==================== block 1
Figure 1. The metal 1 layer (block 1).
Scale: 4 px per micron. Supply wires on this layer in grey.
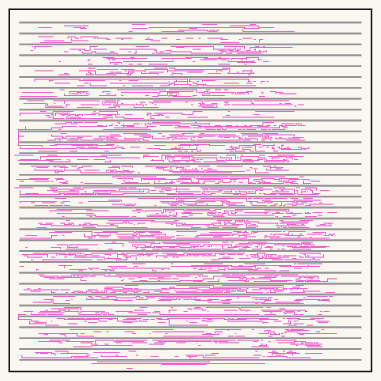
Figure 2. Congestion heat map (block 1).
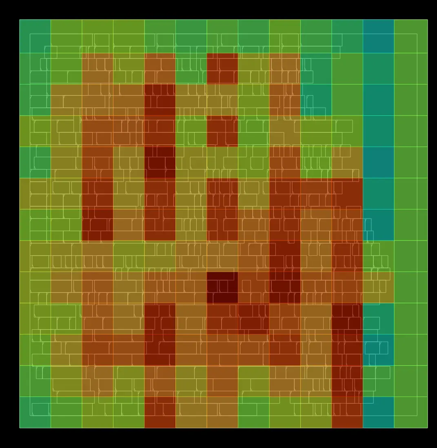
Figure 3. Close-up of the layout (block 1).
Window x 30 to 60, y 48 to 78 microns. Cells in grey, sequential cells in the stronger grey; small squares are vias.
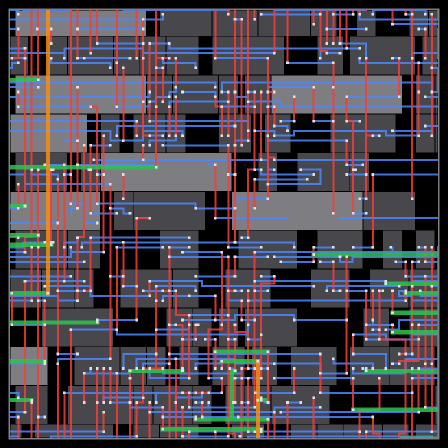
### config.mk
export PLATFORM = sky130hd
export DESIGN_NAME = rr_grant_arbiter
export DESIGN_NICKNAME = d
export VERILOG_FILES = /design/src/rtl/rr_grant_arbiter.sv
export SDC_FILE = /design/constraint.sdc
export NUM_CORES = 1
export LEC_CHECK = 0
export ABC_AREA = 0
export CAP_MARGIN = 10
export CORE_MARGIN = 2
export CORE_UTILIZATION = 60
export DETAILED_ROUTE_END_ITERATION = 10
export PLACE_DENSITY = 0.89
export SLEW_MARGIN = 20
export SYNTH_ARGS = -nofsm -noshare
export SYNTH_HDL_FRONTEND = slang
export SYNTH_SLANG_ARGS = --single-unit
### constraint.sdc
create_clock -name clk_i -period 16.1 [get_ports clk_i]
set_input_delay 4.025 -clock clk_i [delete_from_list [all_inputs] [get_ports clk_i]]
set_output_delay 4.025 -clock clk_i [all_outputs]
set_load 0.01 [all_outputs]
### src/rtl/rr_grant_arbiter.sv
// rr_grant_arbiter
//
// Round-robin arbiter for N_REQ requesters. A winner keeps the grant while it
// keeps requesting, optionally limited to MAX_HOLD cycles. Every release is
// followed by at least one idle cycle, and arbitration restarts just past the
// last winner.
//
// Ports:
//   clk_i       - clock, rising edge
//   rst_i       - asynchronous active-high reset
//   req_i       - level-sensitive request vector, bit k = requester k
//   gnt_o       - registered one-hot grant, zero when idle
//   gnt_idx_o   - registered binary index of the grant, zero when idle
//   gnt_valid_o - high while a grant is active (== |gnt_o)
//   hold_cnt_o  - cycles the current grant has been held, 0 in its first cycle

module rr_grant_arbiter #(
    parameter int unsigned IDX_W    = 4,
    parameter int unsigned N_REQ    = 16,
    parameter int unsigned HOLD_W   = 16,
    parameter int unsigned MAX_HOLD = 0
) (
    input  logic              clk_i,
    input  logic              rst_i,
    input  logic [N_REQ-1:0]  req_i,
    output logic [N_REQ-1:0]  gnt_o,
    output logic [IDX_W-1:0]  gnt_idx_o,
    output logic              gnt_valid_o,
    output logic [HOLD_W-1:0] hold_cnt_o
);

    // Elaboration-time parameter checks; the tool stops on these errors.
    if (N_REQ != (32'd1 << IDX_W)) begin : g_bad_n_req
        $error("rr_grant_arbiter: N_REQ=%0d must equal 2**IDX_W=%0d", N_REQ, 32'd1 << IDX_W);
    end
    if (64'(MAX_HOLD) >= (64'd1 << HOLD_W)) begin : g_bad_max_hold
        $error("rr_grant_arbiter: MAX_HOLD=%0d does not fit in HOLD_W=%0d bits",
               MAX_HOLD, HOLD_W);
    end

    typedef enum logic [0:0] {StIdle, StGrant} state_e;

    state_e             state_q, state_d;
    logic [IDX_W-1:0]   ptr_q, ptr_d;
    logic [IDX_W-1:0]   idx_q, idx_d;
    logic [N_REQ-1:0]   gnt_q, gnt_d;
    logic [HOLD_W-1:0]  cnt_q, cnt_d;

    logic               found;
    logic [IDX_W-1:0]   win;
    logic [IDX_W-1:0]   scan;
    logic               release_grant;

    always_ff @(posedge clk_i or posedge rst_i) begin
        if (rst_i) begin
            state_q <= StIdle;
            ptr_q   <= '0;
            idx_q   <= '0;
            gnt_q   <= '0;
            cnt_q   <= '0;
        end else begin
            state_q <= state_d;
            ptr_q   <= ptr_d;
            idx_q   <= idx_d;
            gnt_q   <= gnt_d;
            cnt_q   <= cnt_d;
        end
    end

    always_comb begin
        state_d = state_q;
        ptr_d   = ptr_q;
        idx_d   = idx_q;
        gnt_d   = gnt_q;
        cnt_d   = cnt_q;
        found   = 1'b0;
        win     = '0;
        scan    = '0;

        // Scan from ptr upwards; IDX_W-bit addition gives the modulo-N_REQ wrap
        // because N_REQ is a power of two.
        for (int i = 0; i < int'(N_REQ); i++) begin
            scan = ptr_q + IDX_W'(i);
            if (!found && req_i[scan]) begin
                found = 1'b1;
                win   = scan;
            end
        end

        release_grant = !req_i[idx_q] ||
                        ((MAX_HOLD != 0) && (cnt_q == HOLD_W'(MAX_HOLD - 1)));

        unique case (state_q)
            StIdle: begin
                if (found) begin
                    state_d    = StGrant;
                    idx_d      = win;
                    gnt_d      = '0;
                    gnt_d[win] = 1'b1;
                    cnt_d      = '0;
                end
            end
            StGrant: begin
                if (release_grant) begin
                    state_d = StIdle;
                    idx_d   = '0;
                    gnt_d   = '0;
                    cnt_d   = '0;
                    ptr_d   = idx_q + IDX_W'(1);
                end else if (cnt_q != '1) begin
                    cnt_d = cnt_q + HOLD_W'(1);
                end
            end
            default: state_d = StIdle;
        endcase
    end

    assign gnt_o       = gnt_q;
    assign gnt_idx_o   = idx_q;
    assign gnt_valid_o = (state_q == StGrant);
    assign hold_cnt_o  = cnt_q;

endmodule

==> results.toml <==
# yosys + openroad results
[run_status]
status = "complete, no violations"

[floorplan]
coreArea_sq_um = 7210

[layout]
register_area_sq_um = 1030
bufAreaShareNonClock_pct = 11.0
fill_cells = 557
biggestCellCategory = "combinational gates"
comb_share_pct = 63.8

[grt]
grt_pass1_wl_microns = 20700
grt_util_met2_pct = 49.6
grt_antenna_before_repair = 0

[yosys]
area_leaders = "dfrtp_1 23%, mux4_2 13%, mux4_1 5.9%"
ys_seq_share_pct = 23.0
synthTopLogicFamily = "multiplexers"
synth.avg_cell_area_sq_um = 9.95
synthMuxAreaShare_pct = 31.2
ys_warn_count = 0
ys_cells = 448
fa_ha_area_share_pct = 2.53

[timing]
finalCritPeriodShare_pct = 49.8
whs_ns = 0.503
skew_ns = 0.0105

[worst_setup_path]
r2r_start = "ptr_q[2]$_DFFE_PP0P_"
critPathBufInv = 1
r2r_slack_ns = 10.38
cp.required_ns = 16.31
end_kind = "register"

[clocking]
clk_latency_ns = 0.29
clkTransAtPathRegs_ns = 0.07

[route]
drcViolationCount = 0
wl_per_cell_microns = 21.6
wl_met2_microns = 5890
postRouteAntennaNets = 0

[place]
dpl_worst_slack_ns = 7.99
dp_cells = 579
hpwlAfterDp_microns = 9200
gp_congestion = 0.974

[min_path]
whs_path_depth = 1
Notes on Figure 1 above:
share of all routed wire: 41%
main direction: horizontal
longest straight run: 43.2 microns
routed via count: 4209
met1 usage: 46.1%
final WL: 12700 microns

Notes on Figure 2 above:
M3 GR Usage: 4.86%
final core utilization: 70.8%
gr busiest metal: met2
overall routing resource usage: 31.4%

Notes on Figure 3 above:
| colour | layer |
|---|---|
| green | met3 |
| blue | met1 |
| red | met2 |
| orange | met4 |
sequential cells in the window: 7
netlist names of flops here include: `hold_cnt_o` (4), `gnt_o` (2)
cells with their middle in the window: 82
most frequent: nand2_1 (12), dfrtp_1 (7), nor2_1 (6)

-- registers in the layout, summed over array words and instances (netlist names) --
| register | count |
|---|---|
| gnt_o | 16 |
| hold_cnt_o | 16 |
| gnt_valid_o | 1 |
| gnt_idx_o | 4 |
| ptr_q | 4 |
-- worst reg2reg max path: cells and delay by family, from the launching register on --
kind            cells  cell delay [ns]
simple gates        4             1.70
mux                 2             1.06
flops               1             0.95
fa+ha+maj           1             0.82
buf+inv             1             0.57
compound gates      2             0.55

==================== block 2
Figure 4. Gate families picked out (block 2).
Scale: 6 px per micron.
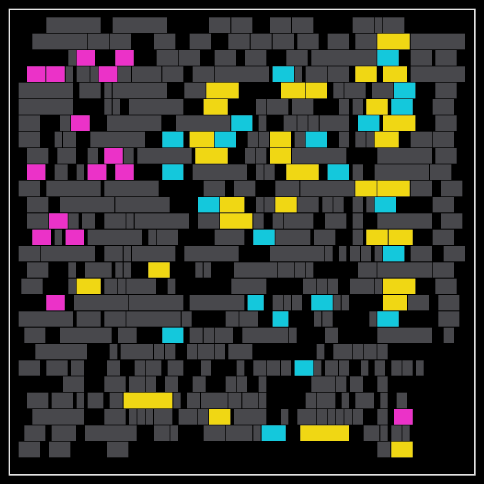
Figure 5. Wiring by layer (block 2).
Scale: 4 px per micron. Only two layers are drawn.
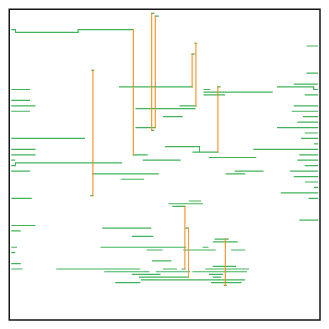
Figure 6. Close-up of the layout (block 2).
Window x 24 to 54, y 39 to 69 microns. Cells in grey, sequential cells in the stronger grey; small squares are vias.
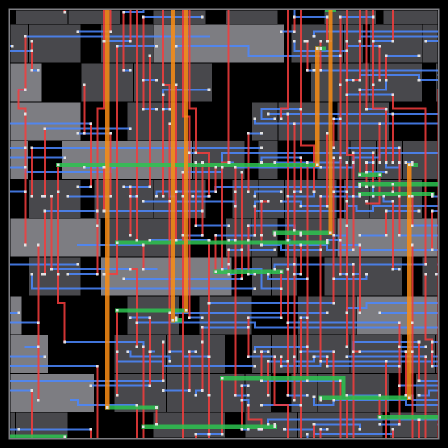
[src/rtl/mux42_rr_sched.sv]
// Round-robin 4-to-2 byte scheduler: up to two grants per cycle, registered lane data one cycle after handshake.
// out_stall freezes all registered state and withholds every grant (ready=0).
module mux42_rr_sched #(
  parameter int DATA_W = 8,
  parameter int CNT_W  = 16
) (
  input  logic              clk,
  input  logic              reset,
  input  logic [DATA_W-1:0] in0,
  input  logic [DATA_W-1:0] in1,
  input  logic [DATA_W-1:0] in2,
  input  logic [DATA_W-1:0] in3,
  input  logic [3:0]        valid,
  input  logic [3:0]        lane_mask,
  input  logic              out_stall,
  output logic [3:0]        ready,
  output logic [DATA_W-1:0] out0,
  output logic [DATA_W-1:0] out1,
  output logic [1:0]        validout,
  output logic [CNT_W-1:0]  byte_cnt
);

  logic [1:0]        rr_ptr;
  logic [3:0]        elig;
  logic              g0_vld;
  logic              g1_vld;
  logic [1:0]        g0;
  logic [1:0]        g1;
  logic [1:0]        idx;
  logic [1:0]        next_ptr;
  logic [DATA_W-1:0] src [4];

  assign src[0] = in0;
  assign src[1] = in1;
  assign src[2] = in2;
  assign src[3] = in3;

  // Gating with reset keeps ready low while the block is held in reset.
  assign elig = valid & lane_mask & {4{~out_stall & reset}};

  always_comb begin
    g0_vld = 1'b0;
    g1_vld = 1'b0;
    g0     = 2'd0;
    g1     = 2'd0;
    idx    = 2'd0;
    for (int k = 0; k < 4; k++) begin
      idx = rr_ptr + 2'(k);
      if (elig[idx]) begin
        if (!g0_vld) begin
          g0_vld = 1'b1;
          g0     = idx;
        end else if (!g1_vld) begin
          g1_vld = 1'b1;
          g1     = idx;
        end
      end
    end
  end

  assign ready    = ({3'b000, g0_vld} << g0) | ({3'b000, g1_vld} << g1);
  assign next_ptr = (g1_vld ? g1 : g0) + 2'd1;

  always_ff @(posedge clk or negedge reset) begin
    if (!reset) begin
      out0     <= '0;
      out1     <= '0;
      validout <= 2'b00;
      byte_cnt <= '0;
      rr_ptr   <= 2'd0;
    end else if (!out_stall) begin
      out0     <= g0_vld ? src[g0] : '0;
      out1     <= g1_vld ? src[g1] : '0;
      validout <= {g1_vld, g0_vld};
      byte_cnt <= byte_cnt + CNT_W'(g0_vld) + CNT_W'(g1_vld);
      if (g0_vld) begin
        rr_ptr <= next_ptr;
      end
    end
  end

endmodule

[config.mk]
export PLATFORM = sky130hd
export DESIGN_NAME = mux42_rr_sched
export DESIGN_NICKNAME = d
export VERILOG_FILES = /design/src/rtl/mux42_rr_sched.sv
export SDC_FILE = /design/constraint.sdc
export NUM_CORES = 1
export LEC_CHECK = 0
export CORE_MARGIN = 1
export CORE_UTILIZATION = 50
export CTS_CLUSTER_DIAMETER = 30
export DETAILED_ROUTE_END_ITERATION = 10
export GPL_TIMING_DRIVEN = 0
export PLACE_DENSITY_LB_ADDON = 0.05
export SLEW_MARGIN = 5
export SYNTH_ARGS = -nofsm -noshare
export SYNTH_HDL_FRONTEND = slang
export SYNTH_SLANG_ARGS = --single-unit
[constraint.sdc]
create_clock -name clk -period 6.68 [get_ports clk]
set_input_delay 1.002 -clock clk [delete_from_list [all_inputs] [get_ports clk]]
set_output_delay 1.002 -clock clk [all_outputs]
set_load 0.01 [all_outputs]
==> results.toml <==
# yosys + openroad results
[clocking]
htreeDepth = 2

[yosys]
ys_cells = 293
ys_seq_elements = 36
ys_sh_xor_pct = 4.63
floorplan.nets = 340

[worst_setup_path]
crit_chain = "buf_2 -> buf_6 -> and4b_1 -> buf_4 -> buf_4 -> mux4_2 -> ha_1 -> o2111a_1 -> a311oi_2 -> o21ai_4 -> nand2_8 -> inv_1 -> o21ai_0 -> clkdlybuf4s50_1"
cpPeakStageDelay_ns = 0.57

[flow_run]
drv_cap = 0

[grt]
gr-usage-met1_pct = 36.4
grt.busiest_layer = "met2"

[route]
postRouteAntennaNets = 0
dr.pass1.iters = 5
dr_wl_met3_microns = 619
wl_met2_microns = 3500
drcViolationCount = 0

[timing]
finalCritPeriodShare_pct = 85.4
finalSetupTns_ns = 0
whs_ns = 0.478

[pwr]
p_leak_uw = 0.00167
p_total_uw = 1010
p_seq_share_pct = 27.4
ir_drop_uv = 191

[layout]
logic_area_sq_um = 1780
biggestCellCategory = "combinational gates"
buffers = 101

[run_status]
status = "complete, no violations"

[floorplan]
chipArea_sq_um = 5980
fp-row-count = 27
## Picture notes: Figure 4
| colour | family | cells |
|---|---|---|
| cyan | AND-OR and OR-AND gates | 22 |
| yellow | multiplexers | 30 |
| magenta | XOR/XNOR gates | 15 |
most frequent logic cell in the layout: clkdlybuf4s50_1
Comb/total area: 46.3%

## Picture notes: Figure 5
| colour | layer | wire length |
|---|---|---|
| orange | met4 | 199 microns |
| green | met3 | 619 microns |
wire per inst: 17.2 microns
overall routing resource usage: 26.7%
final WL: 7800 microns
routed via count: 2758

## Picture notes: Figure 6
| colour | layer |
|---|---|
| orange | met4 |
| red | met2 |
| green | met3 |
| blue | met1 |
netlist names of flops here include: `out0` (4), `out1` (4)
most frequent: clkdlybuf4s50_1 (12), a221o_1 (8), dfrtp_1 (8)
cells with their middle in the window: 62
sequential cells in the window: 8

## state kept, by name, summed over array words and instances (netlist names)
| name | count |
|---|---|
| byte_cnt | 16 |
| out0 | 8 |
| out1 | 8 |
| rr_ptr | 2 |
| validout | 2 |
## placed cells by master (no fill, tap or decap), drive strengths merged, types with 11 or more instances in the layout
cell,instances
nand3,13
xnor2,12
clkbuf,11
a21oi,20
nor2,20
dfrtp,36
buf,16
mux2,17
a221o,16
nand2,29
o21ai,25
clkdlybuf4s50,79
mux2i,11

==================== block 3
Figure 7. Wiring by layer (block 3).
Scale: 4 px per micron. Only two layers are drawn.
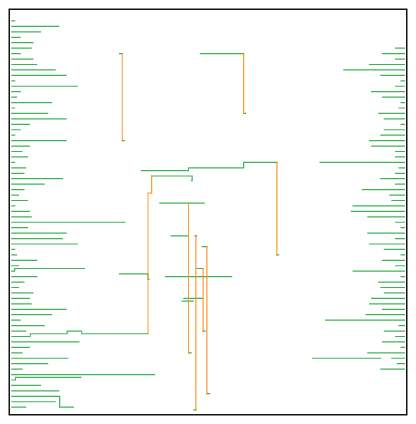
Figure 8. The metal 1 layer (block 3).
Scale: 4 px per micron. Supply wires on this layer in grey.
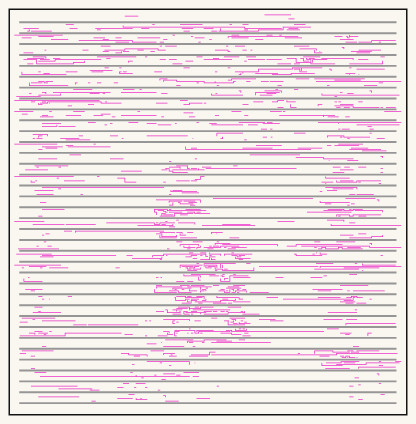
Figure 9. Close-up of the layout (block 3).
Window x 34 to 64, y 56 to 86 microns. Cells in grey, sequential cells in the stronger grey; small squares are vias.
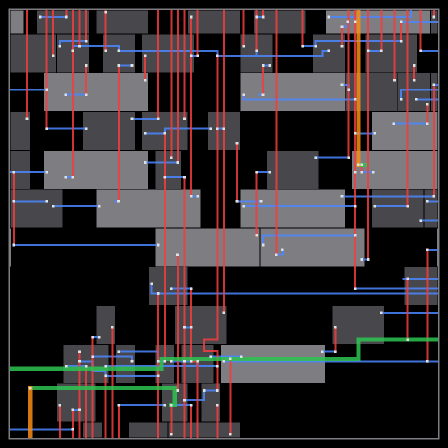
<file path="src/rtl/mem_access_unit.sv">
// MEM-stage access unit: issues word-aligned bus requests and registers MEM->WB results.
// Latency 1 cycle for ALU ops/stores, >=2 for loads; StallM asserts while the bus is not ready or a load is pending.
module mem_access_unit #(
    parameter int unsigned TIMEOUT = 255
) (
    input  logic        clk,
    input  logic        rst,
    input  logic [31:0] AluoutM,
    input  logic [4:0]  rdM,
    input  logic [31:0] Mem_dataM,
    input  logic        RegWriteM,
    input  logic        ResultSrcM,
    input  logic        MemWriteM,
    output logic        mem_req_valid,
    input  logic        mem_req_ready,
    output logic [31:0] mem_req_addr,
    output logic [31:0] mem_req_wdata,
    output logic        mem_req_we,
    input  logic        mem_rsp_valid,
    input  logic [31:0] mem_rsp_rdata,
    output logic        StallM,
    output logic [31:0] AluoutW,
    output logic [31:0] ReadDataW,
    output logic [4:0]  rdW,
    output logic        RegWriteW,
    output logic        ResultSrcW,
    output logic        MisalignW,
    output logic        BusErrW
);

    typedef enum logic {
        IDLE,
        WAIT_RSP
    } state_t;

    localparam logic [7:0] TMO_LAST = 8'(TIMEOUT - 1);

    state_t      state_q, state_d;
    logic [7:0]  tcnt_q, tcnt_d;
    logic [31:0] aluout_q, aluout_d;
    logic [31:0] rdata_q, rdata_d;
    logic [4:0]  rd_q, rd_d;
    logic        regwrite_q, regwrite_d;
    logic        resultsrc_q, resultsrc_d;
    logic        misalign_q, misalign_d;
    logic        buserr_q, buserr_d;

    logic access;
    logic misaligned;
    logic req_vld;
    logic stall;

    assign access     = ResultSrcM | MemWriteM;
    assign misaligned = access & (AluoutM[1:0] != 2'b00);

    assign mem_req_addr  = AluoutM;
    assign mem_req_wdata = Mem_dataM;
    assign mem_req_we    = MemWriteM;
    assign mem_req_valid = req_vld & ~rst;
    assign StallM        = stall & ~rst;

    always_comb begin
        state_d     = state_q;
        tcnt_d      = tcnt_q;
        aluout_d    = AluoutM;
        rd_d        = rdM;
        regwrite_d  = RegWriteM;
        resultsrc_d = 1'b0;
        rdata_d     = '0;
        misalign_d  = 1'b0;
        buserr_d    = 1'b0;
        req_vld     = 1'b0;
        stall       = 1'b0;

        case (state_q)
            IDLE: begin
                if (misaligned) begin
                    misalign_d = 1'b1;
                    regwrite_d = 1'b0;
                end else if (access) begin
                    req_vld = 1'b1;
                    if (MemWriteM) begin
                        stall = ~mem_req_ready;
                    end else begin
                        stall = 1'b1;
                        if (mem_req_ready) begin
                            state_d = WAIT_RSP;
                            tcnt_d  = 8'd0;
                        end
                    end
                end
            end
            WAIT_RSP: begin
                if (mem_rsp_valid) begin
                    rdata_d     = mem_rsp_rdata;
                    resultsrc_d = 1'b1;
                    state_d     = IDLE;
                end else begin
                    if (tcnt_q != 8'hFF) begin
                        tcnt_d = tcnt_q + 8'd1;
                    end
                    if (tcnt_q == TMO_LAST) begin
                        buserr_d   = 1'b1;
                        regwrite_d = 1'b0;
                        state_d    = IDLE;
                    end else begin
                        stall = 1'b1;
                    end
                end
            end
            default: state_d = IDLE;
        endcase

        // A held M stage must not retire twice: stalled cycles write a bubble.
        if (stall) begin
            regwrite_d  = 1'b0;
            resultsrc_d = 1'b0;
            misalign_d  = 1'b0;
            buserr_d    = 1'b0;
        end
    end

    always_ff @(posedge clk) begin
        if (rst) begin
            state_q     <= IDLE;
            tcnt_q      <= 8'd0;
            aluout_q    <= '0;
            rdata_q     <= '0;
            rd_q        <= '0;
            regwrite_q  <= 1'b0;
            resultsrc_q <= 1'b0;
            misalign_q  <= 1'b0;
            buserr_q    <= 1'b0;
        end else begin
            state_q     <= state_d;
            tcnt_q      <= tcnt_d;
            aluout_q    <= aluout_d;
            rdata_q     <= rdata_d;
            rd_q        <= rd_d;
            regwrite_q  <= regwrite_d;
            resultsrc_q <= resultsrc_d;
            misalign_q  <= misalign_d;
            buserr_q    <= buserr_d;
        end
    end

    assign AluoutW    = aluout_q;
    assign ReadDataW  = rdata_q;
    assign rdW        = rd_q;
    assign RegWriteW  = regwrite_q;
    assign ResultSrcW = resultsrc_q;
    assign MisalignW  = misalign_q;
    assign BusErrW    = buserr_q;

endmodule

</file>
<file path="config.mk">
export PLATFORM = sky130hd
export DESIGN_NAME = mem_access_unit
export DESIGN_NICKNAME = d
export VERILOG_FILES = /design/src/rtl/mem_access_unit.sv
export SDC_FILE = /design/constraint.sdc
export NUM_CORES = 1
export LEC_CHECK = 0
export ABC_CLOCK_PERIOD_IN_PS = 2050
export CORE_AREA = 2 2 97 99
export DETAILED_ROUTE_END_ITERATION = 7
export DIE_AREA = 0 0 99 101
export HOLD_SLACK_MARGIN = 0.15
export PLACE_DENSITY = 0.84
export RECOVER_POWER = 100
export SLEW_MARGIN = 20
export SYNTH_ARGS = -nofsm -noshare
export SYNTH_HDL_FRONTEND = slang
export SYNTH_SLANG_ARGS = --single-unit
export TNS_END_PERCENT = 30
</file>
<file path="constraint.sdc">
create_clock -name clk -period 2.05 [get_ports clk]
set_input_delay 0.41 -clock clk [delete_from_list [all_inputs] [get_ports clk]]
set_output_delay 0.41 -clock clk [all_outputs]
set_load 0.005 [all_outputs]
</file>
==> results.toml <==
# yosys + openroad results
[run_status]
status = "complete, no violations"

[layout]
final_util_pct = 53.3
lay_top_cells = "124 x dlygate4sd3_1, 81 x dfxtp_1, 53 x clkdlybuf4s50_1"
final_common_cell = "dlygate4sd3_1"
comb_share_pct = 17.6

[yosys]
top_cell_area_share_pct = 54.1
ys_seq_share_pct = 54.1
synth-edff-count = 0

[worst_setup_path]
reg2reg_depth = 5
cpLargestDelayFamily = "buffers and inverters"
cpMaxStageDelayCell = "dlygate4sd3_1"

[route]
drcViolationCount = 0

[pwr]
seq-power_uw = 1650

[timing]
rsz0062_at_grt = "no"
setup_ws_ns = 0.0591
## Picture notes: Figure 7
| colour | layer | wire length |
|---|---|---|
| orange | met4 | 234 microns |
| green | met3 | 1030 microns |
wire per inst: 17.1 microns
final WL: 9270 microns
overall routing resource usage: 17.5%
routed via count: 2462

## Picture notes: Figure 8
share of all routed wire: 32%
main direction: horizontal
met1 usage: 15.6%

## Picture notes: Figure 9
| colour | layer |
|---|---|
| red | met2 |
| blue | met1 |
| orange | met4 |
| green | met3 |
sequential cells in the window: 11
cells with their middle in the window: 43
netlist names of flops here include: `AluoutW` (9)
most frequent: dfxtp_1 (11), dlygate4sd3_1 (9), nor2b_1 (6)

cells by family (layout without fill, tap and decap cells):
kind of cell	after synthesis	after routing	synth area share [%]
and+or+nand+nor	102	102	21.1
buffers and inverters	84	222	18.5
DFF	82	82	54.1
AOI/OAI and AO/OA	23	23	5.27
adders and majority gates	2	2	0.824
xor gates and xnor gates	1	1	0.288
flip-flops by register name, indices dropped and copies added (netlist names):
signal,flops
BusErrW,1
state_q,1
ResultSrcW,1
ReadDataW,32
tcnt_q,8
RegWriteW,1
AluoutW,32
rdW,5
MisalignW,1

==================== block 4
Figure 10. The metal 1 layer (block 4).
Scale: 2 px per micron. Supply wires on this layer in grey.
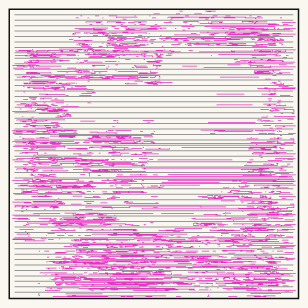
Figure 11. Wiring by layer (block 4).
Scale: 2 px per micron. Only two layers are drawn.
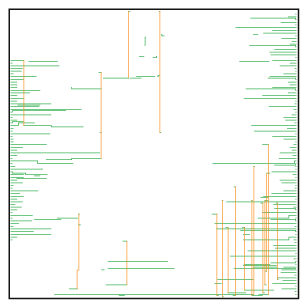
===== src/rtl/qpu_exu_alu_issue_arb.sv =====
`default_nettype none
// +-----------------------------------------------------------------------------+
// | Module      : qpu_exu_alu_issue_arb                                         |
// | Description : Round-robin issue arbiter for the shared ALU datapath (ALU,   |
// |               BJP, QIU) with a 1-entry registered result slot.              |
// | Revision    : 1.0 - initial release                                         |
// +-----------------------------------------------------------------------------+
module qpu_exu_alu_issue_arb #(
    parameter int XLEN  = 32,
    parameter int TAG_W = 4
) (
    input  logic             clk,
    input  logic             rst,
    input  logic             alu_i_valid,
    output logic             alu_i_ready,
    input  logic [3:0]       alu_i_op,
    input  logic [XLEN-1:0]  alu_i_op1,
    input  logic [XLEN-1:0]  alu_i_op2,
    input  logic [TAG_W-1:0] alu_i_tag,
    input  logic             bjp_i_valid,
    output logic             bjp_i_ready,
    input  logic [3:0]       bjp_i_cmp,
    input  logic [XLEN-1:0]  bjp_i_op1,
    input  logic [XLEN-1:0]  bjp_i_op2,
    input  logic [TAG_W-1:0] bjp_i_tag,
    input  logic             qiu_i_valid,
    output logic             qiu_i_ready,
    input  logic [XLEN-1:0]  qiu_i_op1,
    input  logic [XLEN-1:0]  qiu_i_op2,
    input  logic [TAG_W-1:0] qiu_i_tag,
    output logic             dp_alu_req,
    output logic             dp_bjp_req,
    output logic             dp_qiu_req,
    output logic [7:0]       dp_op,
    output logic [XLEN-1:0]  dp_op1,
    output logic [XLEN-1:0]  dp_op2,
    input  logic [XLEN-1:0]  dp_res,
    input  logic             dp_cmp_res,
    output logic             o_valid,
    input  logic             o_ready,
    output logic [1:0]       o_src,
    output logic [XLEN-1:0]  o_res,
    output logic             o_cmp,
    output logic [TAG_W-1:0] o_tag
);

    localparam logic [1:0] c_SRC_ALU = 2'b01;
    localparam logic [1:0] c_SRC_BJP = 2'b10;
    localparam logic [1:0] c_SRC_QIU = 2'b11;
    localparam logic [7:0] c_OP_ADD  = 8'b1000_0000;

    typedef enum logic [1:0] {
        PTR_ALU = 2'd0,
        PTR_BJP = 2'd1,
        PTR_QIU = 2'd2
    } ptr_e;

    ptr_e             ptr_q, ptr_d;
    logic             valid_q, valid_d;
    logic [1:0]       src_q, src_d;
    logic [XLEN-1:0]  res_q, res_d;
    logic             cmp_q, cmp_d;
    logic [TAG_W-1:0] tag_q, tag_d;

    logic             w_slot_free;
    logic [2:0]       w_gnt;

    assign w_slot_free = ~valid_q | o_ready;

    // Grant vector bit order is {QIU, BJP, ALU}; search starts at the pointer.
    always_comb begin
        w_gnt = 3'b000;
        if (!rst && w_slot_free) begin
            case (ptr_q)
                PTR_ALU: begin
                    if (alu_i_valid)      w_gnt = 3'b001;
                    else if (bjp_i_valid) w_gnt = 3'b010;
                    else if (qiu_i_valid) w_gnt = 3'b100;
                end
                PTR_BJP: begin
                    if (bjp_i_valid)      w_gnt = 3'b010;
                    else if (qiu_i_valid) w_gnt = 3'b100;
                    else if (alu_i_valid) w_gnt = 3'b001;
                end
                PTR_QIU: begin
                    if (qiu_i_valid)      w_gnt = 3'b100;
                    else if (alu_i_valid) w_gnt = 3'b001;
                    else if (bjp_i_valid) w_gnt = 3'b010;
                end
                default: w_gnt = 3'b000;
            endcase
        end
    end

    always_comb begin
        ptr_d = ptr_q;
        case (w_gnt)
            3'b001:  ptr_d = PTR_BJP;
            3'b010:  ptr_d = PTR_QIU;
            3'b100:  ptr_d = PTR_ALU;
            default: ptr_d = ptr_q;
        endcase
    end

    assign alu_i_ready = w_gnt[0];
    assign bjp_i_ready = w_gnt[1];
    assign qiu_i_ready = w_gnt[2];
    assign dp_alu_req  = w_gnt[0];
    assign dp_bjp_req  = w_gnt[1];
    assign dp_qiu_req  = w_gnt[2];

    always_comb begin
        dp_op  = 8'd0;
        dp_op1 = '0;
        dp_op2 = '0;
        case (w_gnt)
            3'b001: begin
                dp_op  = {alu_i_op, 4'b0000};
                dp_op1 = alu_i_op1;
                dp_op2 = alu_i_op2;
            end
            3'b010: begin
                dp_op  = {4'b0000, bjp_i_cmp};
                dp_op1 = bjp_i_op1;
                dp_op2 = bjp_i_op2;
            end
            3'b100: begin
                dp_op  = c_OP_ADD;
                dp_op1 = qiu_i_op1;
                dp_op2 = qiu_i_op2;
            end
            default: begin
                dp_op  = 8'd0;
                dp_op1 = '0;
                dp_op2 = '0;
            end
        endcase
    end

    // A new accept overwrites the slot even while it drains, keeping 1 op/cycle.
    always_comb begin
        valid_d = valid_q;
        src_d   = src_q;
        res_d   = res_q;
        cmp_d   = cmp_q;
        tag_d   = tag_q;
        if (|w_gnt) begin
            valid_d = 1'b1;
            if (w_gnt[1]) begin
                src_d = c_SRC_BJP;
                res_d = '0;
                cmp_d = dp_cmp_res;
                tag_d = bjp_i_tag;
            end else if (w_gnt[2]) begin
                src_d = c_SRC_QIU;
                res_d = dp_res;
                cmp_d = 1'b0;
                tag_d = qiu_i_tag;
            end else begin
                src_d = c_SRC_ALU;
                res_d = dp_res;
                cmp_d = 1'b0;
                tag_d = alu_i_tag;
            end
        end else if (o_ready) begin
            valid_d = 1'b0;
        end
    end

    always_ff @(posedge clk) begin
        if (rst) begin
            ptr_q   <= PTR_ALU;
            valid_q <= 1'b0;
            src_q   <= 2'b00;
            res_q   <= '0;
            cmp_q   <= 1'b0;
            tag_q   <= '0;
        end else begin
            ptr_q   <= ptr_d;
            valid_q <= valid_d;
            src_q   <= src_d;
            res_q   <= res_d;
            cmp_q   <= cmp_d;
            tag_q   <= tag_d;
        end
    end

    assign o_valid = valid_q;
    assign o_src   = src_q;
    assign o_res   = res_q;
    assign o_cmp   = cmp_q;
    assign o_tag   = tag_q;

    a_alu_op_onehot: assert property (@(posedge clk) disable iff (rst)
        alu_i_valid |-> $onehot0(alu_i_op));
    a_bjp_cmp_onehot: assert property (@(posedge clk) disable iff (rst)
        bjp_i_valid |-> $onehot0(bjp_i_cmp));
    a_single_grant: assert property (@(posedge clk) $onehot0(w_gnt));

endmodule
`default_nettype wire

===== config.mk =====
export PLATFORM = sky130hd
export DESIGN_NAME = qpu_exu_alu_issue_arb
export DESIGN_NICKNAME = d
export VERILOG_FILES = /design/src/rtl/qpu_exu_alu_issue_arb.sv
export SDC_FILE = /design/constraint.sdc
export NUM_CORES = 1
export LEC_CHECK = 0
export CELL_PAD_IN_SITES_DETAIL_PLACEMENT = 1
export CELL_PAD_IN_SITES_GLOBAL_PLACEMENT = 1
export CORE_MARGIN = 2
export CORE_UTILIZATION = 18
export CTS_CLUSTER_SIZE = 40
export DETAILED_ROUTE_END_ITERATION = 10
export GPL_ROUTABILITY_DRIVEN = 1
export PLACE_DENSITY = 0.83
export SLEW_MARGIN = 10
export SYNTH_ARGS = -nofsm -noshare
export SYNTH_HDL_FRONTEND = slang
export SYNTH_SLANG_ARGS = --single-unit

===== constraint.sdc =====
create_clock -name clk -period 2.1 [get_ports clk]
set_input_delay 0.21 -clock clk [delete_from_list [all_inputs] [get_ports clk]]
set_output_delay 0.21 -clock clk [all_outputs]
set_load 0.005 [all_outputs]

==> results.toml <==
# yosys + openroad results
[route]
wl_met1_microns = 10200
dr_wl_met3_microns = 2060

[timing]
setup_ws_ns = -0.0880
setup_viol = 50
finalSetupTns_ns = -1.15
relSlewSlack_pct = 70.9

[grt]
grt.busiest_layer = "met2"
overflow = 0
grt_start_max_net_pins = 66

[yosys]
synth-area-yosys_sq_um = 3520
syn_inst = 462
common_cells = "70 x inv_1, 65 x nor3_1, 64 x a221o_1, 42 x dfxtp_1, 37 x o221ai_1"
aoi_share_pct = 46.9
syn_area_sq_um = 3520
ys_seq_elements = 42
synth_top_flop_cell = "dfxtp_1"
ys_cells = 462
ys_sh_xor_pct = 0
fa_ha_area_share_pct = 0
ys_warn_count = 0
ys_seq_share_pct = 23.9
largest_area_cell = "dfxtp_1"

[layout]
stdcell_count = 1118
final_util_pct = 42.6
final_common_cell = "clkdlybuf4s50_1"
lay_top_cells = "288 x clkdlybuf4s50_1, 69 x inv_1, 64 x a221o_1"
nets = 1097

[floorplan]
ios = 369
die_w_microns = 144
coreArea_sq_um = 19300

[pwr]
ir_drop_uv = 420
p_total_uw = 3460

[place]
hpwlAfterDp_microns = 18900
gp_congestion = 0.942
io_buffers = 368

[run_status]
violations = "negative setup slack"
status = "finished, violations left"

[worst_setup_path]
critPathBufInv = 5
r2r_start = "ptr_q[1]$_SDFFE_PP0P_"
cp-startpoint = "ptr_q[1]$_SDFFE_PP0P_"
cpPeakStageDelay_ns = 0.32
cp-endpoint = "dp_op2[26]"
cp_max_fo = 8

[clocking]
cts_buffer_depth = 2
## Picture notes: Figure 10
longest straight run: 93.4 microns
wire length on this layer: 10200 microns
share of all routed wire: 40%
routed via count: 5576
final WL: 25200 microns

## Picture notes: Figure 11
| colour | layer | wire length |
|---|---|---|
| orange | met4 | 797 microns |
| green | met3 | 2060 microns |
wire per inst: 22.6 microns
overall routing resource usage: 22.7%

[layout make-up]
class / instances / area (sq um) / area share (%)
Inverter: 72 / 287 / 3.48
Clock buffer: 7 / 143 / 1.73
Clock inverter: 1 / 8.76 / 0.106
Antenna cell: 6 / 15.0 / 0.182
Tap cell: 265 / 332 / 4.02
Timing Repair Buffer: 444 / 4400 / 53.3
Multi-Input combinational cell: 281 / 2220 / 26.9
Sequential cell: 42 / 846 / 10.3
[report_power, final]
group	leakage (uW)	switching, uW	internal [uW]
logic	0.00296	738	1020
registers	0.000344	31.8	850
clock network	0.0000746	342	479
total	0.00338	1110	2350

==================== block 5
**src/rtl/reg_sched_pkg.sv**
```systemverilog
// Shared types and default sizes for the register-file write scheduler.
package reg_sched_pkg;

  localparam int unsigned REG_DATA_W = 8;
  localparam int unsigned REG_ADDR_W = 3;
  localparam int unsigned REG_NREG   = 8;

  typedef enum logic {
    IDLE  = 1'b0,
    CLEAR = 1'b1
  } state_t;

  typedef enum logic {
    PORT_A = 1'b0,
    PORT_B = 1'b1
  } port_id_t;

endpackage

```
**src/rtl/rr_arb2.sv**
```systemverilog
// Two-requester round-robin arbiter; bit 0 is port A, bit 1 is port B.
module rr_arb2
  import reg_sched_pkg::*;
(
  input  logic       CLK,
  input  logic       RESET,
  input  logic [1:0] req,
  input  logic       enable,
  output logic [1:0] gnt
);

  port_id_t last;

  // One-hot grant; on contention the port that did not win last time goes
  always_comb begin
    gnt = 2'b00;
    if (enable) begin
      if (req == 2'b11) begin
        gnt = (last == PORT_B) ? 2'b01 : 2'b10;
      end else begin
        gnt = req;
      end
    end
  end

  // Remember the winner of each actual transfer
  always_ff @(posedge CLK or negedge RESET) begin
    if (!RESET) begin
      last <= PORT_B;
    end else if (gnt != 2'b00) begin
      last <= gnt[1] ? PORT_B : PORT_A;
    end
  end

endmodule

```
**src/rtl/reg_write_sched.sv**
```systemverilog
// Shares the register file write port between ALU (A) and load (B) writeback
// and runs a sequenced clear that zeroes every register.
module reg_write_sched
  import reg_sched_pkg::*;
#(
  parameter int unsigned DATA_W = REG_DATA_W,
  parameter int unsigned ADDR_W = REG_ADDR_W,
  parameter int unsigned NREG   = REG_NREG
) (
  input  logic              CLK,
  input  logic              RESET,
  input  logic              A_VALID,
  input  logic [ADDR_W-1:0] A_ADDR,
  input  logic [DATA_W-1:0] A_DATA,
  output logic              A_READY,
  input  logic              B_VALID,
  input  logic [ADDR_W-1:0] B_ADDR,
  input  logic [DATA_W-1:0] B_DATA,
  output logic              B_READY,
  input  logic              CLEAR_REQ,
  output logic              CLEAR_BUSY,
  output logic              WR_EN,
  output logic [ADDR_W-1:0] WR_ADDR,
  output logic [DATA_W-1:0] WR_DATA
);

  state_t            state;
  state_t            state_nxt;
  logic [ADDR_W-1:0] cnt;
  logic [ADDR_W-1:0] cnt_nxt;
  logic              wr_en_nxt;
  logic [ADDR_W-1:0] wr_addr_nxt;
  logic [DATA_W-1:0] wr_data_nxt;
  logic [1:0]        gnt;
  logic              arb_en;
  logic              clr_done;

  // Ports may only be granted while idle and no clear is being requested
  assign arb_en = (state == IDLE) && !CLEAR_REQ;

  // The clear is finished once the last register's zero write is on the port
  assign clr_done = WR_EN && (WR_ADDR == ADDR_W'(NREG - 1));

  rr_arb2 u_arb (
    .CLK    (CLK),
    .RESET  (RESET),
    .req    ({B_VALID, A_VALID}),
    .enable (arb_en),
    .gnt    (gnt)
  );

  // State register
  always_ff @(posedge CLK or negedge RESET) begin
    if (!RESET) begin
      state <= IDLE;
    end else begin
      state <= state_nxt;
    end
  end

  // Next-state: enter CLEAR on a sampled request, leave after the final write
  always_comb begin
    state_nxt = state;
    case (state)
      IDLE:    if (CLEAR_REQ) state_nxt = CLEAR;
      CLEAR:   if (clr_done)  state_nxt = IDLE;
      default: state_nxt = IDLE;
    endcase
  end

  // Outputs: handshakes, busy flag and the next write-port contents
  always_comb begin
    A_READY     = gnt[0];
    B_READY     = gnt[1];
    CLEAR_BUSY  = (state == CLEAR);
    wr_en_nxt   = 1'b0;
    wr_addr_nxt = WR_ADDR;
    wr_data_nxt = WR_DATA;
    cnt_nxt     = cnt;
    case (state)
      IDLE: begin
        if (CLEAR_REQ) begin
          wr_en_nxt   = 1'b1;
          wr_addr_nxt = cnt;
          wr_data_nxt = '0;
          cnt_nxt     = cnt + ADDR_W'(1);
        end else if (gnt[0]) begin
          wr_en_nxt   = 1'b1;
          wr_addr_nxt = A_ADDR;
          wr_data_nxt = A_DATA;
        end else if (gnt[1]) begin
          wr_en_nxt   = 1'b1;
          wr_addr_nxt = B_ADDR;
          wr_data_nxt = B_DATA;
        end
      end
      CLEAR: begin
        if (clr_done) begin
          cnt_nxt = '0;
        end else begin
          wr_en_nxt   = 1'b1;
          wr_addr_nxt = cnt;
          wr_data_nxt = '0;
          cnt_nxt     = cnt + ADDR_W'(1);
        end
      end
      default: ;
    endcase
  end

  // Registered write port and clear address counter
  always_ff @(posedge CLK or negedge RESET) begin
    if (!RESET) begin
      WR_EN   <= 1'b0;
      WR_ADDR <= '0;
      WR_DATA <= '0;
      cnt     <= '0;
    end else begin
      WR_EN   <= wr_en_nxt;
      WR_ADDR <= wr_addr_nxt;
      WR_DATA <= wr_data_nxt;
      cnt     <= cnt_nxt;
    end
  end

endmodule

```
**config.mk**
```make
export PLATFORM = sky130hd
export DESIGN_NAME = reg_write_sched
export DESIGN_NICKNAME = d
export VERILOG_FILES = /design/src/rtl/reg_sched_pkg.sv /design/src/rtl/rr_arb2.sv /design/src/rtl/reg_write_sched.sv
export SDC_FILE = /design/constraint.sdc
export NUM_CORES = 1
export LEC_CHECK = 0
export ABC_AREA = 1
export CORE_UTILIZATION = 41
export CTS_CLUSTER_DIAMETER = 200
export DETAILED_ROUTE_END_ITERATION = 8
export PLACE_DENSITY = 0.79
export SYNTH_ARGS = -nofsm -noshare
export SYNTH_HDL_FRONTEND = slang
export SYNTH_SLANG_ARGS = --single-unit
export TNS_END_PERCENT = 1
```
**constraint.sdc**
```tcl
create_clock -name CLK -period 1.61 [get_ports CLK]
set_input_delay 0.322 -clock CLK [delete_from_list [all_inputs] [get_ports CLK]]
set_output_delay 0.322 -clock CLK [all_outputs]
set_load 0.01 [all_outputs]
```
Figure 12. Wiring by layer (block 5).
Scale: 8 px per micron. Only two layers are drawn.
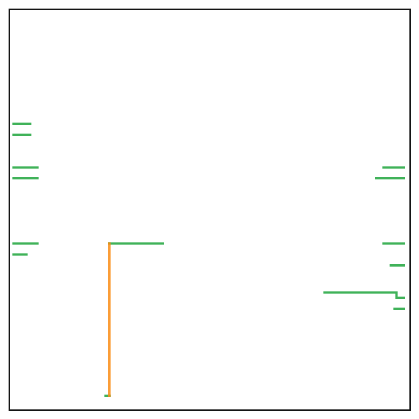
| colour | layer | wire length |
|---|---|---|
| orange | met4 | 19.0 microns |
| green | met3 | 43.5 microns |
routed via count: 960
wire per inst: 11.4 microns

==> results.toml <==
# yosys + openroad results
[clocking]
post_cts.repair.setup_buffers = 1
clk_latency_ns = 0.29

[timing]
max_clock_freq_ghz = 0.625

[place]
dpl_worst_slack_ns = -0.455
hpwlAfterDp_microns = 1850

[yosys]
synthArstFlopShare_pct = 100
floorplan.nets = 156
syn_area_sq_um = 942
top_cell_area_share_pct = 42.5

[layout]
fin_area_sq_um = 1490
largest_reg_flops = 8

[pwr]
pg_comb_uw = 1000
p_total_uw = 1930
power_clock_uw = 240

[grt]
grt_start_max_net_pins = 20
grt_util_met2_pct = 38.3

[floorplan]
chipArea_sq_um = 2490
die_y_microns = 49.9

[worst_setup_path]
cp.depth = 6

[route]
postRouteAntennaNets = 0

[run_status]
status = "complete, no violations"
Figure 13. Congestion heat map (block 5).
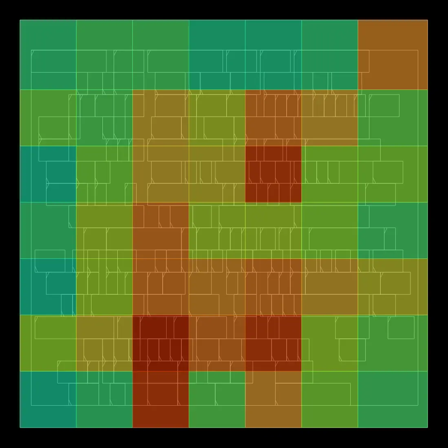
met1 usage: 27.8%
M3 GR Usage: 1.23%
overall routing resource usage: 21.6%
gr busiest metal: met2

-- worst reg2reg max path, stage by stage, from the launching register on --
cell and delay [ns]:
dfstp_2 0.53, inv_1 0.05, nand2_1 0.12, nand3_4 0.08, buf_4 0.20, or2_0 0.22, nand3_1 0.07, nand2_1 0.06
-- cell type report --
type                    count  area (sq um)  area share, %
multi-input cells          88           419           28.1
well taps                  27          33.8           2.26
inverters                  19          71.3           4.78
clock buffers               3          22.5           1.51
flip-flops and latches     17           427           28.6
repair buffers             55           514           34.5
clock inverters             1          5.00          0.335

==================== block 6
Figure 14. Close-up of the layout (block 6).
Window x 87 to 117, y 87 to 117 microns. Cells in grey, sequential cells in the stronger grey; small squares are vias.
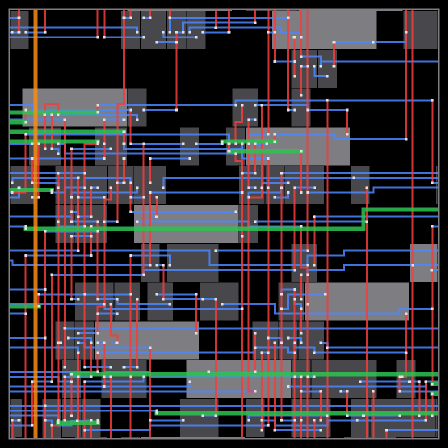
Figure 15. Congestion heat map (block 6).
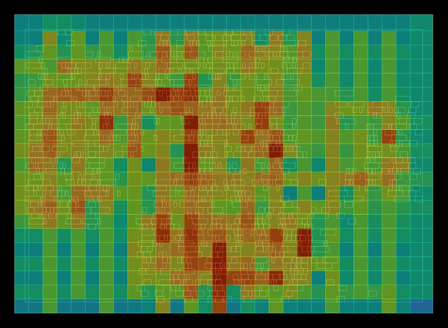
==> src/rtl/core_program_loader_pkg.sv <==
// core_program_loader_pkg: command, state and header types shared by the boot loader files.
package core_program_loader_pkg;

   localparam int LOADER_LEN_W = 10;
   localparam int LOADER_HDR_ADDR_W = 10;

   typedef enum logic [1:0] {
      CMD_PROG  = 2'b00,
      CMD_DATA  = 2'b01,
      CMD_START = 2'b10,
      CMD_ABORT = 2'b11
   } loader_cmd_e;

   typedef enum logic [2:0] {
      ST_IDLE  = 3'd0,
      ST_LOAD  = 3'd1,
      ST_RUN   = 3'd2,
      ST_DONE  = 3'd3,
      ST_ABORT = 3'd4
   } loader_state_e;

   typedef struct packed {
      loader_cmd_e                  cmd;
      logic [8:0]                   rsvd_hi;
      logic [LOADER_LEN_W-1:0]      len_m1;
      logic                         rsvd_lo;
      logic [LOADER_HDR_ADDR_W-1:0] addr;
   } loader_hdr_t;

   function automatic loader_hdr_t loader_hdr_decode(input logic [31:0] word);
      return loader_hdr_t'(word);
   endfunction

endpackage

==> src/rtl/loader_mem_writer.sv <==
// loader_mem_writer: one-cycle-latency write strobe/address/data generator for the core load ports,
// with a base-loadable address counter that wraps at 2^ADDR_W.
module loader_mem_writer #(
   parameter int ADDR_W = 10,
   parameter int DATA_W = 32
) (
   input  logic              clk,
   input  logic              rst,
   input  logic              load_en,
   input  logic [ADDR_W-1:0] base_addr,
   input  logic              wr_en,
   input  logic              sel_data,
   input  logic [DATA_W-1:0] wr_data,
   output logic              prog_ctrl,
   output logic [ADDR_W-1:0] prog_addr,
   output logic [DATA_W-1:0] prog_data,
   output logic              data_ctrl,
   output logic [ADDR_W-1:0] data_addr,
   output logic [DATA_W-1:0] data_data
);

   logic [ADDR_W-1:0] addr_cnt;
   logic              vld_p1;
   logic              sel_p1;
   logic [ADDR_W-1:0] prog_addr_p1;
   logic [DATA_W-1:0] prog_data_p1;
   logic [ADDR_W-1:0] data_addr_p1;
   logic [DATA_W-1:0] data_data_p1;

   // p0 -> p1: accepted payload word becomes a registered write on the selected port
   always_ff @(posedge clk) begin
      if (rst) begin
         addr_cnt     <= '0;
         vld_p1       <= 1'b0;
         sel_p1       <= 1'b0;
         prog_addr_p1 <= '0;
         prog_data_p1 <= '0;
         data_addr_p1 <= '0;
         data_data_p1 <= '0;
      end else begin
         vld_p1 <= wr_en;
         if (load_en) begin
            addr_cnt <= base_addr;
         end else if (wr_en) begin
            addr_cnt <= addr_cnt + 1'b1;
         end
         if (wr_en) begin
            sel_p1 <= sel_data;
            if (sel_data) begin
               data_addr_p1 <= addr_cnt;
               data_data_p1 <= wr_data;
            end else begin
               prog_addr_p1 <= addr_cnt;
               prog_data_p1 <= wr_data;
            end
         end
      end
   end

   assign prog_ctrl = vld_p1 && !sel_p1;
   assign data_ctrl = vld_p1 && sel_p1;
   assign prog_addr = prog_addr_p1;
   assign prog_data = prog_data_p1;
   assign data_addr = data_addr_p1;
   assign data_data = data_data_p1;

endmodule

==> src/rtl/core_program_loader.sv <==
// core_program_loader: stream boot loader that fills instruction/data memory, runs the core and times it.
// Build macro LOADER_CHECKSUM_EN appends an XOR checksum word to every load block.
module core_program_loader
   import core_program_loader_pkg::*;
#(
   parameter int ADDR_W     = 10,
   parameter int DATA_W     = 32,
   parameter int RST_CYCLES = 4
) (
   input  logic              CLK,
   input  logic              RST,
   input  logic              IN_VALID,
   output logic              IN_READY,
   input  logic [31:0]       IN_DATA,
   output logic              PROG_CTRL,
   output logic [ADDR_W-1:0] PROG_ADDR,
   output logic [DATA_W-1:0] PROG_DATA,
   output logic              DATA_CTRL,
   output logic [ADDR_W-1:0] DATA_ADDR,
   output logic [DATA_W-1:0] DATA_DATA,
   output logic              CORE_RSTn,
   output logic              CORE_START,
   input  logic              CORE_OK,
   output logic              BUSY,
   output logic              DONE,
   output logic              ERR,
   output logic [31:0]       RUN_CYCLES
);

   localparam int AC_W = (RST_CYCLES > 1) ? $clog2(RST_CYCLES) : 1;

   function automatic logic [31:0] sat_inc(input logic [31:0] v);
      return (v == 32'hFFFF_FFFF) ? v : v + 32'd1;
   endfunction

   loader_state_e           state;
   loader_hdr_t             hdr;
   logic [LOADER_LEN_W-1:0] len_cnt;
   logic [AC_W-1:0]         abort_cnt;
   logic                    tgt_data;
   logic                    err;
   logic                    done;
   logic                    core_rstn;
   logic                    core_start;
   logic [31:0]             run_cycles;
   logic                    accept_p0;
   logic                    wr_en_p0;
   logic                    load_en_p0;
   logic                    start_ok;
   logic                    unused_hdr_bits;

`ifdef LOADER_CHECKSUM_EN
   logic                    csum_wait;
   logic [31:0]             csum_acc;
   assign start_ok = !err;
   assign wr_en_p0 = accept_p0 && (state == ST_LOAD) && !csum_wait;
`else
   assign start_ok = 1'b1;
   assign wr_en_p0 = accept_p0 && (state == ST_LOAD);
`endif

   assign hdr             = loader_hdr_decode(IN_DATA);
   assign unused_hdr_bits = ^{hdr.rsvd_hi, hdr.rsvd_lo};
   assign IN_READY        = !RST && (state != ST_ABORT);
   assign accept_p0       = IN_VALID && IN_READY;
   assign load_en_p0      = accept_p0 && ((state == ST_IDLE) || (state == ST_DONE)) &&
                            ((hdr.cmd == CMD_PROG) || (hdr.cmd == CMD_DATA));

   always_ff @(posedge CLK) begin
      if (RST) begin
         state      <= ST_IDLE;
         len_cnt    <= '0;
         abort_cnt  <= '0;
         tgt_data   <= 1'b0;
         err        <= 1'b0;
         done       <= 1'b0;
         core_rstn  <= 1'b0;
         core_start <= 1'b0;
         run_cycles <= '0;
`ifdef LOADER_CHECKSUM_EN
         csum_wait  <= 1'b0;
         csum_acc   <= '0;
`endif
      end else begin
         unique case (state)
            ST_IDLE, ST_DONE: begin
               if (accept_p0) begin
                  unique case (hdr.cmd)
                     CMD_PROG, CMD_DATA: begin
                        state      <= ST_LOAD;
                        tgt_data   <= (hdr.cmd == CMD_DATA);
                        len_cnt    <= hdr.len_m1;
                        done       <= 1'b0;
                        core_rstn  <= 1'b0;
                        core_start <= 1'b0;
`ifdef LOADER_CHECKSUM_EN
                        csum_wait  <= 1'b0;
                        csum_acc   <= '0;
`endif
                     end
                     CMD_START: begin
                        done       <= 1'b0;
                        core_start <= 1'b0;
                        if (start_ok) begin
                           // Restart from DONE gives the core one reset cycle before it is released
                           state      <= ST_RUN;
                           core_rstn  <= (state == ST_IDLE);
                           run_cycles <= '0;
                        end else begin
                           state     <= ST_IDLE;
                           core_rstn <= 1'b0;
                        end
                     end
                     CMD_ABORT: begin
                        if (state == ST_DONE) begin
                           state      <= ST_ABORT;
                           abort_cnt  <= AC_W'(RST_CYCLES - 1);
                           core_rstn  <= 1'b0;
                           core_start <= 1'b0;
                           err        <= 1'b0;
                           done       <= 1'b0;
                           run_cycles <= '0;
                        end
                     end
                  endcase
               end
            end
            ST_LOAD: begin
               if (accept_p0) begin
`ifdef LOADER_CHECKSUM_EN
                  if (csum_wait) begin
                     csum_wait <= 1'b0;
                     state     <= ST_IDLE;
                     if (IN_DATA != csum_acc) begin
                        err <= 1'b1;
                     end
                  end else begin
                     csum_acc <= csum_acc ^ IN_DATA;
                     len_cnt  <= len_cnt - 1'b1;
                     if (len_cnt == '0) begin
                        csum_wait <= 1'b1;
                     end
                  end
`else
                  len_cnt <= len_cnt - 1'b1;
                  if (len_cnt == '0) begin
                     state <= ST_IDLE;
                  end
`endif
               end
            end
            ST_RUN: begin
               core_rstn  <= 1'b1;
               core_start <= core_rstn;
               if (accept_p0 && (hdr.cmd == CMD_ABORT)) begin
                  state      <= ST_ABORT;
                  abort_cnt  <= AC_W'(RST_CYCLES - 1);
                  core_rstn  <= 1'b0;
                  core_start <= 1'b0;
                  err        <= 1'b0;
                  done       <= 1'b0;
                  run_cycles <= '0;
               end else begin
                  if (accept_p0) begin
                     err <= 1'b1;
                  end
                  if (CORE_OK) begin
                     state <= ST_DONE;
                     done  <= 1'b1;
                  end else begin
                     run_cycles <= sat_inc(run_cycles);
                  end
               end
            end
            ST_ABORT: begin
               if (abort_cnt == '0) begin
                  state <= ST_IDLE;
               end else begin
                  abort_cnt <= abort_cnt - 1'b1;
               end
            end
            default: begin
               state <= ST_IDLE;
            end
         endcase
      end
   end

   loader_mem_writer #(
      .ADDR_W (ADDR_W),
      .DATA_W (DATA_W)
   ) u_writer (
      .clk       (CLK),
      .rst       (RST),
      .load_en   (load_en_p0),
      .base_addr (ADDR_W'(hdr.addr)),
      .wr_en     (wr_en_p0),
      .sel_data  (tgt_data),
      .wr_data   (DATA_W'(IN_DATA)),
      .prog_ctrl (PROG_CTRL),
      .prog_addr (PROG_ADDR),
      .prog_data (PROG_DATA),
      .data_ctrl (DATA_CTRL),
      .data_addr (DATA_ADDR),
      .data_data (DATA_DATA)
   );

   assign BUSY       = (state != ST_IDLE) && (state != ST_DONE);
   assign DONE       = done;
   assign ERR        = err;
   assign CORE_RSTn  = core_rstn;
   assign CORE_START = core_start;
   assign RUN_CYCLES = run_cycles;

endmodule

==> config.mk <==
export PLATFORM = sky130hd
export DESIGN_NAME = core_program_loader
export DESIGN_NICKNAME = d
export VERILOG_FILES = /design/src/rtl/core_program_loader_pkg.sv /design/src/rtl/loader_mem_writer.sv /design/src/rtl/core_program_loader.sv
export SDC_FILE = /design/constraint.sdc
export NUM_CORES = 1
export LEC_CHECK = 0
export ABC_CLOCK_PERIOD_IN_PS = 3300
export CAP_MARGIN = 20
export CORE_ASPECT_RATIO = 0.7
export CORE_MARGIN = 5
export CORE_UTILIZATION = 25
export DETAILED_ROUTE_END_ITERATION = 6
export GPL_TIMING_DRIVEN = 0
export MAX_ROUTING_LAYER = met4
export SKIP_LAST_GASP = 1
export SYNTH_ARGS = -nofsm -noshare
export SYNTH_HDL_FRONTEND = slang
export SYNTH_SLANG_ARGS = --single-unit
==> constraint.sdc <==
create_clock -name CLK -period 3.3 [get_ports CLK]
set_clock_uncertainty 0.15 [all_clocks]
set_input_delay 0.66 -clock CLK [delete_from_list [all_inputs] [get_ports CLK]]
set_output_delay 0.66 -clock CLK [all_outputs]
set_load 0.005 [all_outputs]
==> results.toml <==
# yosys + openroad results
[pwr]
power_clock_uw = 2030
p_clk_share_pct = 42.1
seq-power_uw = 1920
p_int_uw = 3280

[flow_run]
drv_cap = 0

[floorplan]
tapCellCount = 357

[layout]
clockBufferCount = 17
bufAreaShareNonClock_pct = 19.9
register_area_sq_um = 2960
final_util_pct = 35.8
stdcell_count = 1405
inv_count = 21

[route]
dr_wl_met3_microns = 2480
dr.pass1.iters = 6
drcViolationCount = 0

[yosys]
syn_area_sq_um = 6600
synth.avg_cell_area_sq_um = 7.72
synthDistinctLibCells = 56

[timing]
setup_ws_ns = 0.155
finalMaxSlewViolations = 0
finalCritPeriodShare_pct = 95.3
max_clock_freq_ghz = 0.318

[worst_setup_path]
end_kind = "register"
r2r_slack_ns = 0.24
cpPeakStageDelay_ns = 0.52
cp.required_ns = 3.44

[run_status]
status = "complete, no violations"

[place]
dp_cells = 1370
placed_area_sq_um = 8620

[min_path]
whs_path_depth = 2

[clocking]
cts_tree = "built"
clkSinkCount = 148

[grt]
grt_pass1_wl_microns = 39400
grt_util_met2_pct = 22.4
Notes on Figure 14 above:
| colour | layer |
|---|---|
| green | met3 |
| orange | met4 |
| red | met2 |
| blue | met1 |
netlist names of flops here include: `u_writer.addr_cnt` (4), `len_cnt` (2)
most frequent: nand2_1 (11)
cells with their middle in the window: 60
sequential cells in the window: 7

Notes on Figure 15 above:
M3 GR Usage: 6.04%
gr busiest metal: met1
overall routing resource usage: 17.3%
met1 usage: 25.5%
wire per inst: 18.3 microns

-- cells by family (layout without fill, tap and decap cells) --
family | count (synthesis) | in the layout | synth area share (%)
flip-flops | 148 | 148 | 44.9
AND-OR/OR-AND | 249 | 249 | 23.1
AND/OR/NAND/NOR | 359 | 359 | 24.9
XOR/XNOR | 2 | 2 | 0.266
adder cells (fa/ha/maj) | 5 | 5 | 0.948
buffers and inverters | 86 | 278 | 4.97
other | 0 | 1 | 0
multiplexers | 6 | 6 | 0.910

==================== block 7
===== src/rtl/cpu_types_pkg.sv =====
// Shared types for the multi-core coherence bus: RAM handshake states, the
// bus controller state encoding and the word-counter sizing.
package cpu_types_pkg;

  typedef logic [31:0] word_t;

  typedef enum logic [1:0] {
    FREE   = 2'd0,
    BUSY   = 2'd1,
    ACCESS = 2'd2,
    ERROR  = 2'd3
  } ramstate_t;

  typedef enum logic [2:0] {
    BUS_IDLE   = 3'd0,
    BUS_SNOOP  = 3'd1,
    BUS_IFETCH = 3'd2,
    BUS_MEM2C  = 3'd3,
    BUS_C2C    = 3'd4,
    BUS_WB     = 3'd5,
    BUS_INV    = 3'd6,
    BUS_DONE   = 3'd7
  } bus_state_t;

  // Counter is sized for the largest legal block so every instance shares one width.
  localparam int BLKWORDS_MAX = 4;
  localparam int BLK_CNT_W    = $clog2(BLKWORDS_MAX + 1);

endpackage


===== src/rtl/rr_arbiter.sv =====
// Combinational round-robin arbiter: grants the first requester at or after
// ptr_i, wrapping modulo N. With no request the grant vector is all zero.
module rr_arbiter #(
  parameter  int N  = 2,
  localparam int IW = (N > 1) ? $clog2(N) : 1
) (
  input  logic [N-1:0]  req_i,
  input  logic [IW-1:0] ptr_i,
  output logic [N-1:0]  gnt_o,
  output logic [IW-1:0] idx_o
);

  logic [N-1:0] rot_s;
  int           off_s;
  int           sum_s;

  // Rotate so the pointer sits at bit 0, take the lowest set bit, rotate back.
  always_comb begin
    rot_s = N'({req_i, req_i} >> ptr_i);
    off_s = 0;
    for (int k = N - 1; k >= 0; k--) begin
      off_s = rot_s[k] ? k : off_s;
    end
    sum_s = int'(ptr_i) + off_s;
    sum_s = (sum_s >= N) ? (sum_s - N) : sum_s;
    idx_o = IW'(sum_s);
    gnt_o = (|req_i) ? (N'(1) << idx_o) : '0;
  end

endmodule


===== src/rtl/coherence_bus_ctrl.sv =====
// Multi-core memory bus controller: round-robin arbitration of instruction and
// data traffic onto one RAM port, with snoop-based cache-to-cache forwarding.
module coherence_bus_ctrl
  import cpu_types_pkg::*;
#(
  parameter int CPUS     = 2,
  parameter int BLKWORDS = 2
) (
  input  logic                   CLK,
  input  logic                   nRST,
  input  logic       [CPUS-1:0]  iREN,
  input  word_t      [CPUS-1:0]  iaddr,
  output logic       [CPUS-1:0]  iwait,
  output word_t      [CPUS-1:0]  iload,
  input  logic       [CPUS-1:0]  dREN,
  input  logic       [CPUS-1:0]  dWEN,
  input  word_t      [CPUS-1:0]  daddr,
  input  word_t      [CPUS-1:0]  dstore,
  output logic       [CPUS-1:0]  dwait,
  output word_t      [CPUS-1:0]  dload,
  input  logic       [CPUS-1:0]  ccwrite,
  input  logic       [CPUS-1:0]  cctrans,
  output logic       [CPUS-1:0]  ccwait,
  output logic       [CPUS-1:0]  ccinv,
  output word_t      [CPUS-1:0]  ccsnoopaddr,
  output logic                   ramREN,
  output logic                   ramWEN,
  output word_t                  ramaddr,
  output word_t                  ramstore,
  input  word_t                  ramload,
  input  ramstate_t              ramstate
);

  localparam int IW = $clog2(CPUS);

  bus_state_t           state_q, state_d;
  logic [IW-1:0]        g_q, g_d;
  logic [IW-1:0]        s_q, s_d;
  logic                 excl_q, excl_d;
  logic                 icls_q, icls_d;
  logic [BLK_CNT_W-1:0] cnt_q, cnt_d;
  logic [IW-1:0]        dptr_q, dptr_d;
  logic [IW-1:0]        iptr_q, iptr_d;

  logic [CPUS-1:0]      d_req_s;
  logic [CPUS-1:0]      d_gnt_s;
  logic [CPUS-1:0]      i_gnt_s;
  logic [IW-1:0]        d_idx_s;
  logic [IW-1:0]        i_idx_s;
  logic [CPUS-1:0]      others_s;
  logic [CPUS-1:0]      cand_s;
  logic [IW-1:0]        sup_idx_s;
  logic                 sup_vld_s;
  word_t [CPUS-1:0]     snoop_addr_s;
  logic [BLK_CNT_W-1:0] cnt_inc_s;
  logic                 cnt_last_s;
  logic                 ram_done_s;
  logic [IW-1:0]        g_next_s;

  assign d_req_s = dREN | dWEN | ccwrite;

  rr_arbiter #(.N(CPUS)) u_darb (
    .req_i (d_req_s),
    .ptr_i (dptr_q),
    .gnt_o (d_gnt_s),
    .idx_o (d_idx_s)
  );

  rr_arbiter #(.N(CPUS)) u_iarb (
    .req_i (iREN),
    .ptr_i (iptr_q),
    .gnt_o (i_gnt_s),
    .idx_o (i_idx_s)
  );

  assign others_s   = ~(CPUS'(1) << g_q);
  assign cand_s     = cctrans & others_s;
  assign sup_vld_s  = |cand_s;
  assign cnt_inc_s  = cnt_q + BLK_CNT_W'(1);
  assign cnt_last_s = (cnt_inc_s == BLK_CNT_W'(BLKWORDS));
  assign ram_done_s = (ramstate == ACCESS);
  assign g_next_s   = (g_q == IW'(CPUS - 1)) ? '0 : (g_q + IW'(1));

  // Lowest-index snooped cache holding the line Modified, and per-core snoop addresses.
  always_comb begin
    sup_idx_s = '0;
    for (int k = CPUS - 1; k >= 0; k--) begin
      sup_idx_s = cand_s[k] ? IW'(k) : sup_idx_s;
    end
    for (int k = 0; k < CPUS; k++) begin
      snoop_addr_s[k] = others_s[k] ? daddr[g_q] : '0;
    end
  end

  // State and transaction registers.
  always_ff @(posedge CLK or negedge nRST) begin
    if (!nRST) begin
      state_q <= BUS_IDLE;
      g_q     <= '0;
      s_q     <= '0;
      excl_q  <= 1'b0;
      icls_q  <= 1'b0;
      cnt_q   <= '0;
      dptr_q  <= '0;
      iptr_q  <= '0;
    end else begin
      state_q <= state_d;
      g_q     <= g_d;
      s_q     <= s_d;
      excl_q  <= excl_d;
      icls_q  <= icls_d;
      cnt_q   <= cnt_d;
      dptr_q  <= dptr_d;
      iptr_q  <= iptr_d;
    end
  end

  // Next-state and bus outputs; BUSY/ERROR simply leave everything where it is.
  always_comb begin
    state_d     = state_q;
    g_d         = g_q;
    s_d         = s_q;
    excl_d      = excl_q;
    icls_d      = icls_q;
    cnt_d       = cnt_q;
    dptr_d      = dptr_q;
    iptr_d      = iptr_q;
    iwait       = '1;
    iload       = '0;
    dwait       = '1;
    dload       = '0;
    ccwait      = '0;
    ccinv       = '0;
    ccsnoopaddr = '0;
    ramREN      = 1'b0;
    ramWEN      = 1'b0;
    ramaddr     = '0;
    ramstore    = '0;

    case (state_q)
      BUS_IDLE: begin
        if (|d_gnt_s) begin
          g_d    = d_idx_s;
          icls_d = 1'b0;
          if (|(d_gnt_s & ccwrite & ~dREN & ~dWEN)) begin
            state_d = BUS_INV;
          end else if (|(d_gnt_s & dWEN)) begin
            state_d = BUS_WB;
          end else begin
            state_d = BUS_SNOOP;
          end
        end else if (|i_gnt_s) begin
          g_d     = i_idx_s;
          icls_d  = 1'b1;
          state_d = BUS_IFETCH;
        end else begin
          state_d = BUS_IDLE;
        end
      end

      BUS_SNOOP: begin
        ccwait      = others_s;
        ccsnoopaddr = snoop_addr_s;
        s_d         = sup_idx_s;
        excl_d      = ccwrite[g_q];
        if (sup_vld_s) begin
          state_d = BUS_C2C;
        end else begin
          state_d = BUS_MEM2C;
        end
      end

      BUS_MEM2C: begin
        ramREN      = 1'b1;
        ramaddr     = daddr[g_q];
        ccwait      = others_s;
        ccsnoopaddr = snoop_addr_s;
        ccinv       = excl_q ? others_s : '0;
        if (ram_done_s) begin
          dload[g_q] = ramload;
          dwait[g_q] = 1'b0;
          if (cnt_last_s) begin
            cnt_d   = '0;
            state_d = BUS_DONE;
          end else begin
            cnt_d = cnt_inc_s;
          end
        end else begin
          cnt_d = cnt_q;
        end
      end

      BUS_C2C: begin
        // The supplier's data feeds the requester and is written back in the same beat.
        ramWEN      = 1'b1;
        ramaddr     = daddr[s_q];
        ramstore    = dstore[s_q];
        ccwait      = others_s;
        ccsnoopaddr = snoop_addr_s;
        ccinv       = excl_q ? others_s : '0;
        if (ram_done_s) begin
          dload[g_q] = dstore[s_q];
          dwait[g_q] = 1'b0;
          dwait[s_q] = 1'b0;
          if (cnt_last_s) begin
            cnt_d   = '0;
            state_d = BUS_DONE;
          end else begin
            cnt_d = cnt_inc_s;
          end
        end else begin
          cnt_d = cnt_q;
        end
      end

      BUS_WB: begin
        ramWEN   = 1'b1;
        ramaddr  = daddr[g_q];
        ramstore = dstore[g_q];
        if (ram_done_s) begin
          dwait[g_q] = 1'b0;
          if (cnt_last_s) begin
            cnt_d   = '0;
            state_d = BUS_DONE;
          end else begin
            cnt_d = cnt_inc_s;
          end
        end else begin
          cnt_d = cnt_q;
        end
      end

      BUS_IFETCH: begin
        ramREN  = 1'b1;
        ramaddr = iaddr[g_q];
        if (ram_done_s) begin
          iload[g_q] = ramload;
          iwait[g_q] = 1'b0;
          state_d    = BUS_DONE;
        end else begin
          state_d = BUS_IFETCH;
        end
      end

      BUS_INV: begin
        ccwait      = others_s;
        ccinv       = others_s;
        ccsnoopaddr = snoop_addr_s;
        dwait[g_q]  = 1'b0;
        state_d     = BUS_DONE;
      end

      BUS_DONE: begin
        if (icls_q) begin
          iptr_d = g_next_s;
        end else begin
          dptr_d = g_next_s;
        end
        state_d = BUS_IDLE;
      end

      default: begin
        state_d = BUS_IDLE;
      end
    endcase
  end

endmodule


===== config.mk =====
export PLATFORM = sky130hd
export DESIGN_NAME = coherence_bus_ctrl
export DESIGN_NICKNAME = d
export VERILOG_FILES = /design/src/rtl/cpu_types_pkg.sv /design/src/rtl/rr_arbiter.sv /design/src/rtl/coherence_bus_ctrl.sv
export SDC_FILE = /design/constraint.sdc
export NUM_CORES = 1
export LEC_CHECK = 0
export CAP_MARGIN = 5
export CORE_AREA = 2 2 195 197
export DETAILED_ROUTE_END_ITERATION = 10
export DIE_AREA = 0 0 197 199
export SLEW_MARGIN = 40
export SYNTH_ARGS = -nofsm -noshare
export SYNTH_HDL_FRONTEND = slang
export SYNTH_SLANG_ARGS = --single-unit

===== constraint.sdc =====
create_clock -name CLK -period 2.6 [get_ports CLK]
set_input_delay 0.26 -clock CLK [delete_from_list [all_inputs] [get_ports CLK]]
set_output_delay 0.26 -clock CLK [all_outputs]
set_load 0.01 [all_outputs]

==> results.toml <==
# yosys + openroad results
[run_status]
status = "complete, no violations"

[timing]
whs_ns = 0.385
hold_viol_final = 0
finalMaxSlewViolations = 0

[layout]
register_area_sq_um = 310
logic_area_sq_um = 4320
drive_gt1_share_pct = 10.6
inv_count = 6

[worst_setup_path]
cpLargestDelayFamily = "buffers and inverters"
crit_chain = "or3b_4 -> bufbuf_16 -> nor2_1 -> a21oi_1 -> nor2_1 -> clkdlybuf4s50_1"
worst-setup-path-type = "register to primary output"
cp-endpoint = "dload[12]"
cpPeakStageDelay_ns = 0.53
critPathBufInv = 2

[place]
dpl_worst_slack_ns = 0.127
hpwlAfterDp_microns = 24600

[yosys]
ys_warn_count = 0
ys_seq_elements = 12
ys_cells = 700
synthDistinctLibCells = 51
common_cells = "130 x mux2i_1, 109 x nor2_1, 68 x and2_1, 64 x and3_1, 39 x a21oi_1"
floorplan.nets = 940
largest_area_cell = "mux2i_1"
synthArstFlopShare_pct = 100

[clocking]
hold_buffers = 0
cts_tree = "built"
clkSinkCount = 12
post_cts.repair.setup_buffers = 1
cts_buffers = 3
clk_latency_ns = 0.24
htreeDepth = 1
clkTransAtPathRegs_ns = 0.04

[pwr]
ir_drop_uv = 660
p_total_uw = 9550

[grt]
grt_util_met2_pct = 25.7
grt_pass1_vias = 7252
overflow = 0

[route]
dr_wl_met3_microns = 2040
drcViolationCount = 0

[flow_run]
drv_cap = 0

[floorplan]
fp_util_pct = 13.4
die_y_microns = 199
chipArea_sq_um = 39200
cells by family after synthesis:
| family | count (synthesis) | share of synthesized area (%) |
|---|---|---|
| and+or+nand+nor | 306 | 31.8 |
| muxes | 162 | 33.4 |
| DFF | 12 | 6.04 |
| AOI/OAI and AO/OA | 132 | 19.4 |
| adders and majority gates | 2 | 0.503 |
| buffers and inverters | 83 | 8.26 |
| xor gates and xnor gates | 3 | 0.529 |
report_power, final:
| group | switching [uW] | leakage (uW) | internal (uW) |
|---|---|---|---|
| clock network | 78.7 | 0.0000370 | 200 |
| registers | 167 | 0.000139 | 291 |
| logic | 4310 | 0.00474 | 4500 |
Figure 16. The metal 1 layer (block 7).
Scale: 2 px per micron. Supply wires on this layer in grey.
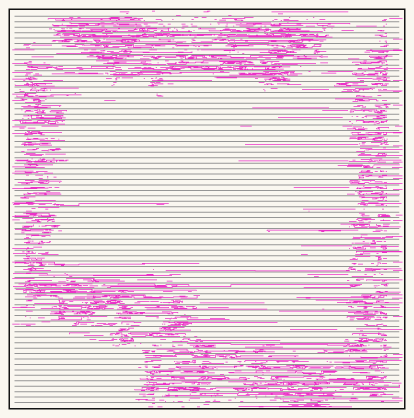
main direction: horizontal
nets with wire on the layer: 1234
share of all routed wire: 41%
routed via count: 7471
final WL: 31200 microns
met1 usage: 16.7%

Figure 17. Congestion heat map (block 7).
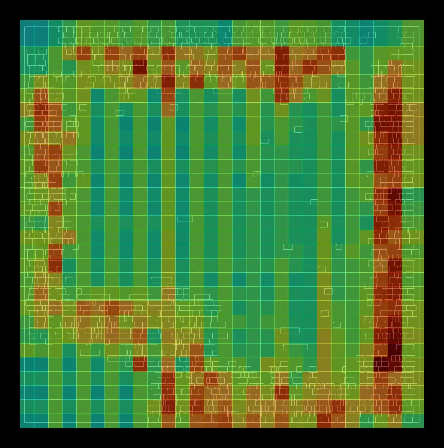
M3 GR Usage: 2.61%
wire per inst: 18.7 microns
final core utilization: 30.1%
overall routing resource usage: 14.1%


==================== block 8
===== config.mk =====
export PLATFORM = sky130hd
export DESIGN_NAME = freq_meter
export DESIGN_NICKNAME = d
export VERILOG_FILES = /design/src/rtl/freq_meter.sv
export SDC_FILE = /design/constraint.sdc
export NUM_CORES = 1
export LEC_CHECK = 0
export ABC_AREA = 1
export CAP_MARGIN = 10
export CELL_PAD_IN_SITES_DETAIL_PLACEMENT = 1
export CELL_PAD_IN_SITES_GLOBAL_PLACEMENT = 2
export CORE_UTILIZATION = 32
export CTS_CLUSTER_SIZE = 30
export DETAILED_ROUTE_END_ITERATION = 12
export GPL_TIMING_DRIVEN = 1
export PLACE_DENSITY = 0.74
export SLEW_MARGIN = 20
export SYNTH_ARGS = -nofsm -noshare
export SYNTH_HDL_FRONTEND = slang
export SYNTH_SLANG_ARGS = --single-unit

===== constraint.sdc =====
create_clock -name clk -period 1.4 [get_ports clk]
set_input_delay 0.28 -clock clk [delete_from_list [all_inputs] [get_ports clk]]
set_output_delay 0.28 -clock clk [all_outputs]
set_load 0.02 [all_outputs]

===== src/rtl/freq_meter.sv =====
`default_nettype none
// ============================================================================
// Module   : freq_meter
// Purpose  : Counts rising edges of a slow asynchronous square wave over a
//            fixed window of clk cycles and reports the saturated count.
// Revision : 1.0 - initial release
// ============================================================================
module freq_meter #(
    parameter int GATE_CYC = 50000000,
    parameter int HZ_W     = 4
) (
    input  logic            clk,
    input  logic            reset,
    input  logic            en,
    input  logic            sig_in,
    output logic [HZ_W-1:0] hz_meas,
    output logic            meas_valid,
    output logic            ovf,
    output logic            busy
);

    localparam int              GW        = $clog2(GATE_CYC);
    localparam logic [GW-1:0]   GATE_LAST = GW'(GATE_CYC - 1);
    localparam logic [HZ_W-1:0] CNT_MAX   = '1;

    typedef enum logic [0:0] {
        S_IDLE = 1'b0,
        S_GATE = 1'b1
    } state_t;

    state_t          state_q;
    logic [1:0]      sync_q;
    logic            dly_q;
    logic [GW-1:0]   gate_cnt_q;
    logic [HZ_W-1:0] edge_cnt_q;
    logic [HZ_W-1:0] edge_cnt_d;
    logic            sat_q;
    logic            sat_d;
    logic [HZ_W-1:0] hz_q;
    logic            valid_q;
    logic            ovf_q;
    logic            busy_q;
    logic            edge_p;
    logic            at_max;
    logic            win_last;

    // Edge count including the current cycle; saturation is sticky per window.
    always_comb begin
        edge_p     = sync_q[1] & ~dly_q;
        at_max     = (edge_cnt_q == CNT_MAX);
        win_last   = (gate_cnt_q == GATE_LAST);
        edge_cnt_d = edge_cnt_q;
        sat_d      = sat_q;
        if (edge_p) begin
            if (at_max) begin
                sat_d = 1'b1;
            end else begin
                edge_cnt_d = edge_cnt_q + HZ_W'(1);
            end
        end
    end

    always_ff @(posedge clk or negedge reset) begin
        if (!reset) begin
            state_q    <= S_IDLE;
            sync_q     <= '0;
            dly_q      <= 1'b0;
            gate_cnt_q <= '0;
            edge_cnt_q <= '0;
            sat_q      <= 1'b0;
            hz_q       <= '0;
            valid_q    <= 1'b0;
            ovf_q      <= 1'b0;
            busy_q     <= 1'b0;
        end else begin
            // Synchronizer runs in every state so en rise never sees a stale edge.
            sync_q  <= {sync_q[0], sig_in};
            dly_q   <= sync_q[1];
            valid_q <= 1'b0;
            case (state_q)
                S_IDLE: begin
                    gate_cnt_q <= '0;
                    edge_cnt_q <= '0;
                    sat_q      <= 1'b0;
                    if (en) begin
                        state_q <= S_GATE;
                        busy_q  <= 1'b1;
                    end
                end
                S_GATE: begin
                    if (!en) begin
                        state_q    <= S_IDLE;
                        busy_q     <= 1'b0;
                        gate_cnt_q <= '0;
                        edge_cnt_q <= '0;
                        sat_q      <= 1'b0;
                    end else if (win_last) begin
                        hz_q       <= edge_cnt_d;
                        ovf_q      <= sat_d;
                        valid_q    <= 1'b1;
                        gate_cnt_q <= '0;
                        edge_cnt_q <= '0;
                        sat_q      <= 1'b0;
                    end else begin
                        gate_cnt_q <= gate_cnt_q + GW'(1);
                        edge_cnt_q <= edge_cnt_d;
                        sat_q      <= sat_d;
                    end
                end
                default: begin
                    state_q <= S_IDLE;
                    busy_q  <= 1'b0;
                end
            endcase
        end
    end

    assign hz_meas    = hz_q;
    assign meas_valid = valid_q;
    assign ovf        = ovf_q;
    assign busy       = busy_q;

endmodule
`default_nettype wire


Figure 18. Close-up of the layout (block 8).
Window x 28 to 58, y 45 to 75 microns. Cells in grey, sequential cells in the stronger grey; small squares are vias.
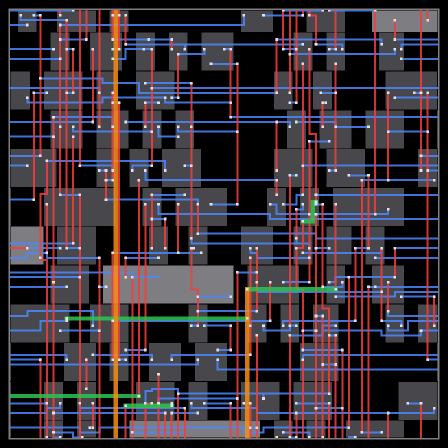
| colour | layer |
|---|---|
| orange | met4 |
| blue | met1 |
| red | met2 |
| green | met3 |
most frequent: nand2_1 (14), nor2_1 (13), buf_4 (13)
cells with their middle in the window: 72
netlist names of flops here include: `gate_cnt_q` (2)
sequential cells in the window: 2

Figure 19. Wiring by layer (block 8).
Scale: 4 px per micron. Only two layers are drawn.
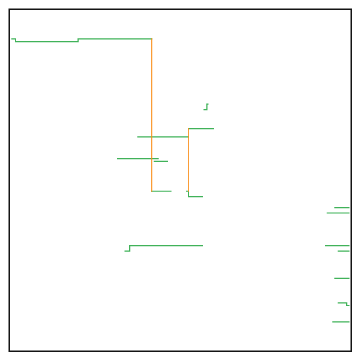
| colour | layer | wire length |
|---|---|---|
| green | met3 | 129 microns |
| orange | met4 | 53.7 microns |
wire per inst: 14.2 microns
overall routing resource usage: 18.6%

==> results.toml <==
# yosys + openroad results
[run_status]
status = "finished, violations left"
violations = "negative setup slack"

[pwr]
ir_drop_uv = 292
pg_comb_uw = 160
power_switching_uw = 541

[layout]
nets = 378
flops = 42

[place]
io_buffers = 10

[clocking]
clkTransAtPathRegs_ns = 0.08
clkSinkCount = 42
cts_buffer_depth = 2
cts_resized = 41
cts_buffers = 5

[worst_setup_path]
cp_max_fo = 6

[yosys]
common_cells = "79 x nand2_1, 66 x nor2_1, 42 x dfrtp_1, 28 x inv_1, 16 x nand3_1"
largest_area_cell = "dfrtp_1"
synth-area-yosys_sq_um = 2210
synthArstFlopShare_pct = 100

[route]
drtIter0Drc = 70

[timing]
setup_viol = 30
setup_ws_ns = -0.111

[min_path]
whs_path_depth = 0
Figure 20. Congestion heat map (block 8).
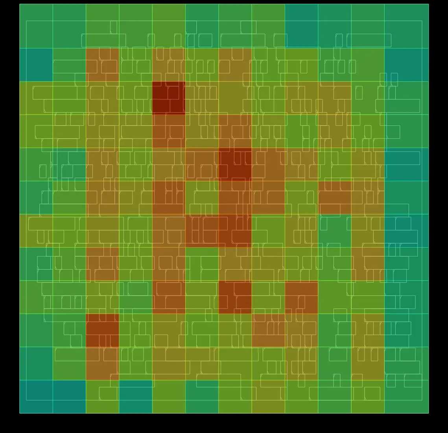
met2 usage: 30.5%
gr busiest metal: met2
final core utilization: 51.1%
met1 usage: 25.5%

## metal layers
metal / vias to the layer above / part of all wire [%] / GRT usage (%)
li1: 1049 / - / -
met1: 1012 / 49 / 25.5
met2: 20 / 48 / 30.5
met3: 5 / 2.0 / 3.21
met4: 0 / 0.83 / 5.08
met5: - / 0 / 0
## registers in the layout (all words and copies together) (netlist names)
name	cells
busy	1
hz_meas	4
edge_cnt_q	4
meas_valid	1
gate_cnt_q	26
sat_q	1
state_q	1
sync_q	2
dly_q	1
ovf	1

==================== block 9
<file path="config.mk">
export PLATFORM = sky130hd
export DESIGN_NAME = motor_pwm_driver
export DESIGN_NICKNAME = d
export VERILOG_FILES = /design/src/rtl/motor_pkg.sv /design/src/rtl/motor_channel.sv /design/src/rtl/motor_pwm_driver.sv
export SDC_FILE = /design/constraint.sdc
export NUM_CORES = 1
export LEC_CHECK = 0
export CAP_MARGIN = 20
export CORE_MARGIN = 2
export CORE_UTILIZATION = 45
export DETAILED_ROUTE_END_ITERATION = 10
export GPL_TIMING_DRIVEN = 1
export MAX_ROUTING_LAYER = met4
export PLACE_DENSITY_LB_ADDON = 0.05
export SYNTH_ARGS = -nofsm -noshare
export SYNTH_HDL_FRONTEND = slang
export SYNTH_HIERARCHICAL = 1
export SYNTH_SLANG_ARGS = --single-unit
</file>
<file path="constraint.sdc">
create_clock -name clk -period 2.1 [get_ports clk]
set_input_delay 0.21 -clock clk [delete_from_list [all_inputs] [get_ports clk]]
set_output_delay 0.21 -clock clk [all_outputs]
set_load 0.01 [all_outputs]
</file>
<file path="src/rtl/motor_pkg.sv">
// motor_pkg: state codes and duty helpers shared by the motor PWM driver.
package motor_pkg;

  // Channel state codes, also reported on statusM.
  typedef enum logic [1:0] {
    ST_IDLE = 2'd0,
    ST_UP   = 2'd1,
    ST_RUN  = 2'd2,
    ST_DOWN = 2'd3
  } state_e;

  // Full-scale duty for a PWM counter of the given width.
  function automatic int unsigned duty_max(input int unsigned pwm_w);
    return (32'd1 << pwm_w) - 32'd1;
  endfunction

endpackage

</file>
<file path="src/rtl/motor_channel.sv">
// motor_channel: one motor's FSM with duty ramp, post-request hold timer
// and the registered PWM compare. Ramping (UP/DOWN states and the step
// counter) is built only when SOFT_START_EN is defined.
module motor_channel
  import motor_pkg::*;
#(
  parameter int unsigned PWM_W         = 8,
`ifdef SOFT_START_EN
  parameter int unsigned RAMP_STEP_CYC = 16,
`endif
  parameter int unsigned HOLD_CYC      = 1000
) (
  input  logic             clk,
  input  logic             rst,
  input  logic             ena,
  input  logic             req,
  input  logic [PWM_W-1:0] pwm_cnt,
  output logic             move,
  output state_e           state,
  output state_e           state_next
);

  localparam logic [PWM_W-1:0]  DUTY_MAX  = PWM_W'(duty_max(PWM_W));
  localparam logic [PWM_W-1:0]  DUTY_ONE  = PWM_W'(1);
  localparam int unsigned       HOLD_W    = $clog2(HOLD_CYC + 1);
  localparam logic [HOLD_W-1:0] HOLD_LOAD = HOLD_W'(HOLD_CYC);
  localparam logic [HOLD_W-1:0] HOLD_ONE  = HOLD_W'(1);

  state_e            state_q, state_d;
  logic [PWM_W-1:0]  duty_q, duty_d;
  logic [HOLD_W-1:0] hold_q, hold_d;
  logic              move_q, move_d;

`ifdef SOFT_START_EN
  localparam int unsigned       STEP_W    = (RAMP_STEP_CYC > 1) ? $clog2(RAMP_STEP_CYC) : 1;
  localparam logic [STEP_W-1:0] STEP_LAST = STEP_W'(RAMP_STEP_CYC - 1);
  localparam logic [STEP_W-1:0] STEP_ONE  = STEP_W'(1);
  logic [STEP_W-1:0] step_q, step_d;
`endif

  // Next-state, duty/hold/step updates and the PWM compare; ena low wins over everything.
  always_comb begin
    state_d = state_q;
    duty_d  = duty_q;
    hold_d  = hold_q;
`ifdef SOFT_START_EN
    step_d  = step_q;
`endif
    if (!ena) begin
      move_d = 1'b0;
    end else if (duty_q == DUTY_MAX) begin
      move_d = 1'b1;
    end else begin
      move_d = (pwm_cnt < duty_q);
    end

    if (!ena) begin
      state_d = ST_IDLE;
      duty_d  = '0;
      hold_d  = '0;
`ifdef SOFT_START_EN
      step_d  = '0;
`endif
    end else begin
      case (state_q)
        ST_IDLE: begin
          duty_d = '0;
          if (req) begin
`ifdef SOFT_START_EN
            state_d = ST_UP;
            step_d  = '0;
`else
            state_d = ST_RUN;
            duty_d  = DUTY_MAX;
            hold_d  = HOLD_LOAD;
`endif
          end else begin
            state_d = ST_IDLE;
          end
        end
`ifdef SOFT_START_EN
        ST_UP: begin
          if (!req) begin
            state_d = ST_DOWN;
            step_d  = '0;
          end else if (step_q == STEP_LAST) begin
            step_d = '0;
            // Saturate at full scale; reaching it hands over to RUN.
            if (duty_q >= DUTY_MAX - DUTY_ONE) begin
              duty_d  = DUTY_MAX;
              state_d = ST_RUN;
              hold_d  = HOLD_LOAD;
            end else begin
              duty_d = duty_q + DUTY_ONE;
            end
          end else begin
            step_d = step_q + STEP_ONE;
          end
        end
        ST_DOWN: begin
          if (req) begin
            state_d = ST_UP;
            step_d  = '0;
          end else if (duty_q == '0) begin
            state_d = ST_IDLE;
            step_d  = '0;
          end else if (step_q == STEP_LAST) begin
            step_d = '0;
            duty_d = duty_q - DUTY_ONE;
            if (duty_q == DUTY_ONE) begin
              state_d = ST_IDLE;
            end else begin
              state_d = ST_DOWN;
            end
          end else begin
            step_d = step_q + STEP_ONE;
          end
        end
`endif
        ST_RUN: begin
          duty_d = DUTY_MAX;
          if (req) begin
            hold_d = HOLD_LOAD;
          end else if (hold_q <= HOLD_ONE) begin
            hold_d = '0;
`ifdef SOFT_START_EN
            state_d = ST_DOWN;
            step_d  = '0;
`else
            state_d = ST_IDLE;
            duty_d  = '0;
`endif
          end else begin
            hold_d = hold_q - HOLD_ONE;
          end
        end
        default: begin
          state_d = ST_IDLE;
          duty_d  = '0;
          hold_d  = '0;
        end
      endcase
    end
  end

  // Channel state, counters and PWM output register.
  always_ff @(posedge clk) begin
    if (rst) begin
      state_q <= ST_IDLE;
      duty_q  <= '0;
      hold_q  <= '0;
      move_q  <= 1'b0;
`ifdef SOFT_START_EN
      step_q  <= '0;
`endif
    end else begin
      state_q <= state_d;
      duty_q  <= duty_d;
      hold_q  <= hold_d;
      move_q  <= move_d;
`ifdef SOFT_START_EN
      step_q  <= step_d;
`endif
    end
  end

  assign move       = move_q;
  assign state      = state_q;
  assign state_next = state_d;

endmodule

</file>
<file path="src/rtl/motor_pwm_driver.sv">
// motor_pwm_driver: N_CH soft-start/soft-stop motor drivers sharing one
// free-running PWM counter. Define SOFT_START_EN to build the duty ramps;
// without it channels switch straight between IDLE and RUN.
module motor_pwm_driver
  import motor_pkg::*;
#(
  parameter int unsigned N_CH          = 2,
  parameter int unsigned PWM_W         = 8,
  parameter int unsigned RAMP_STEP_CYC = 16,
  parameter int unsigned HOLD_CYC      = 1000
) (
  input  logic              clk,
  input  logic              rst,
  input  logic              ena,
  input  logic [N_CH-1:0]   req,
  output logic [N_CH-1:0]   move,
  output logic [2*N_CH-1:0] statusM,
  output logic              busy
);

  // Reject configurations whose timers could never expire.
  if (RAMP_STEP_CYC < 1 || HOLD_CYC < 1) begin : g_bad_cfg
    $error("motor_pwm_driver: RAMP_STEP_CYC and HOLD_CYC must be >= 1");
  end

  logic [PWM_W-1:0] pwm_cnt_q, pwm_cnt_d;
  logic             busy_q, busy_d;
  state_e           ch_state      [N_CH];
  state_e           ch_state_next [N_CH];

  for (genvar i = 0; i < N_CH; i++) begin : g_ch
    motor_channel #(
      .PWM_W        (PWM_W),
`ifdef SOFT_START_EN
      .RAMP_STEP_CYC(RAMP_STEP_CYC),
`endif
      .HOLD_CYC     (HOLD_CYC)
    ) u_ch (
      .clk       (clk),
      .rst       (rst),
      .ena       (ena),
      .req       (req[i]),
      .pwm_cnt   (pwm_cnt_q),
      .move      (move[i]),
      .state     (ch_state[i]),
      .state_next(ch_state_next[i])
    );
    assign statusM[2*i +: 2] = ch_state[i];
  end

  // Shared PWM counter advance and busy from the channels' next states.
  always_comb begin
    pwm_cnt_d = pwm_cnt_q + PWM_W'(1);
    busy_d    = 1'b0;
    for (int i = 0; i < N_CH; i++) begin
      busy_d = busy_d | (ch_state_next[i] != ST_IDLE);
    end
  end

  // PWM counter and busy registers.
  always_ff @(posedge clk) begin
    if (rst) begin
      pwm_cnt_q <= '0;
      busy_q    <= 1'b0;
    end else begin
      pwm_cnt_q <= pwm_cnt_d;
      busy_q    <= busy_d;
    end
  end

  assign busy = busy_q;

endmodule

</file>
Figure 21. Congestion heat map (block 9).
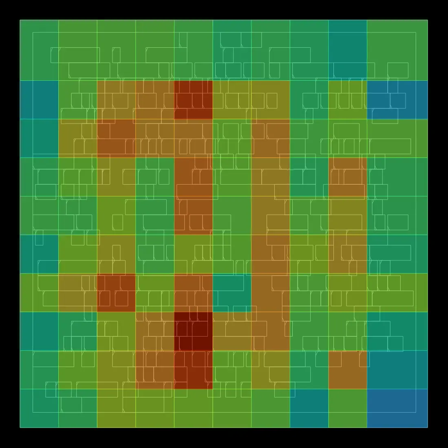
wire per inst: 14.0 microns
met2 usage: 28.7%
gr busiest metal: met2

==> results.toml <==
# yosys + openroad results
[timing]
finalSetupTns_ns = 0
layout_min_cycle_time_ns = 1.84
skew_ns = 0.00346
finalCritPeriodShare_pct = 87.8

[floorplan]
chipArea_sq_um = 5320
ios = 12

[grt]
overflow = 0
grt_pass1_vias = 1705

[yosys]
synthArstFlopShare_pct = 0
ys_warn_count = 6
synth-simple-area-share_pct = 30.4
synth-area-yosys_sq_um = 2140
yosysMostFrequentCell = "dfxtp_1"
aoi_share_pct = 17.9

[place]
gp_congestion = 0.849

[layout]
clockBufferCount = 7
top_register = "g_ch.u_ch/hold_q"
areaGrowthSynthToFinish_pct = 16.0
drive_gt1_share_pct = 8.30
inv_count = 8
clock_area_share_pct = 4.69

[route]
top_layer = "met4"
drcViolationCount = 0
dr_wl_met3_microns = 218
postRouteAntennaNets = 0

[pwr]
p_seq_share_pct = 47.5
power_clock_uw = 646
p_int_uw = 1200

[clocking]
cts_root_buf = "clkbuf_8"
hold_buffers = 0

[worst_setup_path]
end_kind = "register"
crit_arrival_ns = 2.02
cp-startpoint = "g_ch[0].u_ch/hold_q[6]$_SDFFE_PP0P_"

[run_status]
status = "complete, no violations"

[min_path]
hold_end = "pwm_cnt_q[0]$_SDFF_PP0_"
Figure 22. Gate families picked out (block 9).
Scale: 6 px per micron.
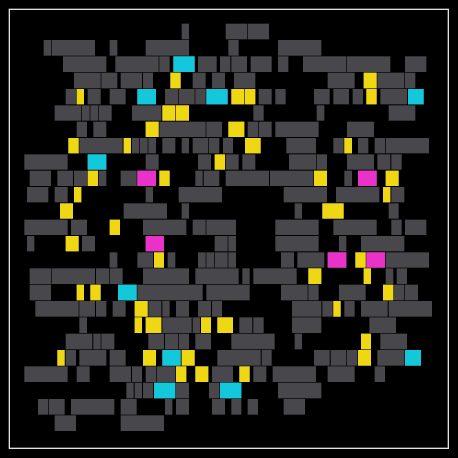
| colour | family | cells |
|---|---|---|
| yellow | NAND gates | 46 |
| cyan | AND-OR and OR-AND gates | 10 |
| magenta | XOR/XNOR gates | 5 |
Post-Layout Cell Count: 331
most frequent logic cell in the layout: dfxtp_1
Comb/total area: 54.4%

==> critical path: stages, from the launching register on <==
cell     delay [ns]
dfxtp_1        0.37
nor4_1         0.46
a31oi_1        0.23
nor2_1         0.24
nor2b_1        0.07
nor4_1         0.28
nor2_1         0.07
==> through the flow <==
step                      hold WS, ns  area [sq um]  total power, uW  worst slack [ns]
after floorplan                 0.389          2150              888             0.368
after global placement          0.468          2360              956             0.284
after detailed placement        0.472          2360              955             0.279
after CTS                       0.491          2480             1600             0.259
after global routing            0.524          2480             1660            0.0579
final                           0.485          2480             1590             0.256

==================== block 10
===== src/rtl/fifo_wr_arbiter_if.sv =====
// Bus between four producers, the write arbiter and the fifo write port.
// Handshake: producer i holds req[i] and its data slice stable until the
// rising edge where req[i] & ack[i] is 1; that word transfers on that edge.
// ack is combinational and at most one-hot.
interface fifo_wr_arbiter_if #(
  parameter int DATA_WIDTH = 32,
  parameter int CNT_WIDTH  = 4
);
  logic [3:0]              req;
  logic [4*DATA_WIDTH-1:0] req_data;
  logic [3:0]              ack;
  logic [CNT_WIDTH-1:0]    fifo_data_count;
  logic                    fifo_wr_err;
  logic                    fifo_wr_en;
  logic [DATA_WIDTH-1:0]   fifo_din;

  modport master (
    output req, req_data, fifo_data_count, fifo_wr_err,
    input  ack, fifo_wr_en, fifo_din
  );

  modport slave (
    input  req, req_data, fifo_data_count, fifo_wr_err,
    output ack, fifo_wr_en, fifo_din
  );
endinterface


===== src/rtl/fifo_wr_arbiter.sv =====
// Round-robin burst arbiter sharing one fifo write port among four producers.
// Never issues a write the fifo cannot absorb; the write is registered.
module fifo_wr_arbiter #(
  parameter int DATA_WIDTH = 32,
  parameter int DEPTH      = 8,
  parameter int CNT_WIDTH  = 4,
  parameter int BURST_LEN  = 4
) (
  input  logic             clk,
  input  logic             reset,
  fifo_wr_arbiter_if.slave bus,
  output logic             busy,
  output logic [1:0]       owner,
  output logic [7:0]       err_cnt,
  output logic             state_dbg,
  output logic [1:0]       rr_ptr_dbg
);
  typedef enum logic {IDLE = 1'b0, BURST = 1'b1} state_t;

  state_t                state, state_n;
  logic [1:0]            rr_ptr, rr_ptr_n, owner_n, winner, grant_idx;
  logic [3:0]            beat_cnt, beat_cnt_n;
  logic [3:0]            ack_c;
  logic [CNT_WIDTH:0]    occupancy;
  logic                  room, xfer;
  logic [DATA_WIDTH-1:0] grant_data;

  // The write already in flight counts as occupied; pending reads are ignored.
  assign occupancy = {1'b0, bus.fifo_data_count} + {{CNT_WIDTH{1'b0}}, bus.fifo_wr_en};
  assign room      = occupancy < (CNT_WIDTH+1)'(DEPTH);

  // Lowest rotated offset from rr_ptr wins, so scan from the far end down.
  always_comb begin
    winner = rr_ptr;
    for (int k = 3; k >= 0; k--) begin
      if (bus.req[rr_ptr + 2'(k)]) winner = rr_ptr + 2'(k);
    end
  end

  always_comb begin
    state_n    = state;
    rr_ptr_n   = rr_ptr;
    owner_n    = owner;
    beat_cnt_n = beat_cnt;
    ack_c      = '0;
    grant_idx  = owner;
    case (state)
      IDLE: begin
        grant_idx = winner;
        if (room && (bus.req != 4'b0000)) begin
          ack_c[winner] = 1'b1;
          owner_n       = winner;
          if (BURST_LEN == 1) begin
            rr_ptr_n = winner + 2'd1;
          end else begin
            state_n    = BURST;
            beat_cnt_n = 4'd1;
          end
        end
      end
      BURST: begin
        if (!bus.req[owner]) begin
          state_n  = IDLE;
          rr_ptr_n = owner + 2'd1;
        end else if (room) begin
          ack_c[owner] = 1'b1;
          beat_cnt_n   = beat_cnt + 4'd1;
          if (({1'b0, beat_cnt} + 5'd1) == 5'(BURST_LEN)) begin
            state_n  = IDLE;
            rr_ptr_n = owner + 2'd1;
          end
        end
      end
      default: state_n = IDLE;
    endcase
  end

  always_comb begin
    grant_data = '0;
    for (int i = 0; i < 4; i++) begin
      if (grant_idx == 2'(i)) grant_data = bus.req_data[i*DATA_WIDTH +: DATA_WIDTH];
    end
  end

  // ack implies req, so any ack bit is a transfer on the next edge.
  assign xfer    = |ack_c;
  assign bus.ack = reset ? 4'b0000 : ack_c;

  always_ff @(posedge clk or posedge reset) begin
    if (reset) begin
      state          <= IDLE;
      rr_ptr         <= 2'd0;
      owner          <= 2'd0;
      beat_cnt       <= 4'd0;
      bus.fifo_wr_en <= 1'b0;
      bus.fifo_din   <= '0;
      err_cnt        <= 8'd0;
    end else begin
      state          <= state_n;
      rr_ptr         <= rr_ptr_n;
      owner          <= owner_n;
      beat_cnt       <= beat_cnt_n;
      bus.fifo_wr_en <= xfer;
      if (xfer) bus.fifo_din <= grant_data;
      if (bus.fifo_wr_err && (err_cnt != 8'hff)) err_cnt <= err_cnt + 8'd1;
    end
  end

  assign busy       = (state == BURST);
  assign state_dbg  = (state == BURST);
  assign rr_ptr_dbg = rr_ptr;
endmodule


===== src/flat_wrapper.sv =====
// flat-port wrapper written by rule: the top's interface ports become plain ports
module fifo_wr_arbiter_flat 
#(
  parameter int DATA_WIDTH = 32,
  parameter int DEPTH      = 8,
  parameter int CNT_WIDTH  = 4,
  parameter int BURST_LEN  = 4
)
  (clk, reset, busy, owner, err_cnt, state_dbg, rr_ptr_dbg, bus_req, bus_req_data, bus_fifo_data_count, bus_fifo_wr_err, bus_ack, bus_fifo_wr_en, bus_fifo_din);
  fifo_wr_arbiter_if #(.DATA_WIDTH(DATA_WIDTH), .CNT_WIDTH(CNT_WIDTH)) bus_i ();
  input  logic clk;
  input  logic reset;
  output logic busy;
  output logic [1:0] owner;
  output logic [7:0] err_cnt;
  output logic state_dbg;
  output logic [1:0] rr_ptr_dbg;
  input wire logic [$bits(bus_i.req)-1:0] bus_req;
  input wire logic [$bits(bus_i.req_data)-1:0] bus_req_data;
  input wire logic [$bits(bus_i.fifo_data_count)-1:0] bus_fifo_data_count;
  input wire logic [$bits(bus_i.fifo_wr_err)-1:0] bus_fifo_wr_err;
  output wire logic [$bits(bus_i.ack)-1:0] bus_ack;
  output wire logic [$bits(bus_i.fifo_wr_en)-1:0] bus_fifo_wr_en;
  output wire logic [$bits(bus_i.fifo_din)-1:0] bus_fifo_din;
  assign bus_i.req = bus_req;
  assign bus_i.req_data = bus_req_data;
  assign bus_i.fifo_data_count = bus_fifo_data_count;
  assign bus_i.fifo_wr_err = bus_fifo_wr_err;
  assign bus_ack = bus_i.ack;
  assign bus_fifo_wr_en = bus_i.fifo_wr_en;
  assign bus_fifo_din = bus_i.fifo_din;
  fifo_wr_arbiter #(.DATA_WIDTH(DATA_WIDTH), .DEPTH(DEPTH), .CNT_WIDTH(CNT_WIDTH), .BURST_LEN(BURST_LEN)) u_core (.clk(clk), .reset(reset), .bus(bus_i), .busy(busy), .owner(owner), .err_cnt(err_cnt), .state_dbg(state_dbg), .rr_ptr_dbg(rr_ptr_dbg));
endmodule

===== config.mk =====
export PLATFORM = sky130hd
export DESIGN_NAME = fifo_wr_arbiter_flat
export DESIGN_NICKNAME = d
export VERILOG_FILES = /design/src/rtl/fifo_wr_arbiter_if.sv /design/src/rtl/fifo_wr_arbiter.sv /design/src/flat_wrapper.sv
export SDC_FILE = /design/constraint.sdc
export NUM_CORES = 1
export LEC_CHECK = 0
export ABC_AREA = 1
export CAP_MARGIN = 20
export CORE_MARGIN = 8
export CORE_UTILIZATION = 41
export CTS_CLUSTER_SIZE = 16
export DETAILED_ROUTE_END_ITERATION = 10
export GPL_ROUTABILITY_DRIVEN = 0
export PLACE_DENSITY_LB_ADDON = 0.15
export REMOVE_ABC_BUFFERS = 1
export SYNTH_ARGS = -nofsm -noshare
export SYNTH_HDL_FRONTEND = slang
export SYNTH_SLANG_ARGS = --single-unit

===== constraint.sdc =====
create_clock -name clk -period 2.5 [get_ports clk]
set_input_delay 0.5 -clock clk [delete_from_list [all_inputs] [get_ports clk]]
set_output_delay 0.5 -clock clk [all_outputs]
set_load 0.02 [all_outputs]

Figure 23. The metal 1 layer (block 10).
Scale: 3 px per micron. Supply wires on this layer in grey.
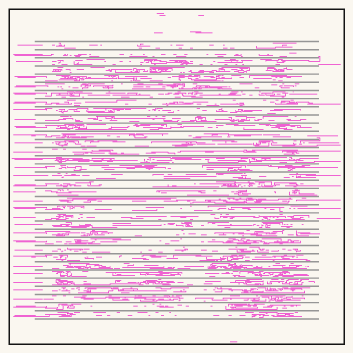
wire length on this layer: 5180 microns
nets with wire on the layer: 776
main direction: horizontal
met1 usage: 22.0%
final WL: 13200 microns
routed via count: 4188

Figure 24. Congestion heat map (block 10).
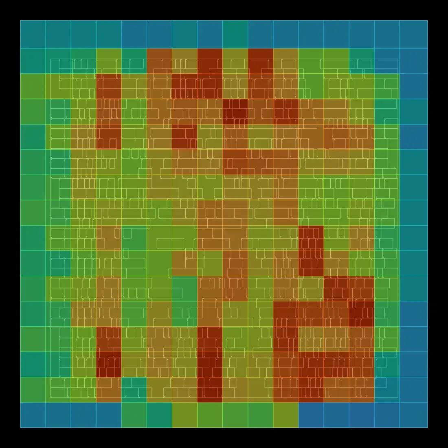
gr busiest metal: met2
overall routing resource usage: 20.6%

==> results.toml <==
# yosys + openroad results
[run_status]
status = "finished, violations left"
violations = "negative setup slack"

[worst_setup_path]
cp-endpoint = "bus_ack[3]"
cp-startpoint = "u_core.rr_ptr_dbg[0]$_DFFE_PP0P_"
r2r_start = "u_core.rr_ptr_dbg[0]$_DFFE_PP0P_"
worst-setup-path-type = "register to primary output"
cp.required_ns = 2.00

[grt]
globalRouteMet3Util_pct = 7.85
grt_antenna_before_repair = 0

[timing]
hold_viol_final = 0
setup_ws_ns = -0.0537
rsz0062_at_grt = "yes"
setup_viol = 4

[yosys]
yosysMostFrequentCell = "nand2_1"
largest_area_cell = "dfrtp_1"
area_leaders = "dfrtp_1 34%, nand2_1 15%, nand3_1 13%"
synth.avg_cell_area_sq_um = 7.26

[place]
hpwlAfterDp_microns = 10500

[clocking]
hold_buffers = 0
clkTransAtPathRegs_ns = 0.09
cts_buffer_depth = 2

[layout]
fill_cells = 713
nets = 869

[pwr]
p_sw_share_pct = 51.4
p_leak_uw = 0.00279
p_total_uw = 9540
pg_comb_uw = 7500

[route]
via_per_inst = 5.03
drcViolationCount = 0
drtIter0Drc = 172

[floorplan]
ios = 190
coreArea_sq_um = 8760
Figure 25. Close-up of the layout (block 10).
Window x 41 to 71, y 63 to 93 microns. Cells in grey, sequential cells in the stronger grey; small squares are vias.
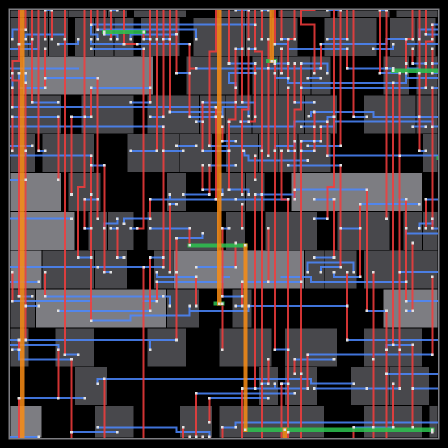
| colour | layer |
|---|---|
| red | met2 |
| blue | met1 |
| green | met3 |
| orange | met4 |
sequential cells in the window: 4
cells with their middle in the window: 74
netlist names of flops here include: `u_core.bus.fifo_din` (4)
most frequent: nand2_1 (20), clkdlybuf4s50_1 (15), nand3_1 (9)

critical path, delay by kind of cell (launching register included):
kind                   cells  cell delay, ns
buffers and inverters      4            0.38
flip-flops                 1            0.48
AND-OR/OR-AND              1            0.13
AND/OR/NAND/NOR           10            0.76
per-stage QoR:
step                instance area (sq um)  cells  setup slack, ns
finish                               6160    833          -0.0537
floorplan                            3470    480           -0.291
global route                         6160    833           -0.214
detailed placement                   5870    816           -0.688
global placement                     5870    816           -0.568
CTS                                  6030    828          0.00310

==================== block 11
Figure 26. The metal 1 layer (block 11).
Scale: 3 px per micron. Supply wires on this layer in grey.
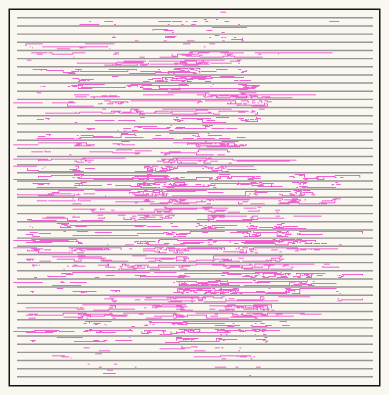
Figure 27. Wiring by layer (block 11).
Scale: 3 px per micron. Only two layers are drawn.
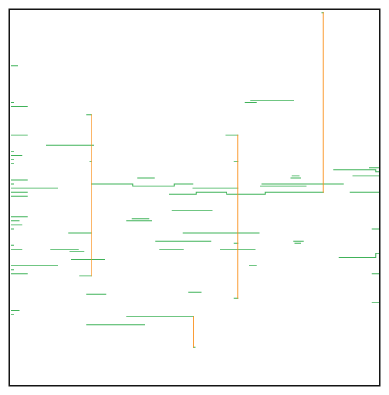
`config.mk`:
```
export PLATFORM = sky130hd
export DESIGN_NAME = fifo_mmio_reader
export DESIGN_NICKNAME = d
export VERILOG_FILES = /design/src/rtl/fifo_mmio_reader.sv
export SDC_FILE = /design/constraint.sdc
export NUM_CORES = 1
export LEC_CHECK = 0
export ABC_AREA = 1
export CAP_MARGIN = 20
export CORE_AREA = 2 2 121 123
export DETAILED_ROUTE_END_ITERATION = 10
export DIE_AREA = 0 0 123 125
export HOLD_SLACK_MARGIN = 0.02
export PLACE_DENSITY = 0.49
export SLEW_MARGIN = 20
export SYNTH_ARGS = -nofsm -noshare
export SYNTH_HDL_FRONTEND = slang
export SYNTH_SLANG_ARGS = --single-unit
```
`constraint.sdc`:
```
create_clock -name clk -period 5.8 [get_ports clk]
set_input_delay 0.87 -clock clk [delete_from_list [all_inputs] [get_ports clk]]
set_output_delay 0.87 -clock clk [all_outputs]
set_load 0.02 [all_outputs]
```
`src/rtl/fifo_mmio_reader.sv`:
```
// fifo_mmio_reader: prefetches words from the FT receive FIFO into a 2-entry buffer and
// presents them as DATA/STAT/CTRL/COUNT MMIO registers. Define FIFO_RD_IRQ_EN for the irq output.
module fifo_mmio_reader #(
    parameter int DATA_WIDTH = 18
) (
    input  logic                  clk,
    input  logic                  rst_n,
    input  logic                  cs,
    input  logic                  read,
    input  logic                  write,
    input  logic [4:0]            addr,
    input  logic [31:0]           wr_data,
    output logic [31:0]           rd_data,
    input  logic [DATA_WIDTH-1:0] fifo_dout,
    input  logic                  fifo_empty,
    input  logic                  fifo_data_valid,
    input  logic                  fifo_rd_rst_busy,
    output logic                  fifo_rd_en
`ifdef FIFO_RD_IRQ_EN
    ,
    output logic                  irq
`endif
);

    localparam logic [1:0] REG_DATA  = 2'd0;
    localparam logic [1:0] REG_STAT  = 2'd1;
    localparam logic [1:0] REG_CTRL  = 2'd2;
    localparam logic [1:0] REG_COUNT = 2'd3;

    logic                  wr_en;
    logic                  wr_data_sel;
    logic                  wr_stat;
    logic                  wr_ctrl;
    logic                  wr_count;
    logic                  flush;
    logic                  pop_req;
    logic                  pop_ok;
    logic                  push_req;
    logic                  push_ok;
    logic                  ovf_set;
    logic                  udf_set;
    logic                  buf_valid;
    logic                  buf_full;
    logic                  ctrl_irq_en;
    logic [2:0]            occ_sum;
    logic [1:0]            occ_reg;
    logic [1:0]            occ_next;
    logic                  rd_ptr_reg;
    logic                  wr_ptr_reg;
    logic                  inflight_reg;
    logic                  drop_reg;
    logic                  ovf_reg;
    logic                  udf_reg;
    logic                  enable_reg;
    logic [31:0]           count_reg;
    logic [DATA_WIDTH-1:0] head;
    logic [29:0]           head_ext;
    logic                  unused_bits;

    assign unused_bits = ^{read, addr[4:2], wr_data};

    // Bus decode
    assign wr_en       = cs & write;
    assign wr_data_sel = wr_en & (addr[1:0] == REG_DATA);
    assign wr_stat     = wr_en & (addr[1:0] == REG_STAT);
    assign wr_ctrl     = wr_en & (addr[1:0] == REG_CTRL);
    assign wr_count    = wr_en & (addr[1:0] == REG_COUNT);

    assign flush   = wr_ctrl & wr_data[1];
    assign pop_req = wr_data_sel & ~flush;
    assign pop_ok  = pop_req & (occ_reg != 2'd0);
    assign udf_set = pop_req & (occ_reg == 2'd0);

    // A word from a read issued in (or before) a flush cycle never lands in the buffer.
    assign push_req = fifo_data_valid & ~fifo_rd_rst_busy & ~drop_reg & ~flush;
    assign push_ok  = push_req & ((occ_reg != 2'd2) | pop_ok);
    assign ovf_set  = push_req & (occ_reg == 2'd2) & ~pop_ok;

    assign buf_valid = (occ_reg != 2'd0);
    assign buf_full  = (occ_reg == 2'd2);

    assign occ_sum    = {1'b0, occ_reg} + {2'b00, pop_ok};
    assign fifo_rd_en = enable_reg & ~fifo_empty & ~fifo_rd_rst_busy & ~inflight_reg
                        & (occ_sum < 3'd2);

    always_comb begin
        occ_next = occ_reg;
        if (flush) begin
            occ_next = 2'd0;
        end else begin
            case ({push_ok, pop_ok})
                2'b10:   occ_next = occ_reg + 2'd1;
                2'b01:   occ_next = occ_reg - 2'd1;
                default: occ_next = occ_reg;
            endcase
        end
    end

    // Buffer storage: data only, no reset needed since occupancy gates visibility.
    generate
        for (genvar gi = 0; gi < 2; gi++) begin : g_entry
            logic [DATA_WIDTH-1:0] word_reg;
            always_ff @(posedge clk) begin
                if (push_ok && (wr_ptr_reg == 1'(gi))) begin
                    word_reg <= fifo_dout;
                end
            end
        end
    endgenerate

    always_comb begin
        head = '0;
        if (buf_valid) begin
            head = rd_ptr_reg ? g_entry[1].word_reg : g_entry[0].word_reg;
        end
    end

    always_ff @(posedge clk or negedge rst_n) begin
        if (!rst_n) begin
            occ_reg      <= 2'd0;
            rd_ptr_reg   <= 1'b0;
            wr_ptr_reg   <= 1'b0;
            inflight_reg <= 1'b0;
            drop_reg     <= 1'b0;
            ovf_reg      <= 1'b0;
            udf_reg      <= 1'b0;
            enable_reg   <= 1'b0;
            count_reg    <= 32'd0;
        end else begin
            occ_reg      <= occ_next;
            inflight_reg <= fifo_rd_en;
            drop_reg     <= flush & fifo_rd_en;

            if (flush) begin
                rd_ptr_reg <= 1'b0;
                wr_ptr_reg <= 1'b0;
            end else begin
                if (pop_ok) begin
                    rd_ptr_reg <= ~rd_ptr_reg;
                end
                if (push_ok) begin
                    wr_ptr_reg <= ~wr_ptr_reg;
                end
            end

            // Sticky flags: a new event in the clearing cycle wins.
            if (ovf_set) begin
                ovf_reg <= 1'b1;
            end else if (wr_stat && wr_data[4]) begin
                ovf_reg <= 1'b0;
            end
            if (udf_set) begin
                udf_reg <= 1'b1;
            end else if (wr_stat && wr_data[5]) begin
                udf_reg <= 1'b0;
            end

            if (wr_ctrl) begin
                enable_reg <= wr_data[0];
            end

            if (wr_count) begin
                count_reg <= 32'd0;
            end else if (pop_ok) begin
                count_reg <= count_reg + 32'd1;
            end
        end
    end

`ifdef FIFO_RD_IRQ_EN
    logic irq_en_reg;
    logic irq_reg;

    always_ff @(posedge clk or negedge rst_n) begin
        if (!rst_n) begin
            irq_en_reg <= 1'b0;
            irq_reg    <= 1'b0;
        end else begin
            if (wr_ctrl) begin
                irq_en_reg <= wr_data[2];
            end
            irq_reg <= irq_en_reg & buf_valid;
        end
    end

    assign irq         = irq_reg;
    assign ctrl_irq_en = irq_en_reg;
`else
    assign ctrl_irq_en = 1'b0;
`endif

    always_comb begin
        rd_data  = '0;
        head_ext = '0;
        head_ext[DATA_WIDTH-1:0] = head;
        case (addr[1:0])
            REG_DATA:  rd_data = {1'b0, buf_valid, head_ext};
            REG_STAT:  rd_data = {26'd0, udf_reg, ovf_reg, fifo_rd_rst_busy, fifo_empty,
                                  buf_full, buf_valid};
            REG_CTRL:  rd_data = {29'd0, ctrl_irq_en, 1'b0, enable_reg};
            default:   rd_data = count_reg;
        endcase
    end

endmodule
```
==> results.toml <==
# yosys + openroad results
[yosys]
synth.avg_cell_area_sq_um = 8.23
synthDistinctLibCells = 43
ys_cells = 503
synthMuxAreaShare_pct = 0.756
synth-edff-count = 36
synthArstFlopShare_pct = 53.2
syn_inst = 503
yosysMostFrequentCell = "nand2_1"
synth-simple-area-share_pct = 31.6
ys_warn_count = 0

[timing]
finalSetupTns_ns = 0
layout_min_cycle_time_ns = 3.98
rsz0062_at_grt = "no"
max_slew.worst_pin.slew_ns = 0.694
setup_ws_ns = 1.82
finalCritPeriodShare_pct = 68.6

[grt]
grt_pass1_wl_microns = 18100
grt_pass1_vias = 3511

[floorplan]
coreArea_sq_um = 14200

[clocking]
hold_buffers = 0
htreeDepth = 3
cts_tree = "built"

[run_status]
status = "complete, no violations"

[layout]
lay_top_cells = "117 x nand2_1, 88 x nor2_1, 62 x inv_1, 62 x clkdlybuf4s50_1, 41 x dfrtp_1"
areaGrowthSynthToFinish_pct = 25.8
nets = 630
antenna_cells = 0
logic_area_sq_um = 1690

[pwr]
p_total_uw = 1650
pg_comb_uw = 388
p_sw_share_pct = 31.5
p_int_uw = 1130
p_per_area_nw_per_um2 = 317
power_switching_uw = 520

[worst_setup_path]
r2r_slack_ns = 3.80
startpoint_type = "input pin"
end_kind = "primary output"

[place]
placed_area_sq_um = 4920
io_buffers = 63
gp_congestion = 0.833

[route]
wl_met1_microns = 5380
wl_met2_microns = 5000

[min_path]
hold_end = "udf_reg$_DFFE_PN0P_"
Notes on Figure 26 above:
nets with wire on the layer: 543
longest straight run: 68.1 microns
wire length on this layer: 5380 microns
share of all routed wire: 48%
main direction: horizontal
final WL: 11100 microns
met1 usage: 21.2%
routed via count: 3603

Notes on Figure 27 above:
| colour | layer | wire length |
|---|---|---|
| green | met3 | 535 microns |
| orange | met4 | 178 microns |
overall routing resource usage: 15.1%
wire per inst: 14.7 microns

## cell type report
class                   instances  area share [%]
inverters                      67            4.83
repair buffers                 65            12.4
multi-input cells             346            32.5
flip-flops and latches         77            40.5
well taps                     184            4.42
clock buffers                  11            4.47
clock inverters                 4           0.986
## critical path, cell delays in order
cell,delay [ns]
clkdlybuf4s50_1,0.51
inv_1,0.10
nand2_1,0.13
nor2_8,0.19
inv_1,0.23
a21oi_1,0.21
a2bb2oi_1,0.22
clkdlybuf4s50_1,0.64

==================== block 12
Figure 28. Close-up of the layout (block 12).
Window x 66 to 96, y 70 to 100 microns. Cells in grey, sequential cells in the stronger grey; small squares are vias.
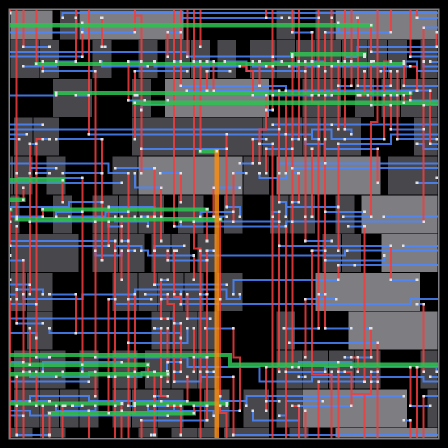
[src/rtl/sr_shift_ctrl_if.sv]
// Wishbone classic slave bus between the management core and sr_shift_ctrl.
// The master drives the strobes, address and write data; the slave returns a one-cycle ack and read data.
interface sr_shift_ctrl_if;
  logic        wbs_cyc_i;
  logic        wbs_stb_i;
  logic        wbs_we_i;
  logic [3:0]  wbs_sel_i;
  logic [31:0] wbs_adr_i;
  logic [31:0] wbs_dat_i;
  logic        wbs_ack_o;
  logic [31:0] wbs_dat_o;

  modport master (
    output wbs_cyc_i, wbs_stb_i, wbs_we_i, wbs_sel_i, wbs_adr_i, wbs_dat_i,
    input  wbs_ack_o, wbs_dat_o
  );

  modport slave (
    input  wbs_cyc_i, wbs_stb_i, wbs_we_i, wbs_sel_i, wbs_adr_i, wbs_dat_i,
    output wbs_ack_o, wbs_dat_o
  );
endinterface

[src/rtl/sr_shift_ctrl.sv]
// Wishbone-mapped serial shift-chain sequencer: shifts TXDATA out MSB-first, captures the returning bits, pulses latch.
// Bus ack one cycle after request, every other cycle back-to-back; register writes are dropped (still acked) while busy.
module sr_shift_ctrl #(
  parameter int          DIV_W    = 16,
  parameter logic [31:0] BASE_ADR = 32'h3000_0000
) (
  input  logic           wb_clk_i,
  input  logic           wb_rst_i,
  sr_shift_ctrl_if.slave wb,
  output logic           sr_clk_o,
  output logic           sr_dat_o,
  output logic           sr_lat_o,
  input  logic           sr_dat_i,
  output logic           irq_o
);

  typedef enum logic [1:0] {ST_IDLE, ST_LOW, ST_HIGH, ST_LATCH} state_t;

  state_t           state, state_nxt;
  logic             irq_en, done;
  logic [4:0]       len, bit_cnt, len_start;
  logic [DIV_W-1:0] div, div_lat, ph_cnt;
  logic [31:0]      txdata, rxdata, tx_sh, rx_sh;
  logic [31:0]      rd_mux, tx_merged, div_merged;
  logic             hit, req, wr, busy, start, w1c, ph_zero;
  logic             load, capture, shift, reload, finish;
  logic [2:0]       reg_sel;
  logic             unused_adr;

  assign hit        = wb.wbs_adr_i[31:8] == BASE_ADR[31:8];
  assign req        = wb.wbs_cyc_i & wb.wbs_stb_i & ~wb.wbs_ack_o & hit;
  assign wr         = req & wb.wbs_we_i;
  assign reg_sel    = wb.wbs_adr_i[4:2];
  assign unused_adr = ^{wb.wbs_adr_i[7:5], wb.wbs_adr_i[1:0]};
  assign busy       = state != ST_IDLE;
  assign start      = wr & (reg_sel == 3'd0) & wb.wbs_sel_i[0] & wb.wbs_dat_i[0] & ~busy;
  assign w1c        = wr & (reg_sel == 3'd4) & wb.wbs_sel_i[0] & wb.wbs_dat_i[1];
  // LEN written together with START takes effect for that very transfer
  assign len_start  = wb.wbs_sel_i[1] ? wb.wbs_dat_i[12:8] : len;
  assign ph_zero    = ph_cnt == '0;

  always_comb begin
    tx_merged  = txdata;
    div_merged = 32'(div);
    for (int b = 0; b < 4; b++) begin
      if (wb.wbs_sel_i[b]) begin
        tx_merged[8*b +: 8]  = wb.wbs_dat_i[8*b +: 8];
        div_merged[8*b +: 8] = wb.wbs_dat_i[8*b +: 8];
      end
    end
  end

  always_comb begin
    rd_mux = '0;
    case (reg_sel)
      3'd0:    rd_mux = {19'b0, len, 6'b0, irq_en, 1'b0};
      3'd1:    rd_mux = 32'(div);
      3'd2:    rd_mux = txdata;
      3'd3:    rd_mux = rxdata;
      3'd4:    rd_mux = {30'b0, done, busy};
      default: rd_mux = '0;
    endcase
  end

  always_ff @(posedge wb_clk_i) begin
    if (wb_rst_i) state <= ST_IDLE;
    else          state <= state_nxt;
  end

  always_comb begin
    state_nxt = state;
    load      = 1'b0;
    capture   = 1'b0;
    shift     = 1'b0;
    reload    = 1'b0;
    finish    = 1'b0;
    sr_clk_o  = 1'b0;
    sr_dat_o  = 1'b0;
    sr_lat_o  = 1'b0;
    case (state)
      ST_IDLE: begin
        if (start) begin
          load      = 1'b1;
          state_nxt = ST_LOW;
        end
      end
      ST_LOW: begin
        sr_dat_o = tx_sh[31];
        if (ph_zero) begin
          capture   = 1'b1;
          reload    = 1'b1;
          state_nxt = ST_HIGH;
        end
      end
      ST_HIGH: begin
        sr_clk_o = 1'b1;
        sr_dat_o = tx_sh[31];
        if (ph_zero) begin
          reload = 1'b1;
          if (bit_cnt == 5'd0) begin
            state_nxt = ST_LATCH;
          end else begin
            shift     = 1'b1;
            state_nxt = ST_LOW;
          end
        end
      end
      ST_LATCH: begin
        sr_lat_o = 1'b1;
        if (ph_zero) begin
          finish    = 1'b1;
          state_nxt = ST_IDLE;
        end
      end
      default: state_nxt = ST_IDLE;
    endcase
  end

  always_ff @(posedge wb_clk_i) begin
    if (wb_rst_i) begin
      wb.wbs_ack_o <= 1'b0;
      wb.wbs_dat_o <= '0;
      irq_en       <= 1'b0;
      len          <= '0;
      div          <= '0;
      div_lat      <= '0;
      txdata       <= '0;
      rxdata       <= '0;
      tx_sh        <= '0;
      rx_sh        <= '0;
      bit_cnt      <= '0;
      ph_cnt       <= '0;
      done         <= 1'b0;
      irq_o        <= 1'b0;
    end else begin
      wb.wbs_ack_o <= req;
      wb.wbs_dat_o <= (req & ~wb.wbs_we_i) ? rd_mux : '0;

      if (wr && !busy) begin
        case (reg_sel)
          3'd0: begin
            if (wb.wbs_sel_i[0]) irq_en <= wb.wbs_dat_i[1];
            if (wb.wbs_sel_i[1]) len    <= wb.wbs_dat_i[12:8];
          end
          3'd1:    div    <= div_merged[DIV_W-1:0];
          3'd2:    txdata <= tx_merged;
          default: ;
        endcase
      end

      if (load) begin
        tx_sh   <= txdata << (5'd31 - len_start);
        rx_sh   <= '0;
        bit_cnt <= len_start;
        ph_cnt  <= div;
        div_lat <= div;
      end else begin
        if (reload)             ph_cnt <= div_lat;
        else if (busy)          ph_cnt <= ph_cnt - 1'b1;
        if (capture)            rx_sh  <= {rx_sh[30:0], sr_dat_i};
        if (shift) begin
          tx_sh   <= tx_sh << 1;
          bit_cnt <= bit_cnt - 5'd1;
        end
      end

      if (finish) rxdata <= rx_sh;

      // a completion landing on the same edge as a clear must stay visible
      if (finish)   done <= 1'b1;
      else if (w1c) done <= 1'b0;

      irq_o <= done & irq_en;
    end
  end

endmodule

[src/flat_wrapper.sv]
// flat-port wrapper written by rule: the top's interface ports become plain ports
module sr_shift_ctrl_flat 
#(
  parameter int          DIV_W    = 16,
  parameter logic [31:0] BASE_ADR = 32'h3000_0000
)
  (wb_clk_i, wb_rst_i, sr_clk_o, sr_dat_o, sr_lat_o, sr_dat_i, irq_o, wb_wbs_cyc_i, wb_wbs_stb_i, wb_wbs_we_i, wb_wbs_sel_i, wb_wbs_adr_i, wb_wbs_dat_i, wb_wbs_ack_o, wb_wbs_dat_o);
  sr_shift_ctrl_if wb_i ();
  input  logic wb_clk_i;
  input  logic wb_rst_i;
  output logic sr_clk_o;
  output logic sr_dat_o;
  output logic sr_lat_o;
  input  logic sr_dat_i;
  output logic irq_o;
  input wire logic [$bits(wb_i.wbs_cyc_i)-1:0] wb_wbs_cyc_i;
  input wire logic [$bits(wb_i.wbs_stb_i)-1:0] wb_wbs_stb_i;
  input wire logic [$bits(wb_i.wbs_we_i)-1:0] wb_wbs_we_i;
  input wire logic [$bits(wb_i.wbs_sel_i)-1:0] wb_wbs_sel_i;
  input wire logic [$bits(wb_i.wbs_adr_i)-1:0] wb_wbs_adr_i;
  input wire logic [$bits(wb_i.wbs_dat_i)-1:0] wb_wbs_dat_i;
  output wire logic [$bits(wb_i.wbs_ack_o)-1:0] wb_wbs_ack_o;
  output wire logic [$bits(wb_i.wbs_dat_o)-1:0] wb_wbs_dat_o;
  assign wb_i.wbs_cyc_i = wb_wbs_cyc_i;
  assign wb_i.wbs_stb_i = wb_wbs_stb_i;
  assign wb_i.wbs_we_i = wb_wbs_we_i;
  assign wb_i.wbs_sel_i = wb_wbs_sel_i;
  assign wb_i.wbs_adr_i = wb_wbs_adr_i;
  assign wb_i.wbs_dat_i = wb_wbs_dat_i;
  assign wb_wbs_ack_o = wb_i.wbs_ack_o;
  assign wb_wbs_dat_o = wb_i.wbs_dat_o;
  sr_shift_ctrl #(.DIV_W(DIV_W), .BASE_ADR(BASE_ADR)) u_core (.wb_clk_i(wb_clk_i), .wb_rst_i(wb_rst_i), .wb(wb_i), .sr_clk_o(sr_clk_o), .sr_dat_o(sr_dat_o), .sr_lat_o(sr_lat_o), .sr_dat_i(sr_dat_i), .irq_o(irq_o));
endmodule
[config.mk]
export PLATFORM = sky130hd
export DESIGN_NAME = sr_shift_ctrl_flat
export DESIGN_NICKNAME = d
export VERILOG_FILES = /design/src/rtl/sr_shift_ctrl_if.sv /design/src/rtl/sr_shift_ctrl.sv /design/src/flat_wrapper.sv
export SDC_FILE = /design/constraint.sdc
export NUM_CORES = 1
export LEC_CHECK = 0
export ABC_AREA = 1
export ABC_CLOCK_PERIOD_IN_PS = 2600
export CORE_ASPECT_RATIO = 0.75
export CORE_UTILIZATION = 60
export CTS_CLUSTER_SIZE = 8
export DETAILED_ROUTE_END_ITERATION = 10
export HOLD_SLACK_MARGIN = 0.02
export PLACE_DENSITY = 0.83
export RECOVER_POWER = 25
export REMOVE_ABC_BUFFERS = 1
export SLEW_MARGIN = 15
export SYNTH_ARGS = -nofsm -noshare
export SYNTH_HDL_FRONTEND = slang
export SYNTH_SLANG_ARGS = --single-unit
[constraint.sdc]
create_clock -name wb_clk_i -period 2.6 [get_ports wb_clk_i]
set_input_delay 0.39 -clock wb_clk_i [delete_from_list [all_inputs] [get_ports wb_clk_i]]
set_output_delay 0.39 -clock wb_clk_i [all_outputs]
set_load 0.005 [all_outputs]
==> results.toml <==
# yosys + openroad results
[run_status]
status = "complete, no violations"

[worst_setup_path]
cp.depth = 5
reg2reg_depth = 9
cpLargestDelayFamily = "buffers and inverters"
cpPeakStageDelay_ns = 0.50
r2r_start = "u_core.ph_cnt[10]$_SDFFE_PP0P_"

[route]
top_layer = "met4"
dr_wl_met3_microns = 3310

[timing]
rsz0062_at_grt = "no"
finalMaxSlewViolations = 0
finalCritPeriodShare_pct = 96.0
skew_ns = 0.0133

[flow_run]
tool_warnings = 35

[clocking]
post_cts.repair.setup_buffers = 0
hold_buffers = 0
clkTransAtPathRegs_ns = 0.05
clk_latency_ns = 0.56

[min_path]
whs_path_depth = 2
hold_path_startpoint = "wb_rst_i"

[layout]
biggestCellCategory = "combinational gates"
nets = 1852
clockBufferCount = 31
drive_gt1_share_pct = 6.90

[pwr]
p_total_uw = 12500
p_sw_share_pct = 40.9
ir_drop_uv = 1470
pg_comb_uw = 5290

[yosys]
synth-simple-area-share_pct = 32.4
synth.avg_cell_area_sq_um = 6.77

[grt]
grt_pass1_wl_microns = 54400
About Figure 28:
| colour | layer |
|---|---|
| green | met3 |
| red | met2 |
| blue | met1 |
| orange | met4 |
cells with their middle in the window: 96
most frequent: nand2_1 (25), nand3_1 (25), inv_1 (15)
sequential cells in the window: 10
netlist names of flops here include: `u_core.div` (3), `u_core.ph_cnt` (3), `u_core.div_lat` (2)

worst register-to-register path: cells and delay by family, from the launching register on:
kind / cells / cell delay [ns]
DFF: 1 / 0.34
and+or+nand+nor: 6 / 0.99
AOI/OAI and AO/OA: 1 / 0.06
buffers and inverters: 2 / 0.56
per-stage QoR:
| step | TNS, ns | utilization [%] |
|---|---|---|
| 6_report | 0 | 73.5 |
| 5_1_grt | 0 | 73.5 |
| 4_1_cts | 0 | 73.5 |
| 3_5_place_dp | 0 | 69.3 |
| 3_3_place_gp | 0 | 69.3 |
| 2_1_floorplan | -10.13 | - |

==================== block 13
Figure 29. The metal 1 layer (block 13).
Scale: 8 px per micron. Supply wires on this layer in grey.
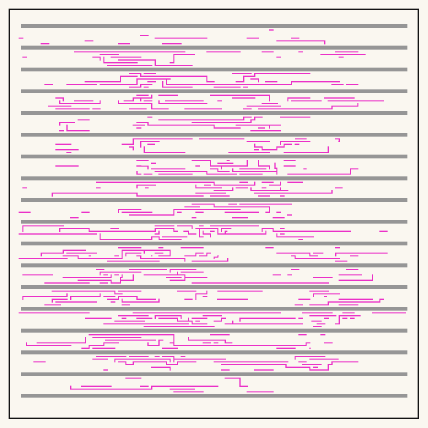
Figure 30. Wiring by layer (block 13).
Scale: 8 px per micron. Only two layers are drawn.
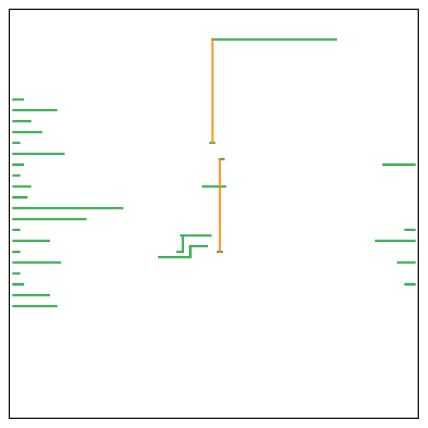
$ cat src/rtl/fifo_write_arbiter.sv
// rtl/fifo_write_arbiter.sv - byte-atomic round-robin arbiter for the nibble FIFO write port

module fifo_write_arbiter #(
  parameter int BURST = 1,
  parameter int CNT_W = 8
) (
  input  logic             clk,
  input  logic             rst,
  input  logic             req0,
  input  logic [3:0]       data0,
  output logic             ack0,
  input  logic             req1,
  input  logic [3:0]       data1,
  output logic             ack1,
  output logic [3:0]       fifo_data,
  output logic             fifo_input_enable,
  input  logic             fifo_input_valid,
  output logic [1:0]       grant,
  output logic             busy,
  output logic [CNT_W-1:0] bytes0,
  output logic [CNT_W-1:0] bytes1
);

  localparam int BC_W = (BURST > 1) ? $clog2(BURST) : 1;
  localparam logic [BC_W-1:0] BC_LAST = BC_W'(BURST - 1);

  typedef enum logic [1:0] {IDLE, LOW, HIGH} state_t;

  state_t           state, state_nxt;
  logic             g, g_nxt;
  logic             ptr, ptr_nxt;
  logic [BC_W-1:0]  bcnt, bcnt_nxt;
  logic [CNT_W-1:0] bytes0_nxt, bytes1_nxt;

  logic             owned;
  logic             req_g;
  logic [3:0]       data_g;
  logic             xfer;

  // State, owner, pointer and counters; everything freezes unless the FSM moves it.
  always_ff @(posedge clk) begin
    if (rst) begin
      state  <= IDLE;
      g      <= 1'b0;
      ptr    <= 1'b0;
      bcnt   <= '0;
      bytes0 <= '0;
      bytes1 <= '0;
    end else begin
      state  <= state_nxt;
      g      <= g_nxt;
      ptr    <= ptr_nxt;
      bcnt   <= bcnt_nxt;
      bytes0 <= bytes0_nxt;
      bytes1 <= bytes1_nxt;
    end
  end

  // Next-state logic and the owner-steered FIFO port; grant is held until the burst completes.
  always_comb begin
    state_nxt  = state;
    g_nxt      = g;
    ptr_nxt    = ptr;
    bcnt_nxt   = bcnt;
    bytes0_nxt = bytes0;
    bytes1_nxt = bytes1;

    owned  = (state != IDLE);
    req_g  = g ? req1 : req0;
    data_g = g ? data1 : data0;
    xfer   = owned && req_g && fifo_input_valid;

    case (state)
      IDLE: begin
        if (req0 || req1) begin
          g_nxt     = (req0 && req1) ? ptr : req1;
          bcnt_nxt  = '0;
          state_nxt = LOW;
        end
      end
      LOW: begin
        if (xfer) state_nxt = HIGH;
      end
      HIGH: begin
        if (xfer) begin
          if (g) bytes1_nxt = bytes1 + CNT_W'(1);
          else   bytes0_nxt = bytes0 + CNT_W'(1);
          if (bcnt == BC_LAST) begin
            ptr_nxt   = ~g;
            state_nxt = IDLE;
          end else begin
            bcnt_nxt  = bcnt + BC_W'(1);
            state_nxt = LOW;
          end
        end
      end
      default: state_nxt = IDLE;
    endcase

    ack0              = xfer && !g;
    ack1              = xfer && g;
    fifo_input_enable = owned && req_g;
    fifo_data         = owned ? data_g : 4'h0;
    grant             = owned ? (g ? 2'b10 : 2'b01) : 2'b00;
    busy              = owned;
  end

endmodule

$ cat config.mk
export PLATFORM = sky130hd
export DESIGN_NAME = fifo_write_arbiter
export DESIGN_NICKNAME = d
export VERILOG_FILES = /design/src/rtl/fifo_write_arbiter.sv
export SDC_FILE = /design/constraint.sdc
export NUM_CORES = 1
export LEC_CHECK = 0
export CORE_UTILIZATION = 45
export DETAILED_ROUTE_END_ITERATION = 10
export PLACE_DENSITY = 0.81
export SETUP_SLACK_MARGIN = 0.02
export SLEW_MARGIN = 5
export SYNTH_ARGS = -nofsm -noshare
export SYNTH_HDL_FRONTEND = slang
export SYNTH_SLANG_ARGS = --single-unit
$ cat constraint.sdc
create_clock -name clk -period 3.41 [get_ports clk]
set_input_delay 0.682 -clock clk [delete_from_list [all_inputs] [get_ports clk]]
set_output_delay 0.682 -clock clk [all_outputs]
set_load 0.01 [all_outputs]
==> results.toml <==
# yosys + openroad results
[timing]
layout_min_cycle_time_ns = 3.16
whs_ns = 0.493
max_clock_freq_ghz = 0.317
relSlewSlack_pct = 48.5
finalSetupTns_ns = 0
finalMaxSlewViolations = 0
max_slew.worst_pin.slew_ns = 0.770

[floorplan]
die_y_microns = 51.0
coreArea_sq_um = 2230
chipArea_sq_um = 2600
fp_util_pct = 48.3

[route]
postRouteAntennaNets = 0
wl_met1_microns = 1270
top_layer = "met4"

[pwr]
p_leak_uw = 0.000493

[run_status]
status = "complete, no violations"

[layout]
reg.largest.list = "bytes0 x8, bytes1 x8, state x2"
final_common_cell = "clkdlybuf4s50_1"
drive_gt1_share_pct = 4.88

[yosys]
synthArstFlopShare_pct = 0
yosysMostFrequentCell = "dfxtp_1"
syn_inst = 128
ys_seq_share_pct = 37.1
ys_cells = 128
synth-area-yosys_sq_um = 1080
synthDistinctLibCells = 29
syn_area_sq_um = 1080
area_leaders = "dfxtp_1 37%, a21oi_1 8.4%, o31ai_1 7.7%"
synth-edff-count = 0

[worst_setup_path]
cpLargestDelayFamily = "buffers and inverters"
worst-setup-path-type = "input pin to primary output"
cpPeakStageDelay_ns = 0.62
cp_max_fo = 8

[min_path]
hp-class = "register to register"

[place]
io_buffers = 38

[clocking]
cts_buffer_depth = 2
cts_buffers = 3
cts_tree = "built"
cts_root_buf = "clkbuf_4"

[grt]
grt_start_max_net_pins = 22
Notes on Figure 29 above:
wire length on this layer: 1270 microns
nets with wire on the layer: 153
longest straight run: 18.4 microns
final WL: 2660 microns
met1 usage: 28.8%
routed via count: 1141

Notes on Figure 30 above:
| colour | layer | wire length |
|---|---|---|
| green | met3 | 115 microns |
| orange | met4 | 24.5 microns |
wire per inst: 13.8 microns
overall routing resource usage: 21.7%

## cell type report
cell class / instances / area, sq um / share of cell area, %
Multi-Input combinational cell: 96 / 628 / 41.7
Sequential cell: 20 / 400 / 26.6
Timing Repair Buffer: 39 / 388 / 25.7
Clock buffer: 4 / 36.3 / 2.41
Tap cell: 28 / 35.0 / 2.33
Inverter: 5 / 18.8 / 1.25
## power breakdown
part | switching [uW] | internal (uW) | total [uW]
Sequential | 7.15 | 236 | 243
Combinational | 33.3 | 39.9 | 73.2
Clock | 76.2 | 65.1 | 141

==================== block 14
Figure 31. Gate families picked out (block 14).
Scale: 6 px per micron.
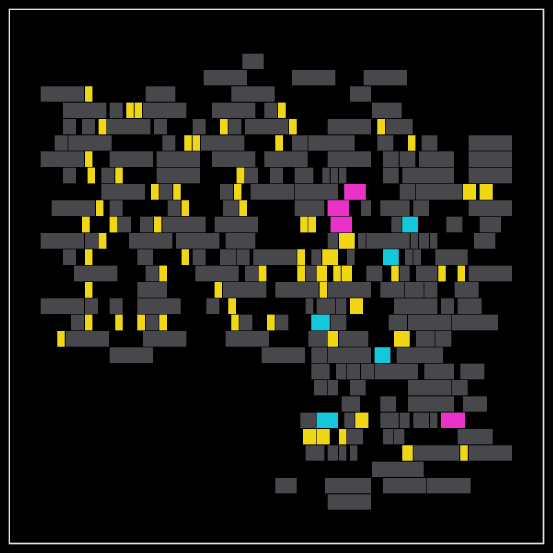
[src/rtl/jtag_pkg.sv]
// Shared TAP types and constants: state encoding, IR width, opcodes, capture pattern.
// Pure declarations; no logic, latency or flow control.
package jtag_pkg;

    localparam int IR_LEN = 4;

    typedef enum logic [3:0] {
        TAP_TLR       = 4'd0,
        TAP_RTI       = 4'd1,
        TAP_SEL_DR    = 4'd2,
        TAP_CAP_DR    = 4'd3,
        TAP_SHIFT_DR  = 4'd4,
        TAP_EXIT1_DR  = 4'd5,
        TAP_PAUSE_DR  = 4'd6,
        TAP_EXIT2_DR  = 4'd7,
        TAP_UPD_DR    = 4'd8,
        TAP_SEL_IR    = 4'd9,
        TAP_CAP_IR    = 4'd10,
        TAP_SHIFT_IR  = 4'd11,
        TAP_EXIT1_IR  = 4'd12,
        TAP_PAUSE_IR  = 4'd13,
        TAP_EXIT2_IR  = 4'd14,
        TAP_UPD_IR    = 4'd15
    } tap_state_t;

    localparam logic [IR_LEN-1:0] OP_EXTEST         = 4'b0000;
    localparam logic [IR_LEN-1:0] OP_SAMPLE_PRELOAD = 4'b0001;
    localparam logic [IR_LEN-1:0] OP_IDCODE         = 4'b0010;
    localparam logic [IR_LEN-1:0] OP_MBIST          = 4'b1000;
    localparam logic [IR_LEN-1:0] OP_DEBUG          = 4'b1001;
    localparam logic [IR_LEN-1:0] OP_BYPASS         = 4'b1111;

    localparam logic [IR_LEN-1:0] IR_CAPTURE = 4'b0101;

    localparam logic [31:0] IDCODE_DEFAULT = 32'h1801_0A4B;

endpackage

[src/rtl/jtag_tap_ctrl_if.sv]
// Scan-side signal bundle of the TAP: TMS/TDI, chain returns, strobes, selects and TDO.
// Purely wiring; the master side drives TMS/TDI and chain returns, the slave side is the TAP.
interface jtag_tap_ctrl_if;
    logic tms_i;
    logic tdi_i;
    logic bs_chain_tdo_i;
    logic mbist_tdo_i;
    logic debug_tdo_i;
    logic test_logic_reset_o;
    logic capture_dr_o;
    logic shift_dr_o;
    logic pause_dr_o;
    logic update_dr_o;
    logic extest_select_o;
    logic sample_preload_select_o;
    logic mbist_select_o;
    logic debug_select_o;
    logic tdo_o;
    logic tdo_oe_o;

    modport master (
        output tms_i, tdi_i, bs_chain_tdo_i, mbist_tdo_i, debug_tdo_i,
        input  test_logic_reset_o, capture_dr_o, shift_dr_o, pause_dr_o, update_dr_o,
        input  extest_select_o, sample_preload_select_o, mbist_select_o, debug_select_o,
        input  tdo_o, tdo_oe_o
    );

    modport slave (
        input  tms_i, tdi_i, bs_chain_tdo_i, mbist_tdo_i, debug_tdo_i,
        output test_logic_reset_o, capture_dr_o, shift_dr_o, pause_dr_o, update_dr_o,
        output extest_select_o, sample_preload_select_o, mbist_select_o, debug_select_o,
        output tdo_o, tdo_oe_o
    );
endinterface

[src/rtl/jtag_tap_fsm.sv]
// 16-state 1149.1 TAP state machine with Moore decodes of the registered state.
// Strobes valid one tck after the TMS edge that enters their state; no backpressure.
module jtag_tap_fsm
    import jtag_pkg::*;
(
    input  logic       tck_i,
    input  logic       trst_ni,
    input  logic       tms_i,
    output tap_state_t state_o,
    output tap_state_t state_next_o,
    output logic       tlr_o,
    output logic       capture_dr_o,
    output logic       shift_dr_o,
    output logic       pause_dr_o,
    output logic       update_dr_o
);

    tap_state_t state_q, state_d;

    always_ff @(posedge tck_i) begin
        if (!trst_ni) state_q <= TAP_TLR;
        else          state_q <= state_d;
    end

    always_comb begin
        state_d = state_q;
        unique case (state_q)
            TAP_TLR:      state_d = tms_i ? TAP_TLR      : TAP_RTI;
            TAP_RTI:      state_d = tms_i ? TAP_SEL_DR   : TAP_RTI;
            TAP_SEL_DR:   state_d = tms_i ? TAP_SEL_IR   : TAP_CAP_DR;
            TAP_CAP_DR:   state_d = tms_i ? TAP_EXIT1_DR : TAP_SHIFT_DR;
            TAP_SHIFT_DR: state_d = tms_i ? TAP_EXIT1_DR : TAP_SHIFT_DR;
            TAP_EXIT1_DR: state_d = tms_i ? TAP_UPD_DR   : TAP_PAUSE_DR;
            TAP_PAUSE_DR: state_d = tms_i ? TAP_EXIT2_DR : TAP_PAUSE_DR;
            TAP_EXIT2_DR: state_d = tms_i ? TAP_UPD_DR   : TAP_SHIFT_DR;
            TAP_UPD_DR:   state_d = tms_i ? TAP_SEL_DR   : TAP_RTI;
            TAP_SEL_IR:   state_d = tms_i ? TAP_TLR      : TAP_CAP_IR;
            TAP_CAP_IR:   state_d = tms_i ? TAP_EXIT1_IR : TAP_SHIFT_IR;
            TAP_SHIFT_IR: state_d = tms_i ? TAP_EXIT1_IR : TAP_SHIFT_IR;
            TAP_EXIT1_IR: state_d = tms_i ? TAP_UPD_IR   : TAP_PAUSE_IR;
            TAP_PAUSE_IR: state_d = tms_i ? TAP_EXIT2_IR : TAP_PAUSE_IR;
            TAP_EXIT2_IR: state_d = tms_i ? TAP_UPD_IR   : TAP_SHIFT_IR;
            TAP_UPD_IR:   state_d = tms_i ? TAP_SEL_DR   : TAP_RTI;
            default:      state_d = TAP_TLR;
        endcase
    end

    assign state_o      = state_q;
    assign state_next_o = state_d;
    assign tlr_o        = (state_q == TAP_TLR);
    assign capture_dr_o = (state_q == TAP_CAP_DR);
    assign shift_dr_o   = (state_q == TAP_SHIFT_DR);
    assign pause_dr_o   = (state_q == TAP_PAUSE_DR);
    assign update_dr_o  = (state_q == TAP_UPD_DR);

endmodule

[src/rtl/jtag_tap_ctrl.sv]
// TAP controller: IR shift/latch, instruction decode, IDCODE/BYPASS registers and TDO mux.
// Registers update on tck rise; tdo_o/tdo_oe_o are combinational; no backpressure.
module jtag_tap_ctrl
    import jtag_pkg::*;
#(
    parameter logic [31:0] IDCODE_VAL = IDCODE_DEFAULT
) (
    input  logic           tck_i,
    input  logic           trst_ni,
    jtag_tap_ctrl_if.slave bus
);

    tap_state_t state_q;
    tap_state_t state_d;

    logic [IR_LEN-1:0] ir_shift_q, ir_shift_d;
    logic [IR_LEN-1:0] ir_q, ir_d;
    logic [31:0]       idcode_q, idcode_d;
    logic              bypass_q, bypass_d;

    logic sel_extest, sel_sample, sel_idcode, sel_mbist, sel_debug, sel_bypass;
    logic tdo;

    jtag_tap_fsm u_fsm (
        .tck_i        (tck_i),
        .trst_ni      (trst_ni),
        .tms_i        (bus.tms_i),
        .state_o      (state_q),
        .state_next_o (state_d),
        .tlr_o        (bus.test_logic_reset_o),
        .capture_dr_o (bus.capture_dr_o),
        .shift_dr_o   (bus.shift_dr_o),
        .pause_dr_o   (bus.pause_dr_o),
        .update_dr_o  (bus.update_dr_o)
    );

    // Decode only the latched IR so selects stay stable while a new opcode shifts in.
    always_comb begin
        sel_extest = 1'b0;
        sel_sample = 1'b0;
        sel_idcode = 1'b0;
        sel_mbist  = 1'b0;
        sel_debug  = 1'b0;
        sel_bypass = 1'b0;
        case (ir_q)
            OP_EXTEST:         sel_extest = 1'b1;
            OP_SAMPLE_PRELOAD: sel_sample = 1'b1;
            OP_IDCODE:         sel_idcode = 1'b1;
            OP_MBIST:          sel_mbist  = 1'b1;
            OP_DEBUG:          sel_debug  = 1'b1;
            default:           sel_bypass = 1'b1;
        endcase
    end

    always_comb begin
        ir_shift_d = ir_shift_q;
        ir_d       = ir_q;
        idcode_d   = idcode_q;
        bypass_d   = bypass_q;

        if (state_q == TAP_CAP_IR)   ir_shift_d = IR_CAPTURE;
        if (state_q == TAP_SHIFT_IR) ir_shift_d = {bus.tdi_i, ir_shift_q[IR_LEN-1:1]};
        if (state_q == TAP_UPD_IR)   ir_d       = ir_shift_q;

        // Landing in TLR drops any partial IR scan and reverts to IDCODE.
        if (state_d == TAP_TLR) begin
            ir_d       = OP_IDCODE;
            ir_shift_d = IR_CAPTURE;
        end

        if (sel_idcode) begin
            if (state_q == TAP_CAP_DR)   idcode_d = IDCODE_VAL;
            if (state_q == TAP_SHIFT_DR) idcode_d = {bus.tdi_i, idcode_q[31:1]};
        end
        if (sel_bypass) begin
            if (state_q == TAP_CAP_DR)   bypass_d = 1'b0;
            if (state_q == TAP_SHIFT_DR) bypass_d = bus.tdi_i;
        end
    end

    always_ff @(posedge tck_i) begin
        if (!trst_ni) begin
            ir_shift_q <= IR_CAPTURE;
            ir_q       <= OP_IDCODE;
            idcode_q   <= IDCODE_VAL;
            bypass_q   <= 1'b0;
        end else begin
            ir_shift_q <= ir_shift_d;
            ir_q       <= ir_d;
            idcode_q   <= idcode_d;
            bypass_q   <= bypass_d;
        end
    end

    always_comb begin
        tdo = 1'b0;
        if (state_q == TAP_SHIFT_IR) begin
            tdo = ir_shift_q[0];
        end else if (state_q == TAP_SHIFT_DR) begin
            if (sel_extest || sel_sample) tdo = bus.bs_chain_tdo_i;
            else if (sel_mbist)           tdo = bus.mbist_tdo_i;
            else if (sel_debug)           tdo = bus.debug_tdo_i;
            else if (sel_idcode)          tdo = idcode_q[0];
            else                          tdo = bypass_q;
        end
    end

    assign bus.tdo_o    = tdo;
    assign bus.tdo_oe_o = (state_q == TAP_SHIFT_IR) || (state_q == TAP_SHIFT_DR);

    assign bus.extest_select_o         = sel_extest;
    assign bus.sample_preload_select_o = sel_sample;
    assign bus.mbist_select_o          = sel_mbist;
    assign bus.debug_select_o          = sel_debug;

endmodule
[src/flat_wrapper.sv]
// flat-port wrapper written by rule: the top's interface ports become plain ports
module jtag_tap_ctrl_flat import jtag_pkg::*;
#(
    parameter logic [31:0] IDCODE_VAL = IDCODE_DEFAULT
)
  (tck_i, trst_ni, bus_tms_i, bus_tdi_i, bus_bs_chain_tdo_i, bus_mbist_tdo_i, bus_debug_tdo_i, bus_test_logic_reset_o, bus_capture_dr_o, bus_shift_dr_o, bus_pause_dr_o, bus_update_dr_o, bus_extest_select_o, bus_sample_preload_select_o, bus_mbist_select_o, bus_debug_select_o, bus_tdo_o, bus_tdo_oe_o);
  jtag_tap_ctrl_if bus_i ();
  input  logic tck_i;
  input  logic trst_ni;
  input wire logic [$bits(bus_i.tms_i)-1:0] bus_tms_i;
  input wire logic [$bits(bus_i.tdi_i)-1:0] bus_tdi_i;
  input wire logic [$bits(bus_i.bs_chain_tdo_i)-1:0] bus_bs_chain_tdo_i;
  input wire logic [$bits(bus_i.mbist_tdo_i)-1:0] bus_mbist_tdo_i;
  input wire logic [$bits(bus_i.debug_tdo_i)-1:0] bus_debug_tdo_i;
  output wire logic [$bits(bus_i.test_logic_reset_o)-1:0] bus_test_logic_reset_o;
  output wire logic [$bits(bus_i.capture_dr_o)-1:0] bus_capture_dr_o;
  output wire logic [$bits(bus_i.shift_dr_o)-1:0] bus_shift_dr_o;
  output wire logic [$bits(bus_i.pause_dr_o)-1:0] bus_pause_dr_o;
  output wire logic [$bits(bus_i.update_dr_o)-1:0] bus_update_dr_o;
  output wire logic [$bits(bus_i.extest_select_o)-1:0] bus_extest_select_o;
  output wire logic [$bits(bus_i.sample_preload_select_o)-1:0] bus_sample_preload_select_o;
  output wire logic [$bits(bus_i.mbist_select_o)-1:0] bus_mbist_select_o;
  output wire logic [$bits(bus_i.debug_select_o)-1:0] bus_debug_select_o;
  output wire logic [$bits(bus_i.tdo_o)-1:0] bus_tdo_o;
  output wire logic [$bits(bus_i.tdo_oe_o)-1:0] bus_tdo_oe_o;
  assign bus_i.tms_i = bus_tms_i;
  assign bus_i.tdi_i = bus_tdi_i;
  assign bus_i.bs_chain_tdo_i = bus_bs_chain_tdo_i;
  assign bus_i.mbist_tdo_i = bus_mbist_tdo_i;
  assign bus_i.debug_tdo_i = bus_debug_tdo_i;
  assign bus_test_logic_reset_o = bus_i.test_logic_reset_o;
  assign bus_capture_dr_o = bus_i.capture_dr_o;
  assign bus_shift_dr_o = bus_i.shift_dr_o;
  assign bus_pause_dr_o = bus_i.pause_dr_o;
  assign bus_update_dr_o = bus_i.update_dr_o;
  assign bus_extest_select_o = bus_i.extest_select_o;
  assign bus_sample_preload_select_o = bus_i.sample_preload_select_o;
  assign bus_mbist_select_o = bus_i.mbist_select_o;
  assign bus_debug_select_o = bus_i.debug_select_o;
  assign bus_tdo_o = bus_i.tdo_o;
  assign bus_tdo_oe_o = bus_i.tdo_oe_o;
  jtag_tap_ctrl #(.IDCODE_VAL(IDCODE_VAL)) u_core (.tck_i(tck_i), .trst_ni(trst_ni), .bus(bus_i));
endmodule
[config.mk]
export PLATFORM = sky130hd
export DESIGN_NAME = jtag_tap_ctrl_flat
export DESIGN_NICKNAME = d
export VERILOG_FILES = /design/src/rtl/jtag_pkg.sv /design/src/rtl/jtag_tap_ctrl_if.sv /design/src/rtl/jtag_tap_fsm.sv /design/src/rtl/jtag_tap_ctrl.sv /design/src/flat_wrapper.sv
export SDC_FILE = /design/constraint.sdc
export NUM_CORES = 1
export LEC_CHECK = 0
export CORE_MARGIN = 5
export CORE_UTILIZATION = 32
export CTS_CLUSTER_SIZE = 30
export DETAILED_ROUTE_END_ITERATION = 7
export SYNTH_ARGS = -nofsm -noshare
export SYNTH_HDL_FRONTEND = slang
export SYNTH_SLANG_ARGS = --single-unit
export TNS_END_PERCENT = 5
[constraint.sdc]
create_clock -name tck_i -period 2.1 [get_ports tck_i]
set_clock_uncertainty 0.2 [all_clocks]
set_input_delay 0.42 -clock tck_i [delete_from_list [all_inputs] [get_ports tck_i]]
set_output_delay 0.42 -clock tck_i [all_outputs]
set_load 0.1 [all_outputs]
==> results.toml <==
# yosys + openroad results
[timing]
hold_viol_final = 0
setup_viol = 3
finalMaxSlewViolations = 0
setup_ws_ns = -0.223

[clocking]
cts_buffer_depth = 2
htreeDepth = 2

[route]
wl_microns = 4200

[floorplan]
chipArea_sq_um = 7880

[layout]
biggestCellCategory = "combinational gates"

[place]
gp_congestion = 0.751
io_buffers = 17

[run_status]
status = "finished, violations left"
violations = "negative setup slack"

[yosys]
fa_ha_area_share_pct = 0
largest_area_cell = "dfxtp_1"
ys_cells = 239
common_cells = "52 x nand2_1, 45 x dfxtp_1, 32 x o22ai_1, 15 x clkbuf_1, 9 x nor2_1"
synth-simple-area-share_pct = 21.9

[pwr]
power_leader = "registers"

[min_path]
hold_path_startpoint = "u_core.idcode_q[7]$_SDFFE_PN0P_"

[flow_run]
tool_warnings = 29

[grt]
gr-usage-all-layers_pct = 11.6
About Figure 31:
| colour | family | cells |
|---|---|---|
| magenta | multiplexers | 4 |
| yellow | NAND gates | 64 |
| cyan | AND-OR and OR-AND gates | 5 |
most frequent logic cell in the layout: nand2_1
Post-Layout Cell Count: 334
Comb/total area: 40.0%

==> layer usage <==
| metal | track usage, % | routed length [microns] | vias to the layer above |
|---|---|---|---|
| li1 | - | - | 882 |
| met1 | 15.3 | 1990 | 795 |
| met2 | 18.6 | 2010 | 25 |
| met3 | 3.35 | 172 | 4 |
| met4 | 3.30 | 29 | 0 |
| met5 | 0 | 0 | - |
==> state kept, by name, summed over array words and instances (netlist names) <==
register / count
u_core.ir_shift_q: 4
u_core.ir_q: 4
u_core.bypass_q: 1
u_core.idcode_q: 32
u_core.u_fsm.state_o: 4

==================== block 15
===== src/rtl/w5300_ready_gate.sv =====
// Purpose: gate host accesses to the W5300 until its reset is released and the PLL has settled.
// Latency: 2-cycle reset-line sync, then PRESCALE*SETTLE_TICKS cycles of settle before ready.
// Backpressure: host_hold asserts (DTACK withheld) for any host_cs while not ready; csl held high.
module w5300_ready_gate #(
  parameter int PRESCALE     = 256,
  parameter int SETTLE_TICKS = 300,
  parameter int PRE_W        = 8,
  parameter int TICK_W       = 16
) (
  input  logic clk,
  input  logic resetl,
  input  logic w5300_resetl,
  input  logic host_cs,
  input  logic err_clr,
  output logic w5300_csl,
  output logic w5300_ready,
  output logic host_hold,
  output logic access_err
);

  typedef enum logic [1:0] {
    IN_RESET = 2'd0,
    SETTLE   = 2'd1,
    READY    = 2'd2
  } state_t;

  localparam logic [PRE_W-1:0]  PRE_LAST  = PRE_W'(PRESCALE - 1);
  localparam logic [TICK_W-1:0] TICK_LAST = TICK_W'(SETTLE_TICKS - 1);

  logic              rs1;
  logic              rs2;
  state_t            state;
  state_t            state_nxt;
  logic [PRE_W-1:0]  pre_cnt;
  logic [PRE_W-1:0]  pre_nxt;
  logic [TICK_W-1:0] tick_cnt;
  logic [TICK_W-1:0] tick_nxt;
  logic              pre_last;
  logic              settle_done;
  logic              ready_dec;
  logic              cs_d;
  logic              err_set;

  // Two-flop synchronizer for the chip reset line; reset treats the chip as held in reset.
  always_ff @(posedge clk or negedge resetl) begin
    if (!resetl) begin
      rs1 <= 1'b0;
      rs2 <= 1'b0;
    end else begin
      rs1 <= w5300_resetl;
      rs2 <= rs1;
    end
  end

  assign pre_last    = (pre_cnt == PRE_LAST);
  assign settle_done = pre_last && (tick_cnt == TICK_LAST);

  // State register.
  always_ff @(posedge clk or negedge resetl) begin
    if (!resetl) begin
      state <= IN_RESET;
    end else begin
      state <= state_nxt;
    end
  end

  // Next-state logic; a low synchronized reset line overrides every other transition.
  always_comb begin
    state_nxt = state;
    if (!rs2) begin
      state_nxt = IN_RESET;
    end else begin
      case (state)
        IN_RESET: state_nxt = SETTLE;
        SETTLE:   if (settle_done) state_nxt = READY;
        READY:    state_nxt = READY;
        default:  state_nxt = IN_RESET;
      endcase
    end
  end

  // Settle counters advance only while settling; everywhere else they sit at zero.
  always_comb begin
    pre_nxt  = '0;
    tick_nxt = '0;
    if (rs2 && (state == SETTLE) && !settle_done) begin
      if (pre_last) begin
        pre_nxt  = '0;
        tick_nxt = tick_cnt + 1'b1;
      end else begin
        pre_nxt  = pre_cnt + 1'b1;
        tick_nxt = tick_cnt;
      end
    end
  end

  // Counter registers.
  always_ff @(posedge clk or negedge resetl) begin
    if (!resetl) begin
      pre_cnt  <= '0;
      tick_cnt <= '0;
    end else begin
      pre_cnt  <= pre_nxt;
      tick_cnt <= tick_nxt;
    end
  end

  // Output decode from the registered state only, so no decode glitches reach the chip select.
  always_comb begin
    ready_dec = (state == READY);
  end

  assign w5300_ready = ready_dec;
  assign w5300_csl   = ~(host_cs & ready_dec);
  assign host_hold   = host_cs & ~ready_dec;

  // Only the rising edge of host_cs counts as a new access, so one in flight at reset entry is ignored.
  assign err_set = host_cs & ~cs_d & ~ready_dec;

  // Sticky access-error flag; a set in the same cycle as a clear wins.
  always_ff @(posedge clk or negedge resetl) begin
    if (!resetl) begin
      cs_d       <= 1'b0;
      access_err <= 1'b0;
    end else begin
      cs_d <= host_cs;
      if (err_set) begin
        access_err <= 1'b1;
      end else if (err_clr) begin
        access_err <= 1'b0;
      end
    end
  end

endmodule


===== config.mk =====
export PLATFORM = sky130hd
export DESIGN_NAME = w5300_ready_gate
export DESIGN_NICKNAME = d
export VERILOG_FILES = /design/src/rtl/w5300_ready_gate.sv
export SDC_FILE = /design/constraint.sdc
export NUM_CORES = 1
export LEC_CHECK = 0
export CAP_MARGIN = 30
export CELL_PAD_IN_SITES_DETAIL_PLACEMENT = 2
export CELL_PAD_IN_SITES_GLOBAL_PLACEMENT = 2
export CORE_MARGIN = 2
export CORE_UTILIZATION = 40
export CTS_BUF_LIST = sky130_fd_sc_hd__clkbuf_8
export DETAILED_ROUTE_END_ITERATION = 10
export PLACE_DENSITY = 0.91
export SLEW_MARGIN = 20
export SYNTH_ARGS = -nofsm -noshare
export SYNTH_HDL_FRONTEND = slang
export SYNTH_SLANG_ARGS = --single-unit

===== constraint.sdc =====
create_clock -name clk -period 2.4 [get_ports clk]
set_clock_uncertainty 0.15 [all_clocks]
set_input_delay 0.48 -clock clk [delete_from_list [all_inputs] [get_ports clk]]
set_output_delay 0.48 -clock clk [all_outputs]
set_load 0.02 [all_outputs]

Figure 32. Gate families picked out (block 15).
Scale: 6 px per micron.
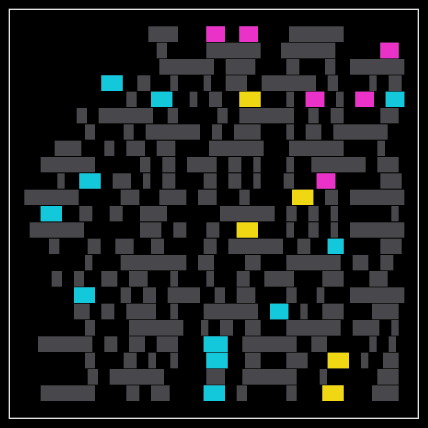
| colour | family | cells |
|---|---|---|
| cyan | AND-OR and OR-AND gates | 11 |
| yellow | multiplexers | 5 |
| magenta | XOR/XNOR gates | 6 |
most frequent logic cell in the layout: dfrtp_1
Post-Layout Cell Count: 236

Figure 33. Wiring by layer (block 15).
Scale: 6 px per micron. Only two layers are drawn.
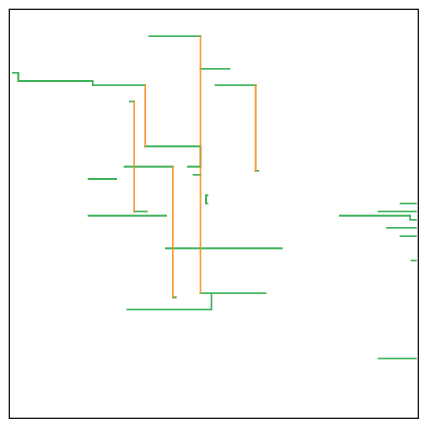
| colour | layer | wire length |
|---|---|---|
| orange | met4 | 107 microns |
| green | met3 | 174 microns |
overall routing resource usage: 27.3%
final WL: 5600 microns
routed via count: 1501
wire per inst: 23.7 microns

==> results.toml <==
# yosys + openroad results
[run_status]
status = "complete, no violations"

[layout]
nets = 195
fin_area_sq_um = 1940
inv_count = 7
antenna_cells = 0
logic_gate_count = 124
clock_area_share_pct = 5.61
seq-cell-share_pct = 38.7

[yosys]
synthMuxAreaShare_pct = 3.06
synth.avg_cell_area_sq_um = 9.91
yosysMostFrequentCell = "dfrtp_1"
synth-area-yosys_sq_um = 1640
largest_area_cell = "dfrtp_1"
aoi_share_pct = 15.0
fa_ha_area_share_pct = 3.83
synth-simple-area-share_pct = 26.4

[pwr]
p_total_uw = 1320

[clocking]
clkSinkCount = 30
clkTransAtPathRegs_ns = 0.07

[place]
dpl_worst_slack_ns = -0.0632

[timing]
max_clock_freq_ghz = 0.432
finalSetupTns_ns = 0

[route]
drtIter0Drc = 78

[worst_setup_path]
cpPeakStageDelay_ns = 0.59

[grt]
overflow = 0

[flow_run]
tool_warnings = 28
Figure 34. Close-up of the layout (block 15).
Window x 19 to 49, y 33 to 63 microns. Cells in grey, sequential cells in the stronger grey; small squares are vias.
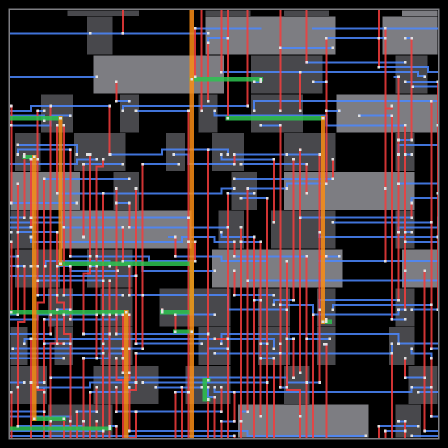
| colour | layer |
|---|---|
| orange | met4 |
| red | met2 |
| green | met3 |
| blue | met1 |
cells with their middle in the window: 48
netlist names of flops here include: `pre_cnt` (4), `tick_cnt` (4)
most frequent: dfrtp_1 (8), nor3_1 (6), nor2_1 (5)
sequential cells in the window: 8

## flip-flops by register name (all words and copies together), names as in the netlist
signal,count
cs_d,1
tick_cnt,16
state,2
rs2,1
rs1,1
pre_cnt,8
access_err,1
## power by group through the flow
stage | Clock (uW) | Sequential, uW | Combinational, uW
floorplan | 0 | 558 | 131
global placement | 0 | 557 | 222
detailed placement | 0 | 562 | 252
CTS | 523 | 552 | 253
global route | 544 | 556 | 272
finish | 518 | 552 | 250

==================== block 16
==> src/rtl/pc_branch_unit.sv <==
// rtl/pc_branch_unit.sv - program counter, branch resolution and return-address stack
//
// Purpose: owns the PC and a LIFO return stack; resolves SEQ/JMP/BRT/BRF/CALL/RET/HALT
// for the instruction currently addressed by o_pc_out.
//
// Ports:
//   i_clk        system clock, rising edge
//   i_rst_n      asynchronous active-low reset
//   i_en         advance enable (0 = stall, no state change)
//   i_op         sequencing op for the instruction at o_pc_out
//   i_flag_in    registered ALU flag, used as presented this cycle
//   i_target     branch/jump/call destination
//   o_pc_out     current PC (registered)
//   o_taken      combinational: current op redirects the PC this cycle
//   o_halted     registered: unit is in HALT
//   o_stack_err  registered, sticky: return-stack overflow/underflow seen
//   o_sp_out     current stack occupancy (registered)

module pc_branch_unit #(
  parameter int              PC_W        = 8,
  parameter int              STACK_DEPTH = 4,
  parameter logic [PC_W-1:0] RESET_PC    = '0
) (
  input  logic                           i_clk,
  input  logic                           i_rst_n,
  input  logic                           i_en,
  input  logic [2:0]                     i_op,
  input  logic                           i_flag_in,
  input  logic [PC_W-1:0]                i_target,
  output logic [PC_W-1:0]                o_pc_out,
  output logic                           o_taken,
  output logic                           o_halted,
  output logic                           o_stack_err,
  output logic [$clog2(STACK_DEPTH):0]   o_sp_out
);

  localparam int AW   = $clog2(STACK_DEPTH);
  localparam int SP_W = AW + 1;

  localparam logic [2:0] OP_SEQ  = 3'b000;
  localparam logic [2:0] OP_JMP  = 3'b001;
  localparam logic [2:0] OP_BRT  = 3'b010;
  localparam logic [2:0] OP_BRF  = 3'b011;
  localparam logic [2:0] OP_CALL = 3'b100;
  localparam logic [2:0] OP_RET  = 3'b101;
  localparam logic [2:0] OP_HALT = 3'b110;

  typedef enum logic {S_RUN = 1'b0, S_HALT = 1'b1} state_t;

  state_t            r_state;
  state_t            w_state_nxt;
  logic [PC_W-1:0]   r_pc;
  logic [PC_W-1:0]   w_pc_nxt;
  logic [PC_W-1:0]   w_pc_inc;
  logic [SP_W-1:0]   r_sp;
  logic [SP_W-1:0]   w_sp_nxt;
  logic              r_err;
  logic              w_err_nxt;
  logic              w_taken;
  logic              w_push;
  logic              w_active;
  logic              w_full;
  logic              w_empty;
  logic [AW-1:0]     w_top_idx;
  logic [PC_W-1:0]   r_stack [STACK_DEPTH];

  // Only RUN with enable evaluates an op; HALT and stalls freeze everything.
  assign w_active  = i_en && (r_state == S_RUN);
  assign w_full    = (r_sp == SP_W'(STACK_DEPTH));
  assign w_empty   = (r_sp == '0);
  assign w_pc_inc  = r_pc + PC_W'(1);
  assign w_top_idx = AW'(r_sp - SP_W'(1));

  always_ff @(posedge i_clk or negedge i_rst_n) begin
    if (!i_rst_n) begin
      r_state <= S_RUN;
    end else begin
      r_state <= w_state_nxt;
    end
  end

  always_comb begin
    w_state_nxt = r_state;
    if (w_active && (i_op == OP_HALT)) begin
      w_state_nxt = S_HALT;
    end
  end

  always_comb begin
    w_taken   = 1'b0;
    w_pc_nxt  = r_pc;
    w_sp_nxt  = r_sp;
    w_err_nxt = r_err;
    w_push    = 1'b0;
    if (w_active) begin
      case (i_op)
        OP_JMP: begin
          w_taken  = 1'b1;
          w_pc_nxt = i_target;
        end
        OP_BRT: begin
          w_taken  = i_flag_in;
          w_pc_nxt = i_flag_in ? i_target : w_pc_inc;
        end
        OP_BRF: begin
          w_taken  = !i_flag_in;
          w_pc_nxt = i_flag_in ? w_pc_inc : i_target;
        end
        OP_CALL: begin
          if (!w_full) begin
            w_taken  = 1'b1;
            w_push   = 1'b1;
            w_sp_nxt = r_sp + SP_W'(1);
            w_pc_nxt = i_target;
          end else begin
            w_pc_nxt  = w_pc_inc;
            w_err_nxt = 1'b1;
          end
        end
        OP_RET: begin
          if (!w_empty) begin
            w_taken  = 1'b1;
            w_sp_nxt = r_sp - SP_W'(1);
            w_pc_nxt = r_stack[w_top_idx];
          end else begin
            w_pc_nxt  = w_pc_inc;
            w_err_nxt = 1'b1;
          end
        end
        OP_HALT: begin
          w_pc_nxt = r_pc;
        end
        default: begin
          // SEQ and the reserved encoding both fall through
          w_pc_nxt = w_pc_inc;
        end
      endcase
    end
  end

  always_ff @(posedge i_clk or negedge i_rst_n) begin
    if (!i_rst_n) begin
      r_pc  <= RESET_PC;
      r_sp  <= '0;
      r_err <= 1'b0;
    end else begin
      r_pc  <= w_pc_nxt;
      r_sp  <= w_sp_nxt;
      r_err <= w_err_nxt;
    end
  end

  // Stack contents need no reset; occupancy alone decides validity.
  always_ff @(posedge i_clk) begin
    if (w_push) begin
      r_stack[r_sp[AW-1:0]] <= w_pc_inc;
    end
  end

  assign o_pc_out    = r_pc;
  assign o_taken     = w_taken;
  assign o_halted    = (r_state == S_HALT);
  assign o_stack_err = r_err;
  assign o_sp_out    = r_sp;

  logic w_unused;
  assign w_unused = (OP_SEQ == 3'b000);

endmodule

==> config.mk <==
export PLATFORM = sky130hd
export DESIGN_NAME = pc_branch_unit
export DESIGN_NICKNAME = d
export VERILOG_FILES = /design/src/rtl/pc_branch_unit.sv
export SDC_FILE = /design/constraint.sdc
export NUM_CORES = 1
export LEC_CHECK = 0
export CAP_MARGIN = 25
export CELL_PAD_IN_SITES_DETAIL_PLACEMENT = 1
export CELL_PAD_IN_SITES_GLOBAL_PLACEMENT = 1
export CORE_MARGIN = 2
export CORE_UTILIZATION = 45
export DETAILED_ROUTE_END_ITERATION = 8
export PLACE_DENSITY_LB_ADDON = 0.25
export SETUP_SLACK_MARGIN = 0.02
export SYNTH_ARGS = -nofsm -noshare
export SYNTH_HDL_FRONTEND = slang
export SYNTH_SLANG_ARGS = --single-unit
==> constraint.sdc <==
create_clock -name i_clk -period 3.8 [get_ports i_clk]
set_input_delay 0.57 -clock i_clk [delete_from_list [all_inputs] [get_ports i_clk]]
set_output_delay 0.57 -clock i_clk [all_outputs]
set_load 0.02 [all_outputs]
Figure 35. Gate families picked out (block 16).
Scale: 6 px per micron.
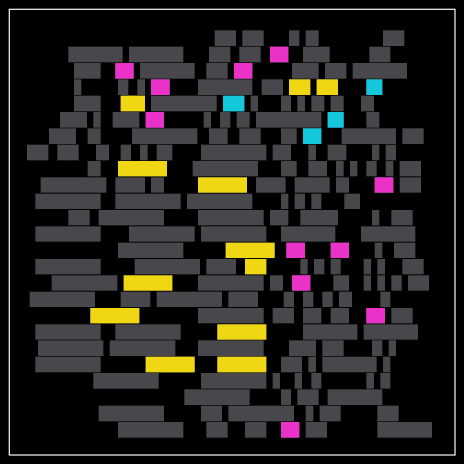
| colour | family | cells |
|---|---|---|
| yellow | multiplexers | 12 |
| cyan | AND-OR and OR-AND gates | 4 |
| magenta | XOR/XNOR gates | 11 |
most frequent logic cell in the layout: edfxtp_1
Post-Layout Cell Count: 259
Comb/total area: 32.4%

==> results.toml <==
# yosys + openroad results
[run_status]
status = "complete, no violations"

[yosys]
fa_ha_area_share_pct = 3.40
syn_inst = 161
synth_top_flop_cell = "edfxtp_1"
syn_area_sq_um = 2210
area_leaders = "edfxtp_1 44%, dfrtp_1 15%, mux4_2 8.2%"
synthDistinctLibCells = 41
synth-area-yosys_sq_um = 2210
synthTopLogicFamily = "simple AND/OR/NAND/NOR gates"
ys_cells = 161
ys_seq_share_pct = 58.2

[timing]
max_clock_freq_ghz = 0.312
setup_viol = 0
hold_viol_final = 0

[floorplan]
chipArea_sq_um = 5480
fp-row-count = 25

[route]
dr.pass1.iters = 4
vias = 1450
wl_per_cell_microns = 19.9
postRouteAntennaNets = 0

[layout]
seq-cell-share_pct = 48.1
final_util_pct = 56.7
buffers = 29
fin_area_sq_um = 2680
nets = 212
antenna_cells = 0
logic_area_sq_um = 866

[clocking]
cts_tree = "built"
hold_buffers = 0
cts_resized = 0

[place]
dp_cells = 251
io_buffers = 28
placed_area_sq_um = 2540

[min_path]
hold_path_startpoint = "o_stack_err$_DFFE_PN0P_"
whs_path_depth = 1

[grt]
grt_start_max_net_pins = 15
grt_pass1_wl_microns = 8200

[worst_setup_path]
r2r_slack_ns = 1.44

[pwr]
p_per_area_nw_per_um2 = 761
p_clk_share_pct = 20.6

[flow_run]
tool_warnings = 30
-- layer usage --
metal | vias to the layer above | track usage (%) | wire length, microns
met5 | - | 0 | 0
met2 | 41 | 31.5 | 2470
met4 | 0 | 7.47 | 102
met3 | 8 | 4.61 | 268
li1 | 667 | - | -
met1 | 734 | 29.6 | 2320
-- power groups by stage --
stage | clock network [uW] | registers, uW | logic [uW]
floorplan | 0 | 841 | 464
global placement | 0 | 778 | 811
detailed placement | 0 | 781 | 842
CTS | 425 | 772 | 851
global route | 440 | 784 | 917
finish | 419 | 770 | 848

==================== block 17
--- src/rtl/vga_pattern_gen.sv ---
// VGA timing and test-pattern generator: position counters, sync/blank, selectable
// colour patterns, with mode changes deferred to the frame boundary.
module vga_pattern_gen #(
  parameter int H_ACTIVE        = 640,
  parameter int H_FP            = 16,
  parameter int H_SYNC          = 96,
  parameter int H_BP            = 48,
  parameter int V_ACTIVE        = 480,
  parameter int V_FP            = 10,
  parameter int V_SYNC          = 2,
  parameter int V_BP            = 33,
  parameter int CNT_W           = 10,
  parameter int COLOR_BITS      = 3,
  parameter bit SYNC_ACTIVE_LOW = 1'b1
) (
  input  logic                  i_Clk,
  input  logic                  i_Reset,
  input  logic [2:0]            i_Mode,
  input  logic                  i_Mode_Valid,
  output logic                  o_HSync,
  output logic                  o_VSync,
  output logic [COLOR_BITS-1:0] o_Red,
  output logic [COLOR_BITS-1:0] o_Grn,
  output logic [COLOR_BITS-1:0] o_Blu,
  output logic                  o_Visible,
  output logic [CNT_W-1:0]      o_HPos,
  output logic [CNT_W-1:0]      o_VPos,
  output logic                  o_Frame_Start,
  output logic [2:0]            o_Mode
);

  localparam int H_TOTAL = H_ACTIVE + H_FP + H_SYNC + H_BP;
  localparam int V_TOTAL = V_ACTIVE + V_FP + V_SYNC + V_BP;

  localparam logic [CNT_W-1:0] H_LAST  = CNT_W'(H_TOTAL - 1);
  localparam logic [CNT_W-1:0] V_LAST  = CNT_W'(V_TOTAL - 1);
  localparam logic [CNT_W-1:0] H_ACT_C = CNT_W'(H_ACTIVE);
  localparam logic [CNT_W-1:0] V_ACT_C = CNT_W'(V_ACTIVE);
  localparam logic [CNT_W-1:0] HS_BEG  = CNT_W'(H_ACTIVE + H_FP);
  localparam logic [CNT_W-1:0] HS_END  = CNT_W'(H_ACTIVE + H_FP + H_SYNC);
  localparam logic [CNT_W-1:0] VS_BEG  = CNT_W'(V_ACTIVE + V_FP);
  localparam logic [CNT_W-1:0] VS_END  = CNT_W'(V_ACTIVE + V_FP + V_SYNC);
  localparam logic [CNT_W-1:0] BAR_W   = CNT_W'(H_ACTIVE / 8);
  localparam logic [COLOR_BITS-1:0] C_ONES = '1;

  logic [CNT_W-1:0] h_q, v_q;
  logic [7:0]       frame_q;
  logic [2:0]       mode_q;
  logic             pend_q;
  logic [2:0]       pend_mode_q;

  logic                  h_last, v_last, visible_d, hsync_d, vsync_d, chk_on;
  logic [2:0]            bar;
  logic [COLOR_BITS-1:0] red_d, grn_d, blu_d;

  always_comb begin
    h_last    = (h_q == H_LAST);
    v_last    = (v_q == V_LAST);
    visible_d = (h_q < H_ACT_C) && (v_q < V_ACT_C);
    hsync_d   = ((h_q >= HS_BEG) && (h_q < HS_END)) ^ SYNC_ACTIVE_LOW;
    vsync_d   = ((v_q >= VS_BEG) && (v_q < VS_END)) ^ SYNC_ACTIVE_LOW;
    bar       = 3'(h_q / BAR_W);
    // Adding the frame count to h scrolls the checker one pixel left per frame.
    chk_on    = 1'((h_q + CNT_W'(frame_q)) >> 4) ^ v_q[4];
    red_d     = '0;
    grn_d     = '0;
    blu_d     = '0;
    case (mode_q)
      3'd1: begin
        red_d = {COLOR_BITS{(h_q[2:0] == 3'd0) || (v_q[2:0] == 3'd0)}};
        grn_d = {COLOR_BITS{v_q[4]}};
        blu_d = {COLOR_BITS{h_q[4]}};
      end
      3'd2: begin
        red_d = {COLOR_BITS{~bar[1]}};
        grn_d = {COLOR_BITS{~bar[2]}};
        blu_d = {COLOR_BITS{~bar[0]}};
      end
      3'd3: begin
        red_d = COLOR_BITS'(h_q >> 4);
        grn_d = COLOR_BITS'(h_q >> 4);
        blu_d = COLOR_BITS'(h_q >> 4);
      end
      3'd4: begin
        red_d = {COLOR_BITS{chk_on}};
        grn_d = {COLOR_BITS{chk_on}};
        blu_d = {COLOR_BITS{chk_on}};
      end
      3'd5: begin
        red_d = C_ONES;
        grn_d = C_ONES;
        blu_d = C_ONES;
      end
      default: ;
    endcase
    if (!visible_d) begin
      red_d = '0;
      grn_d = '0;
      blu_d = '0;
    end
  end

  always_ff @(posedge i_Clk) begin
    if (i_Reset) begin
      h_q           <= '0;
      v_q           <= '0;
      frame_q       <= '0;
      mode_q        <= 3'd1;
      pend_q        <= 1'b0;
      pend_mode_q   <= 3'd0;
      o_HSync       <= SYNC_ACTIVE_LOW;
      o_VSync       <= SYNC_ACTIVE_LOW;
      o_Red         <= '0;
      o_Grn         <= '0;
      o_Blu         <= '0;
      o_Visible     <= 1'b0;
      o_HPos        <= '0;
      o_VPos        <= '0;
      o_Frame_Start <= 1'b0;
      o_Mode        <= 3'd1;
    end else begin
      if (h_last) begin
        h_q <= '0;
        if (v_last) begin
          v_q     <= '0;
          frame_q <= frame_q + 8'd1;
        end else begin
          v_q <= v_q + 1'b1;
        end
      end else begin
        h_q <= h_q + 1'b1;
      end
      // A strobe on the boundary cycle must survive the clear, so it is written last.
      if (h_last && v_last && pend_q) begin
        mode_q <= pend_mode_q;
        pend_q <= 1'b0;
      end
      if (i_Mode_Valid) begin
        pend_q      <= 1'b1;
        pend_mode_q <= i_Mode;
      end
      o_HSync       <= hsync_d;
      o_VSync       <= vsync_d;
      o_Red         <= red_d;
      o_Grn         <= grn_d;
      o_Blu         <= blu_d;
      o_Visible     <= visible_d;
      o_HPos        <= h_q;
      o_VPos        <= v_q;
      o_Frame_Start <= (h_q == '0) && (v_q == '0);
      o_Mode        <= mode_q;
    end
  end

endmodule

--- config.mk ---
export PLATFORM = sky130hd
export DESIGN_NAME = vga_pattern_gen
export DESIGN_NICKNAME = d
export VERILOG_FILES = /design/src/rtl/vga_pattern_gen.sv
export SDC_FILE = /design/constraint.sdc
export NUM_CORES = 1
export LEC_CHECK = 0
export CAP_MARGIN = 15
export CORE_MARGIN = 1.5
export CORE_UTILIZATION = 55
export CTS_BUF_LIST = sky130_fd_sc_hd__clkbuf_4
export DETAILED_ROUTE_END_ITERATION = 10
export HOLD_SLACK_MARGIN = 0.12
export PLACE_DENSITY = 0.83
export SETUP_SLACK_MARGIN = 0.5
export SYNTH_ARGS = -nofsm -noshare
export SYNTH_HDL_FRONTEND = slang
export SYNTH_SLANG_ARGS = --single-unit
--- constraint.sdc ---
create_clock -name i_Clk -period 3.7 [get_ports i_Clk]
set_clock_uncertainty 0.15 [all_clocks]
set_input_delay 0.555 -clock i_Clk [delete_from_list [all_inputs] [get_ports i_Clk]]
set_output_delay 0.555 -clock i_Clk [all_outputs]
set_load 0.05 [all_outputs]
==> results.toml <==
# yosys + openroad results
[run_status]
status = "complete, no violations"

[layout]
logic_gate_count = 220
logic_area_sq_um = 1380
inv_count = 11
fin_area_sq_um = 3450
final_util_pct = 68.0

[yosys]
synth.avg_cell_area_sq_um = 8.97
synth-area-yosys_sq_um = 2870

[floorplan]
chipArea_sq_um = 5660
die_w_microns = 75.2
fp_util_pct = 56.5
tapCellCount = 70

[worst_setup_path]
reg2reg_depth = 7
r2r_start = "v_q[0]$_SDFFE_PP0N_"

[grt]
grt_antenna_before_repair = 0

[timing]
max_slew.worst_pin.slew_ns = 0.631

[min_path]
hold_end = "o_VSync$_SDFF_PP1_"
==> logic make-up (layout without fill, tap and decap cells) <==
kind of cell / count (synthesis) / in the layout / synth area share [%]
buffers and inverters: 32 / 69 / 4.36
DFF: 68 / 68 / 47.4
and+or+nand+nor: 150 / 150 / 28.2
muxes: 5 / 5 / 1.74
AOI/OAI and AO/OA: 34 / 34 / 7.76
adders and majority gates: 8 / 8 / 3.49
xor gates and xnor gates: 23 / 23 / 7.02
==> where the power goes <==
part           switching, uW  total [uW]  internal, uW
combinational           42.5        66.1          23.6
sequential              7.47         750           742
clock                    256         526           270
Figure 36. Gate families picked out (block 17).
Scale: 6 px per micron.
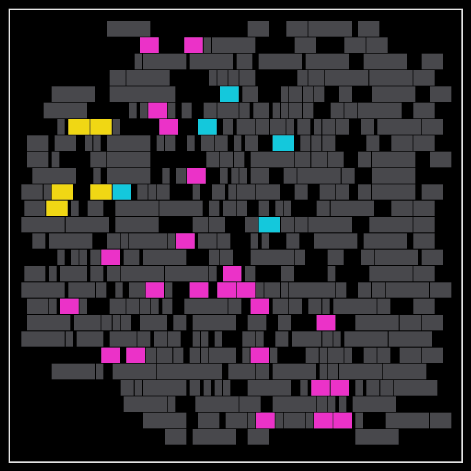
| colour | family | cells |
|---|---|---|
| yellow | multiplexers | 5 |
| cyan | AND-OR and OR-AND gates | 5 |
| magenta | XOR/XNOR gates | 23 |
Post-Layout Cell Count: 427
most frequent logic cell in the layout: dfxtp_1
Comb/total area: 40.1%

Figure 37. Congestion heat map (block 17).
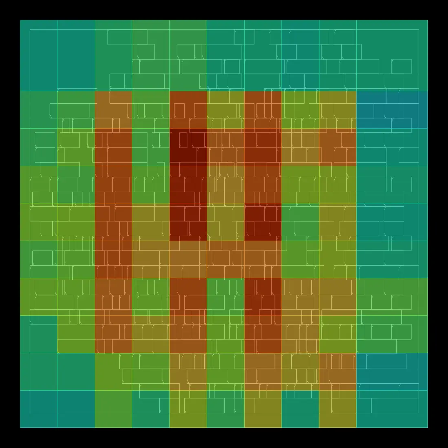
met1 usage: 27.2%
M3 GR Usage: 4.02%
overall routing resource usage: 21.8%

Figure 38. The metal 1 layer (block 17).
Scale: 4 px per micron. Supply wires on this layer in grey.
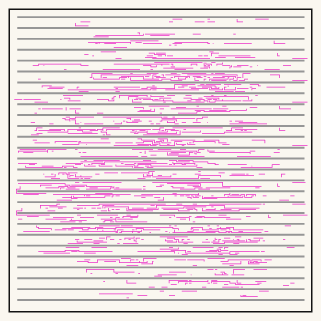
nets with wire on the layer: 324
longest straight run: 20.7 microns
wire length on this layer: 2450 microns
routed via count: 2285
final WL: 5490 microns


==================== block 18
Figure 39. The metal 1 layer (block 18).
Scale: 6 px per micron. Supply wires on this layer in grey.
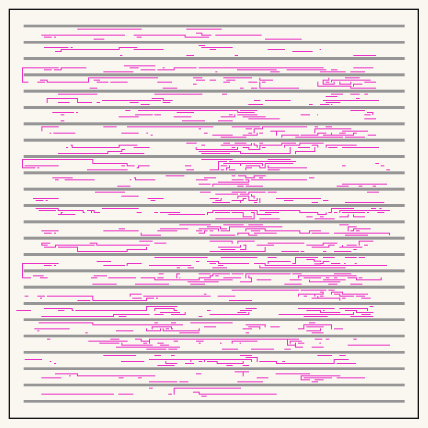
Figure 40. Congestion heat map (block 18).
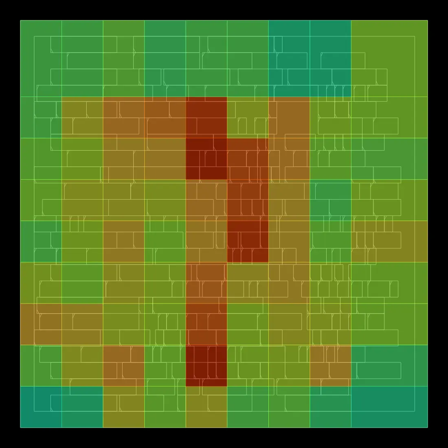
==> config.mk <==
export PLATFORM = sky130hd
export DESIGN_NAME = sum_uart_tx
export DESIGN_NICKNAME = d
export VERILOG_FILES = /design/src/rtl/sum_uart_pkg.sv /design/src/rtl/sum_fifo.sv /design/src/rtl/sum_uart_tx.sv
export SDC_FILE = /design/constraint.sdc
export NUM_CORES = 1
export LEC_CHECK = 0
export CAP_MARGIN = 15
export CORE_MARGIN = 2
export CORE_UTILIZATION = 62
export DETAILED_ROUTE_END_ITERATION = 7
export PLACE_DENSITY = 0.83
export SYNTH_ARGS = -nofsm -noshare
export SYNTH_HDL_FRONTEND = slang
export SYNTH_HIERARCHICAL = 1
export SYNTH_SLANG_ARGS = --single-unit
==> constraint.sdc <==
create_clock -name clk -period 6.7 [get_ports clk]
set_clock_uncertainty 0.1 [all_clocks]
set_input_delay 0.67 -clock clk [delete_from_list [all_inputs] [get_ports clk]]
set_output_delay 0.67 -clock clk [all_outputs]
set_load 0.01 [all_outputs]
==> src/rtl/sum_uart_pkg.sv <==
// sum_uart_pkg: shared state encoding and frame constants for the sum UART transmitter
package sum_uart_pkg;
    typedef enum logic [1:0] {IDLE, START, DATA, STOP} state_t;
    localparam int DATA_BITS = 8;
    localparam int STOP_BITS = 1;
endpackage

==> src/rtl/sum_fifo.sv <==
// sum_fifo: synchronous FIFO with combinational head and registered occupancy
module sum_fifo #(
    parameter int WIDTH = 8,
    parameter int DEPTH = 4
) (
    input  logic                     clk,
    input  logic                     rst,
    input  logic                     push,
    input  logic                     pop,
    input  logic [WIDTH-1:0]         wr_data,
    output logic [WIDTH-1:0]         rd_data,
    output logic [$clog2(DEPTH):0]   level
);
    localparam int AW = $clog2(DEPTH);
    localparam int LW = AW + 1;
    logic [WIDTH-1:0] mem_q [DEPTH];
    logic [AW-1:0] wr_ptr_q, wr_ptr_d, rd_ptr_q, rd_ptr_d;
    logic [LW-1:0] level_q, level_d;
    assign rd_data = mem_q[rd_ptr_q];
    assign level = level_q;
    always_comb begin
        wr_ptr_d = wr_ptr_q + AW'(push);
        rd_ptr_d = rd_ptr_q + AW'(pop);
        level_d = level_q + LW'(push) - LW'(pop);
    end
    always_ff @(posedge clk) begin
        if (rst) begin
            wr_ptr_q <= '0;
            rd_ptr_q <= '0;
            level_q <= '0;
        end else begin
            wr_ptr_q <= wr_ptr_d;
            rd_ptr_q <= rd_ptr_d;
            level_q <= level_d;
        end
    end
    always_ff @(posedge clk) begin
        if (push) mem_q[wr_ptr_q] <= wr_data;
    end
endmodule

==> src/rtl/sum_uart_tx.sv <==
// sum_uart_tx: buffers sum bytes and sends each as an 8N1 UART frame, LSB first
module sum_uart_tx
    import sum_uart_pkg::*;
#(
    parameter int CLKS_PER_BIT = 16,
    parameter int FIFO_DEPTH = 4
) (
    input  logic                          clk,
    input  logic                          rst,
    input  logic [7:0]                    in_data,
    input  logic                          in_valid,
    output logic                          in_ready,
    output logic                          tx,
    output logic                          busy,
    output logic [$clog2(FIFO_DEPTH):0]   level
);
    localparam int CW = $clog2(CLKS_PER_BIT);
    localparam int LW = $clog2(FIFO_DEPTH) + 1;
    localparam int IW = $clog2(DATA_BITS);
    localparam logic [CW-1:0] CNT_MAX = CW'(CLKS_PER_BIT - 1);
    state_t state_q, state_d;
    logic [CW-1:0] cnt_q, cnt_d;
    logic [IW-1:0] idx_q, idx_d;
    logic [DATA_BITS-1:0] shift_q, shift_d, head;
    logic tx_q, tx_d, busy_q, busy_d;
    logic push, pop, last, frame_end;
    assign in_ready = !rst && level < LW'(FIFO_DEPTH);
    assign push = in_valid && in_ready;
    assign last = cnt_q == CNT_MAX;
    assign frame_end = state_q == STOP && last && idx_q == IW'(STOP_BITS - 1);
    // Popping from STOP on its final cycle chains frames with no idle gap
    assign pop = level != '0 && (state_q == IDLE || frame_end);
    assign tx = tx_q;
    assign busy = busy_q;
    sum_fifo #(.WIDTH(DATA_BITS), .DEPTH(FIFO_DEPTH)) u_fifo (
        .clk(clk),
        .rst(rst),
        .push(push),
        .pop(pop),
        .wr_data(in_data),
        .rd_data(head),
        .level(level)
    );
    always_comb begin
        state_d = state_q;
        cnt_d = (state_q == IDLE || last) ? '0 : cnt_q + 1'b1;
        idx_d = idx_q;
        shift_d = shift_q;
        tx_d = tx_q;
        busy_d = busy_q;
        if (pop) begin
            state_d = START;
            shift_d = head;
            tx_d = 1'b0;
            busy_d = 1'b1;
        end else if (last) begin
            unique case (state_q)
                START: begin
                    state_d = DATA;
                    idx_d = '0;
                    tx_d = shift_q[0];
                end
                DATA: begin
                    state_d = idx_q == IW'(DATA_BITS - 1) ? STOP : DATA;
                    idx_d = idx_q == IW'(DATA_BITS - 1) ? '0 : idx_q + 1'b1;
                    shift_d = shift_q >> 1;
                    tx_d = idx_q == IW'(DATA_BITS - 1) ? 1'b1 : shift_q[1];
                end
                STOP: begin
                    state_d = frame_end ? IDLE : STOP;
                    idx_d = frame_end ? '0 : idx_q + 1'b1;
                    busy_d = !frame_end;
                end
                default: ;
            endcase
        end
    end
    always_ff @(posedge clk) begin
        if (rst) begin
            state_q <= IDLE;
            cnt_q <= '0;
            idx_q <= '0;
            shift_q <= '0;
            tx_q <= 1'b1;
            busy_q <= 1'b0;
        end else begin
            state_q <= state_d;
            cnt_q <= cnt_d;
            idx_q <= idx_d;
            shift_q <= shift_d;
            tx_q <= tx_d;
            busy_q <= busy_d;
        end
    end
endmodule

==> results.toml <==
# yosys + openroad results
[run_status]
status = "complete, no violations"

[timing]
finalMaxSlewViolations = 0
layout_min_cycle_time_ns = 3.28
rsz0062_at_grt = "no"

[floorplan]
coreArea_sq_um = 3970
die_y_microns = 67.9

[yosys]
synth_top_flop_cell = "edfxtp_1"
syn_inst = 191
synthTopLogicFamily = "simple AND/OR/NAND/NOR gates"
common_cells = "32 x edfxtp_1, 26 x dfxtp_1, 17 x nor2_1, 12 x ha_1, 10 x nand2_1"
ys_seq_elements = 58
synthMuxAreaShare_pct = 7.95
aoi_share_pct = 8.39
area_leaders = "edfxtp_1 38%, dfxtp_1 21%, mux4_2 7.1%"

[route]
postRouteAntennaNets = 0
top_layer = "met4"

[clocking]
cts_buffers = 9
cts_buffer_depth = 2

[pwr]
p_total_uw = 1120

[layout]
antenna_cells = 0
top_register = "u_fifo/mem_q"
areaGrowthSynthToFinish_pct = 16.6

[flow_run]
drv_cap = 0

[worst_setup_path]
crit_top_cell = "inv_1"
cp-startpoint = "rst"
reg2reg_depth = 13

[place]
io_buffers = 16
About Figure 39:
main direction: horizontal
share of all routed wire: 41%
wire length on this layer: 1940 microns
longest straight run: 24.8 microns
nets with wire on the layer: 216
final WL: 4670 microns
routed via count: 1579
met1 usage: 27.2%

About Figure 40:
overall routing resource usage: 23.6%
M3 GR Usage: 7.07%
gr busiest metal: met2
met2 usage: 40.8%
final core utilization: 74.4%

## final cells by class
| cell class | count | area, sq um |
|---|---|---|
| fillers | 266 | 1010 |
| inverters | 8 | 32.5 |
| clock inverters | 6 | 105 |
| flip-flops and latches | 58 | 1480 |
| clock buffers | 10 | 128 |
| multi-input cells | 118 | 977 |
| well taps | 50 | 62.6 |
| repair buffers | 18 | 170 |

==================== block 19
Figure 41. Gate families picked out (block 19).
Scale: 1.5 px per micron.
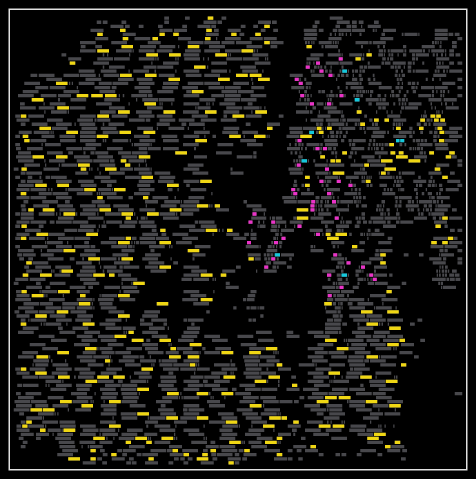
Figure 42. Congestion heat map (block 19).
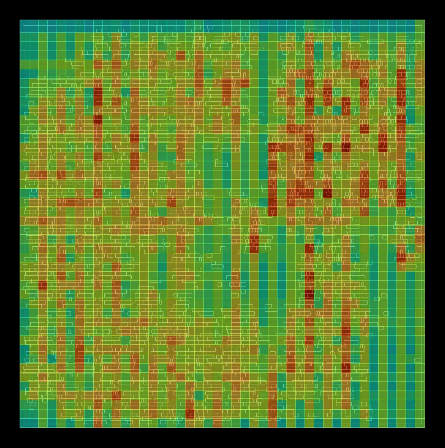
===== config.mk =====
export PLATFORM = sky130hd
export DESIGN_NAME = action_dispatch
export DESIGN_NICKNAME = d
export VERILOG_FILES = /design/src/rtl/action_dispatch.sv
export SDC_FILE = /design/constraint.sdc
export NUM_CORES = 1
export LEC_CHECK = 0
export CAP_MARGIN = 20
export CORE_AREA = 2 2 302 304
export DETAILED_ROUTE_END_ITERATION = 8
export DIE_AREA = 0 0 304 306
export HOLD_SLACK_MARGIN = 0.02
export PLACE_DENSITY = 0.54
export SLEW_MARGIN = 20
export SYNTH_ARGS = -nofsm -noshare
export SYNTH_HDL_FRONTEND = slang
export SYNTH_HIERARCHICAL = 1
export SYNTH_SLANG_ARGS = --single-unit

===== constraint.sdc =====
create_clock -name clk -period 17.8 [get_ports clk]
set_clock_uncertainty 0.05 [all_clocks]
set_input_delay 3.56 -clock clk [delete_from_list [all_inputs] [get_ports clk]]
set_output_delay 3.56 -clock clk [all_outputs]
set_load 0.02 [all_outputs]

===== src/rtl/action_dispatch.sv =====
// ---------------------------------------------------------------------------
// action_dispatch
//
// Pairs each action word from the rule lookup stage with the metadata word the
// parser issued for the same packet (strict FIFO order), decodes the action
// into a forwarding decision and hands it to the output scheduler over a
// valid/ready handshake. Forward/drop/CPU statistics and FIFO status are
// readable and clearable over the shared localbus.
//
// Build option:
//   DISPATCH_MISS_DROP_EN  when defined, action 16'h0000 (lookup miss) is
//                          turned into a drop with an empty port bitmap.
//
// Ports:
//   clk, reset              clock, asynchronous active-low reset
//   metadata_valid/metadata packet metadata from the parser
//   action_valid/action     action word: [15]=drop [14]=to_cpu [7:0]=ports
//   out_valid/out_ready     decision handshake to the output scheduler
//   out_metadata, out_port, out_drop, out_cpu   registered decision fields
//   localbus_cs_n, localbus_rd_wr, localbus_ale, localbus_data   bus inputs
//   localbus_ack_n, localbus_data_out                            bus outputs
//
// Localbus address map (addr[1:0], latched on ale with data[19]=1):
//   0 fwd_cnt, 1 drop_cnt, 2 cpu_cnt,
//   3 status {8'h0, act_level, meta_level, 6'b0, ovf_act, ovf_meta}
//   Any write clears the addressed item; write data is ignored.
// ---------------------------------------------------------------------------

// Single-clock FIFO used for both the metadata and the action queue.
// head shows the oldest entry whenever empty=0. A push while full is only
// accepted when a pop happens on the same edge; otherwise discard pulses.
module action_dispatch_fifo #(
   parameter int W     = 64,
   parameter int DEPTH = 8,
   localparam int AW   = $clog2(DEPTH)
) (
   input  logic          clk,
   input  logic          reset,
   input  logic          push,
   input  logic [W-1:0]  push_data,
   input  logic          pop,
   output logic [W-1:0]  head,
   output logic          empty,
   output logic          full,
   output logic [AW:0]   level,
   output logic          discard
);

   localparam logic [AW:0] PTR_ONE = 1;

   logic [W-1:0] mem [DEPTH];
   logic [AW:0]  wr_ptr;
   logic [AW:0]  rd_ptr;
   logic         do_push;

   // Pointers carry one extra wrap bit, so the difference is the occupancy.
   assign level   = wr_ptr - rd_ptr;
   assign empty   = (level == '0);
   assign full    = level[AW];
   assign do_push = push & (~full | pop);
   assign discard = push & full & ~pop;
   assign head    = mem[rd_ptr[AW-1:0]];

   // NOTE: state registers use non-blocking assignments so every flop samples
   // pre-edge values regardless of block evaluation order.
   always_ff @(posedge clk or negedge reset) begin
      if (!reset) begin
         wr_ptr <= '0;
         rd_ptr <= '0;
      end else begin
         if (do_push) wr_ptr <= wr_ptr + PTR_ONE;
         if (pop)     rd_ptr <= rd_ptr + PTR_ONE;
      end
   end

   // NOTE: the storage array is deliberately not reset; emptiness is defined by
   // the pointers, and a resettable array would cost a reset net per bit.
   always_ff @(posedge clk) begin
      if (do_push) mem[wr_ptr[AW-1:0]] <= push_data;
   end

endmodule

module action_dispatch #(
   parameter int MD_W  = 64,
   parameter int DEPTH = 8
) (
   input  logic            clk,
   input  logic            reset,
   input  logic            metadata_valid,
   input  logic [MD_W-1:0] metadata,
   input  logic            action_valid,
   input  logic [15:0]     action,
   output logic            out_valid,
   input  logic            out_ready,
   output logic [MD_W-1:0] out_metadata,
   output logic [7:0]      out_port,
   output logic            out_drop,
   output logic            out_cpu,
   input  logic            localbus_cs_n,
   input  logic            localbus_rd_wr,
   input  logic            localbus_ale,
   input  logic [31:0]     localbus_data,
   output logic            localbus_ack_n,
   output logic [31:0]     localbus_data_out
);

   localparam int AW = $clog2(DEPTH);

   typedef enum logic [2:0] {
      idle,
      bus_wr,
      bus_rd,
      rd_wait,
      wait_back
   } bus_state_t;

   // ------------------------------------------------------------------------
   // Queues
   // ------------------------------------------------------------------------
   logic [MD_W-1:0] meta_head;
   logic            meta_empty;
   logic            meta_full;
   logic [AW:0]     meta_level;
   logic            meta_discard;

   logic [15:0]     act_head;
   logic            act_empty;
   logic            act_full;
   logic [AW:0]     act_level;
   logic            act_discard;

   logic            pop;

   // A decision can be loaded when both halves are present and the output
   // register is free or being emptied on this same edge.
   assign pop = ~meta_empty & ~act_empty & (~out_valid | out_ready);

   action_dispatch_fifo #(
      .W     (MD_W),
      .DEPTH (DEPTH)
   ) u_meta_fifo (
      .clk       (clk),
      .reset     (reset),
      .push      (metadata_valid),
      .push_data (metadata),
      .pop       (pop),
      .head      (meta_head),
      .empty     (meta_empty),
      .full      (meta_full),
      .level     (meta_level),
      .discard   (meta_discard)
   );

   action_dispatch_fifo #(
      .W     (16),
      .DEPTH (DEPTH)
   ) u_act_fifo (
      .clk       (clk),
      .reset     (reset),
      .push      (action_valid),
      .push_data (action),
      .pop       (pop),
      .head      (act_head),
      .empty     (act_empty),
      .full      (act_full),
      .level     (act_level),
      .discard   (act_discard)
   );

   // ------------------------------------------------------------------------
   // Action decode
   // ------------------------------------------------------------------------
   logic [7:0] dec_port;
   logic       dec_drop;
   logic       dec_cpu;

   // NOTE: every output of this block gets a default before any conditional
   // override, so no path leaves a value unassigned and no latch is inferred.
   always_comb begin
      dec_port = act_head[7:0];
      dec_drop = act_head[15];
      dec_cpu  = act_head[14];
`ifdef DISPATCH_MISS_DROP_EN
      if (act_head == 16'h0000) begin
         dec_drop = 1'b1;
         dec_port = 8'h00;
      end
`endif
   end

   // ------------------------------------------------------------------------
   // Output register
   // ------------------------------------------------------------------------
   always_ff @(posedge clk or negedge reset) begin
      if (!reset) begin
         out_valid    <= 1'b0;
         out_metadata <= '0;
         out_port     <= 8'h00;
         out_drop     <= 1'b0;
         out_cpu      <= 1'b0;
      end else if (pop) begin
         out_valid    <= 1'b1;
         out_metadata <= meta_head;
         out_port     <= dec_port;
         out_drop     <= dec_drop;
         out_cpu      <= dec_cpu;
      end else if (out_ready) begin
         out_valid    <= 1'b0;
      end
   end

   // ------------------------------------------------------------------------
   // Localbus slave
   // ------------------------------------------------------------------------
   bus_state_t  bus_state;
   logic [1:0]  bus_addr;
   logic [31:0] rd_mux;
   logic        bus_clr;

   logic [31:0] fwd_cnt;
   logic [31:0] drop_cnt;
   logic [31:0] cpu_cnt;
   logic        ovf_meta;
   logic        ovf_act;

   // Write strobe: the clear lands on the same edge that drops ack_n.
   assign bus_clr = (bus_state == bus_wr) & ~localbus_cs_n;

   always_comb begin
      rd_mux = 32'h0;
      case (bus_addr)
         2'd0:    rd_mux = fwd_cnt;
         2'd1:    rd_mux = drop_cnt;
         2'd2:    rd_mux = cpu_cnt;
         default: rd_mux = {8'h00, 8'(act_level), 8'(meta_level),
                            6'b0, ovf_act, ovf_meta};
      endcase
   end

   always_ff @(posedge clk or negedge reset) begin
      if (!reset) begin
         bus_state         <= idle;
         bus_addr          <= 2'd0;
         localbus_ack_n    <= 1'b1;
         localbus_data_out <= 32'h0;
      end else begin
         case (bus_state)
            idle: begin
               if (localbus_ale && localbus_data[19]) begin
                  bus_addr  <= localbus_data[1:0];
                  bus_state <= localbus_rd_wr ? bus_rd : bus_wr;
               end
            end
            bus_wr: begin
               if (!localbus_cs_n) begin
                  localbus_ack_n <= 1'b0;
                  bus_state      <= wait_back;
               end
            end
            bus_rd: begin
               if (!localbus_cs_n) bus_state <= rd_wait;
            end
            rd_wait: begin
               localbus_data_out <= rd_mux;
               localbus_ack_n    <= 1'b0;
               bus_state         <= wait_back;
            end
            wait_back: begin
               if (localbus_cs_n) begin
                  localbus_ack_n <= 1'b1;
                  bus_state      <= idle;
               end
            end
            default: bus_state <= idle;
         endcase
      end
   end

   // ------------------------------------------------------------------------
   // Statistics and sticky overflow flags. A bus clear beats a coincident
   // increment or overflow event.
   // ------------------------------------------------------------------------
   logic handshake;
   assign handshake = out_valid & out_ready;

   always_ff @(posedge clk or negedge reset) begin
      if (!reset) begin
         fwd_cnt  <= 32'h0;
         drop_cnt <= 32'h0;
         cpu_cnt  <= 32'h0;
         ovf_meta <= 1'b0;
         ovf_act  <= 1'b0;
      end else begin
         if (bus_clr && bus_addr == 2'd0)       fwd_cnt  <= 32'h0;
         else if (handshake && !out_drop)       fwd_cnt  <= fwd_cnt + 32'd1;

         if (bus_clr && bus_addr == 2'd1)       drop_cnt <= 32'h0;
         else if (handshake && out_drop)        drop_cnt <= drop_cnt + 32'd1;

         if (bus_clr && bus_addr == 2'd2)       cpu_cnt  <= 32'h0;
         else if (handshake && out_cpu)         cpu_cnt  <= cpu_cnt + 32'd1;

         if (bus_clr && bus_addr == 2'd3) begin
            ovf_meta <= 1'b0;
            ovf_act  <= 1'b0;
         end else begin
            if (meta_discard) ovf_meta <= 1'b1;
            if (act_discard)  ovf_act  <= 1'b1;
         end
      end
   end

   // Reserved action bits, unused bus address bits and the FIFO full flags
   // (overflow is taken from the discard strobes) are intentionally ignored.
   logic unused_inputs;
   assign unused_inputs = ^{act_head[13:8], localbus_data[31:20],
                            localbus_data[18:2], meta_full, act_full};

endmodule


==> results.toml <==
# yosys + openroad results
[layout]
register_area_sq_um = 23500
buffers = 228
drive_gt1_share_pct = 19.2
antenna_cells = 2

[worst_setup_path]
cpLargestDelayFamily = "buffers and inverters"
crit_top_cell = "buf_4"

[floorplan]
fp_util_pct = 37.7

[yosys]
ys_warn_count = 6

[timing]
finalSetupTns_ns = 0

[grt]
gr-usage-all-layers_pct = 17.3

[place]
gp_congestion = 0.807
hpwlAfterDp_microns = 46100

[min_path]
hold_path_startpoint = "localbus_data_out[26]$_DFFE_PN0N_"

[route]
vias = 18900

[run_status]
status = "complete, no violations"
About Figure 41:
| colour | family | cells |
|---|---|---|
| cyan | AND-OR and OR-AND gates | 8 |
| magenta | XOR/XNOR gates | 45 |
| yellow | multiplexers | 278 |
most frequent logic cell in the layout: edfxtp_1
Comb/total area: 24.4%
Post-Layout Cell Count: 3552

About Figure 42:
met2 usage: 29.8%
wire per inst: 22.5 microns
M3 GR Usage: 3.41%
met1 usage: 22.4%

[through the flow]
stage / total power [uW] / cell area [sq um] / util, %
2_1_floorplan: 4140 / 33800 / -
3_3_place_gp: 4840 / 37000 / 41.3
3_5_place_dp: 4880 / 37000 / 41.3
4_1_cts: 6720 / 39900 / 44.5
5_1_grt: 6960 / 39900 / 44.5
6_report: 6580 / 39900 / 44.5
[power by group]
part           switching [uW]  internal (uW)
combinational            1130            950
sequential                247           2450
clock                     772           1040

==================== block 20
Figure 43. Wiring by layer (block 20).
Scale: 6 px per micron. Only two layers are drawn.
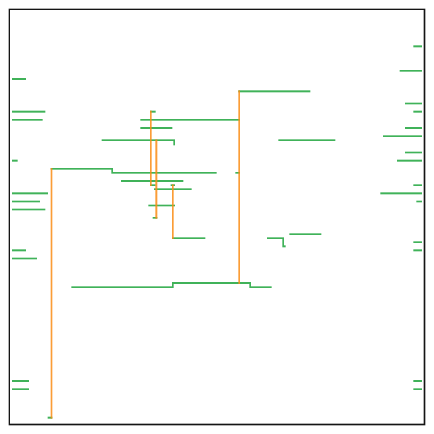
Figure 44. Gate families picked out (block 20).
Scale: 6 px per micron.
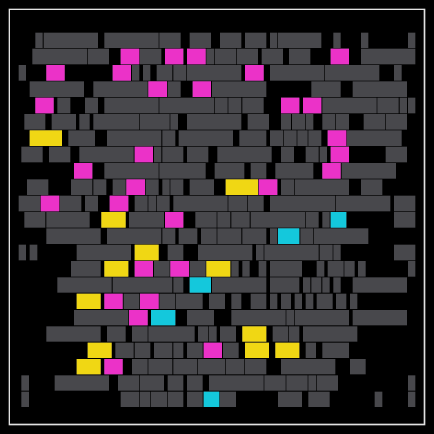
<file path="config.mk">
export PLATFORM = sky130hd
export DESIGN_NAME = ring_phase_monitor_flat
export DESIGN_NICKNAME = d
export VERILOG_FILES = /design/src/rtl/ring_mon_pkg.sv /design/src/rtl/ring_phase_monitor_if.sv /design/src/rtl/onehot_encoder.sv /design/src/rtl/ring_phase_monitor.sv /design/src/flat_wrapper.sv
export SDC_FILE = /design/constraint.sdc
export NUM_CORES = 1
export LEC_CHECK = 0
export CAP_MARGIN = 40
export CORE_UTILIZATION = 50
export CTS_BUF_LIST = sky130_fd_sc_hd__clkbuf_8
export DETAILED_ROUTE_END_ITERATION = 7
export HOLD_SLACK_MARGIN = 0.02
export PLACE_DENSITY = 0.82
export SETUP_SLACK_MARGIN = 0.05
export SLEW_MARGIN = 20
export SYNTH_ARGS = -nofsm -noshare
export SYNTH_HDL_FRONTEND = slang
export SYNTH_HIERARCHICAL = 1
export SYNTH_SLANG_ARGS = --single-unit
</file>
<file path="constraint.sdc">
create_clock -name clk -period 2.2 [get_ports clk]
set_input_delay 0.66 -clock clk [delete_from_list [all_inputs] [get_ports clk]]
set_output_delay 0.66 -clock clk [all_outputs]
set_load 0.02 [all_outputs]
</file>
<file path="src/rtl/ring_mon_pkg.sv">
`default_nettype none
// ring_mon_pkg: shared state encoding, default sizes and the rotate-right helper
// for the ring phase monitor.
package ring_mon_pkg;

  localparam int DEF_WIDTH    = 8;
  localparam int DEF_LOCK_CNT = 4;

  typedef enum logic [1:0] {
    IDLE   = 2'd0,
    ACQ    = 2'd1,
    LOCKED = 2'd2,
    ERR    = 2'd3
  } ring_state_e;

  // Rotate right by one within the low 'width' bits; bits above 'width' must be zero.
  function automatic logic [63:0] rotr(input logic [63:0] w, input int unsigned width);
    return (w >> 1) | ({63'b0, w[0]} << (width - 1));
  endfunction

endpackage
`default_nettype wire

</file>
<file path="src/rtl/ring_phase_monitor_if.sv">
`default_nettype none
// ring_phase_monitor_if: sample enable / phase word in, decoded slot and health status out.
interface ring_phase_monitor_if
  import ring_mon_pkg::*;
#(
  parameter int WIDTH = DEF_WIDTH,
  parameter int REV_W = 16,
  parameter int ERR_W = 8
);
  localparam int IDX_W = $clog2(WIDTH);

  logic             en;
  logic [WIDTH-1:0] phase_in;
  logic [IDX_W-1:0] slot_idx;
  logic             slot_valid;
  logic             locked;
  logic             rev_tick;
  logic [REV_W-1:0] rev_count;
  logic             err_pulse;
  logic [ERR_W-1:0] err_count;
  logic [WIDTH-1:0] err_seen;
  logic [WIDTH-1:0] err_exp;

  modport slave (
    input  en, phase_in,
    output slot_idx, slot_valid, locked, rev_tick, rev_count,
           err_pulse, err_count, err_seen, err_exp
  );

  modport master (
    output en, phase_in,
    input  slot_idx, slot_valid, locked, rev_tick, rev_count,
           err_pulse, err_count, err_seen, err_exp
  );
endinterface
`default_nettype wire

</file>
<file path="src/rtl/onehot_encoder.sv">
`default_nettype none
// onehot_encoder: flags a word with exactly one bit set and returns that bit's index.
module onehot_encoder #(
  parameter int WIDTH = 8
) (
  input  logic [WIDTH-1:0]         word_i,
  output logic                     is_onehot_o,
  output logic [$clog2(WIDTH)-1:0] idx_o
);
  localparam int IDX_W = $clog2(WIDTH);

  assign is_onehot_o = (word_i != '0) && ((word_i & (word_i - 1'b1)) == '0);

  // OR of set-bit indices; exact whenever the word is one-hot
  always_comb begin
    idx_o = '0;
    for (int i = 0; i < WIDTH; i++) begin
      if (word_i[i]) idx_o = idx_o | IDX_W'(i);
    end
  end
endmodule
`default_nettype wire

</file>
<file path="src/rtl/ring_phase_monitor.sv">
`default_nettype none
// ring_phase_monitor: validates a rotating one-hot phase word, locks onto it, counts
// revolutions and sequence errors. RING_ERR_CAPTURE_EN adds capture of the failing words.
module ring_phase_monitor
  import ring_mon_pkg::*;
#(
  parameter int WIDTH    = DEF_WIDTH,
  parameter int LOCK_CNT = DEF_LOCK_CNT,
  parameter int REV_W    = 16,
  parameter int ERR_W    = 8
) (
  input  logic               clk,
  input  logic               rst,
  ring_phase_monitor_if.slave bus
);
  localparam int IDX_W = $clog2(WIDTH);
  localparam int GC_W  = (LOCK_CNT > 1) ? $clog2(LOCK_CNT) : 1;
  localparam logic [GC_W-1:0] GC_LAST = GC_W'(LOCK_CNT - 1);

  localparam logic [1:0] S_IDLE   = IDLE;
  localparam logic [1:0] S_ACQ    = ACQ;
  localparam logic [1:0] S_LOCKED = LOCKED;
  localparam logic [1:0] S_ERR    = ERR;

  logic             w_onehot;
  logic [IDX_W-1:0] w_idx;
  logic [WIDTH-1:0] w_exp;
  logic             w_step_ok;

  logic [1:0]       state_q, state_d;
  logic [GC_W-1:0]  good_cnt_q, good_cnt_d;
  logic [WIDTH-1:0] prev_q;
  logic [IDX_W-1:0] slot_idx_q;
  logic             slot_valid_q;
  logic             locked_q;
  logic             rev_tick_q, rev_tick_d;
  logic [REV_W-1:0] rev_count_q, rev_count_d;
  logic             err_pulse_q, err_pulse_d;
  logic [ERR_W-1:0] err_count_q, err_count_d;

  onehot_encoder #(.WIDTH(WIDTH)) u_enc (
    .word_i      (bus.phase_in),
    .is_onehot_o (w_onehot),
    .idx_o       (w_idx)
  );

  assign w_exp     = WIDTH'(rotr(64'(prev_q), WIDTH));
  assign w_step_ok = w_onehot && (bus.phase_in == w_exp);

  always_comb begin
    state_d     = state_q;
    good_cnt_d  = good_cnt_q;
    rev_count_d = rev_count_q;
    err_count_d = err_count_q;
    rev_tick_d  = 1'b0;
    err_pulse_d = 1'b0;
    if (bus.en) begin
      case (state_q)
        S_IDLE: begin
          if (w_onehot) begin
            state_d    = S_ACQ;
            good_cnt_d = '0;
          end
        end
        S_ACQ: begin
          if (w_step_ok) begin
            if (good_cnt_q == GC_LAST) state_d = S_LOCKED;
            else                       good_cnt_d = good_cnt_q + 1'b1;
          end else if (w_onehot) begin
            good_cnt_d = '0;
          end else begin
            state_d = S_IDLE;
          end
        end
        S_LOCKED: begin
          if (w_step_ok) begin
            // bit 0 rotating back to the MSB closes one revolution
            if (prev_q[0]) begin
              rev_tick_d  = 1'b1;
              rev_count_d = rev_count_q + 1'b1;
            end
          end else begin
            state_d     = S_ERR;
            err_pulse_d = 1'b1;
            if (err_count_q != '1) err_count_d = err_count_q + 1'b1;
          end
        end
        default: begin
          good_cnt_d = '0;
          state_d    = w_onehot ? S_ACQ : S_IDLE;
        end
      endcase
    end
  end

  always_ff @(posedge clk or posedge rst) begin
    if (rst) begin
      state_q      <= S_IDLE;
      good_cnt_q   <= '0;
      prev_q       <= '0;
      slot_idx_q   <= '0;
      slot_valid_q <= 1'b0;
      locked_q     <= 1'b0;
      rev_tick_q   <= 1'b0;
      rev_count_q  <= '0;
      err_pulse_q  <= 1'b0;
      err_count_q  <= '0;
    end else begin
      state_q     <= state_d;
      good_cnt_q  <= good_cnt_d;
      locked_q    <= (state_d == S_LOCKED);
      rev_tick_q  <= rev_tick_d;
      rev_count_q <= rev_count_d;
      err_pulse_q <= err_pulse_d;
      err_count_q <= err_count_d;
      if (bus.en) begin
        prev_q       <= bus.phase_in;
        slot_valid_q <= w_onehot;
        if (w_onehot) slot_idx_q <= w_idx;
      end
    end
  end

  assign bus.slot_idx   = slot_idx_q;
  assign bus.slot_valid = slot_valid_q;
  assign bus.locked     = locked_q;
  assign bus.rev_tick   = rev_tick_q;
  assign bus.rev_count  = rev_count_q;
  assign bus.err_pulse  = err_pulse_q;
  assign bus.err_count  = err_count_q;

`ifdef RING_ERR_CAPTURE_EN
  logic [WIDTH-1:0] err_seen_q;
  logic [WIDTH-1:0] err_exp_q;

  always_ff @(posedge clk or posedge rst) begin
    if (rst) begin
      err_seen_q <= '0;
      err_exp_q  <= '0;
    end else if (err_pulse_d) begin
      err_seen_q <= bus.phase_in;
      err_exp_q  <= w_exp;
    end
  end

  assign bus.err_seen = err_seen_q;
  assign bus.err_exp  = err_exp_q;
`else
  assign bus.err_seen = '0;
  assign bus.err_exp  = '0;
`endif

endmodule
`default_nettype wire

</file>
<file path="src/flat_wrapper.sv">
// flat-port wrapper written by rule: the top's interface ports become plain ports
module ring_phase_monitor_flat import ring_mon_pkg::*;
#(
  parameter int WIDTH    = DEF_WIDTH,
  parameter int LOCK_CNT = DEF_LOCK_CNT,
  parameter int REV_W    = 16,
  parameter int ERR_W    = 8
)
  (clk, rst, bus_en, bus_phase_in, bus_slot_idx, bus_slot_valid, bus_locked, bus_rev_tick, bus_rev_count, bus_err_pulse, bus_err_count, bus_err_seen, bus_err_exp);
  ring_phase_monitor_if #(.WIDTH(WIDTH), .REV_W(REV_W), .ERR_W(ERR_W)) bus_i ();
  input  logic clk;
  input  logic rst;
  input wire logic [$bits(bus_i.en)-1:0] bus_en;
  input wire logic [$bits(bus_i.phase_in)-1:0] bus_phase_in;
  output wire logic [$bits(bus_i.slot_idx)-1:0] bus_slot_idx;
  output wire logic [$bits(bus_i.slot_valid)-1:0] bus_slot_valid;
  output wire logic [$bits(bus_i.locked)-1:0] bus_locked;
  output wire logic [$bits(bus_i.rev_tick)-1:0] bus_rev_tick;
  output wire logic [$bits(bus_i.rev_count)-1:0] bus_rev_count;
  output wire logic [$bits(bus_i.err_pulse)-1:0] bus_err_pulse;
  output wire logic [$bits(bus_i.err_count)-1:0] bus_err_count;
  output wire logic [$bits(bus_i.err_seen)-1:0] bus_err_seen;
  output wire logic [$bits(bus_i.err_exp)-1:0] bus_err_exp;
  assign bus_i.en = bus_en;
  assign bus_i.phase_in = bus_phase_in;
  assign bus_slot_idx = bus_i.slot_idx;
  assign bus_slot_valid = bus_i.slot_valid;
  assign bus_locked = bus_i.locked;
  assign bus_rev_tick = bus_i.rev_tick;
  assign bus_rev_count = bus_i.rev_count;
  assign bus_err_pulse = bus_i.err_pulse;
  assign bus_err_count = bus_i.err_count;
  assign bus_err_seen = bus_i.err_seen;
  assign bus_err_exp = bus_i.err_exp;
  ring_phase_monitor #(.WIDTH(WIDTH), .LOCK_CNT(LOCK_CNT), .REV_W(REV_W), .ERR_W(ERR_W)) u_core (.clk(clk), .rst(rst), .bus(bus_i));
endmodule
</file>
==> results.toml <==
# yosys + openroad results
[timing]
setup_ws_ns = -0.237
finalMaxSlewViolations = 0
setup_viol = 30
finalSetupTns_ns = -3.05

[clocking]
cts_buffers = 5
cts_root_buf = "clkbuf_8"
hold_buffers = 0

[pwr]
seq-power_uw = 844
power_switching_uw = 433
p_comb_share_pct = 13.8
p_per_area_nw_per_um2 = 547

[run_status]
status = "finished, violations left"
violations = "negative setup slack"

[worst_setup_path]
worst-setup-path-type = "input pin to register"
cp-endpoint = "u_core/state_q[0]$_DFF_PP0_"
startpoint_type = "input pin"

[grt]
overflow = 0
grt_pass1_vias = 1631

[floorplan]
die_y_microns = 69.0
chipArea_sq_um = 4760
fp-row-count = 23
fp_util_pct = 54.1

[layout]
areaGrowthSynthToFinish_pct = 38.6
lay_top_cells = "43 x dfrtp_1, 34 x clkdlybuf4s50_1, 21 x buf_4"

[yosys]
synth-edff-count = 0
synth.avg_cell_area_sq_um = 10.8
ys_warn_count = 6
synth-simple-area-share_pct = 19.4
common_cells = "43 x dfrtp_1, 22 x nand2_1, 16 x buf_4, 16 x xnor2_1, 13 x xor2_1"

[min_path]
whs_path_depth = 1
About Figure 43:
| colour | layer | wire length |
|---|---|---|
| orange | met4 | 107 microns |
| green | met3 | 230 microns |
routed via count: 1756
wire per inst: 15.4 microns
final WL: 5050 microns
overall routing resource usage: 22.6%

About Figure 44:
| colour | family | cells |
|---|---|---|
| yellow | multiplexers | 12 |
| magenta | XOR/XNOR gates | 29 |
| cyan | AND-OR and OR-AND gates | 5 |
Comb/total area: 37.3%
most frequent logic cell in the layout: dfrtp_1
Post-Layout Cell Count: 328

-- layout make-up --
class	count	area [sq um]
flip-flops and latches	43	1080
multi-input cells	153	1160
clock buffers	5	68.8
fillers	290	1040
well taps	50	62.6
inverters	5	18.8
repair buffers	69	678
clock inverters	3	43.8
-- worst max-delay path, cell delays in order --
cell and delay, ns:
buf_6 0.09, or3_4 0.39, nor4_4 0.20, nand3b_1 0.13, a31oi_2 0.19, o211a_1 0.21, nand3_2 0.10, or4_4 0.52
o211a_1 0.15

==================== block 21
===== src/rtl/sync_fifo_lvl.sv =====
// ---------------------------------------------------------------------------
// sync_fifo_lvl
//
// Single-clock FIFO with fill-level count, programmable almost-full and
// almost-empty thresholds, sticky overflow/underflow flags and a synchronous
// flush. Storage is an internal register array of depth 2**add_size.
//
// Optional feature macro: SYNC_FIFO_FWFT_EN
//    defined   -> first-word-fall-through, data_out shows the head word
//                 combinationally whenever the FIFO is not empty
//    undefined -> registered read, data_out updates one edge after an
//                 accepted read and holds until the next one
//
// Ports:
//    clk          in   rising-edge clock
//    rst          in   asynchronous active-low reset
//    data_in      in   write data
//    wr_inc       in   write request
//    rd_inc       in   read request
//    flush        in   synchronous clear of contents
//    err_clr      in   synchronous clear of sticky error flags
//    data_out     out  read data
//    full         out  fifo holds depth words
//    empty        out  fifo holds no words
//    almost_full  out  free slots <= af_level
//    almost_empty out  stored words <= ae_level
//    fill_count   out  stored word count, 0..depth
//    overflow     out  sticky, write attempted while full
//    underflow    out  sticky, read attempted while empty
// ---------------------------------------------------------------------------
module sync_fifo_lvl #(
   parameter int data_size = 8,
   parameter int add_size  = 4,
   parameter int af_level  = 2,
   parameter int ae_level  = 2
) (
   input  logic                  clk,
   input  logic                  rst,
   input  logic [data_size-1:0]  data_in,
   input  logic                  wr_inc,
   input  logic                  rd_inc,
   input  logic                  flush,
   input  logic                  err_clr,
   output logic [data_size-1:0]  data_out,
   output logic                  full,
   output logic                  empty,
   output logic                  almost_full,
   output logic                  almost_empty,
   output logic [add_size:0]     fill_count,
   output logic                  overflow,
   output logic                  underflow
);

   localparam int DEPTH = 1 << add_size;
   localparam logic [add_size:0] DEPTH_C = (add_size+1)'(DEPTH);
   localparam logic [add_size:0] AF_C    = (add_size+1)'(af_level);
   localparam logic [add_size:0] AE_C    = (add_size+1)'(ae_level);

   // Thresholds beyond the depth make the flags meaningless, so refuse to
   // elaborate rather than silently truncating them.
   if (af_level < 0 || af_level > DEPTH || ae_level < 0 || ae_level > DEPTH) begin : g_badLevel
      $error("sync_fifo_lvl: af_level/ae_level must lie in 0..2**add_size");
   end

   logic [data_size-1:0] mem [DEPTH];

   logic [add_size:0]   wrPtr_q, wrPtr_d;
   logic [add_size:0]   rdPtr_q, rdPtr_d;
   logic [add_size:0]   count_q, count_d;
   logic                overflow_q, overflow_d;
   logic                underflow_q, underflow_d;

   logic [add_size-1:0] wrAddr;
   logic [add_size-1:0] rdAddr;
   logic                fullInt;
   logic                emptyInt;
   logic                wrAccept;
   logic                rdAccept;

   // The pointers carry one extra wrap bit so that equal addresses can be
   // told apart as either completely full or completely empty.
   assign wrAddr   = wrPtr_q[add_size-1:0];
   assign rdAddr   = rdPtr_q[add_size-1:0];
   assign fullInt  = (wrAddr == rdAddr) && (wrPtr_q[add_size] != rdPtr_q[add_size]);
   assign emptyInt = (wrPtr_q == rdPtr_q);

   // A flush overrides any request made in the same cycle.
   assign wrAccept = wr_inc && !fullInt && !flush;
   assign rdAccept = rd_inc && !emptyInt && !flush;

   // Next-state for pointers, fill level and the sticky error flags. The
   // error flags are left alone by a flush; err_clr beats a same-cycle set.
   always_comb begin
      wrPtr_d     = wrPtr_q;
      rdPtr_d     = rdPtr_q;
      count_d     = count_q;
      overflow_d  = overflow_q;
      underflow_d = underflow_q;

      if (flush) begin
         wrPtr_d = '0;
         rdPtr_d = '0;
         count_d = '0;
      end else begin
         if (wrAccept) begin
            wrPtr_d = wrPtr_q + 1'b1;
         end
         if (rdAccept) begin
            rdPtr_d = rdPtr_q + 1'b1;
         end
         case ({wrAccept, rdAccept})
            2'b10:   count_d = count_q + 1'b1;
            2'b01:   count_d = count_q - 1'b1;
            default: count_d = count_q;
         endcase
         if (wr_inc && fullInt) begin
            overflow_d = 1'b1;
         end
         if (rd_inc && emptyInt) begin
            underflow_d = 1'b1;
         end
      end

      if (err_clr) begin
         overflow_d  = 1'b0;
         underflow_d = 1'b0;
      end
   end

   // State register for pointers, level and error flags.
   always_ff @(posedge clk or negedge rst) begin
      if (!rst) begin
         wrPtr_q     <= '0;
         rdPtr_q     <= '0;
         count_q     <= '0;
         overflow_q  <= 1'b0;
         underflow_q <= 1'b0;
      end else begin
         wrPtr_q     <= wrPtr_d;
         rdPtr_q     <= rdPtr_d;
         count_q     <= count_d;
         overflow_q  <= overflow_d;
         underflow_q <= underflow_d;
      end
   end

   // Storage array; deliberately not reset so it can map onto plain flops
   // or distributed RAM without a reset network.
   always_ff @(posedge clk) begin
      if (wrAccept) begin
         mem[wrAddr] <= data_in;
      end
   end

`ifdef SYNC_FIFO_FWFT_EN
   // Head word is visible as soon as it is stored; an accepted read simply
   // moves the read pointer on to the next word.
   assign data_out = mem[rdAddr];
`else
   logic [data_size-1:0] dataOut_q, dataOut_d;

   assign dataOut_d = rdAccept ? mem[rdAddr] : dataOut_q;

   // Registered read port: the word leaves the array on the same edge that
   // advances the read pointer and holds until the next accepted read.
   always_ff @(posedge clk or negedge rst) begin
      if (!rst) begin
         dataOut_q <= '0;
      end else begin
         dataOut_q <= dataOut_d;
      end
   end

   assign data_out = dataOut_q;
`endif

   // Every status output depends only on registered state.
   assign full         = fullInt;
   assign empty        = emptyInt;
   assign fill_count   = count_q;
   assign almost_full  = (DEPTH_C - count_q) <= AF_C;
   assign almost_empty = count_q <= AE_C;
   assign overflow     = overflow_q;
   assign underflow    = underflow_q;

endmodule


===== config.mk =====
export PLATFORM = sky130hd
export DESIGN_NAME = sync_fifo_lvl
export DESIGN_NICKNAME = d
export VERILOG_FILES = /design/src/rtl/sync_fifo_lvl.sv
export SDC_FILE = /design/constraint.sdc
export NUM_CORES = 1
export LEC_CHECK = 0
export CORE_MARGIN = 2
export CORE_UTILIZATION = 60
export DETAILED_ROUTE_END_ITERATION = 12
export PLACE_DENSITY = 0.85
export SLEW_MARGIN = 20
export SYNTH_ARGS = -nofsm -noshare
export SYNTH_HDL_FRONTEND = slang
export SYNTH_SLANG_ARGS = --single-unit

===== constraint.sdc =====
create_clock -name clk -period 3.7 [get_ports clk]
set_input_delay 0.37 -clock clk [delete_from_list [all_inputs] [get_ports clk]]
set_output_delay 0.37 -clock clk [all_outputs]
set_load 0.01 [all_outputs]

Figure 45. Close-up of the layout (block 21).
Window x 39 to 69, y 61 to 91 microns. Cells in grey, sequential cells in the stronger grey; small squares are vias.
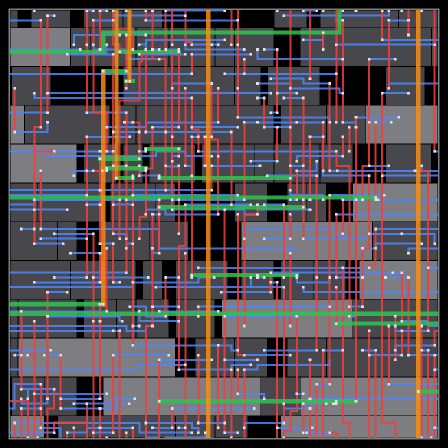
| colour | layer |
|---|---|
| blue | met1 |
| orange | met4 |
| red | met2 |
| green | met3 |
netlist names of flops here include: `mem` (5), `rdPtr_q` (2)
sequential cells in the window: 8
most frequent: inv_1 (6), buf_4 (6)
cells with their middle in the window: 70

==> results.toml <==
# yosys + openroad results
[yosys]
syn_inst = 366
ys_seq_share_pct = 68.3
synthDistinctLibCells = 55
floorplan.nets = 392
top_cell_area_share_pct = 58.8
synth-simple-area-share_pct = 6.47

[run_status]
status = "complete, no violations"

[route]
vias = 3386
postRouteAntennaNets = 0

[layout]
bufAreaShareNonClock_pct = 5.14
antenna_cells = 0
lay_top_cells = "128 x edfxtp_1, 32 x mux4_2, 32 x clkdlybuf4s50_1"
stdcell_count = 562
register_area_sq_um = 4470
areaGrowthSynthToFinish_pct = 15.3
seq-cell-share_pct = 59.3
flops = 153

[worst_setup_path]
cpMaxStageDelayCell = "dfrtp_1"
r2r_slack_ns = 0.70
startpoint_type = "register"
crit_arrival_ns = 3.41
cp-endpoint = "fill_count[4]$_DFFE_PN0P_"
crit_chain = "xnor2_1 -> nand4_4 -> nor2_2 -> nor3b_2 -> and2_1 -> ha_1 -> nor2b_1 -> o21ai_0 -> nand2b_1 -> a32oi_1 -> mux2_1"

[timing]
layout_min_cycle_time_ns = 3.00
setup_viol = 0
rsz0062_at_grt = "no"
finalMaxSlewViolations = 0

[floorplan]
coreArea_sq_um = 10700
die_w_microns = 108
ios = 33

[clocking]
htreeDepth = 4

[place]
hpwlAfterDp_microns = 7700
gp_congestion = 0.782

[grt]
overflow = 0
grt_pass1_vias = 3432
Figure 46. The metal 1 layer (block 21).
Scale: 3 px per micron. Supply wires on this layer in grey.
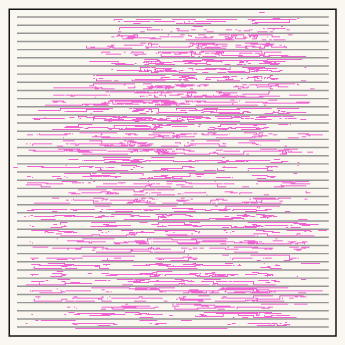
wire length on this layer: 5350 microns
main direction: horizontal
met1 usage: 33.2%
final WL: 12200 microns

-- power breakdown --
part           leakage, uW  total (uW)  internal (uW)  switching [uW]
Sequential         0.00148        2020           1950            67.3
Combinational     0.000834         704            364             339
Clock             0.000276        1610            907             707
-- flip-flops by register name, indices dropped and copies added, names as in the netlist --
signal      flops
overflow        1
fill_count      5
mem           128
underflow       1
wrPtr_q         5
rdPtr_q         5
data_out        8
-- routing by layer --
layer  vias up  wire length, microns  global-route usage, %
met5         -                     0                      0
met2       112                  5940                   35.5
met4         0                   163                   7.97
met1      1733                  5350                   33.2
met3        19                   730                   5.85
li1       1522                     -                      -

==================== block 22
File: src/rtl/jtag_apb_cmd_seq_if.sv
// Bundle of the JTAG command/response handshake and the APB3 master bus for jtag_apb_cmd_seq.
// Handshake: a command transfers on a clock edge where cmd_valid && cmd_ready; cmd_ready is high only while idle,
// and resp_done/resp_data stay stable from completion until the next accepted command.
interface jtag_apb_cmd_seq_if;
  logic        cmd_valid;
  logic        cmd_ready;
  logic [87:0] cmd_data;
  logic [48:0] resp_data;
  logic        resp_done;
  logic [31:0] paddr;
  logic        psel;
  logic        penable;
  logic        pwrite;
  logic [31:0] pwdata;
  logic [31:0] prdata;
  logic        pready;
  logic        pslverr;
  logic [1:0]  dbg_state;

  modport master (
    input  cmd_valid, cmd_data, prdata, pready, pslverr,
    output cmd_ready, resp_data, resp_done, paddr, psel, penable, pwrite, pwdata, dbg_state
  );

  modport slave (
    output cmd_valid, cmd_data, prdata, pready, pslverr,
    input  cmd_ready, resp_data, resp_done, paddr, psel, penable, pwrite, pwdata, dbg_state
  );
endinterface

File: src/rtl/jtag_apb_cmd_seq.sv
// Turns one captured 88-bit JTAG APB command into one or two APB3 beats and builds the 49-bit response.
// Optional ACCESS-phase timeout is enabled by defining JTAG_APB_TIMEOUT_EN.
module jtag_apb_cmd_seq #(
  parameter int ADDR_INC       = 4,
  parameter int TIMEOUT_CYCLES = 256
) (
  input logic                 clk,
  input logic                 rstn,
  jtag_apb_cmd_seq_if.master  bus
);
  typedef enum logic [1:0] {IDLE = 2'd0, SETUP = 2'd1, ACCESS = 2'd2} state_t;

  localparam logic [31:0] INC = 32'(ADDR_INC);

  state_t      state_q, state_n;
  logic [31:0] addr_q;
  logic        d32_q, wr_q, rd_q, beat_q;
  logic [47:0] data_q, data_n;
  logic        resp_done_q;
  logic [48:0] resp_data_q;
  logic        accept, legal, cmd_rd, cmd_wr, last_beat, busy, tmo_hit;

  // Reserved command bits carry no meaning.
  wire unused_rsvd = ^bus.cmd_data[55:51];

  assign cmd_rd    = bus.cmd_data[48];
  assign cmd_wr    = bus.cmd_data[49];
  assign accept    = (state_q == IDLE) && bus.cmd_valid;
  assign legal     = cmd_rd ^ cmd_wr;
  assign last_beat = beat_q | d32_q;
  assign busy      = (state_q != IDLE);

`ifdef JTAG_APB_TIMEOUT_EN
  localparam int TW = $clog2(TIMEOUT_CYCLES + 1);
  logic [TW-1:0] tmo_cnt;

  always_ff @(posedge clk or negedge rstn) begin
    if (!rstn) begin
      tmo_cnt <= '0;
    end else if (state_q == SETUP) begin
      tmo_cnt <= '0;
    end else if ((state_q == ACCESS) && !bus.pready) begin
      tmo_cnt <= tmo_cnt + 1'b1;
    end
  end

  // Fires on the wait cycle that brings the count up to TIMEOUT_CYCLES.
  assign tmo_hit = (state_q == ACCESS) && !bus.pready && (tmo_cnt == TW'(TIMEOUT_CYCLES - 1));
`else
  assign tmo_hit = 1'b0;
  wire unused_tmo = (TIMEOUT_CYCLES > 1);
`endif

  always_comb begin
    data_n = data_q;
    if (rd_q && beat_q) begin
      data_n[47:32] = bus.prdata[15:0];
    end else if (rd_q) begin
      data_n[31:0] = bus.prdata;
    end
  end

  always_ff @(posedge clk or negedge rstn) begin
    if (!rstn) begin
      state_q <= IDLE;
    end else begin
      state_q <= state_n;
    end
  end

  always_comb begin
    state_n = state_q;
    case (state_q)
      IDLE: begin
        if (accept && legal) state_n = SETUP;
      end
      SETUP: begin
        state_n = ACCESS;
      end
      ACCESS: begin
        if (bus.pready) begin
          state_n = (bus.pslverr || last_beat) ? IDLE : SETUP;
        end else if (tmo_hit) begin
          state_n = IDLE;
        end
      end
      default: state_n = IDLE;
    endcase
  end

  always_ff @(posedge clk or negedge rstn) begin
    if (!rstn) begin
      addr_q      <= '0;
      d32_q       <= 1'b0;
      wr_q        <= 1'b0;
      rd_q        <= 1'b0;
      beat_q      <= 1'b0;
      data_q      <= '0;
      resp_done_q <= 1'b0;
      resp_data_q <= '0;
    end else if (accept) begin
      addr_q      <= bus.cmd_data[87:56];
      d32_q       <= bus.cmd_data[50];
      wr_q        <= cmd_wr;
      rd_q        <= cmd_rd;
      beat_q      <= 1'b0;
      // Reads start from zero so uncaptured bits read back as 0.
      data_q      <= (cmd_wr && !cmd_rd) ? bus.cmd_data[47:0] : 48'h0;
      resp_done_q <= !legal;
      resp_data_q <= {cmd_rd & cmd_wr, 48'h0};
    end else if (state_q == ACCESS) begin
      if (bus.pready) begin
        data_q <= data_n;
        if (bus.pslverr || last_beat) begin
          resp_done_q <= 1'b1;
          resp_data_q <= {bus.pslverr, data_n};
        end else begin
          beat_q <= 1'b1;
        end
      end else if (tmo_hit) begin
        resp_done_q <= 1'b1;
        resp_data_q <= {1'b1, data_q};
      end
    end
  end

  assign bus.cmd_ready = (state_q == IDLE);
  assign bus.resp_done = resp_done_q;
  assign bus.resp_data = resp_data_q;
  assign bus.psel      = busy;
  assign bus.penable   = (state_q == ACCESS);
  assign bus.pwrite    = busy & wr_q;
  assign bus.paddr     = !busy ? 32'h0 : (beat_q ? addr_q + INC : addr_q);
  assign bus.pwdata    = !(busy && wr_q) ? 32'h0 : (beat_q ? {16'h0, data_q[47:32]} : data_q[31:0]);
  assign bus.dbg_state = state_q;
endmodule

File: src/flat_wrapper.sv
// flat-port wrapper written by rule: the top's interface ports become plain ports
module jtag_apb_cmd_seq_flat 
#(
  parameter int ADDR_INC       = 4,
  parameter int TIMEOUT_CYCLES = 256
)
  (clk, rstn, bus_cmd_valid, bus_cmd_data, bus_prdata, bus_pready, bus_pslverr, bus_cmd_ready, bus_resp_data, bus_resp_done, bus_paddr, bus_psel, bus_penable, bus_pwrite, bus_pwdata, bus_dbg_state);
  jtag_apb_cmd_seq_if bus_i ();
  input logic clk;
  input logic rstn;
  input wire logic [$bits(bus_i.cmd_valid)-1:0] bus_cmd_valid;
  input wire logic [$bits(bus_i.cmd_data)-1:0] bus_cmd_data;
  input wire logic [$bits(bus_i.prdata)-1:0] bus_prdata;
  input wire logic [$bits(bus_i.pready)-1:0] bus_pready;
  input wire logic [$bits(bus_i.pslverr)-1:0] bus_pslverr;
  output wire logic [$bits(bus_i.cmd_ready)-1:0] bus_cmd_ready;
  output wire logic [$bits(bus_i.resp_data)-1:0] bus_resp_data;
  output wire logic [$bits(bus_i.resp_done)-1:0] bus_resp_done;
  output wire logic [$bits(bus_i.paddr)-1:0] bus_paddr;
  output wire logic [$bits(bus_i.psel)-1:0] bus_psel;
  output wire logic [$bits(bus_i.penable)-1:0] bus_penable;
  output wire logic [$bits(bus_i.pwrite)-1:0] bus_pwrite;
  output wire logic [$bits(bus_i.pwdata)-1:0] bus_pwdata;
  output wire logic [$bits(bus_i.dbg_state)-1:0] bus_dbg_state;
  assign bus_i.cmd_valid = bus_cmd_valid;
  assign bus_i.cmd_data = bus_cmd_data;
  assign bus_i.prdata = bus_prdata;
  assign bus_i.pready = bus_pready;
  assign bus_i.pslverr = bus_pslverr;
  assign bus_cmd_ready = bus_i.cmd_ready;
  assign bus_resp_data = bus_i.resp_data;
  assign bus_resp_done = bus_i.resp_done;
  assign bus_paddr = bus_i.paddr;
  assign bus_psel = bus_i.psel;
  assign bus_penable = bus_i.penable;
  assign bus_pwrite = bus_i.pwrite;
  assign bus_pwdata = bus_i.pwdata;
  assign bus_dbg_state = bus_i.dbg_state;
  jtag_apb_cmd_seq #(.ADDR_INC(ADDR_INC), .TIMEOUT_CYCLES(TIMEOUT_CYCLES)) u_core (.clk(clk), .rstn(rstn), .bus(bus_i));
endmodule
File: config.mk
export PLATFORM = sky130hd
export DESIGN_NAME = jtag_apb_cmd_seq_flat
export DESIGN_NICKNAME = d
export VERILOG_FILES = /design/src/rtl/jtag_apb_cmd_seq_if.sv /design/src/rtl/jtag_apb_cmd_seq.sv /design/src/flat_wrapper.sv
export SDC_FILE = /design/constraint.sdc
export NUM_CORES = 1
export LEC_CHECK = 0
export CORE_MARGIN = 4
export CORE_UTILIZATION = 43
export CTS_BUF_LIST = sky130_fd_sc_hd__clkbuf_8
export DETAILED_ROUTE_END_ITERATION = 10
export PLACE_DENSITY = 0.79
export SLEW_MARGIN = 40
export SYNTH_ARGS = -nofsm -noshare
export SYNTH_HDL_FRONTEND = slang
export SYNTH_SLANG_ARGS = --single-unit
export TNS_END_PERCENT = 5
File: constraint.sdc
create_clock -name clk -period 2.3 [get_ports clk]
set_input_delay 0.46 -clock clk [delete_from_list [all_inputs] [get_ports clk]]
set_output_delay 0.46 -clock clk [all_outputs]
set_load 0.005 [all_outputs]
Figure 47. Congestion heat map (block 22).
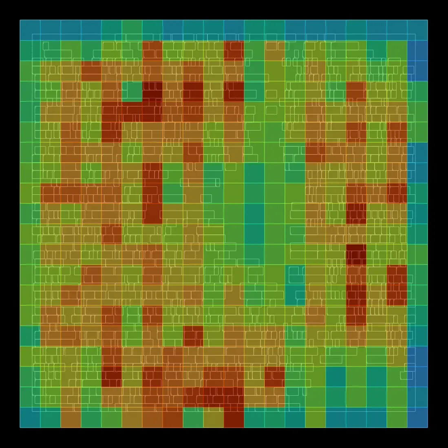
final core utilization: 66.9%
overall routing resource usage: 24.3%
met2 usage: 38.9%
gr busiest metal: met2

==> metal layers <==
layer  track usage, %  up-vias  part of all wire [%]
li1                 -     3397                     -
met1             30.9     3390                    40
met2             38.9      299                    48
met3             7.77       44                   8.6
met4             9.10        4                   3.1
met5                0        -                  0.11
==> per-stage QoR <==
stage | hold WS (ns) | worst slack (ns) | total power, uW
3_5_place_dp | 0.462 | -0.460 | 9780
2_1_floorplan | 0.164 | -0.0182 | 6640
3_3_place_gp | 0.452 | -0.412 | 9640
6_report | 0.473 | -0.652 | 11900
4_1_cts | 0.480 | -0.707 | 11900
5_1_grt | 0.516 | -0.745 | 12700
==> results.toml <==
# yosys + openroad results
[worst_setup_path]
cp.depth = 6
cp-startpoint = "u_core.addr_q[9]$_DFFE_PN0P_"
critPathBufInv = 2
crit_arrival_ns = 2.49
end_kind = "primary output"
reg2reg_depth = 7

[layout]
seq-cell-share_pct = 30.7
inv_count = 7
final_common_cell = "clkdlybuf4s50_1"
logic_area_sq_um = 3830
register_area_sq_um = 3410
fin_area_sq_um = 11100
areaGrowthSynthToFinish_pct = 52.7
largest_reg_flops = 49

[grt]
grt_pass1_wl_microns = 37700
overflow = 0

[timing]
setup_ws_ns = -0.652
setup_viol = 41

[yosys]
syn_inst = 810
synth.avg_cell_area_sq_um = 8.97
yosysMostFrequentCell = "dfrtp_1"
syn_area_sq_um = 7270
ys_seq_elements = 136
aoi_share_pct = 11.9
ys_cells = 810
synthTopLogicFamily = "simple AND/OR/NAND/NOR gates"

[place]
hpwlAfterDp_microns = 16200
placed_area_sq_um = 10400

[floorplan]
tapCellCount = 220

[clocking]
cts_buffer_depth = 2
cts_tree = "built"
hold_buffers = 1
cts_root_buf = "clkbuf_8"
post_cts.repair.setup_buffers = 10

[pwr]
power_leader = "combinational cells"
p_per_area_nw_per_um2 = 1070

[run_status]
status = "finished, violations left"
violations = "negative setup slack"

[min_path]
hp-class = "register to register"

[route]
vias = 7134
via_per_inst = 5.42

==================== block 23
Figure 48. The metal 1 layer (block 23).
Scale: 4 px per micron. Supply wires on this layer in grey.
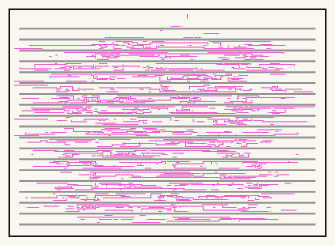
Figure 49. Gate families picked out (block 23).
Scale: 6 px per micron.
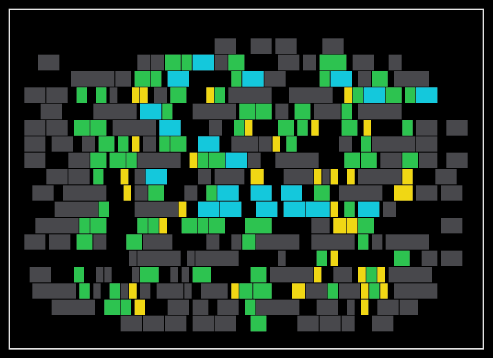
### src/rtl/shift_pkg.sv
// Shared definitions for the iterative shift/rotate sequencer: op encodings,
// FSM states and default widths.
package shift_pkg;

  localparam int DEF_WIDTH = 16;
  localparam int DEF_SHW   = 4;

  localparam logic [2:0] OP_LSL = 3'b000;
  localparam logic [2:0] OP_LSR = 3'b001;
  localparam logic [2:0] OP_ASR = 3'b010;
  localparam logic [2:0] OP_ROL = 3'b011;
  localparam logic [2:0] OP_ROR = 3'b100;

  typedef enum logic [1:0] {
    IDLE,
    SHIFT,
    DONE
  } state_t;

  function automatic logic op_legal(input logic [2:0] op);
    return (op <= OP_ROR);
  endfunction

endpackage

### src/rtl/shift_seq16_shift1_step.sv
// One-bit shift/rotate step: returns the next data word and the bit moved out.
module shift1_step
  import shift_pkg::*;
#(
  parameter int WIDTH = DEF_WIDTH
) (
  input  logic [2:0]       op,
  input  logic [WIDTH-1:0] data,
  output logic [WIDTH-1:0] next_data,
  output logic             out_bit
);

  // Illegal ops pass data through untouched with no carry.
  always_comb begin
    next_data = data;
    out_bit   = 1'b0;
    case (op)
      OP_LSL: begin
        next_data = {data[WIDTH-2:0], 1'b0};
        out_bit   = data[WIDTH-1];
      end
      OP_LSR: begin
        next_data = {1'b0, data[WIDTH-1:1]};
        out_bit   = data[0];
      end
      OP_ASR: begin
        next_data = {data[WIDTH-1], data[WIDTH-1:1]};
        out_bit   = data[0];
      end
      OP_ROL: begin
        next_data = {data[WIDTH-2:0], data[WIDTH-1]};
        out_bit   = data[WIDTH-1];
      end
      OP_ROR: begin
        next_data = {data[0], data[WIDTH-1:1]};
        out_bit   = data[0];
      end
      default: ;
    endcase
  end

endmodule

### src/rtl/shift_seq16.sv
// Iterative shift/rotate sequencer: one bit per clock, valid/ready request,
// one-cycle done pulse with result, carry, zero and illegal-op error.
module shift_seq16
  import shift_pkg::*;
#(
  parameter int WIDTH = DEF_WIDTH,
  parameter int SHW   = DEF_SHW
) (
  input  logic             clk,
  input  logic             rst,
  input  logic             in_valid,
  output logic             in_ready,
  input  logic [2:0]       op,
  input  logic [WIDTH-1:0] operand,
  input  logic [SHW-1:0]   amount,
  output logic [WIDTH-1:0] result,
  output logic             carry,
  output logic             zero,
  output logic             done,
  output logic             busy,
  output logic             err
);

  state_t           state, state_nxt;
  logic [WIDTH-1:0] data_q;
  logic [2:0]       op_q;
  logic [SHW-1:0]   cnt;
  logic             carry_q;
  logic             zero_q;
  logic             accept;
  logic [WIDTH-1:0] step_data;
  logic             step_bit;

  localparam logic [SHW-1:0] CNT_ONE = {{(SHW-1){1'b0}}, 1'b1};

  shift1_step #(.WIDTH(WIDTH)) u_step (
    .op        (op_q),
    .data      (data_q),
    .next_data (step_data),
    .out_bit   (step_bit)
  );

  assign in_ready = (state == IDLE) || (state == DONE);
  assign accept   = in_valid && in_ready;

  always_comb begin
    state_nxt = state;
    case (state)
      IDLE, DONE: begin
        if (accept)
          state_nxt = ((amount == '0) || !op_legal(op)) ? DONE : SHIFT;
        else
          state_nxt = IDLE;
      end
      SHIFT:   state_nxt = (cnt == CNT_ONE) ? DONE : SHIFT;
      default: state_nxt = IDLE;
    endcase
  end

  // Datapath is also cleared on reset so outputs read zero after rst.
  always_ff @(posedge clk) begin
    if (rst) begin
      state   <= IDLE;
      data_q  <= '0;
      op_q    <= '0;
      cnt     <= '0;
      carry_q <= 1'b0;
      zero_q  <= 1'b0;
    end else begin
      state <= state_nxt;
      if (accept) begin
        data_q  <= operand;
        op_q    <= op;
        cnt     <= amount;
        carry_q <= 1'b0;
        zero_q  <= (operand == '0);
      end else if (state == SHIFT) begin
        data_q  <= step_data;
        carry_q <= step_bit;
        cnt     <= cnt - CNT_ONE;
        zero_q  <= (step_data == '0);
      end
    end
  end

  assign result = data_q;
  assign carry  = carry_q;
  assign zero   = zero_q;
  assign done   = (state == DONE);
  assign busy   = (state == SHIFT);
  assign err    = (state == DONE) && !op_legal(op_q);

endmodule

### config.mk
export PLATFORM = sky130hd
export DESIGN_NAME = shift_seq16
export DESIGN_NICKNAME = d
export VERILOG_FILES = /design/src/rtl/shift_pkg.sv /design/src/rtl/shift_seq16_shift1_step.sv /design/src/rtl/shift_seq16.sv
export SDC_FILE = /design/constraint.sdc
export NUM_CORES = 1
export LEC_CHECK = 0
export CORE_ASPECT_RATIO = 0.7
export CORE_MARGIN = 2
export CORE_UTILIZATION = 46
export CTS_CLUSTER_DIAMETER = 120
export CTS_CLUSTER_SIZE = 12
export DETAILED_ROUTE_END_ITERATION = 16
export PLACE_DENSITY = 0.75
export SYNTH_ARGS = -nofsm -noshare
export SYNTH_HDL_FRONTEND = slang
export SYNTH_SLANG_ARGS = --single-unit
### constraint.sdc
create_clock -name clk -period 5.77 [get_ports clk]
set_input_delay 1.154 -clock clk [delete_from_list [all_inputs] [get_ports clk]]
set_output_delay 1.154 -clock clk [all_outputs]
set_load 0.005 [all_outputs]
==> results.toml <==
# yosys + openroad results
[run_status]
status = "complete, no violations"

[min_path]
hp-class = "register to register"

[place]
hpwlAfterDp_microns = 3380

[layout]
nets = 289
lay_top_cells = "47 x clkdlybuf4s50_1, 27 x nand2_1, 27 x dfxtp_1"
drive_gt1_share_pct = 5.00
areaGrowthSynthToFinish_pct = 27.2
register_area_sq_um = 541
fin_area_sq_um = 2290
buffers = 49

[pwr]
seq-power_uw = 228
p_int_uw = 336
power_switching_uw = 171
p_seq_share_pct = 45.1

[route]
via_per_inst = 6.06
drtIter0Drc = 169
postRouteAntennaNets = 0
wl_met1_microns = 2530

[yosys]
ys_warn_count = 0
ys_cells = 227

[grt]
globalRouteMet3Util_pct = 4.02
grt_antenna_before_repair = 0
gr-usage-all-layers_pct = 23.0

[worst_setup_path]
cp.required_ns = 4.62
## Picture notes: Figure 48
nets with wire on the layer: 255
share of all routed wire: 51%
met1 usage: 38.0%
final WL: 4980 microns
routed via count: 1879

## Picture notes: Figure 49
| colour | family | cells |
|---|---|---|
| green | inverting AOI/OAI gates | 78 |
| cyan | multiplexers | 20 |
| yellow | NAND gates | 34 |
most frequent logic cell in the layout: clkdlybuf4s50_1
Post-Layout Cell Count: 310
Comb/total area: 49.8%

[final timing paths]
kind / start / end / slack (ns) / cells past startpoint
max: op_q[1]$_SDFFE_PP0P_ / err / 2.35 / 3
min: cnt[3]$_SDFFE_PP0P_ / cnt[3]$_SDFFE_PP0P_ / 0.50 / 2
min reg2reg: cnt[3]$_SDFFE_PP0P_ / cnt[3]$_SDFFE_PP0P_ / 0.50 / 2
max reg2reg: op_q[1]$_SDFFE_PP0P_ / zero$_SDFFE_PP0P_ / 2.82 / 6

==================== block 24
Figure 50. Congestion heat map (block 24).
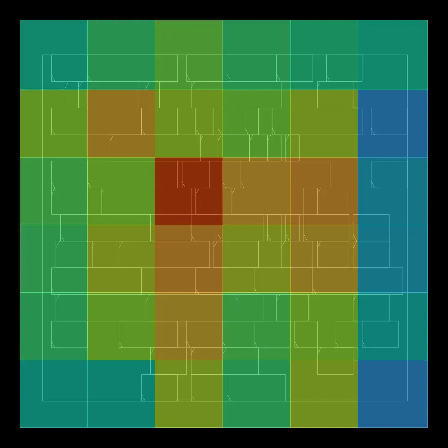
<file path="config.mk">
export PLATFORM = sky130hd
export DESIGN_NAME = fifo_wr_flow_flat
export DESIGN_NICKNAME = d
export VERILOG_FILES = /design/src/rtl/fifo_wr_flow_pkg.sv /design/src/rtl/fifo_wr_flow_if.sv /design/src/rtl/fifo_wr_flow_sync2.sv /design/src/rtl/fifo_wr_flow.sv /design/src/flat_wrapper.sv
export SDC_FILE = /design/constraint.sdc
export NUM_CORES = 1
export LEC_CHECK = 0
export CAP_MARGIN = 5
export CORE_MARGIN = 2
export CORE_UTILIZATION = 44
export CTS_CLUSTER_SIZE = 10
export DETAILED_ROUTE_END_ITERATION = 6
export PLACE_DENSITY = 0.87
export SYNTH_ARGS = -nofsm -noshare
export SYNTH_HDL_FRONTEND = slang
export SYNTH_HIERARCHICAL = 1
export SYNTH_SLANG_ARGS = --single-unit
</file>
<file path="constraint.sdc">
create_clock -name wclk -period 4 [get_ports wclk]
set_input_delay 1.2 -clock wclk [delete_from_list [all_inputs] [get_ports wclk]]
set_output_delay 1.2 -clock wclk [all_outputs]
set_load 0.01 [all_outputs]
</file>
<file path="src/rtl/fifo_wr_flow_pkg.sv">
// Shared FIFO pointer helpers: Gray<->binary conversion and pointer width.
// Latency: none (pure functions).
// Backpressure: n/a.
//
// Used by the FIFO write-flow and read-flow blocks. Functions operate on a
// fixed maximum width; callers zero-extend narrower Gray pointers, which
// converts correctly because leading Gray zeros map to leading binary zeros.
package fifo_wr_flow_pkg;

  localparam int PTR_MAX_W = 16;

  typedef logic [PTR_MAX_W-1:0] ptr_t;

  // Pointer width for a FIFO of the given depth: one extra wrap bit.
  function automatic int ptr_width(input int depth);
    return $clog2(depth) + 1;
  endfunction

  function automatic ptr_t gray2bin(input ptr_t g);
    ptr_t b;
    b[PTR_MAX_W-1] = g[PTR_MAX_W-1];
    for (int i = PTR_MAX_W - 2; i >= 0; i--) begin
      b[i] = b[i+1] ^ g[i];
    end
    return b;
  endfunction

  function automatic ptr_t bin2gray(input ptr_t b);
    return b ^ (b >> 1);
  endfunction

endpackage

</file>
<file path="src/rtl/fifo_wr_flow_if.sv">
// Write-flow bus: producer handshake, Gray pointers and write-side status.
// Latency: n/a (signal bundle).
// Backpressure: s_ready low while the FIFO is full.
//
// master: producer/FIFO-write-side view (drives s_valid, pointers, err_clr).
// slave : fifo_wr_flow view (drives s_ready, winc, rptr_sync, wcount,
//         walmost_full, werr).
interface fifo_wr_flow_if #(
  parameter int DEPTH = 8
);
  import fifo_wr_flow_pkg::*;

  localparam int PW = ptr_width(DEPTH);

  logic [PW-1:0] rptr;          // Gray read pointer, read clock domain
  logic [PW-1:0] wptr;          // Gray write pointer, write clock domain
  logic          s_valid;
  logic          s_ready;
  logic          winc;
  logic          err_clr;
  logic [PW-1:0] rptr_sync;
  logic [PW-1:0] wcount;
  logic          walmost_full;
  logic          werr;

  modport master (
    output rptr, wptr, s_valid, err_clr,
    input  s_ready, winc, rptr_sync, wcount, walmost_full, werr
  );

  modport slave (
    input  rptr, wptr, s_valid, err_clr,
    output s_ready, winc, rptr_sync, wcount, walmost_full, werr
  );

endinterface

</file>
<file path="src/rtl/fifo_wr_flow_sync2.sv">
// Two-flop multi-bit synchroniser for Gray-coded pointers.
// Latency: 2 i_clk cycles from i_d to o_q.
// Backpressure: none; samples every cycle.
//
// Ports: i_clk (destination clock), i_rst_n (async active-low reset),
//        i_d (asynchronous input, Gray so only one bit moves at a time),
//        o_q (synchronised output).
module fifo_sync2 #(
  parameter int W = 4
) (
  input  logic         i_clk,
  input  logic         i_rst_n,
  input  logic [W-1:0] i_d,
  output logic [W-1:0] o_q
);

  logic [W-1:0] r_sync1;
  logic [W-1:0] r_sync2;

  always_ff @(posedge i_clk or negedge i_rst_n) begin
    if (!i_rst_n) begin
      r_sync1 <= '0;
      r_sync2 <= '0;
    end else begin
      r_sync1 <= i_d;
      r_sync2 <= r_sync1;
    end
  end

  assign o_q = r_sync2;

endmodule

</file>
<file path="src/rtl/fifo_wr_flow.sv">
// FIFO write-side flow control: full/ready, occupancy, almost-full, error.
// Latency: rptr->rptr_sync 2 cycles, rptr->wcount 3, wptr->wcount 1.
// Backpressure: s_ready drops combinationally when full; winc gated by it.
//
// Ports: wclk, wrst (async active-low), bus (fifo_wr_flow_if.slave):
//   in : rptr (async Gray), wptr (Gray), s_valid, err_clr
//   out: s_ready, winc, rptr_sync, wcount, walmost_full, werr
module fifo_wr_flow
  import fifo_wr_flow_pkg::*;
#(
  parameter int DEPTH     = 8,
  parameter int AFULL_LVL = 6
) (
  input  logic            wclk,
  input  logic            wrst,
  fifo_wr_flow_if.slave   bus
);

  localparam int AW = $clog2(DEPTH);
  localparam int PW = ptr_width(DEPTH);
  localparam logic [PW-1:0] DEPTH_C = PW'(DEPTH);
  localparam logic [PW-1:0] AFULL_C = PW'(AFULL_LVL);

  if (DEPTH < 4 || (DEPTH & (DEPTH - 1)) != 0) begin : g_bad_depth
    $error("fifo_wr_flow: DEPTH must be a power of two >= 4");
  end
  if (AFULL_LVL < 1 || AFULL_LVL > DEPTH) begin : g_bad_afull
    $error("fifo_wr_flow: AFULL_LVL must be in 1..DEPTH");
  end

  logic [PW-1:0] w_rptr_sync;
  logic [PW-1:0] w_full_cmp;
  logic          w_full;
  ptr_t          w_wbin_ext;
  ptr_t          w_rbin_ext;
  logic [PW-1:0] w_wbin;
  logic [PW-1:0] w_rbin;
  logic [PW-1:0] w_occ;
  logic          w_err_set;
  logic          w_unused_hi;

  logic [PW-1:0] r_wcount;
  logic          r_walmost_full;
  logic          r_werr;

  fifo_sync2 #(.W(PW)) u_rptr_sync (
    .i_clk   (wclk),
    .i_rst_n (wrst),
    .i_d     (bus.rptr),
    .o_q     (w_rptr_sync)
  );

  // Full when the write pointer has lapped the read pointer exactly once:
  // in Gray code that is the top two bits inverted, the rest equal.
  assign w_full_cmp = {~w_rptr_sync[AW:AW-1], w_rptr_sync[AW-2:0]};
  assign w_full     = (bus.wptr == w_full_cmp);

  assign bus.s_ready = ~w_full;
  assign bus.winc    = bus.s_valid & ~w_full;

  assign w_wbin_ext = gray2bin(ptr_t'(bus.wptr));
  assign w_rbin_ext = gray2bin(ptr_t'(w_rptr_sync));
  assign w_wbin     = w_wbin_ext[PW-1:0];
  assign w_rbin     = w_rbin_ext[PW-1:0];
  // Upper bits are always zero for zero-extended inputs.
  assign w_unused_hi = ^{w_wbin_ext[PTR_MAX_W-1:PW], w_rbin_ext[PTR_MAX_W-1:PW]};

  // Modulo-2^PW subtraction handles pointer wrap. The read pointer lags by
  // the synchroniser, so this can only overstate occupancy.
  assign w_occ     = w_wbin - w_rbin;
  assign w_err_set = (w_occ > DEPTH_C);

  always_ff @(posedge wclk or negedge wrst) begin
    if (!wrst) begin
      r_wcount       <= '0;
      r_walmost_full <= 1'b0;
      r_werr         <= 1'b0;
    end else begin
      r_wcount       <= w_occ;
      // Derived from the same next value as r_wcount so both stay aligned.
      r_walmost_full <= (w_occ >= AFULL_C);
      // Set has priority over clear.
      r_werr         <= w_err_set | (r_werr & ~bus.err_clr);
    end
  end

  assign bus.rptr_sync    = w_rptr_sync;
  assign bus.wcount       = r_wcount;
  assign bus.walmost_full = r_walmost_full;
  assign bus.werr         = r_werr;

endmodule

</file>
<file path="src/flat_wrapper.sv">
// flat-port wrapper written by rule: the top's interface ports become plain ports
module fifo_wr_flow_flat import fifo_wr_flow_pkg::*;
#(
  parameter int DEPTH     = 8,
  parameter int AFULL_LVL = 6
)
  (wclk, wrst, bus_rptr, bus_wptr, bus_s_valid, bus_err_clr, bus_s_ready, bus_winc, bus_rptr_sync, bus_wcount, bus_walmost_full, bus_werr);
  fifo_wr_flow_if #(.DEPTH(DEPTH)) bus_i ();
  input  logic wclk;
  input  logic wrst;
  input wire logic [$bits(bus_i.rptr)-1:0] bus_rptr;
  input wire logic [$bits(bus_i.wptr)-1:0] bus_wptr;
  input wire logic [$bits(bus_i.s_valid)-1:0] bus_s_valid;
  input wire logic [$bits(bus_i.err_clr)-1:0] bus_err_clr;
  output wire logic [$bits(bus_i.s_ready)-1:0] bus_s_ready;
  output wire logic [$bits(bus_i.winc)-1:0] bus_winc;
  output wire logic [$bits(bus_i.rptr_sync)-1:0] bus_rptr_sync;
  output wire logic [$bits(bus_i.wcount)-1:0] bus_wcount;
  output wire logic [$bits(bus_i.walmost_full)-1:0] bus_walmost_full;
  output wire logic [$bits(bus_i.werr)-1:0] bus_werr;
  assign bus_i.rptr = bus_rptr;
  assign bus_i.wptr = bus_wptr;
  assign bus_i.s_valid = bus_s_valid;
  assign bus_i.err_clr = bus_err_clr;
  assign bus_s_ready = bus_i.s_ready;
  assign bus_winc = bus_i.winc;
  assign bus_rptr_sync = bus_i.rptr_sync;
  assign bus_wcount = bus_i.wcount;
  assign bus_walmost_full = bus_i.walmost_full;
  assign bus_werr = bus_i.werr;
  fifo_wr_flow #(.DEPTH(DEPTH), .AFULL_LVL(AFULL_LVL)) u_core (.wclk(wclk), .wrst(wrst), .bus(bus_i));
endmodule
</file>
==> results.toml <==
# yosys + openroad results
[layout]
flops = 14
biggestCellCategory = "sequential cells"
antenna_cells = 0
register_area_sq_um = 350
comb_share_pct = 27.7

[yosys]
ys_seq_elements = 14
syn_area_sq_um = 623
aoi_share_pct = 5.02
synth_top_flop_cell = "dfrtp_1"
synth-edff-count = 0

[run_status]
status = "complete, no violations"

[floorplan]
tapCellCount = 15

[place]
io_buffers = 23

[pwr]
power_switching_uw = 125

[worst_setup_path]
reg2reg_to = "u_core/bus.werr$_DFF_PN0_"

[timing]
max_clock_freq_ghz = 0.257
## Picture notes: Figure 50
gr busiest metal: met2
final core utilization: 69.5%
met2 usage: 22.2%

## critical path, delay by kind of cell
family / cells / cell delay (ns)
buffers and inverters: 2 / 1.00
and+or+nand+nor: 2 / 0.29
xor gates and xnor gates: 1 / 0.20
## how the worst max path moves through the flow
stage	cells past startpoint	endpoint	startpoint
finish	5	bus_winc	bus_wptr[3]
global route	5	bus_winc	bus_wptr[3]
CTS	5	bus_winc	bus_wptr[3]
detailed placement	5	bus_winc	bus_wptr[3]
global placement	5	bus_winc	bus_wptr[3]
floorplan	3	bus_winc	bus_wptr[3]

==================== block 25
Figure 51. Wiring by layer (block 25).
Scale: 6 px per micron. Only two layers are drawn.
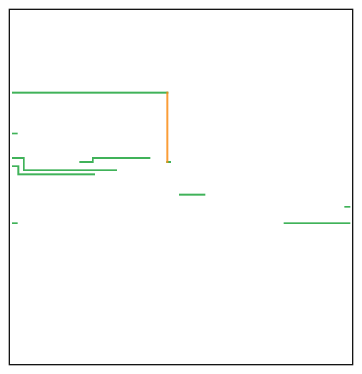
Figure 52. The metal 1 layer (block 25).
Scale: 6 px per micron. Supply wires on this layer in grey.
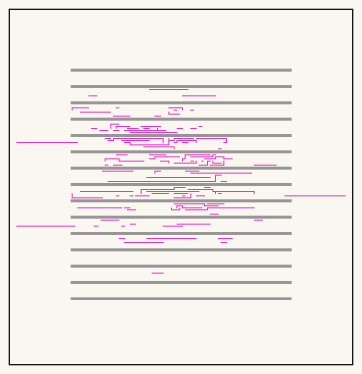
`src/rtl/sat_counter.sv`:
```
// sat_counter
//   Up-counter that sticks at all-ones instead of wrapping.
//   clk   : rising-edge clock
//   clr   : asynchronous active-high clear to zero
//   inc   : add one on this edge (ignored once at maximum)
//   count : current value
module sat_counter #(
    parameter int WIDTH = 8
) (
    input  logic             clk,
    input  logic             clr,
    input  logic             inc,
    output logic [WIDTH-1:0] count
);
    always_ff @(posedge clk or posedge clr) begin
        if (clr) begin
            count <= '0;
        end else if (inc && (count != {WIDTH{1'b1}})) begin
            count <= count + WIDTH'(1);
        end
    end
endmodule

```
`config.mk`:
```
export PLATFORM = sky130hd
export DESIGN_NAME = sat_counter
export DESIGN_NICKNAME = d
export VERILOG_FILES = /design/src/rtl/sat_counter.sv
export SDC_FILE = /design/constraint.sdc
export NUM_CORES = 1
export LEC_CHECK = 0
export CAP_MARGIN = 20
export CORE_AREA = 10 10 47 49
export DETAILED_ROUTE_END_ITERATION = 10
export DIE_AREA = 0 0 57 59
export GPL_ROUTABILITY_DRIVEN = 0
export PLACE_DENSITY = 0.61
export SLEW_MARGIN = 20
export SYNTH_ARGS = -nofsm -noshare
export SYNTH_HDL_FRONTEND = slang
export SYNTH_SLANG_ARGS = --single-unit
```
`constraint.sdc`:
```
create_clock -name clk -period 1.86 [get_ports clk]
set_clock_uncertainty 0.1 [all_clocks]
set_input_delay 0.279 -clock clk [delete_from_list [all_inputs] [get_ports clk]]
set_output_delay 0.279 -clock clk [all_outputs]
set_load 0.1 [all_outputs]
```
==> results.toml <==
# yosys + openroad results
[timing]
max_clock_freq_ghz = 0.611
rsz0062_at_grt = "no"
finalMaxSlewViolations = 0
setup_viol = 0
relSlewSlack_pct = 79.4
whs_ns = 0.170

[worst_setup_path]
startpoint_type = "register"
cpPeakStageDelay_ns = 0.45
cpLargestDelayFamily = "flip-flops"
crit_arrival_ns = 1.67

[layout]
seq-cell-share_pct = 32.4
areaGrowthSynthToFinish_pct = 58.5
drive_gt1_share_pct = 44.2
logic_gate_count = 29
register_area_sq_um = 215
flops = 8

[floorplan]
die_y_microns = 59
fp-row-count = 14
fp_util_pct = 29.9

[yosys]
area_leaders = "dfrtp_1 48%, mux2_1 8.1%, nand4_4 5.1%"
top_cell_area_share_pct = 47.8
syn_area_sq_um = 419
fa_ha_area_share_pct = 2.99
syn_inst = 38
synth.avg_cell_area_sq_um = 11.0

[clocking]
clk_latency_ns = 0.25
htreeDepth = 1
clkTransAtPathRegs_ns = 0.05

[route]
via_per_inst = 5.12
dr.pass1.iters = 3

[run_status]
status = "complete, no violations"

[grt]
grt_pass1_wl_microns = 1590

[flow_run]
drv_cap = 0
Notes on Figure 51 above:
| colour | layer | wire length |
|---|---|---|
| green | met3 | 89.4 microns |
| orange | met4 | 11.6 microns |
wire per inst: 12.9 microns
routed via count: 348
final WL: 877 microns

Notes on Figure 52 above:
wire length on this layer: 375 microns
nets with wire on the layer: 43
met1 usage: 6.48%

-- routing by layer --
metal	vias up	global-route usage, %	routed length (microns)
met1	164	6.48	375
li1	171	-	-
met4	0	2.01	11
met5	-	0	0
met3	2	4.94	89
met2	11	8.53	401
-- cells in the mapped netlist --
library cell  count
mux2_1            3
nand4_1           3
nand2_1           4
nor3_1            2
ha_1              1
nor2_1            2
o21ai_1           1
o21bai_1          2
dfrtp_1           8
o21ai_2           1
o31a_1            1
a21boi_1          1
o2111a_1          1
a21oi_1           1
nand4_4           1
inv_1             1
xnor2_1           1
mux2_2            1
nand3_1           3


## Gallery

Gate families picked out.
panel A
Scale: 3 px per micron.
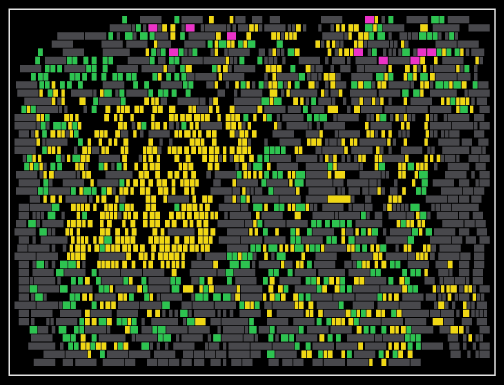
panel B
Scale: 8 px per micron.
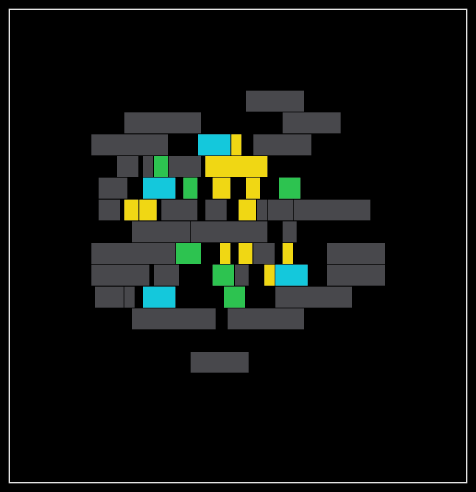
panel C
Scale: 3 px per micron.
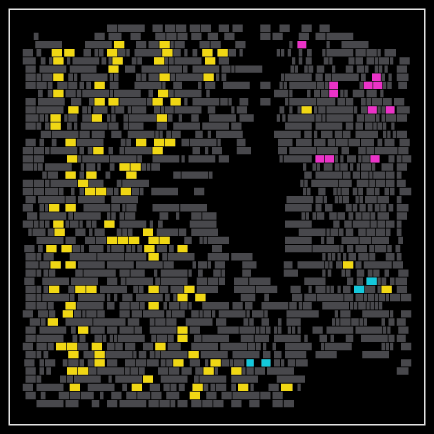
panel D
Scale: 6 px per micron.
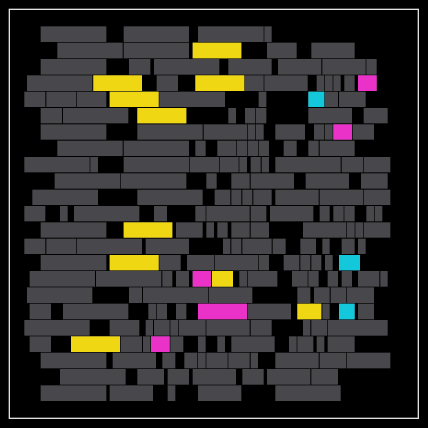
panel E
Scale: 3 px per micron.
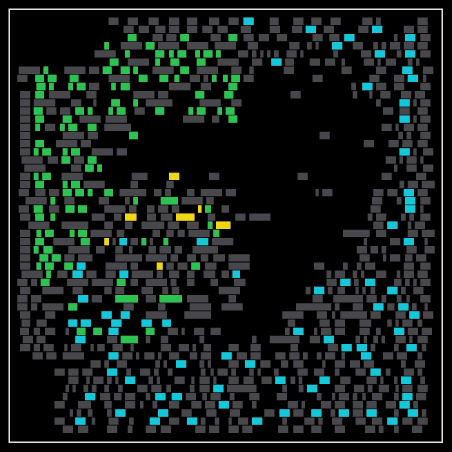
panel F
Scale: 4 px per micron.
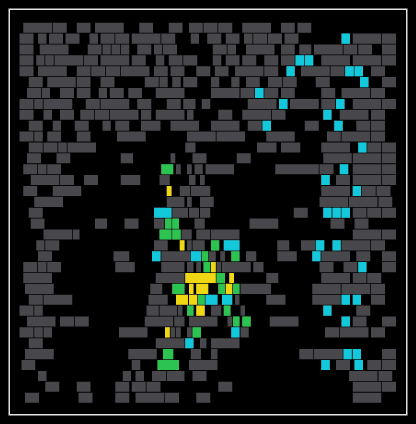
- block 18 = panel D
- block 3 = panel F
- block 22 = panel C
- block 25 = panel B
- block 4 = panel E
- block 12 = panel A
- smallest die: panel B
- most cells: panel A


==> screenshots <==
Congestion heat map.
image #1
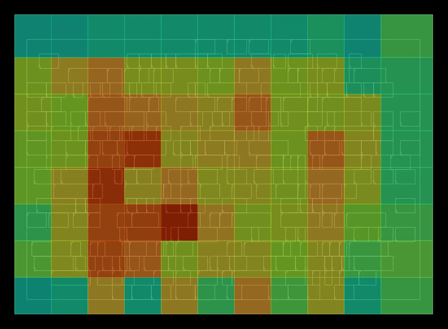
image #2
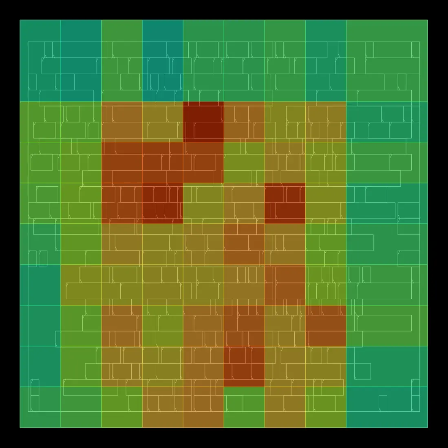
image #3
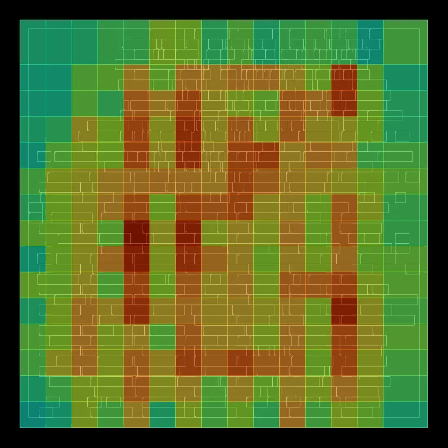
image #4
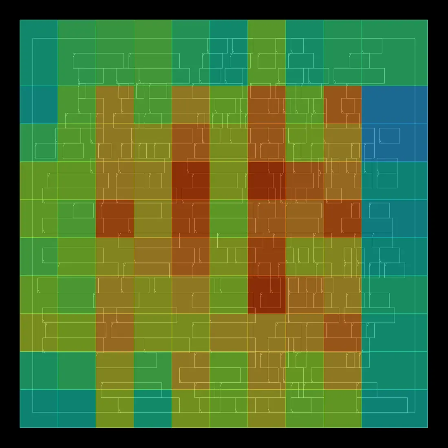
image #5
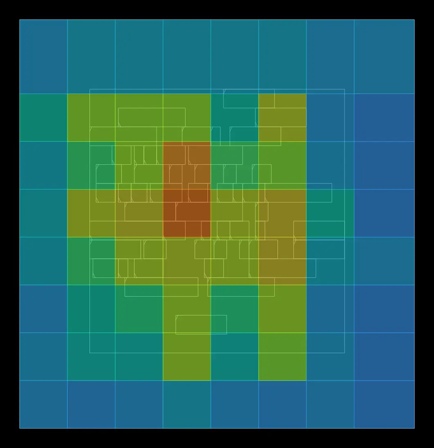
image #6
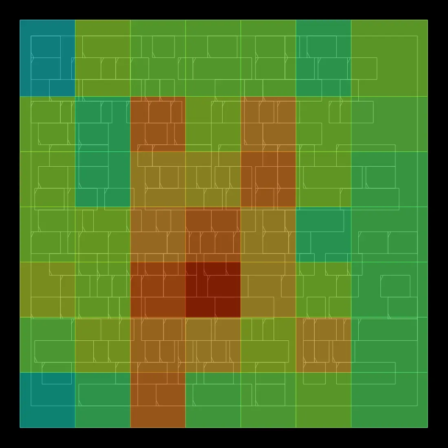
Image #4 comes from block 16.
Image #6 comes from block 13.
Image #2 comes from block 20.
Image #3 comes from block 21.
Image #5 comes from block 25.
Image #1 comes from block 23.

Power is estimated from default activity; no workload was simulated.
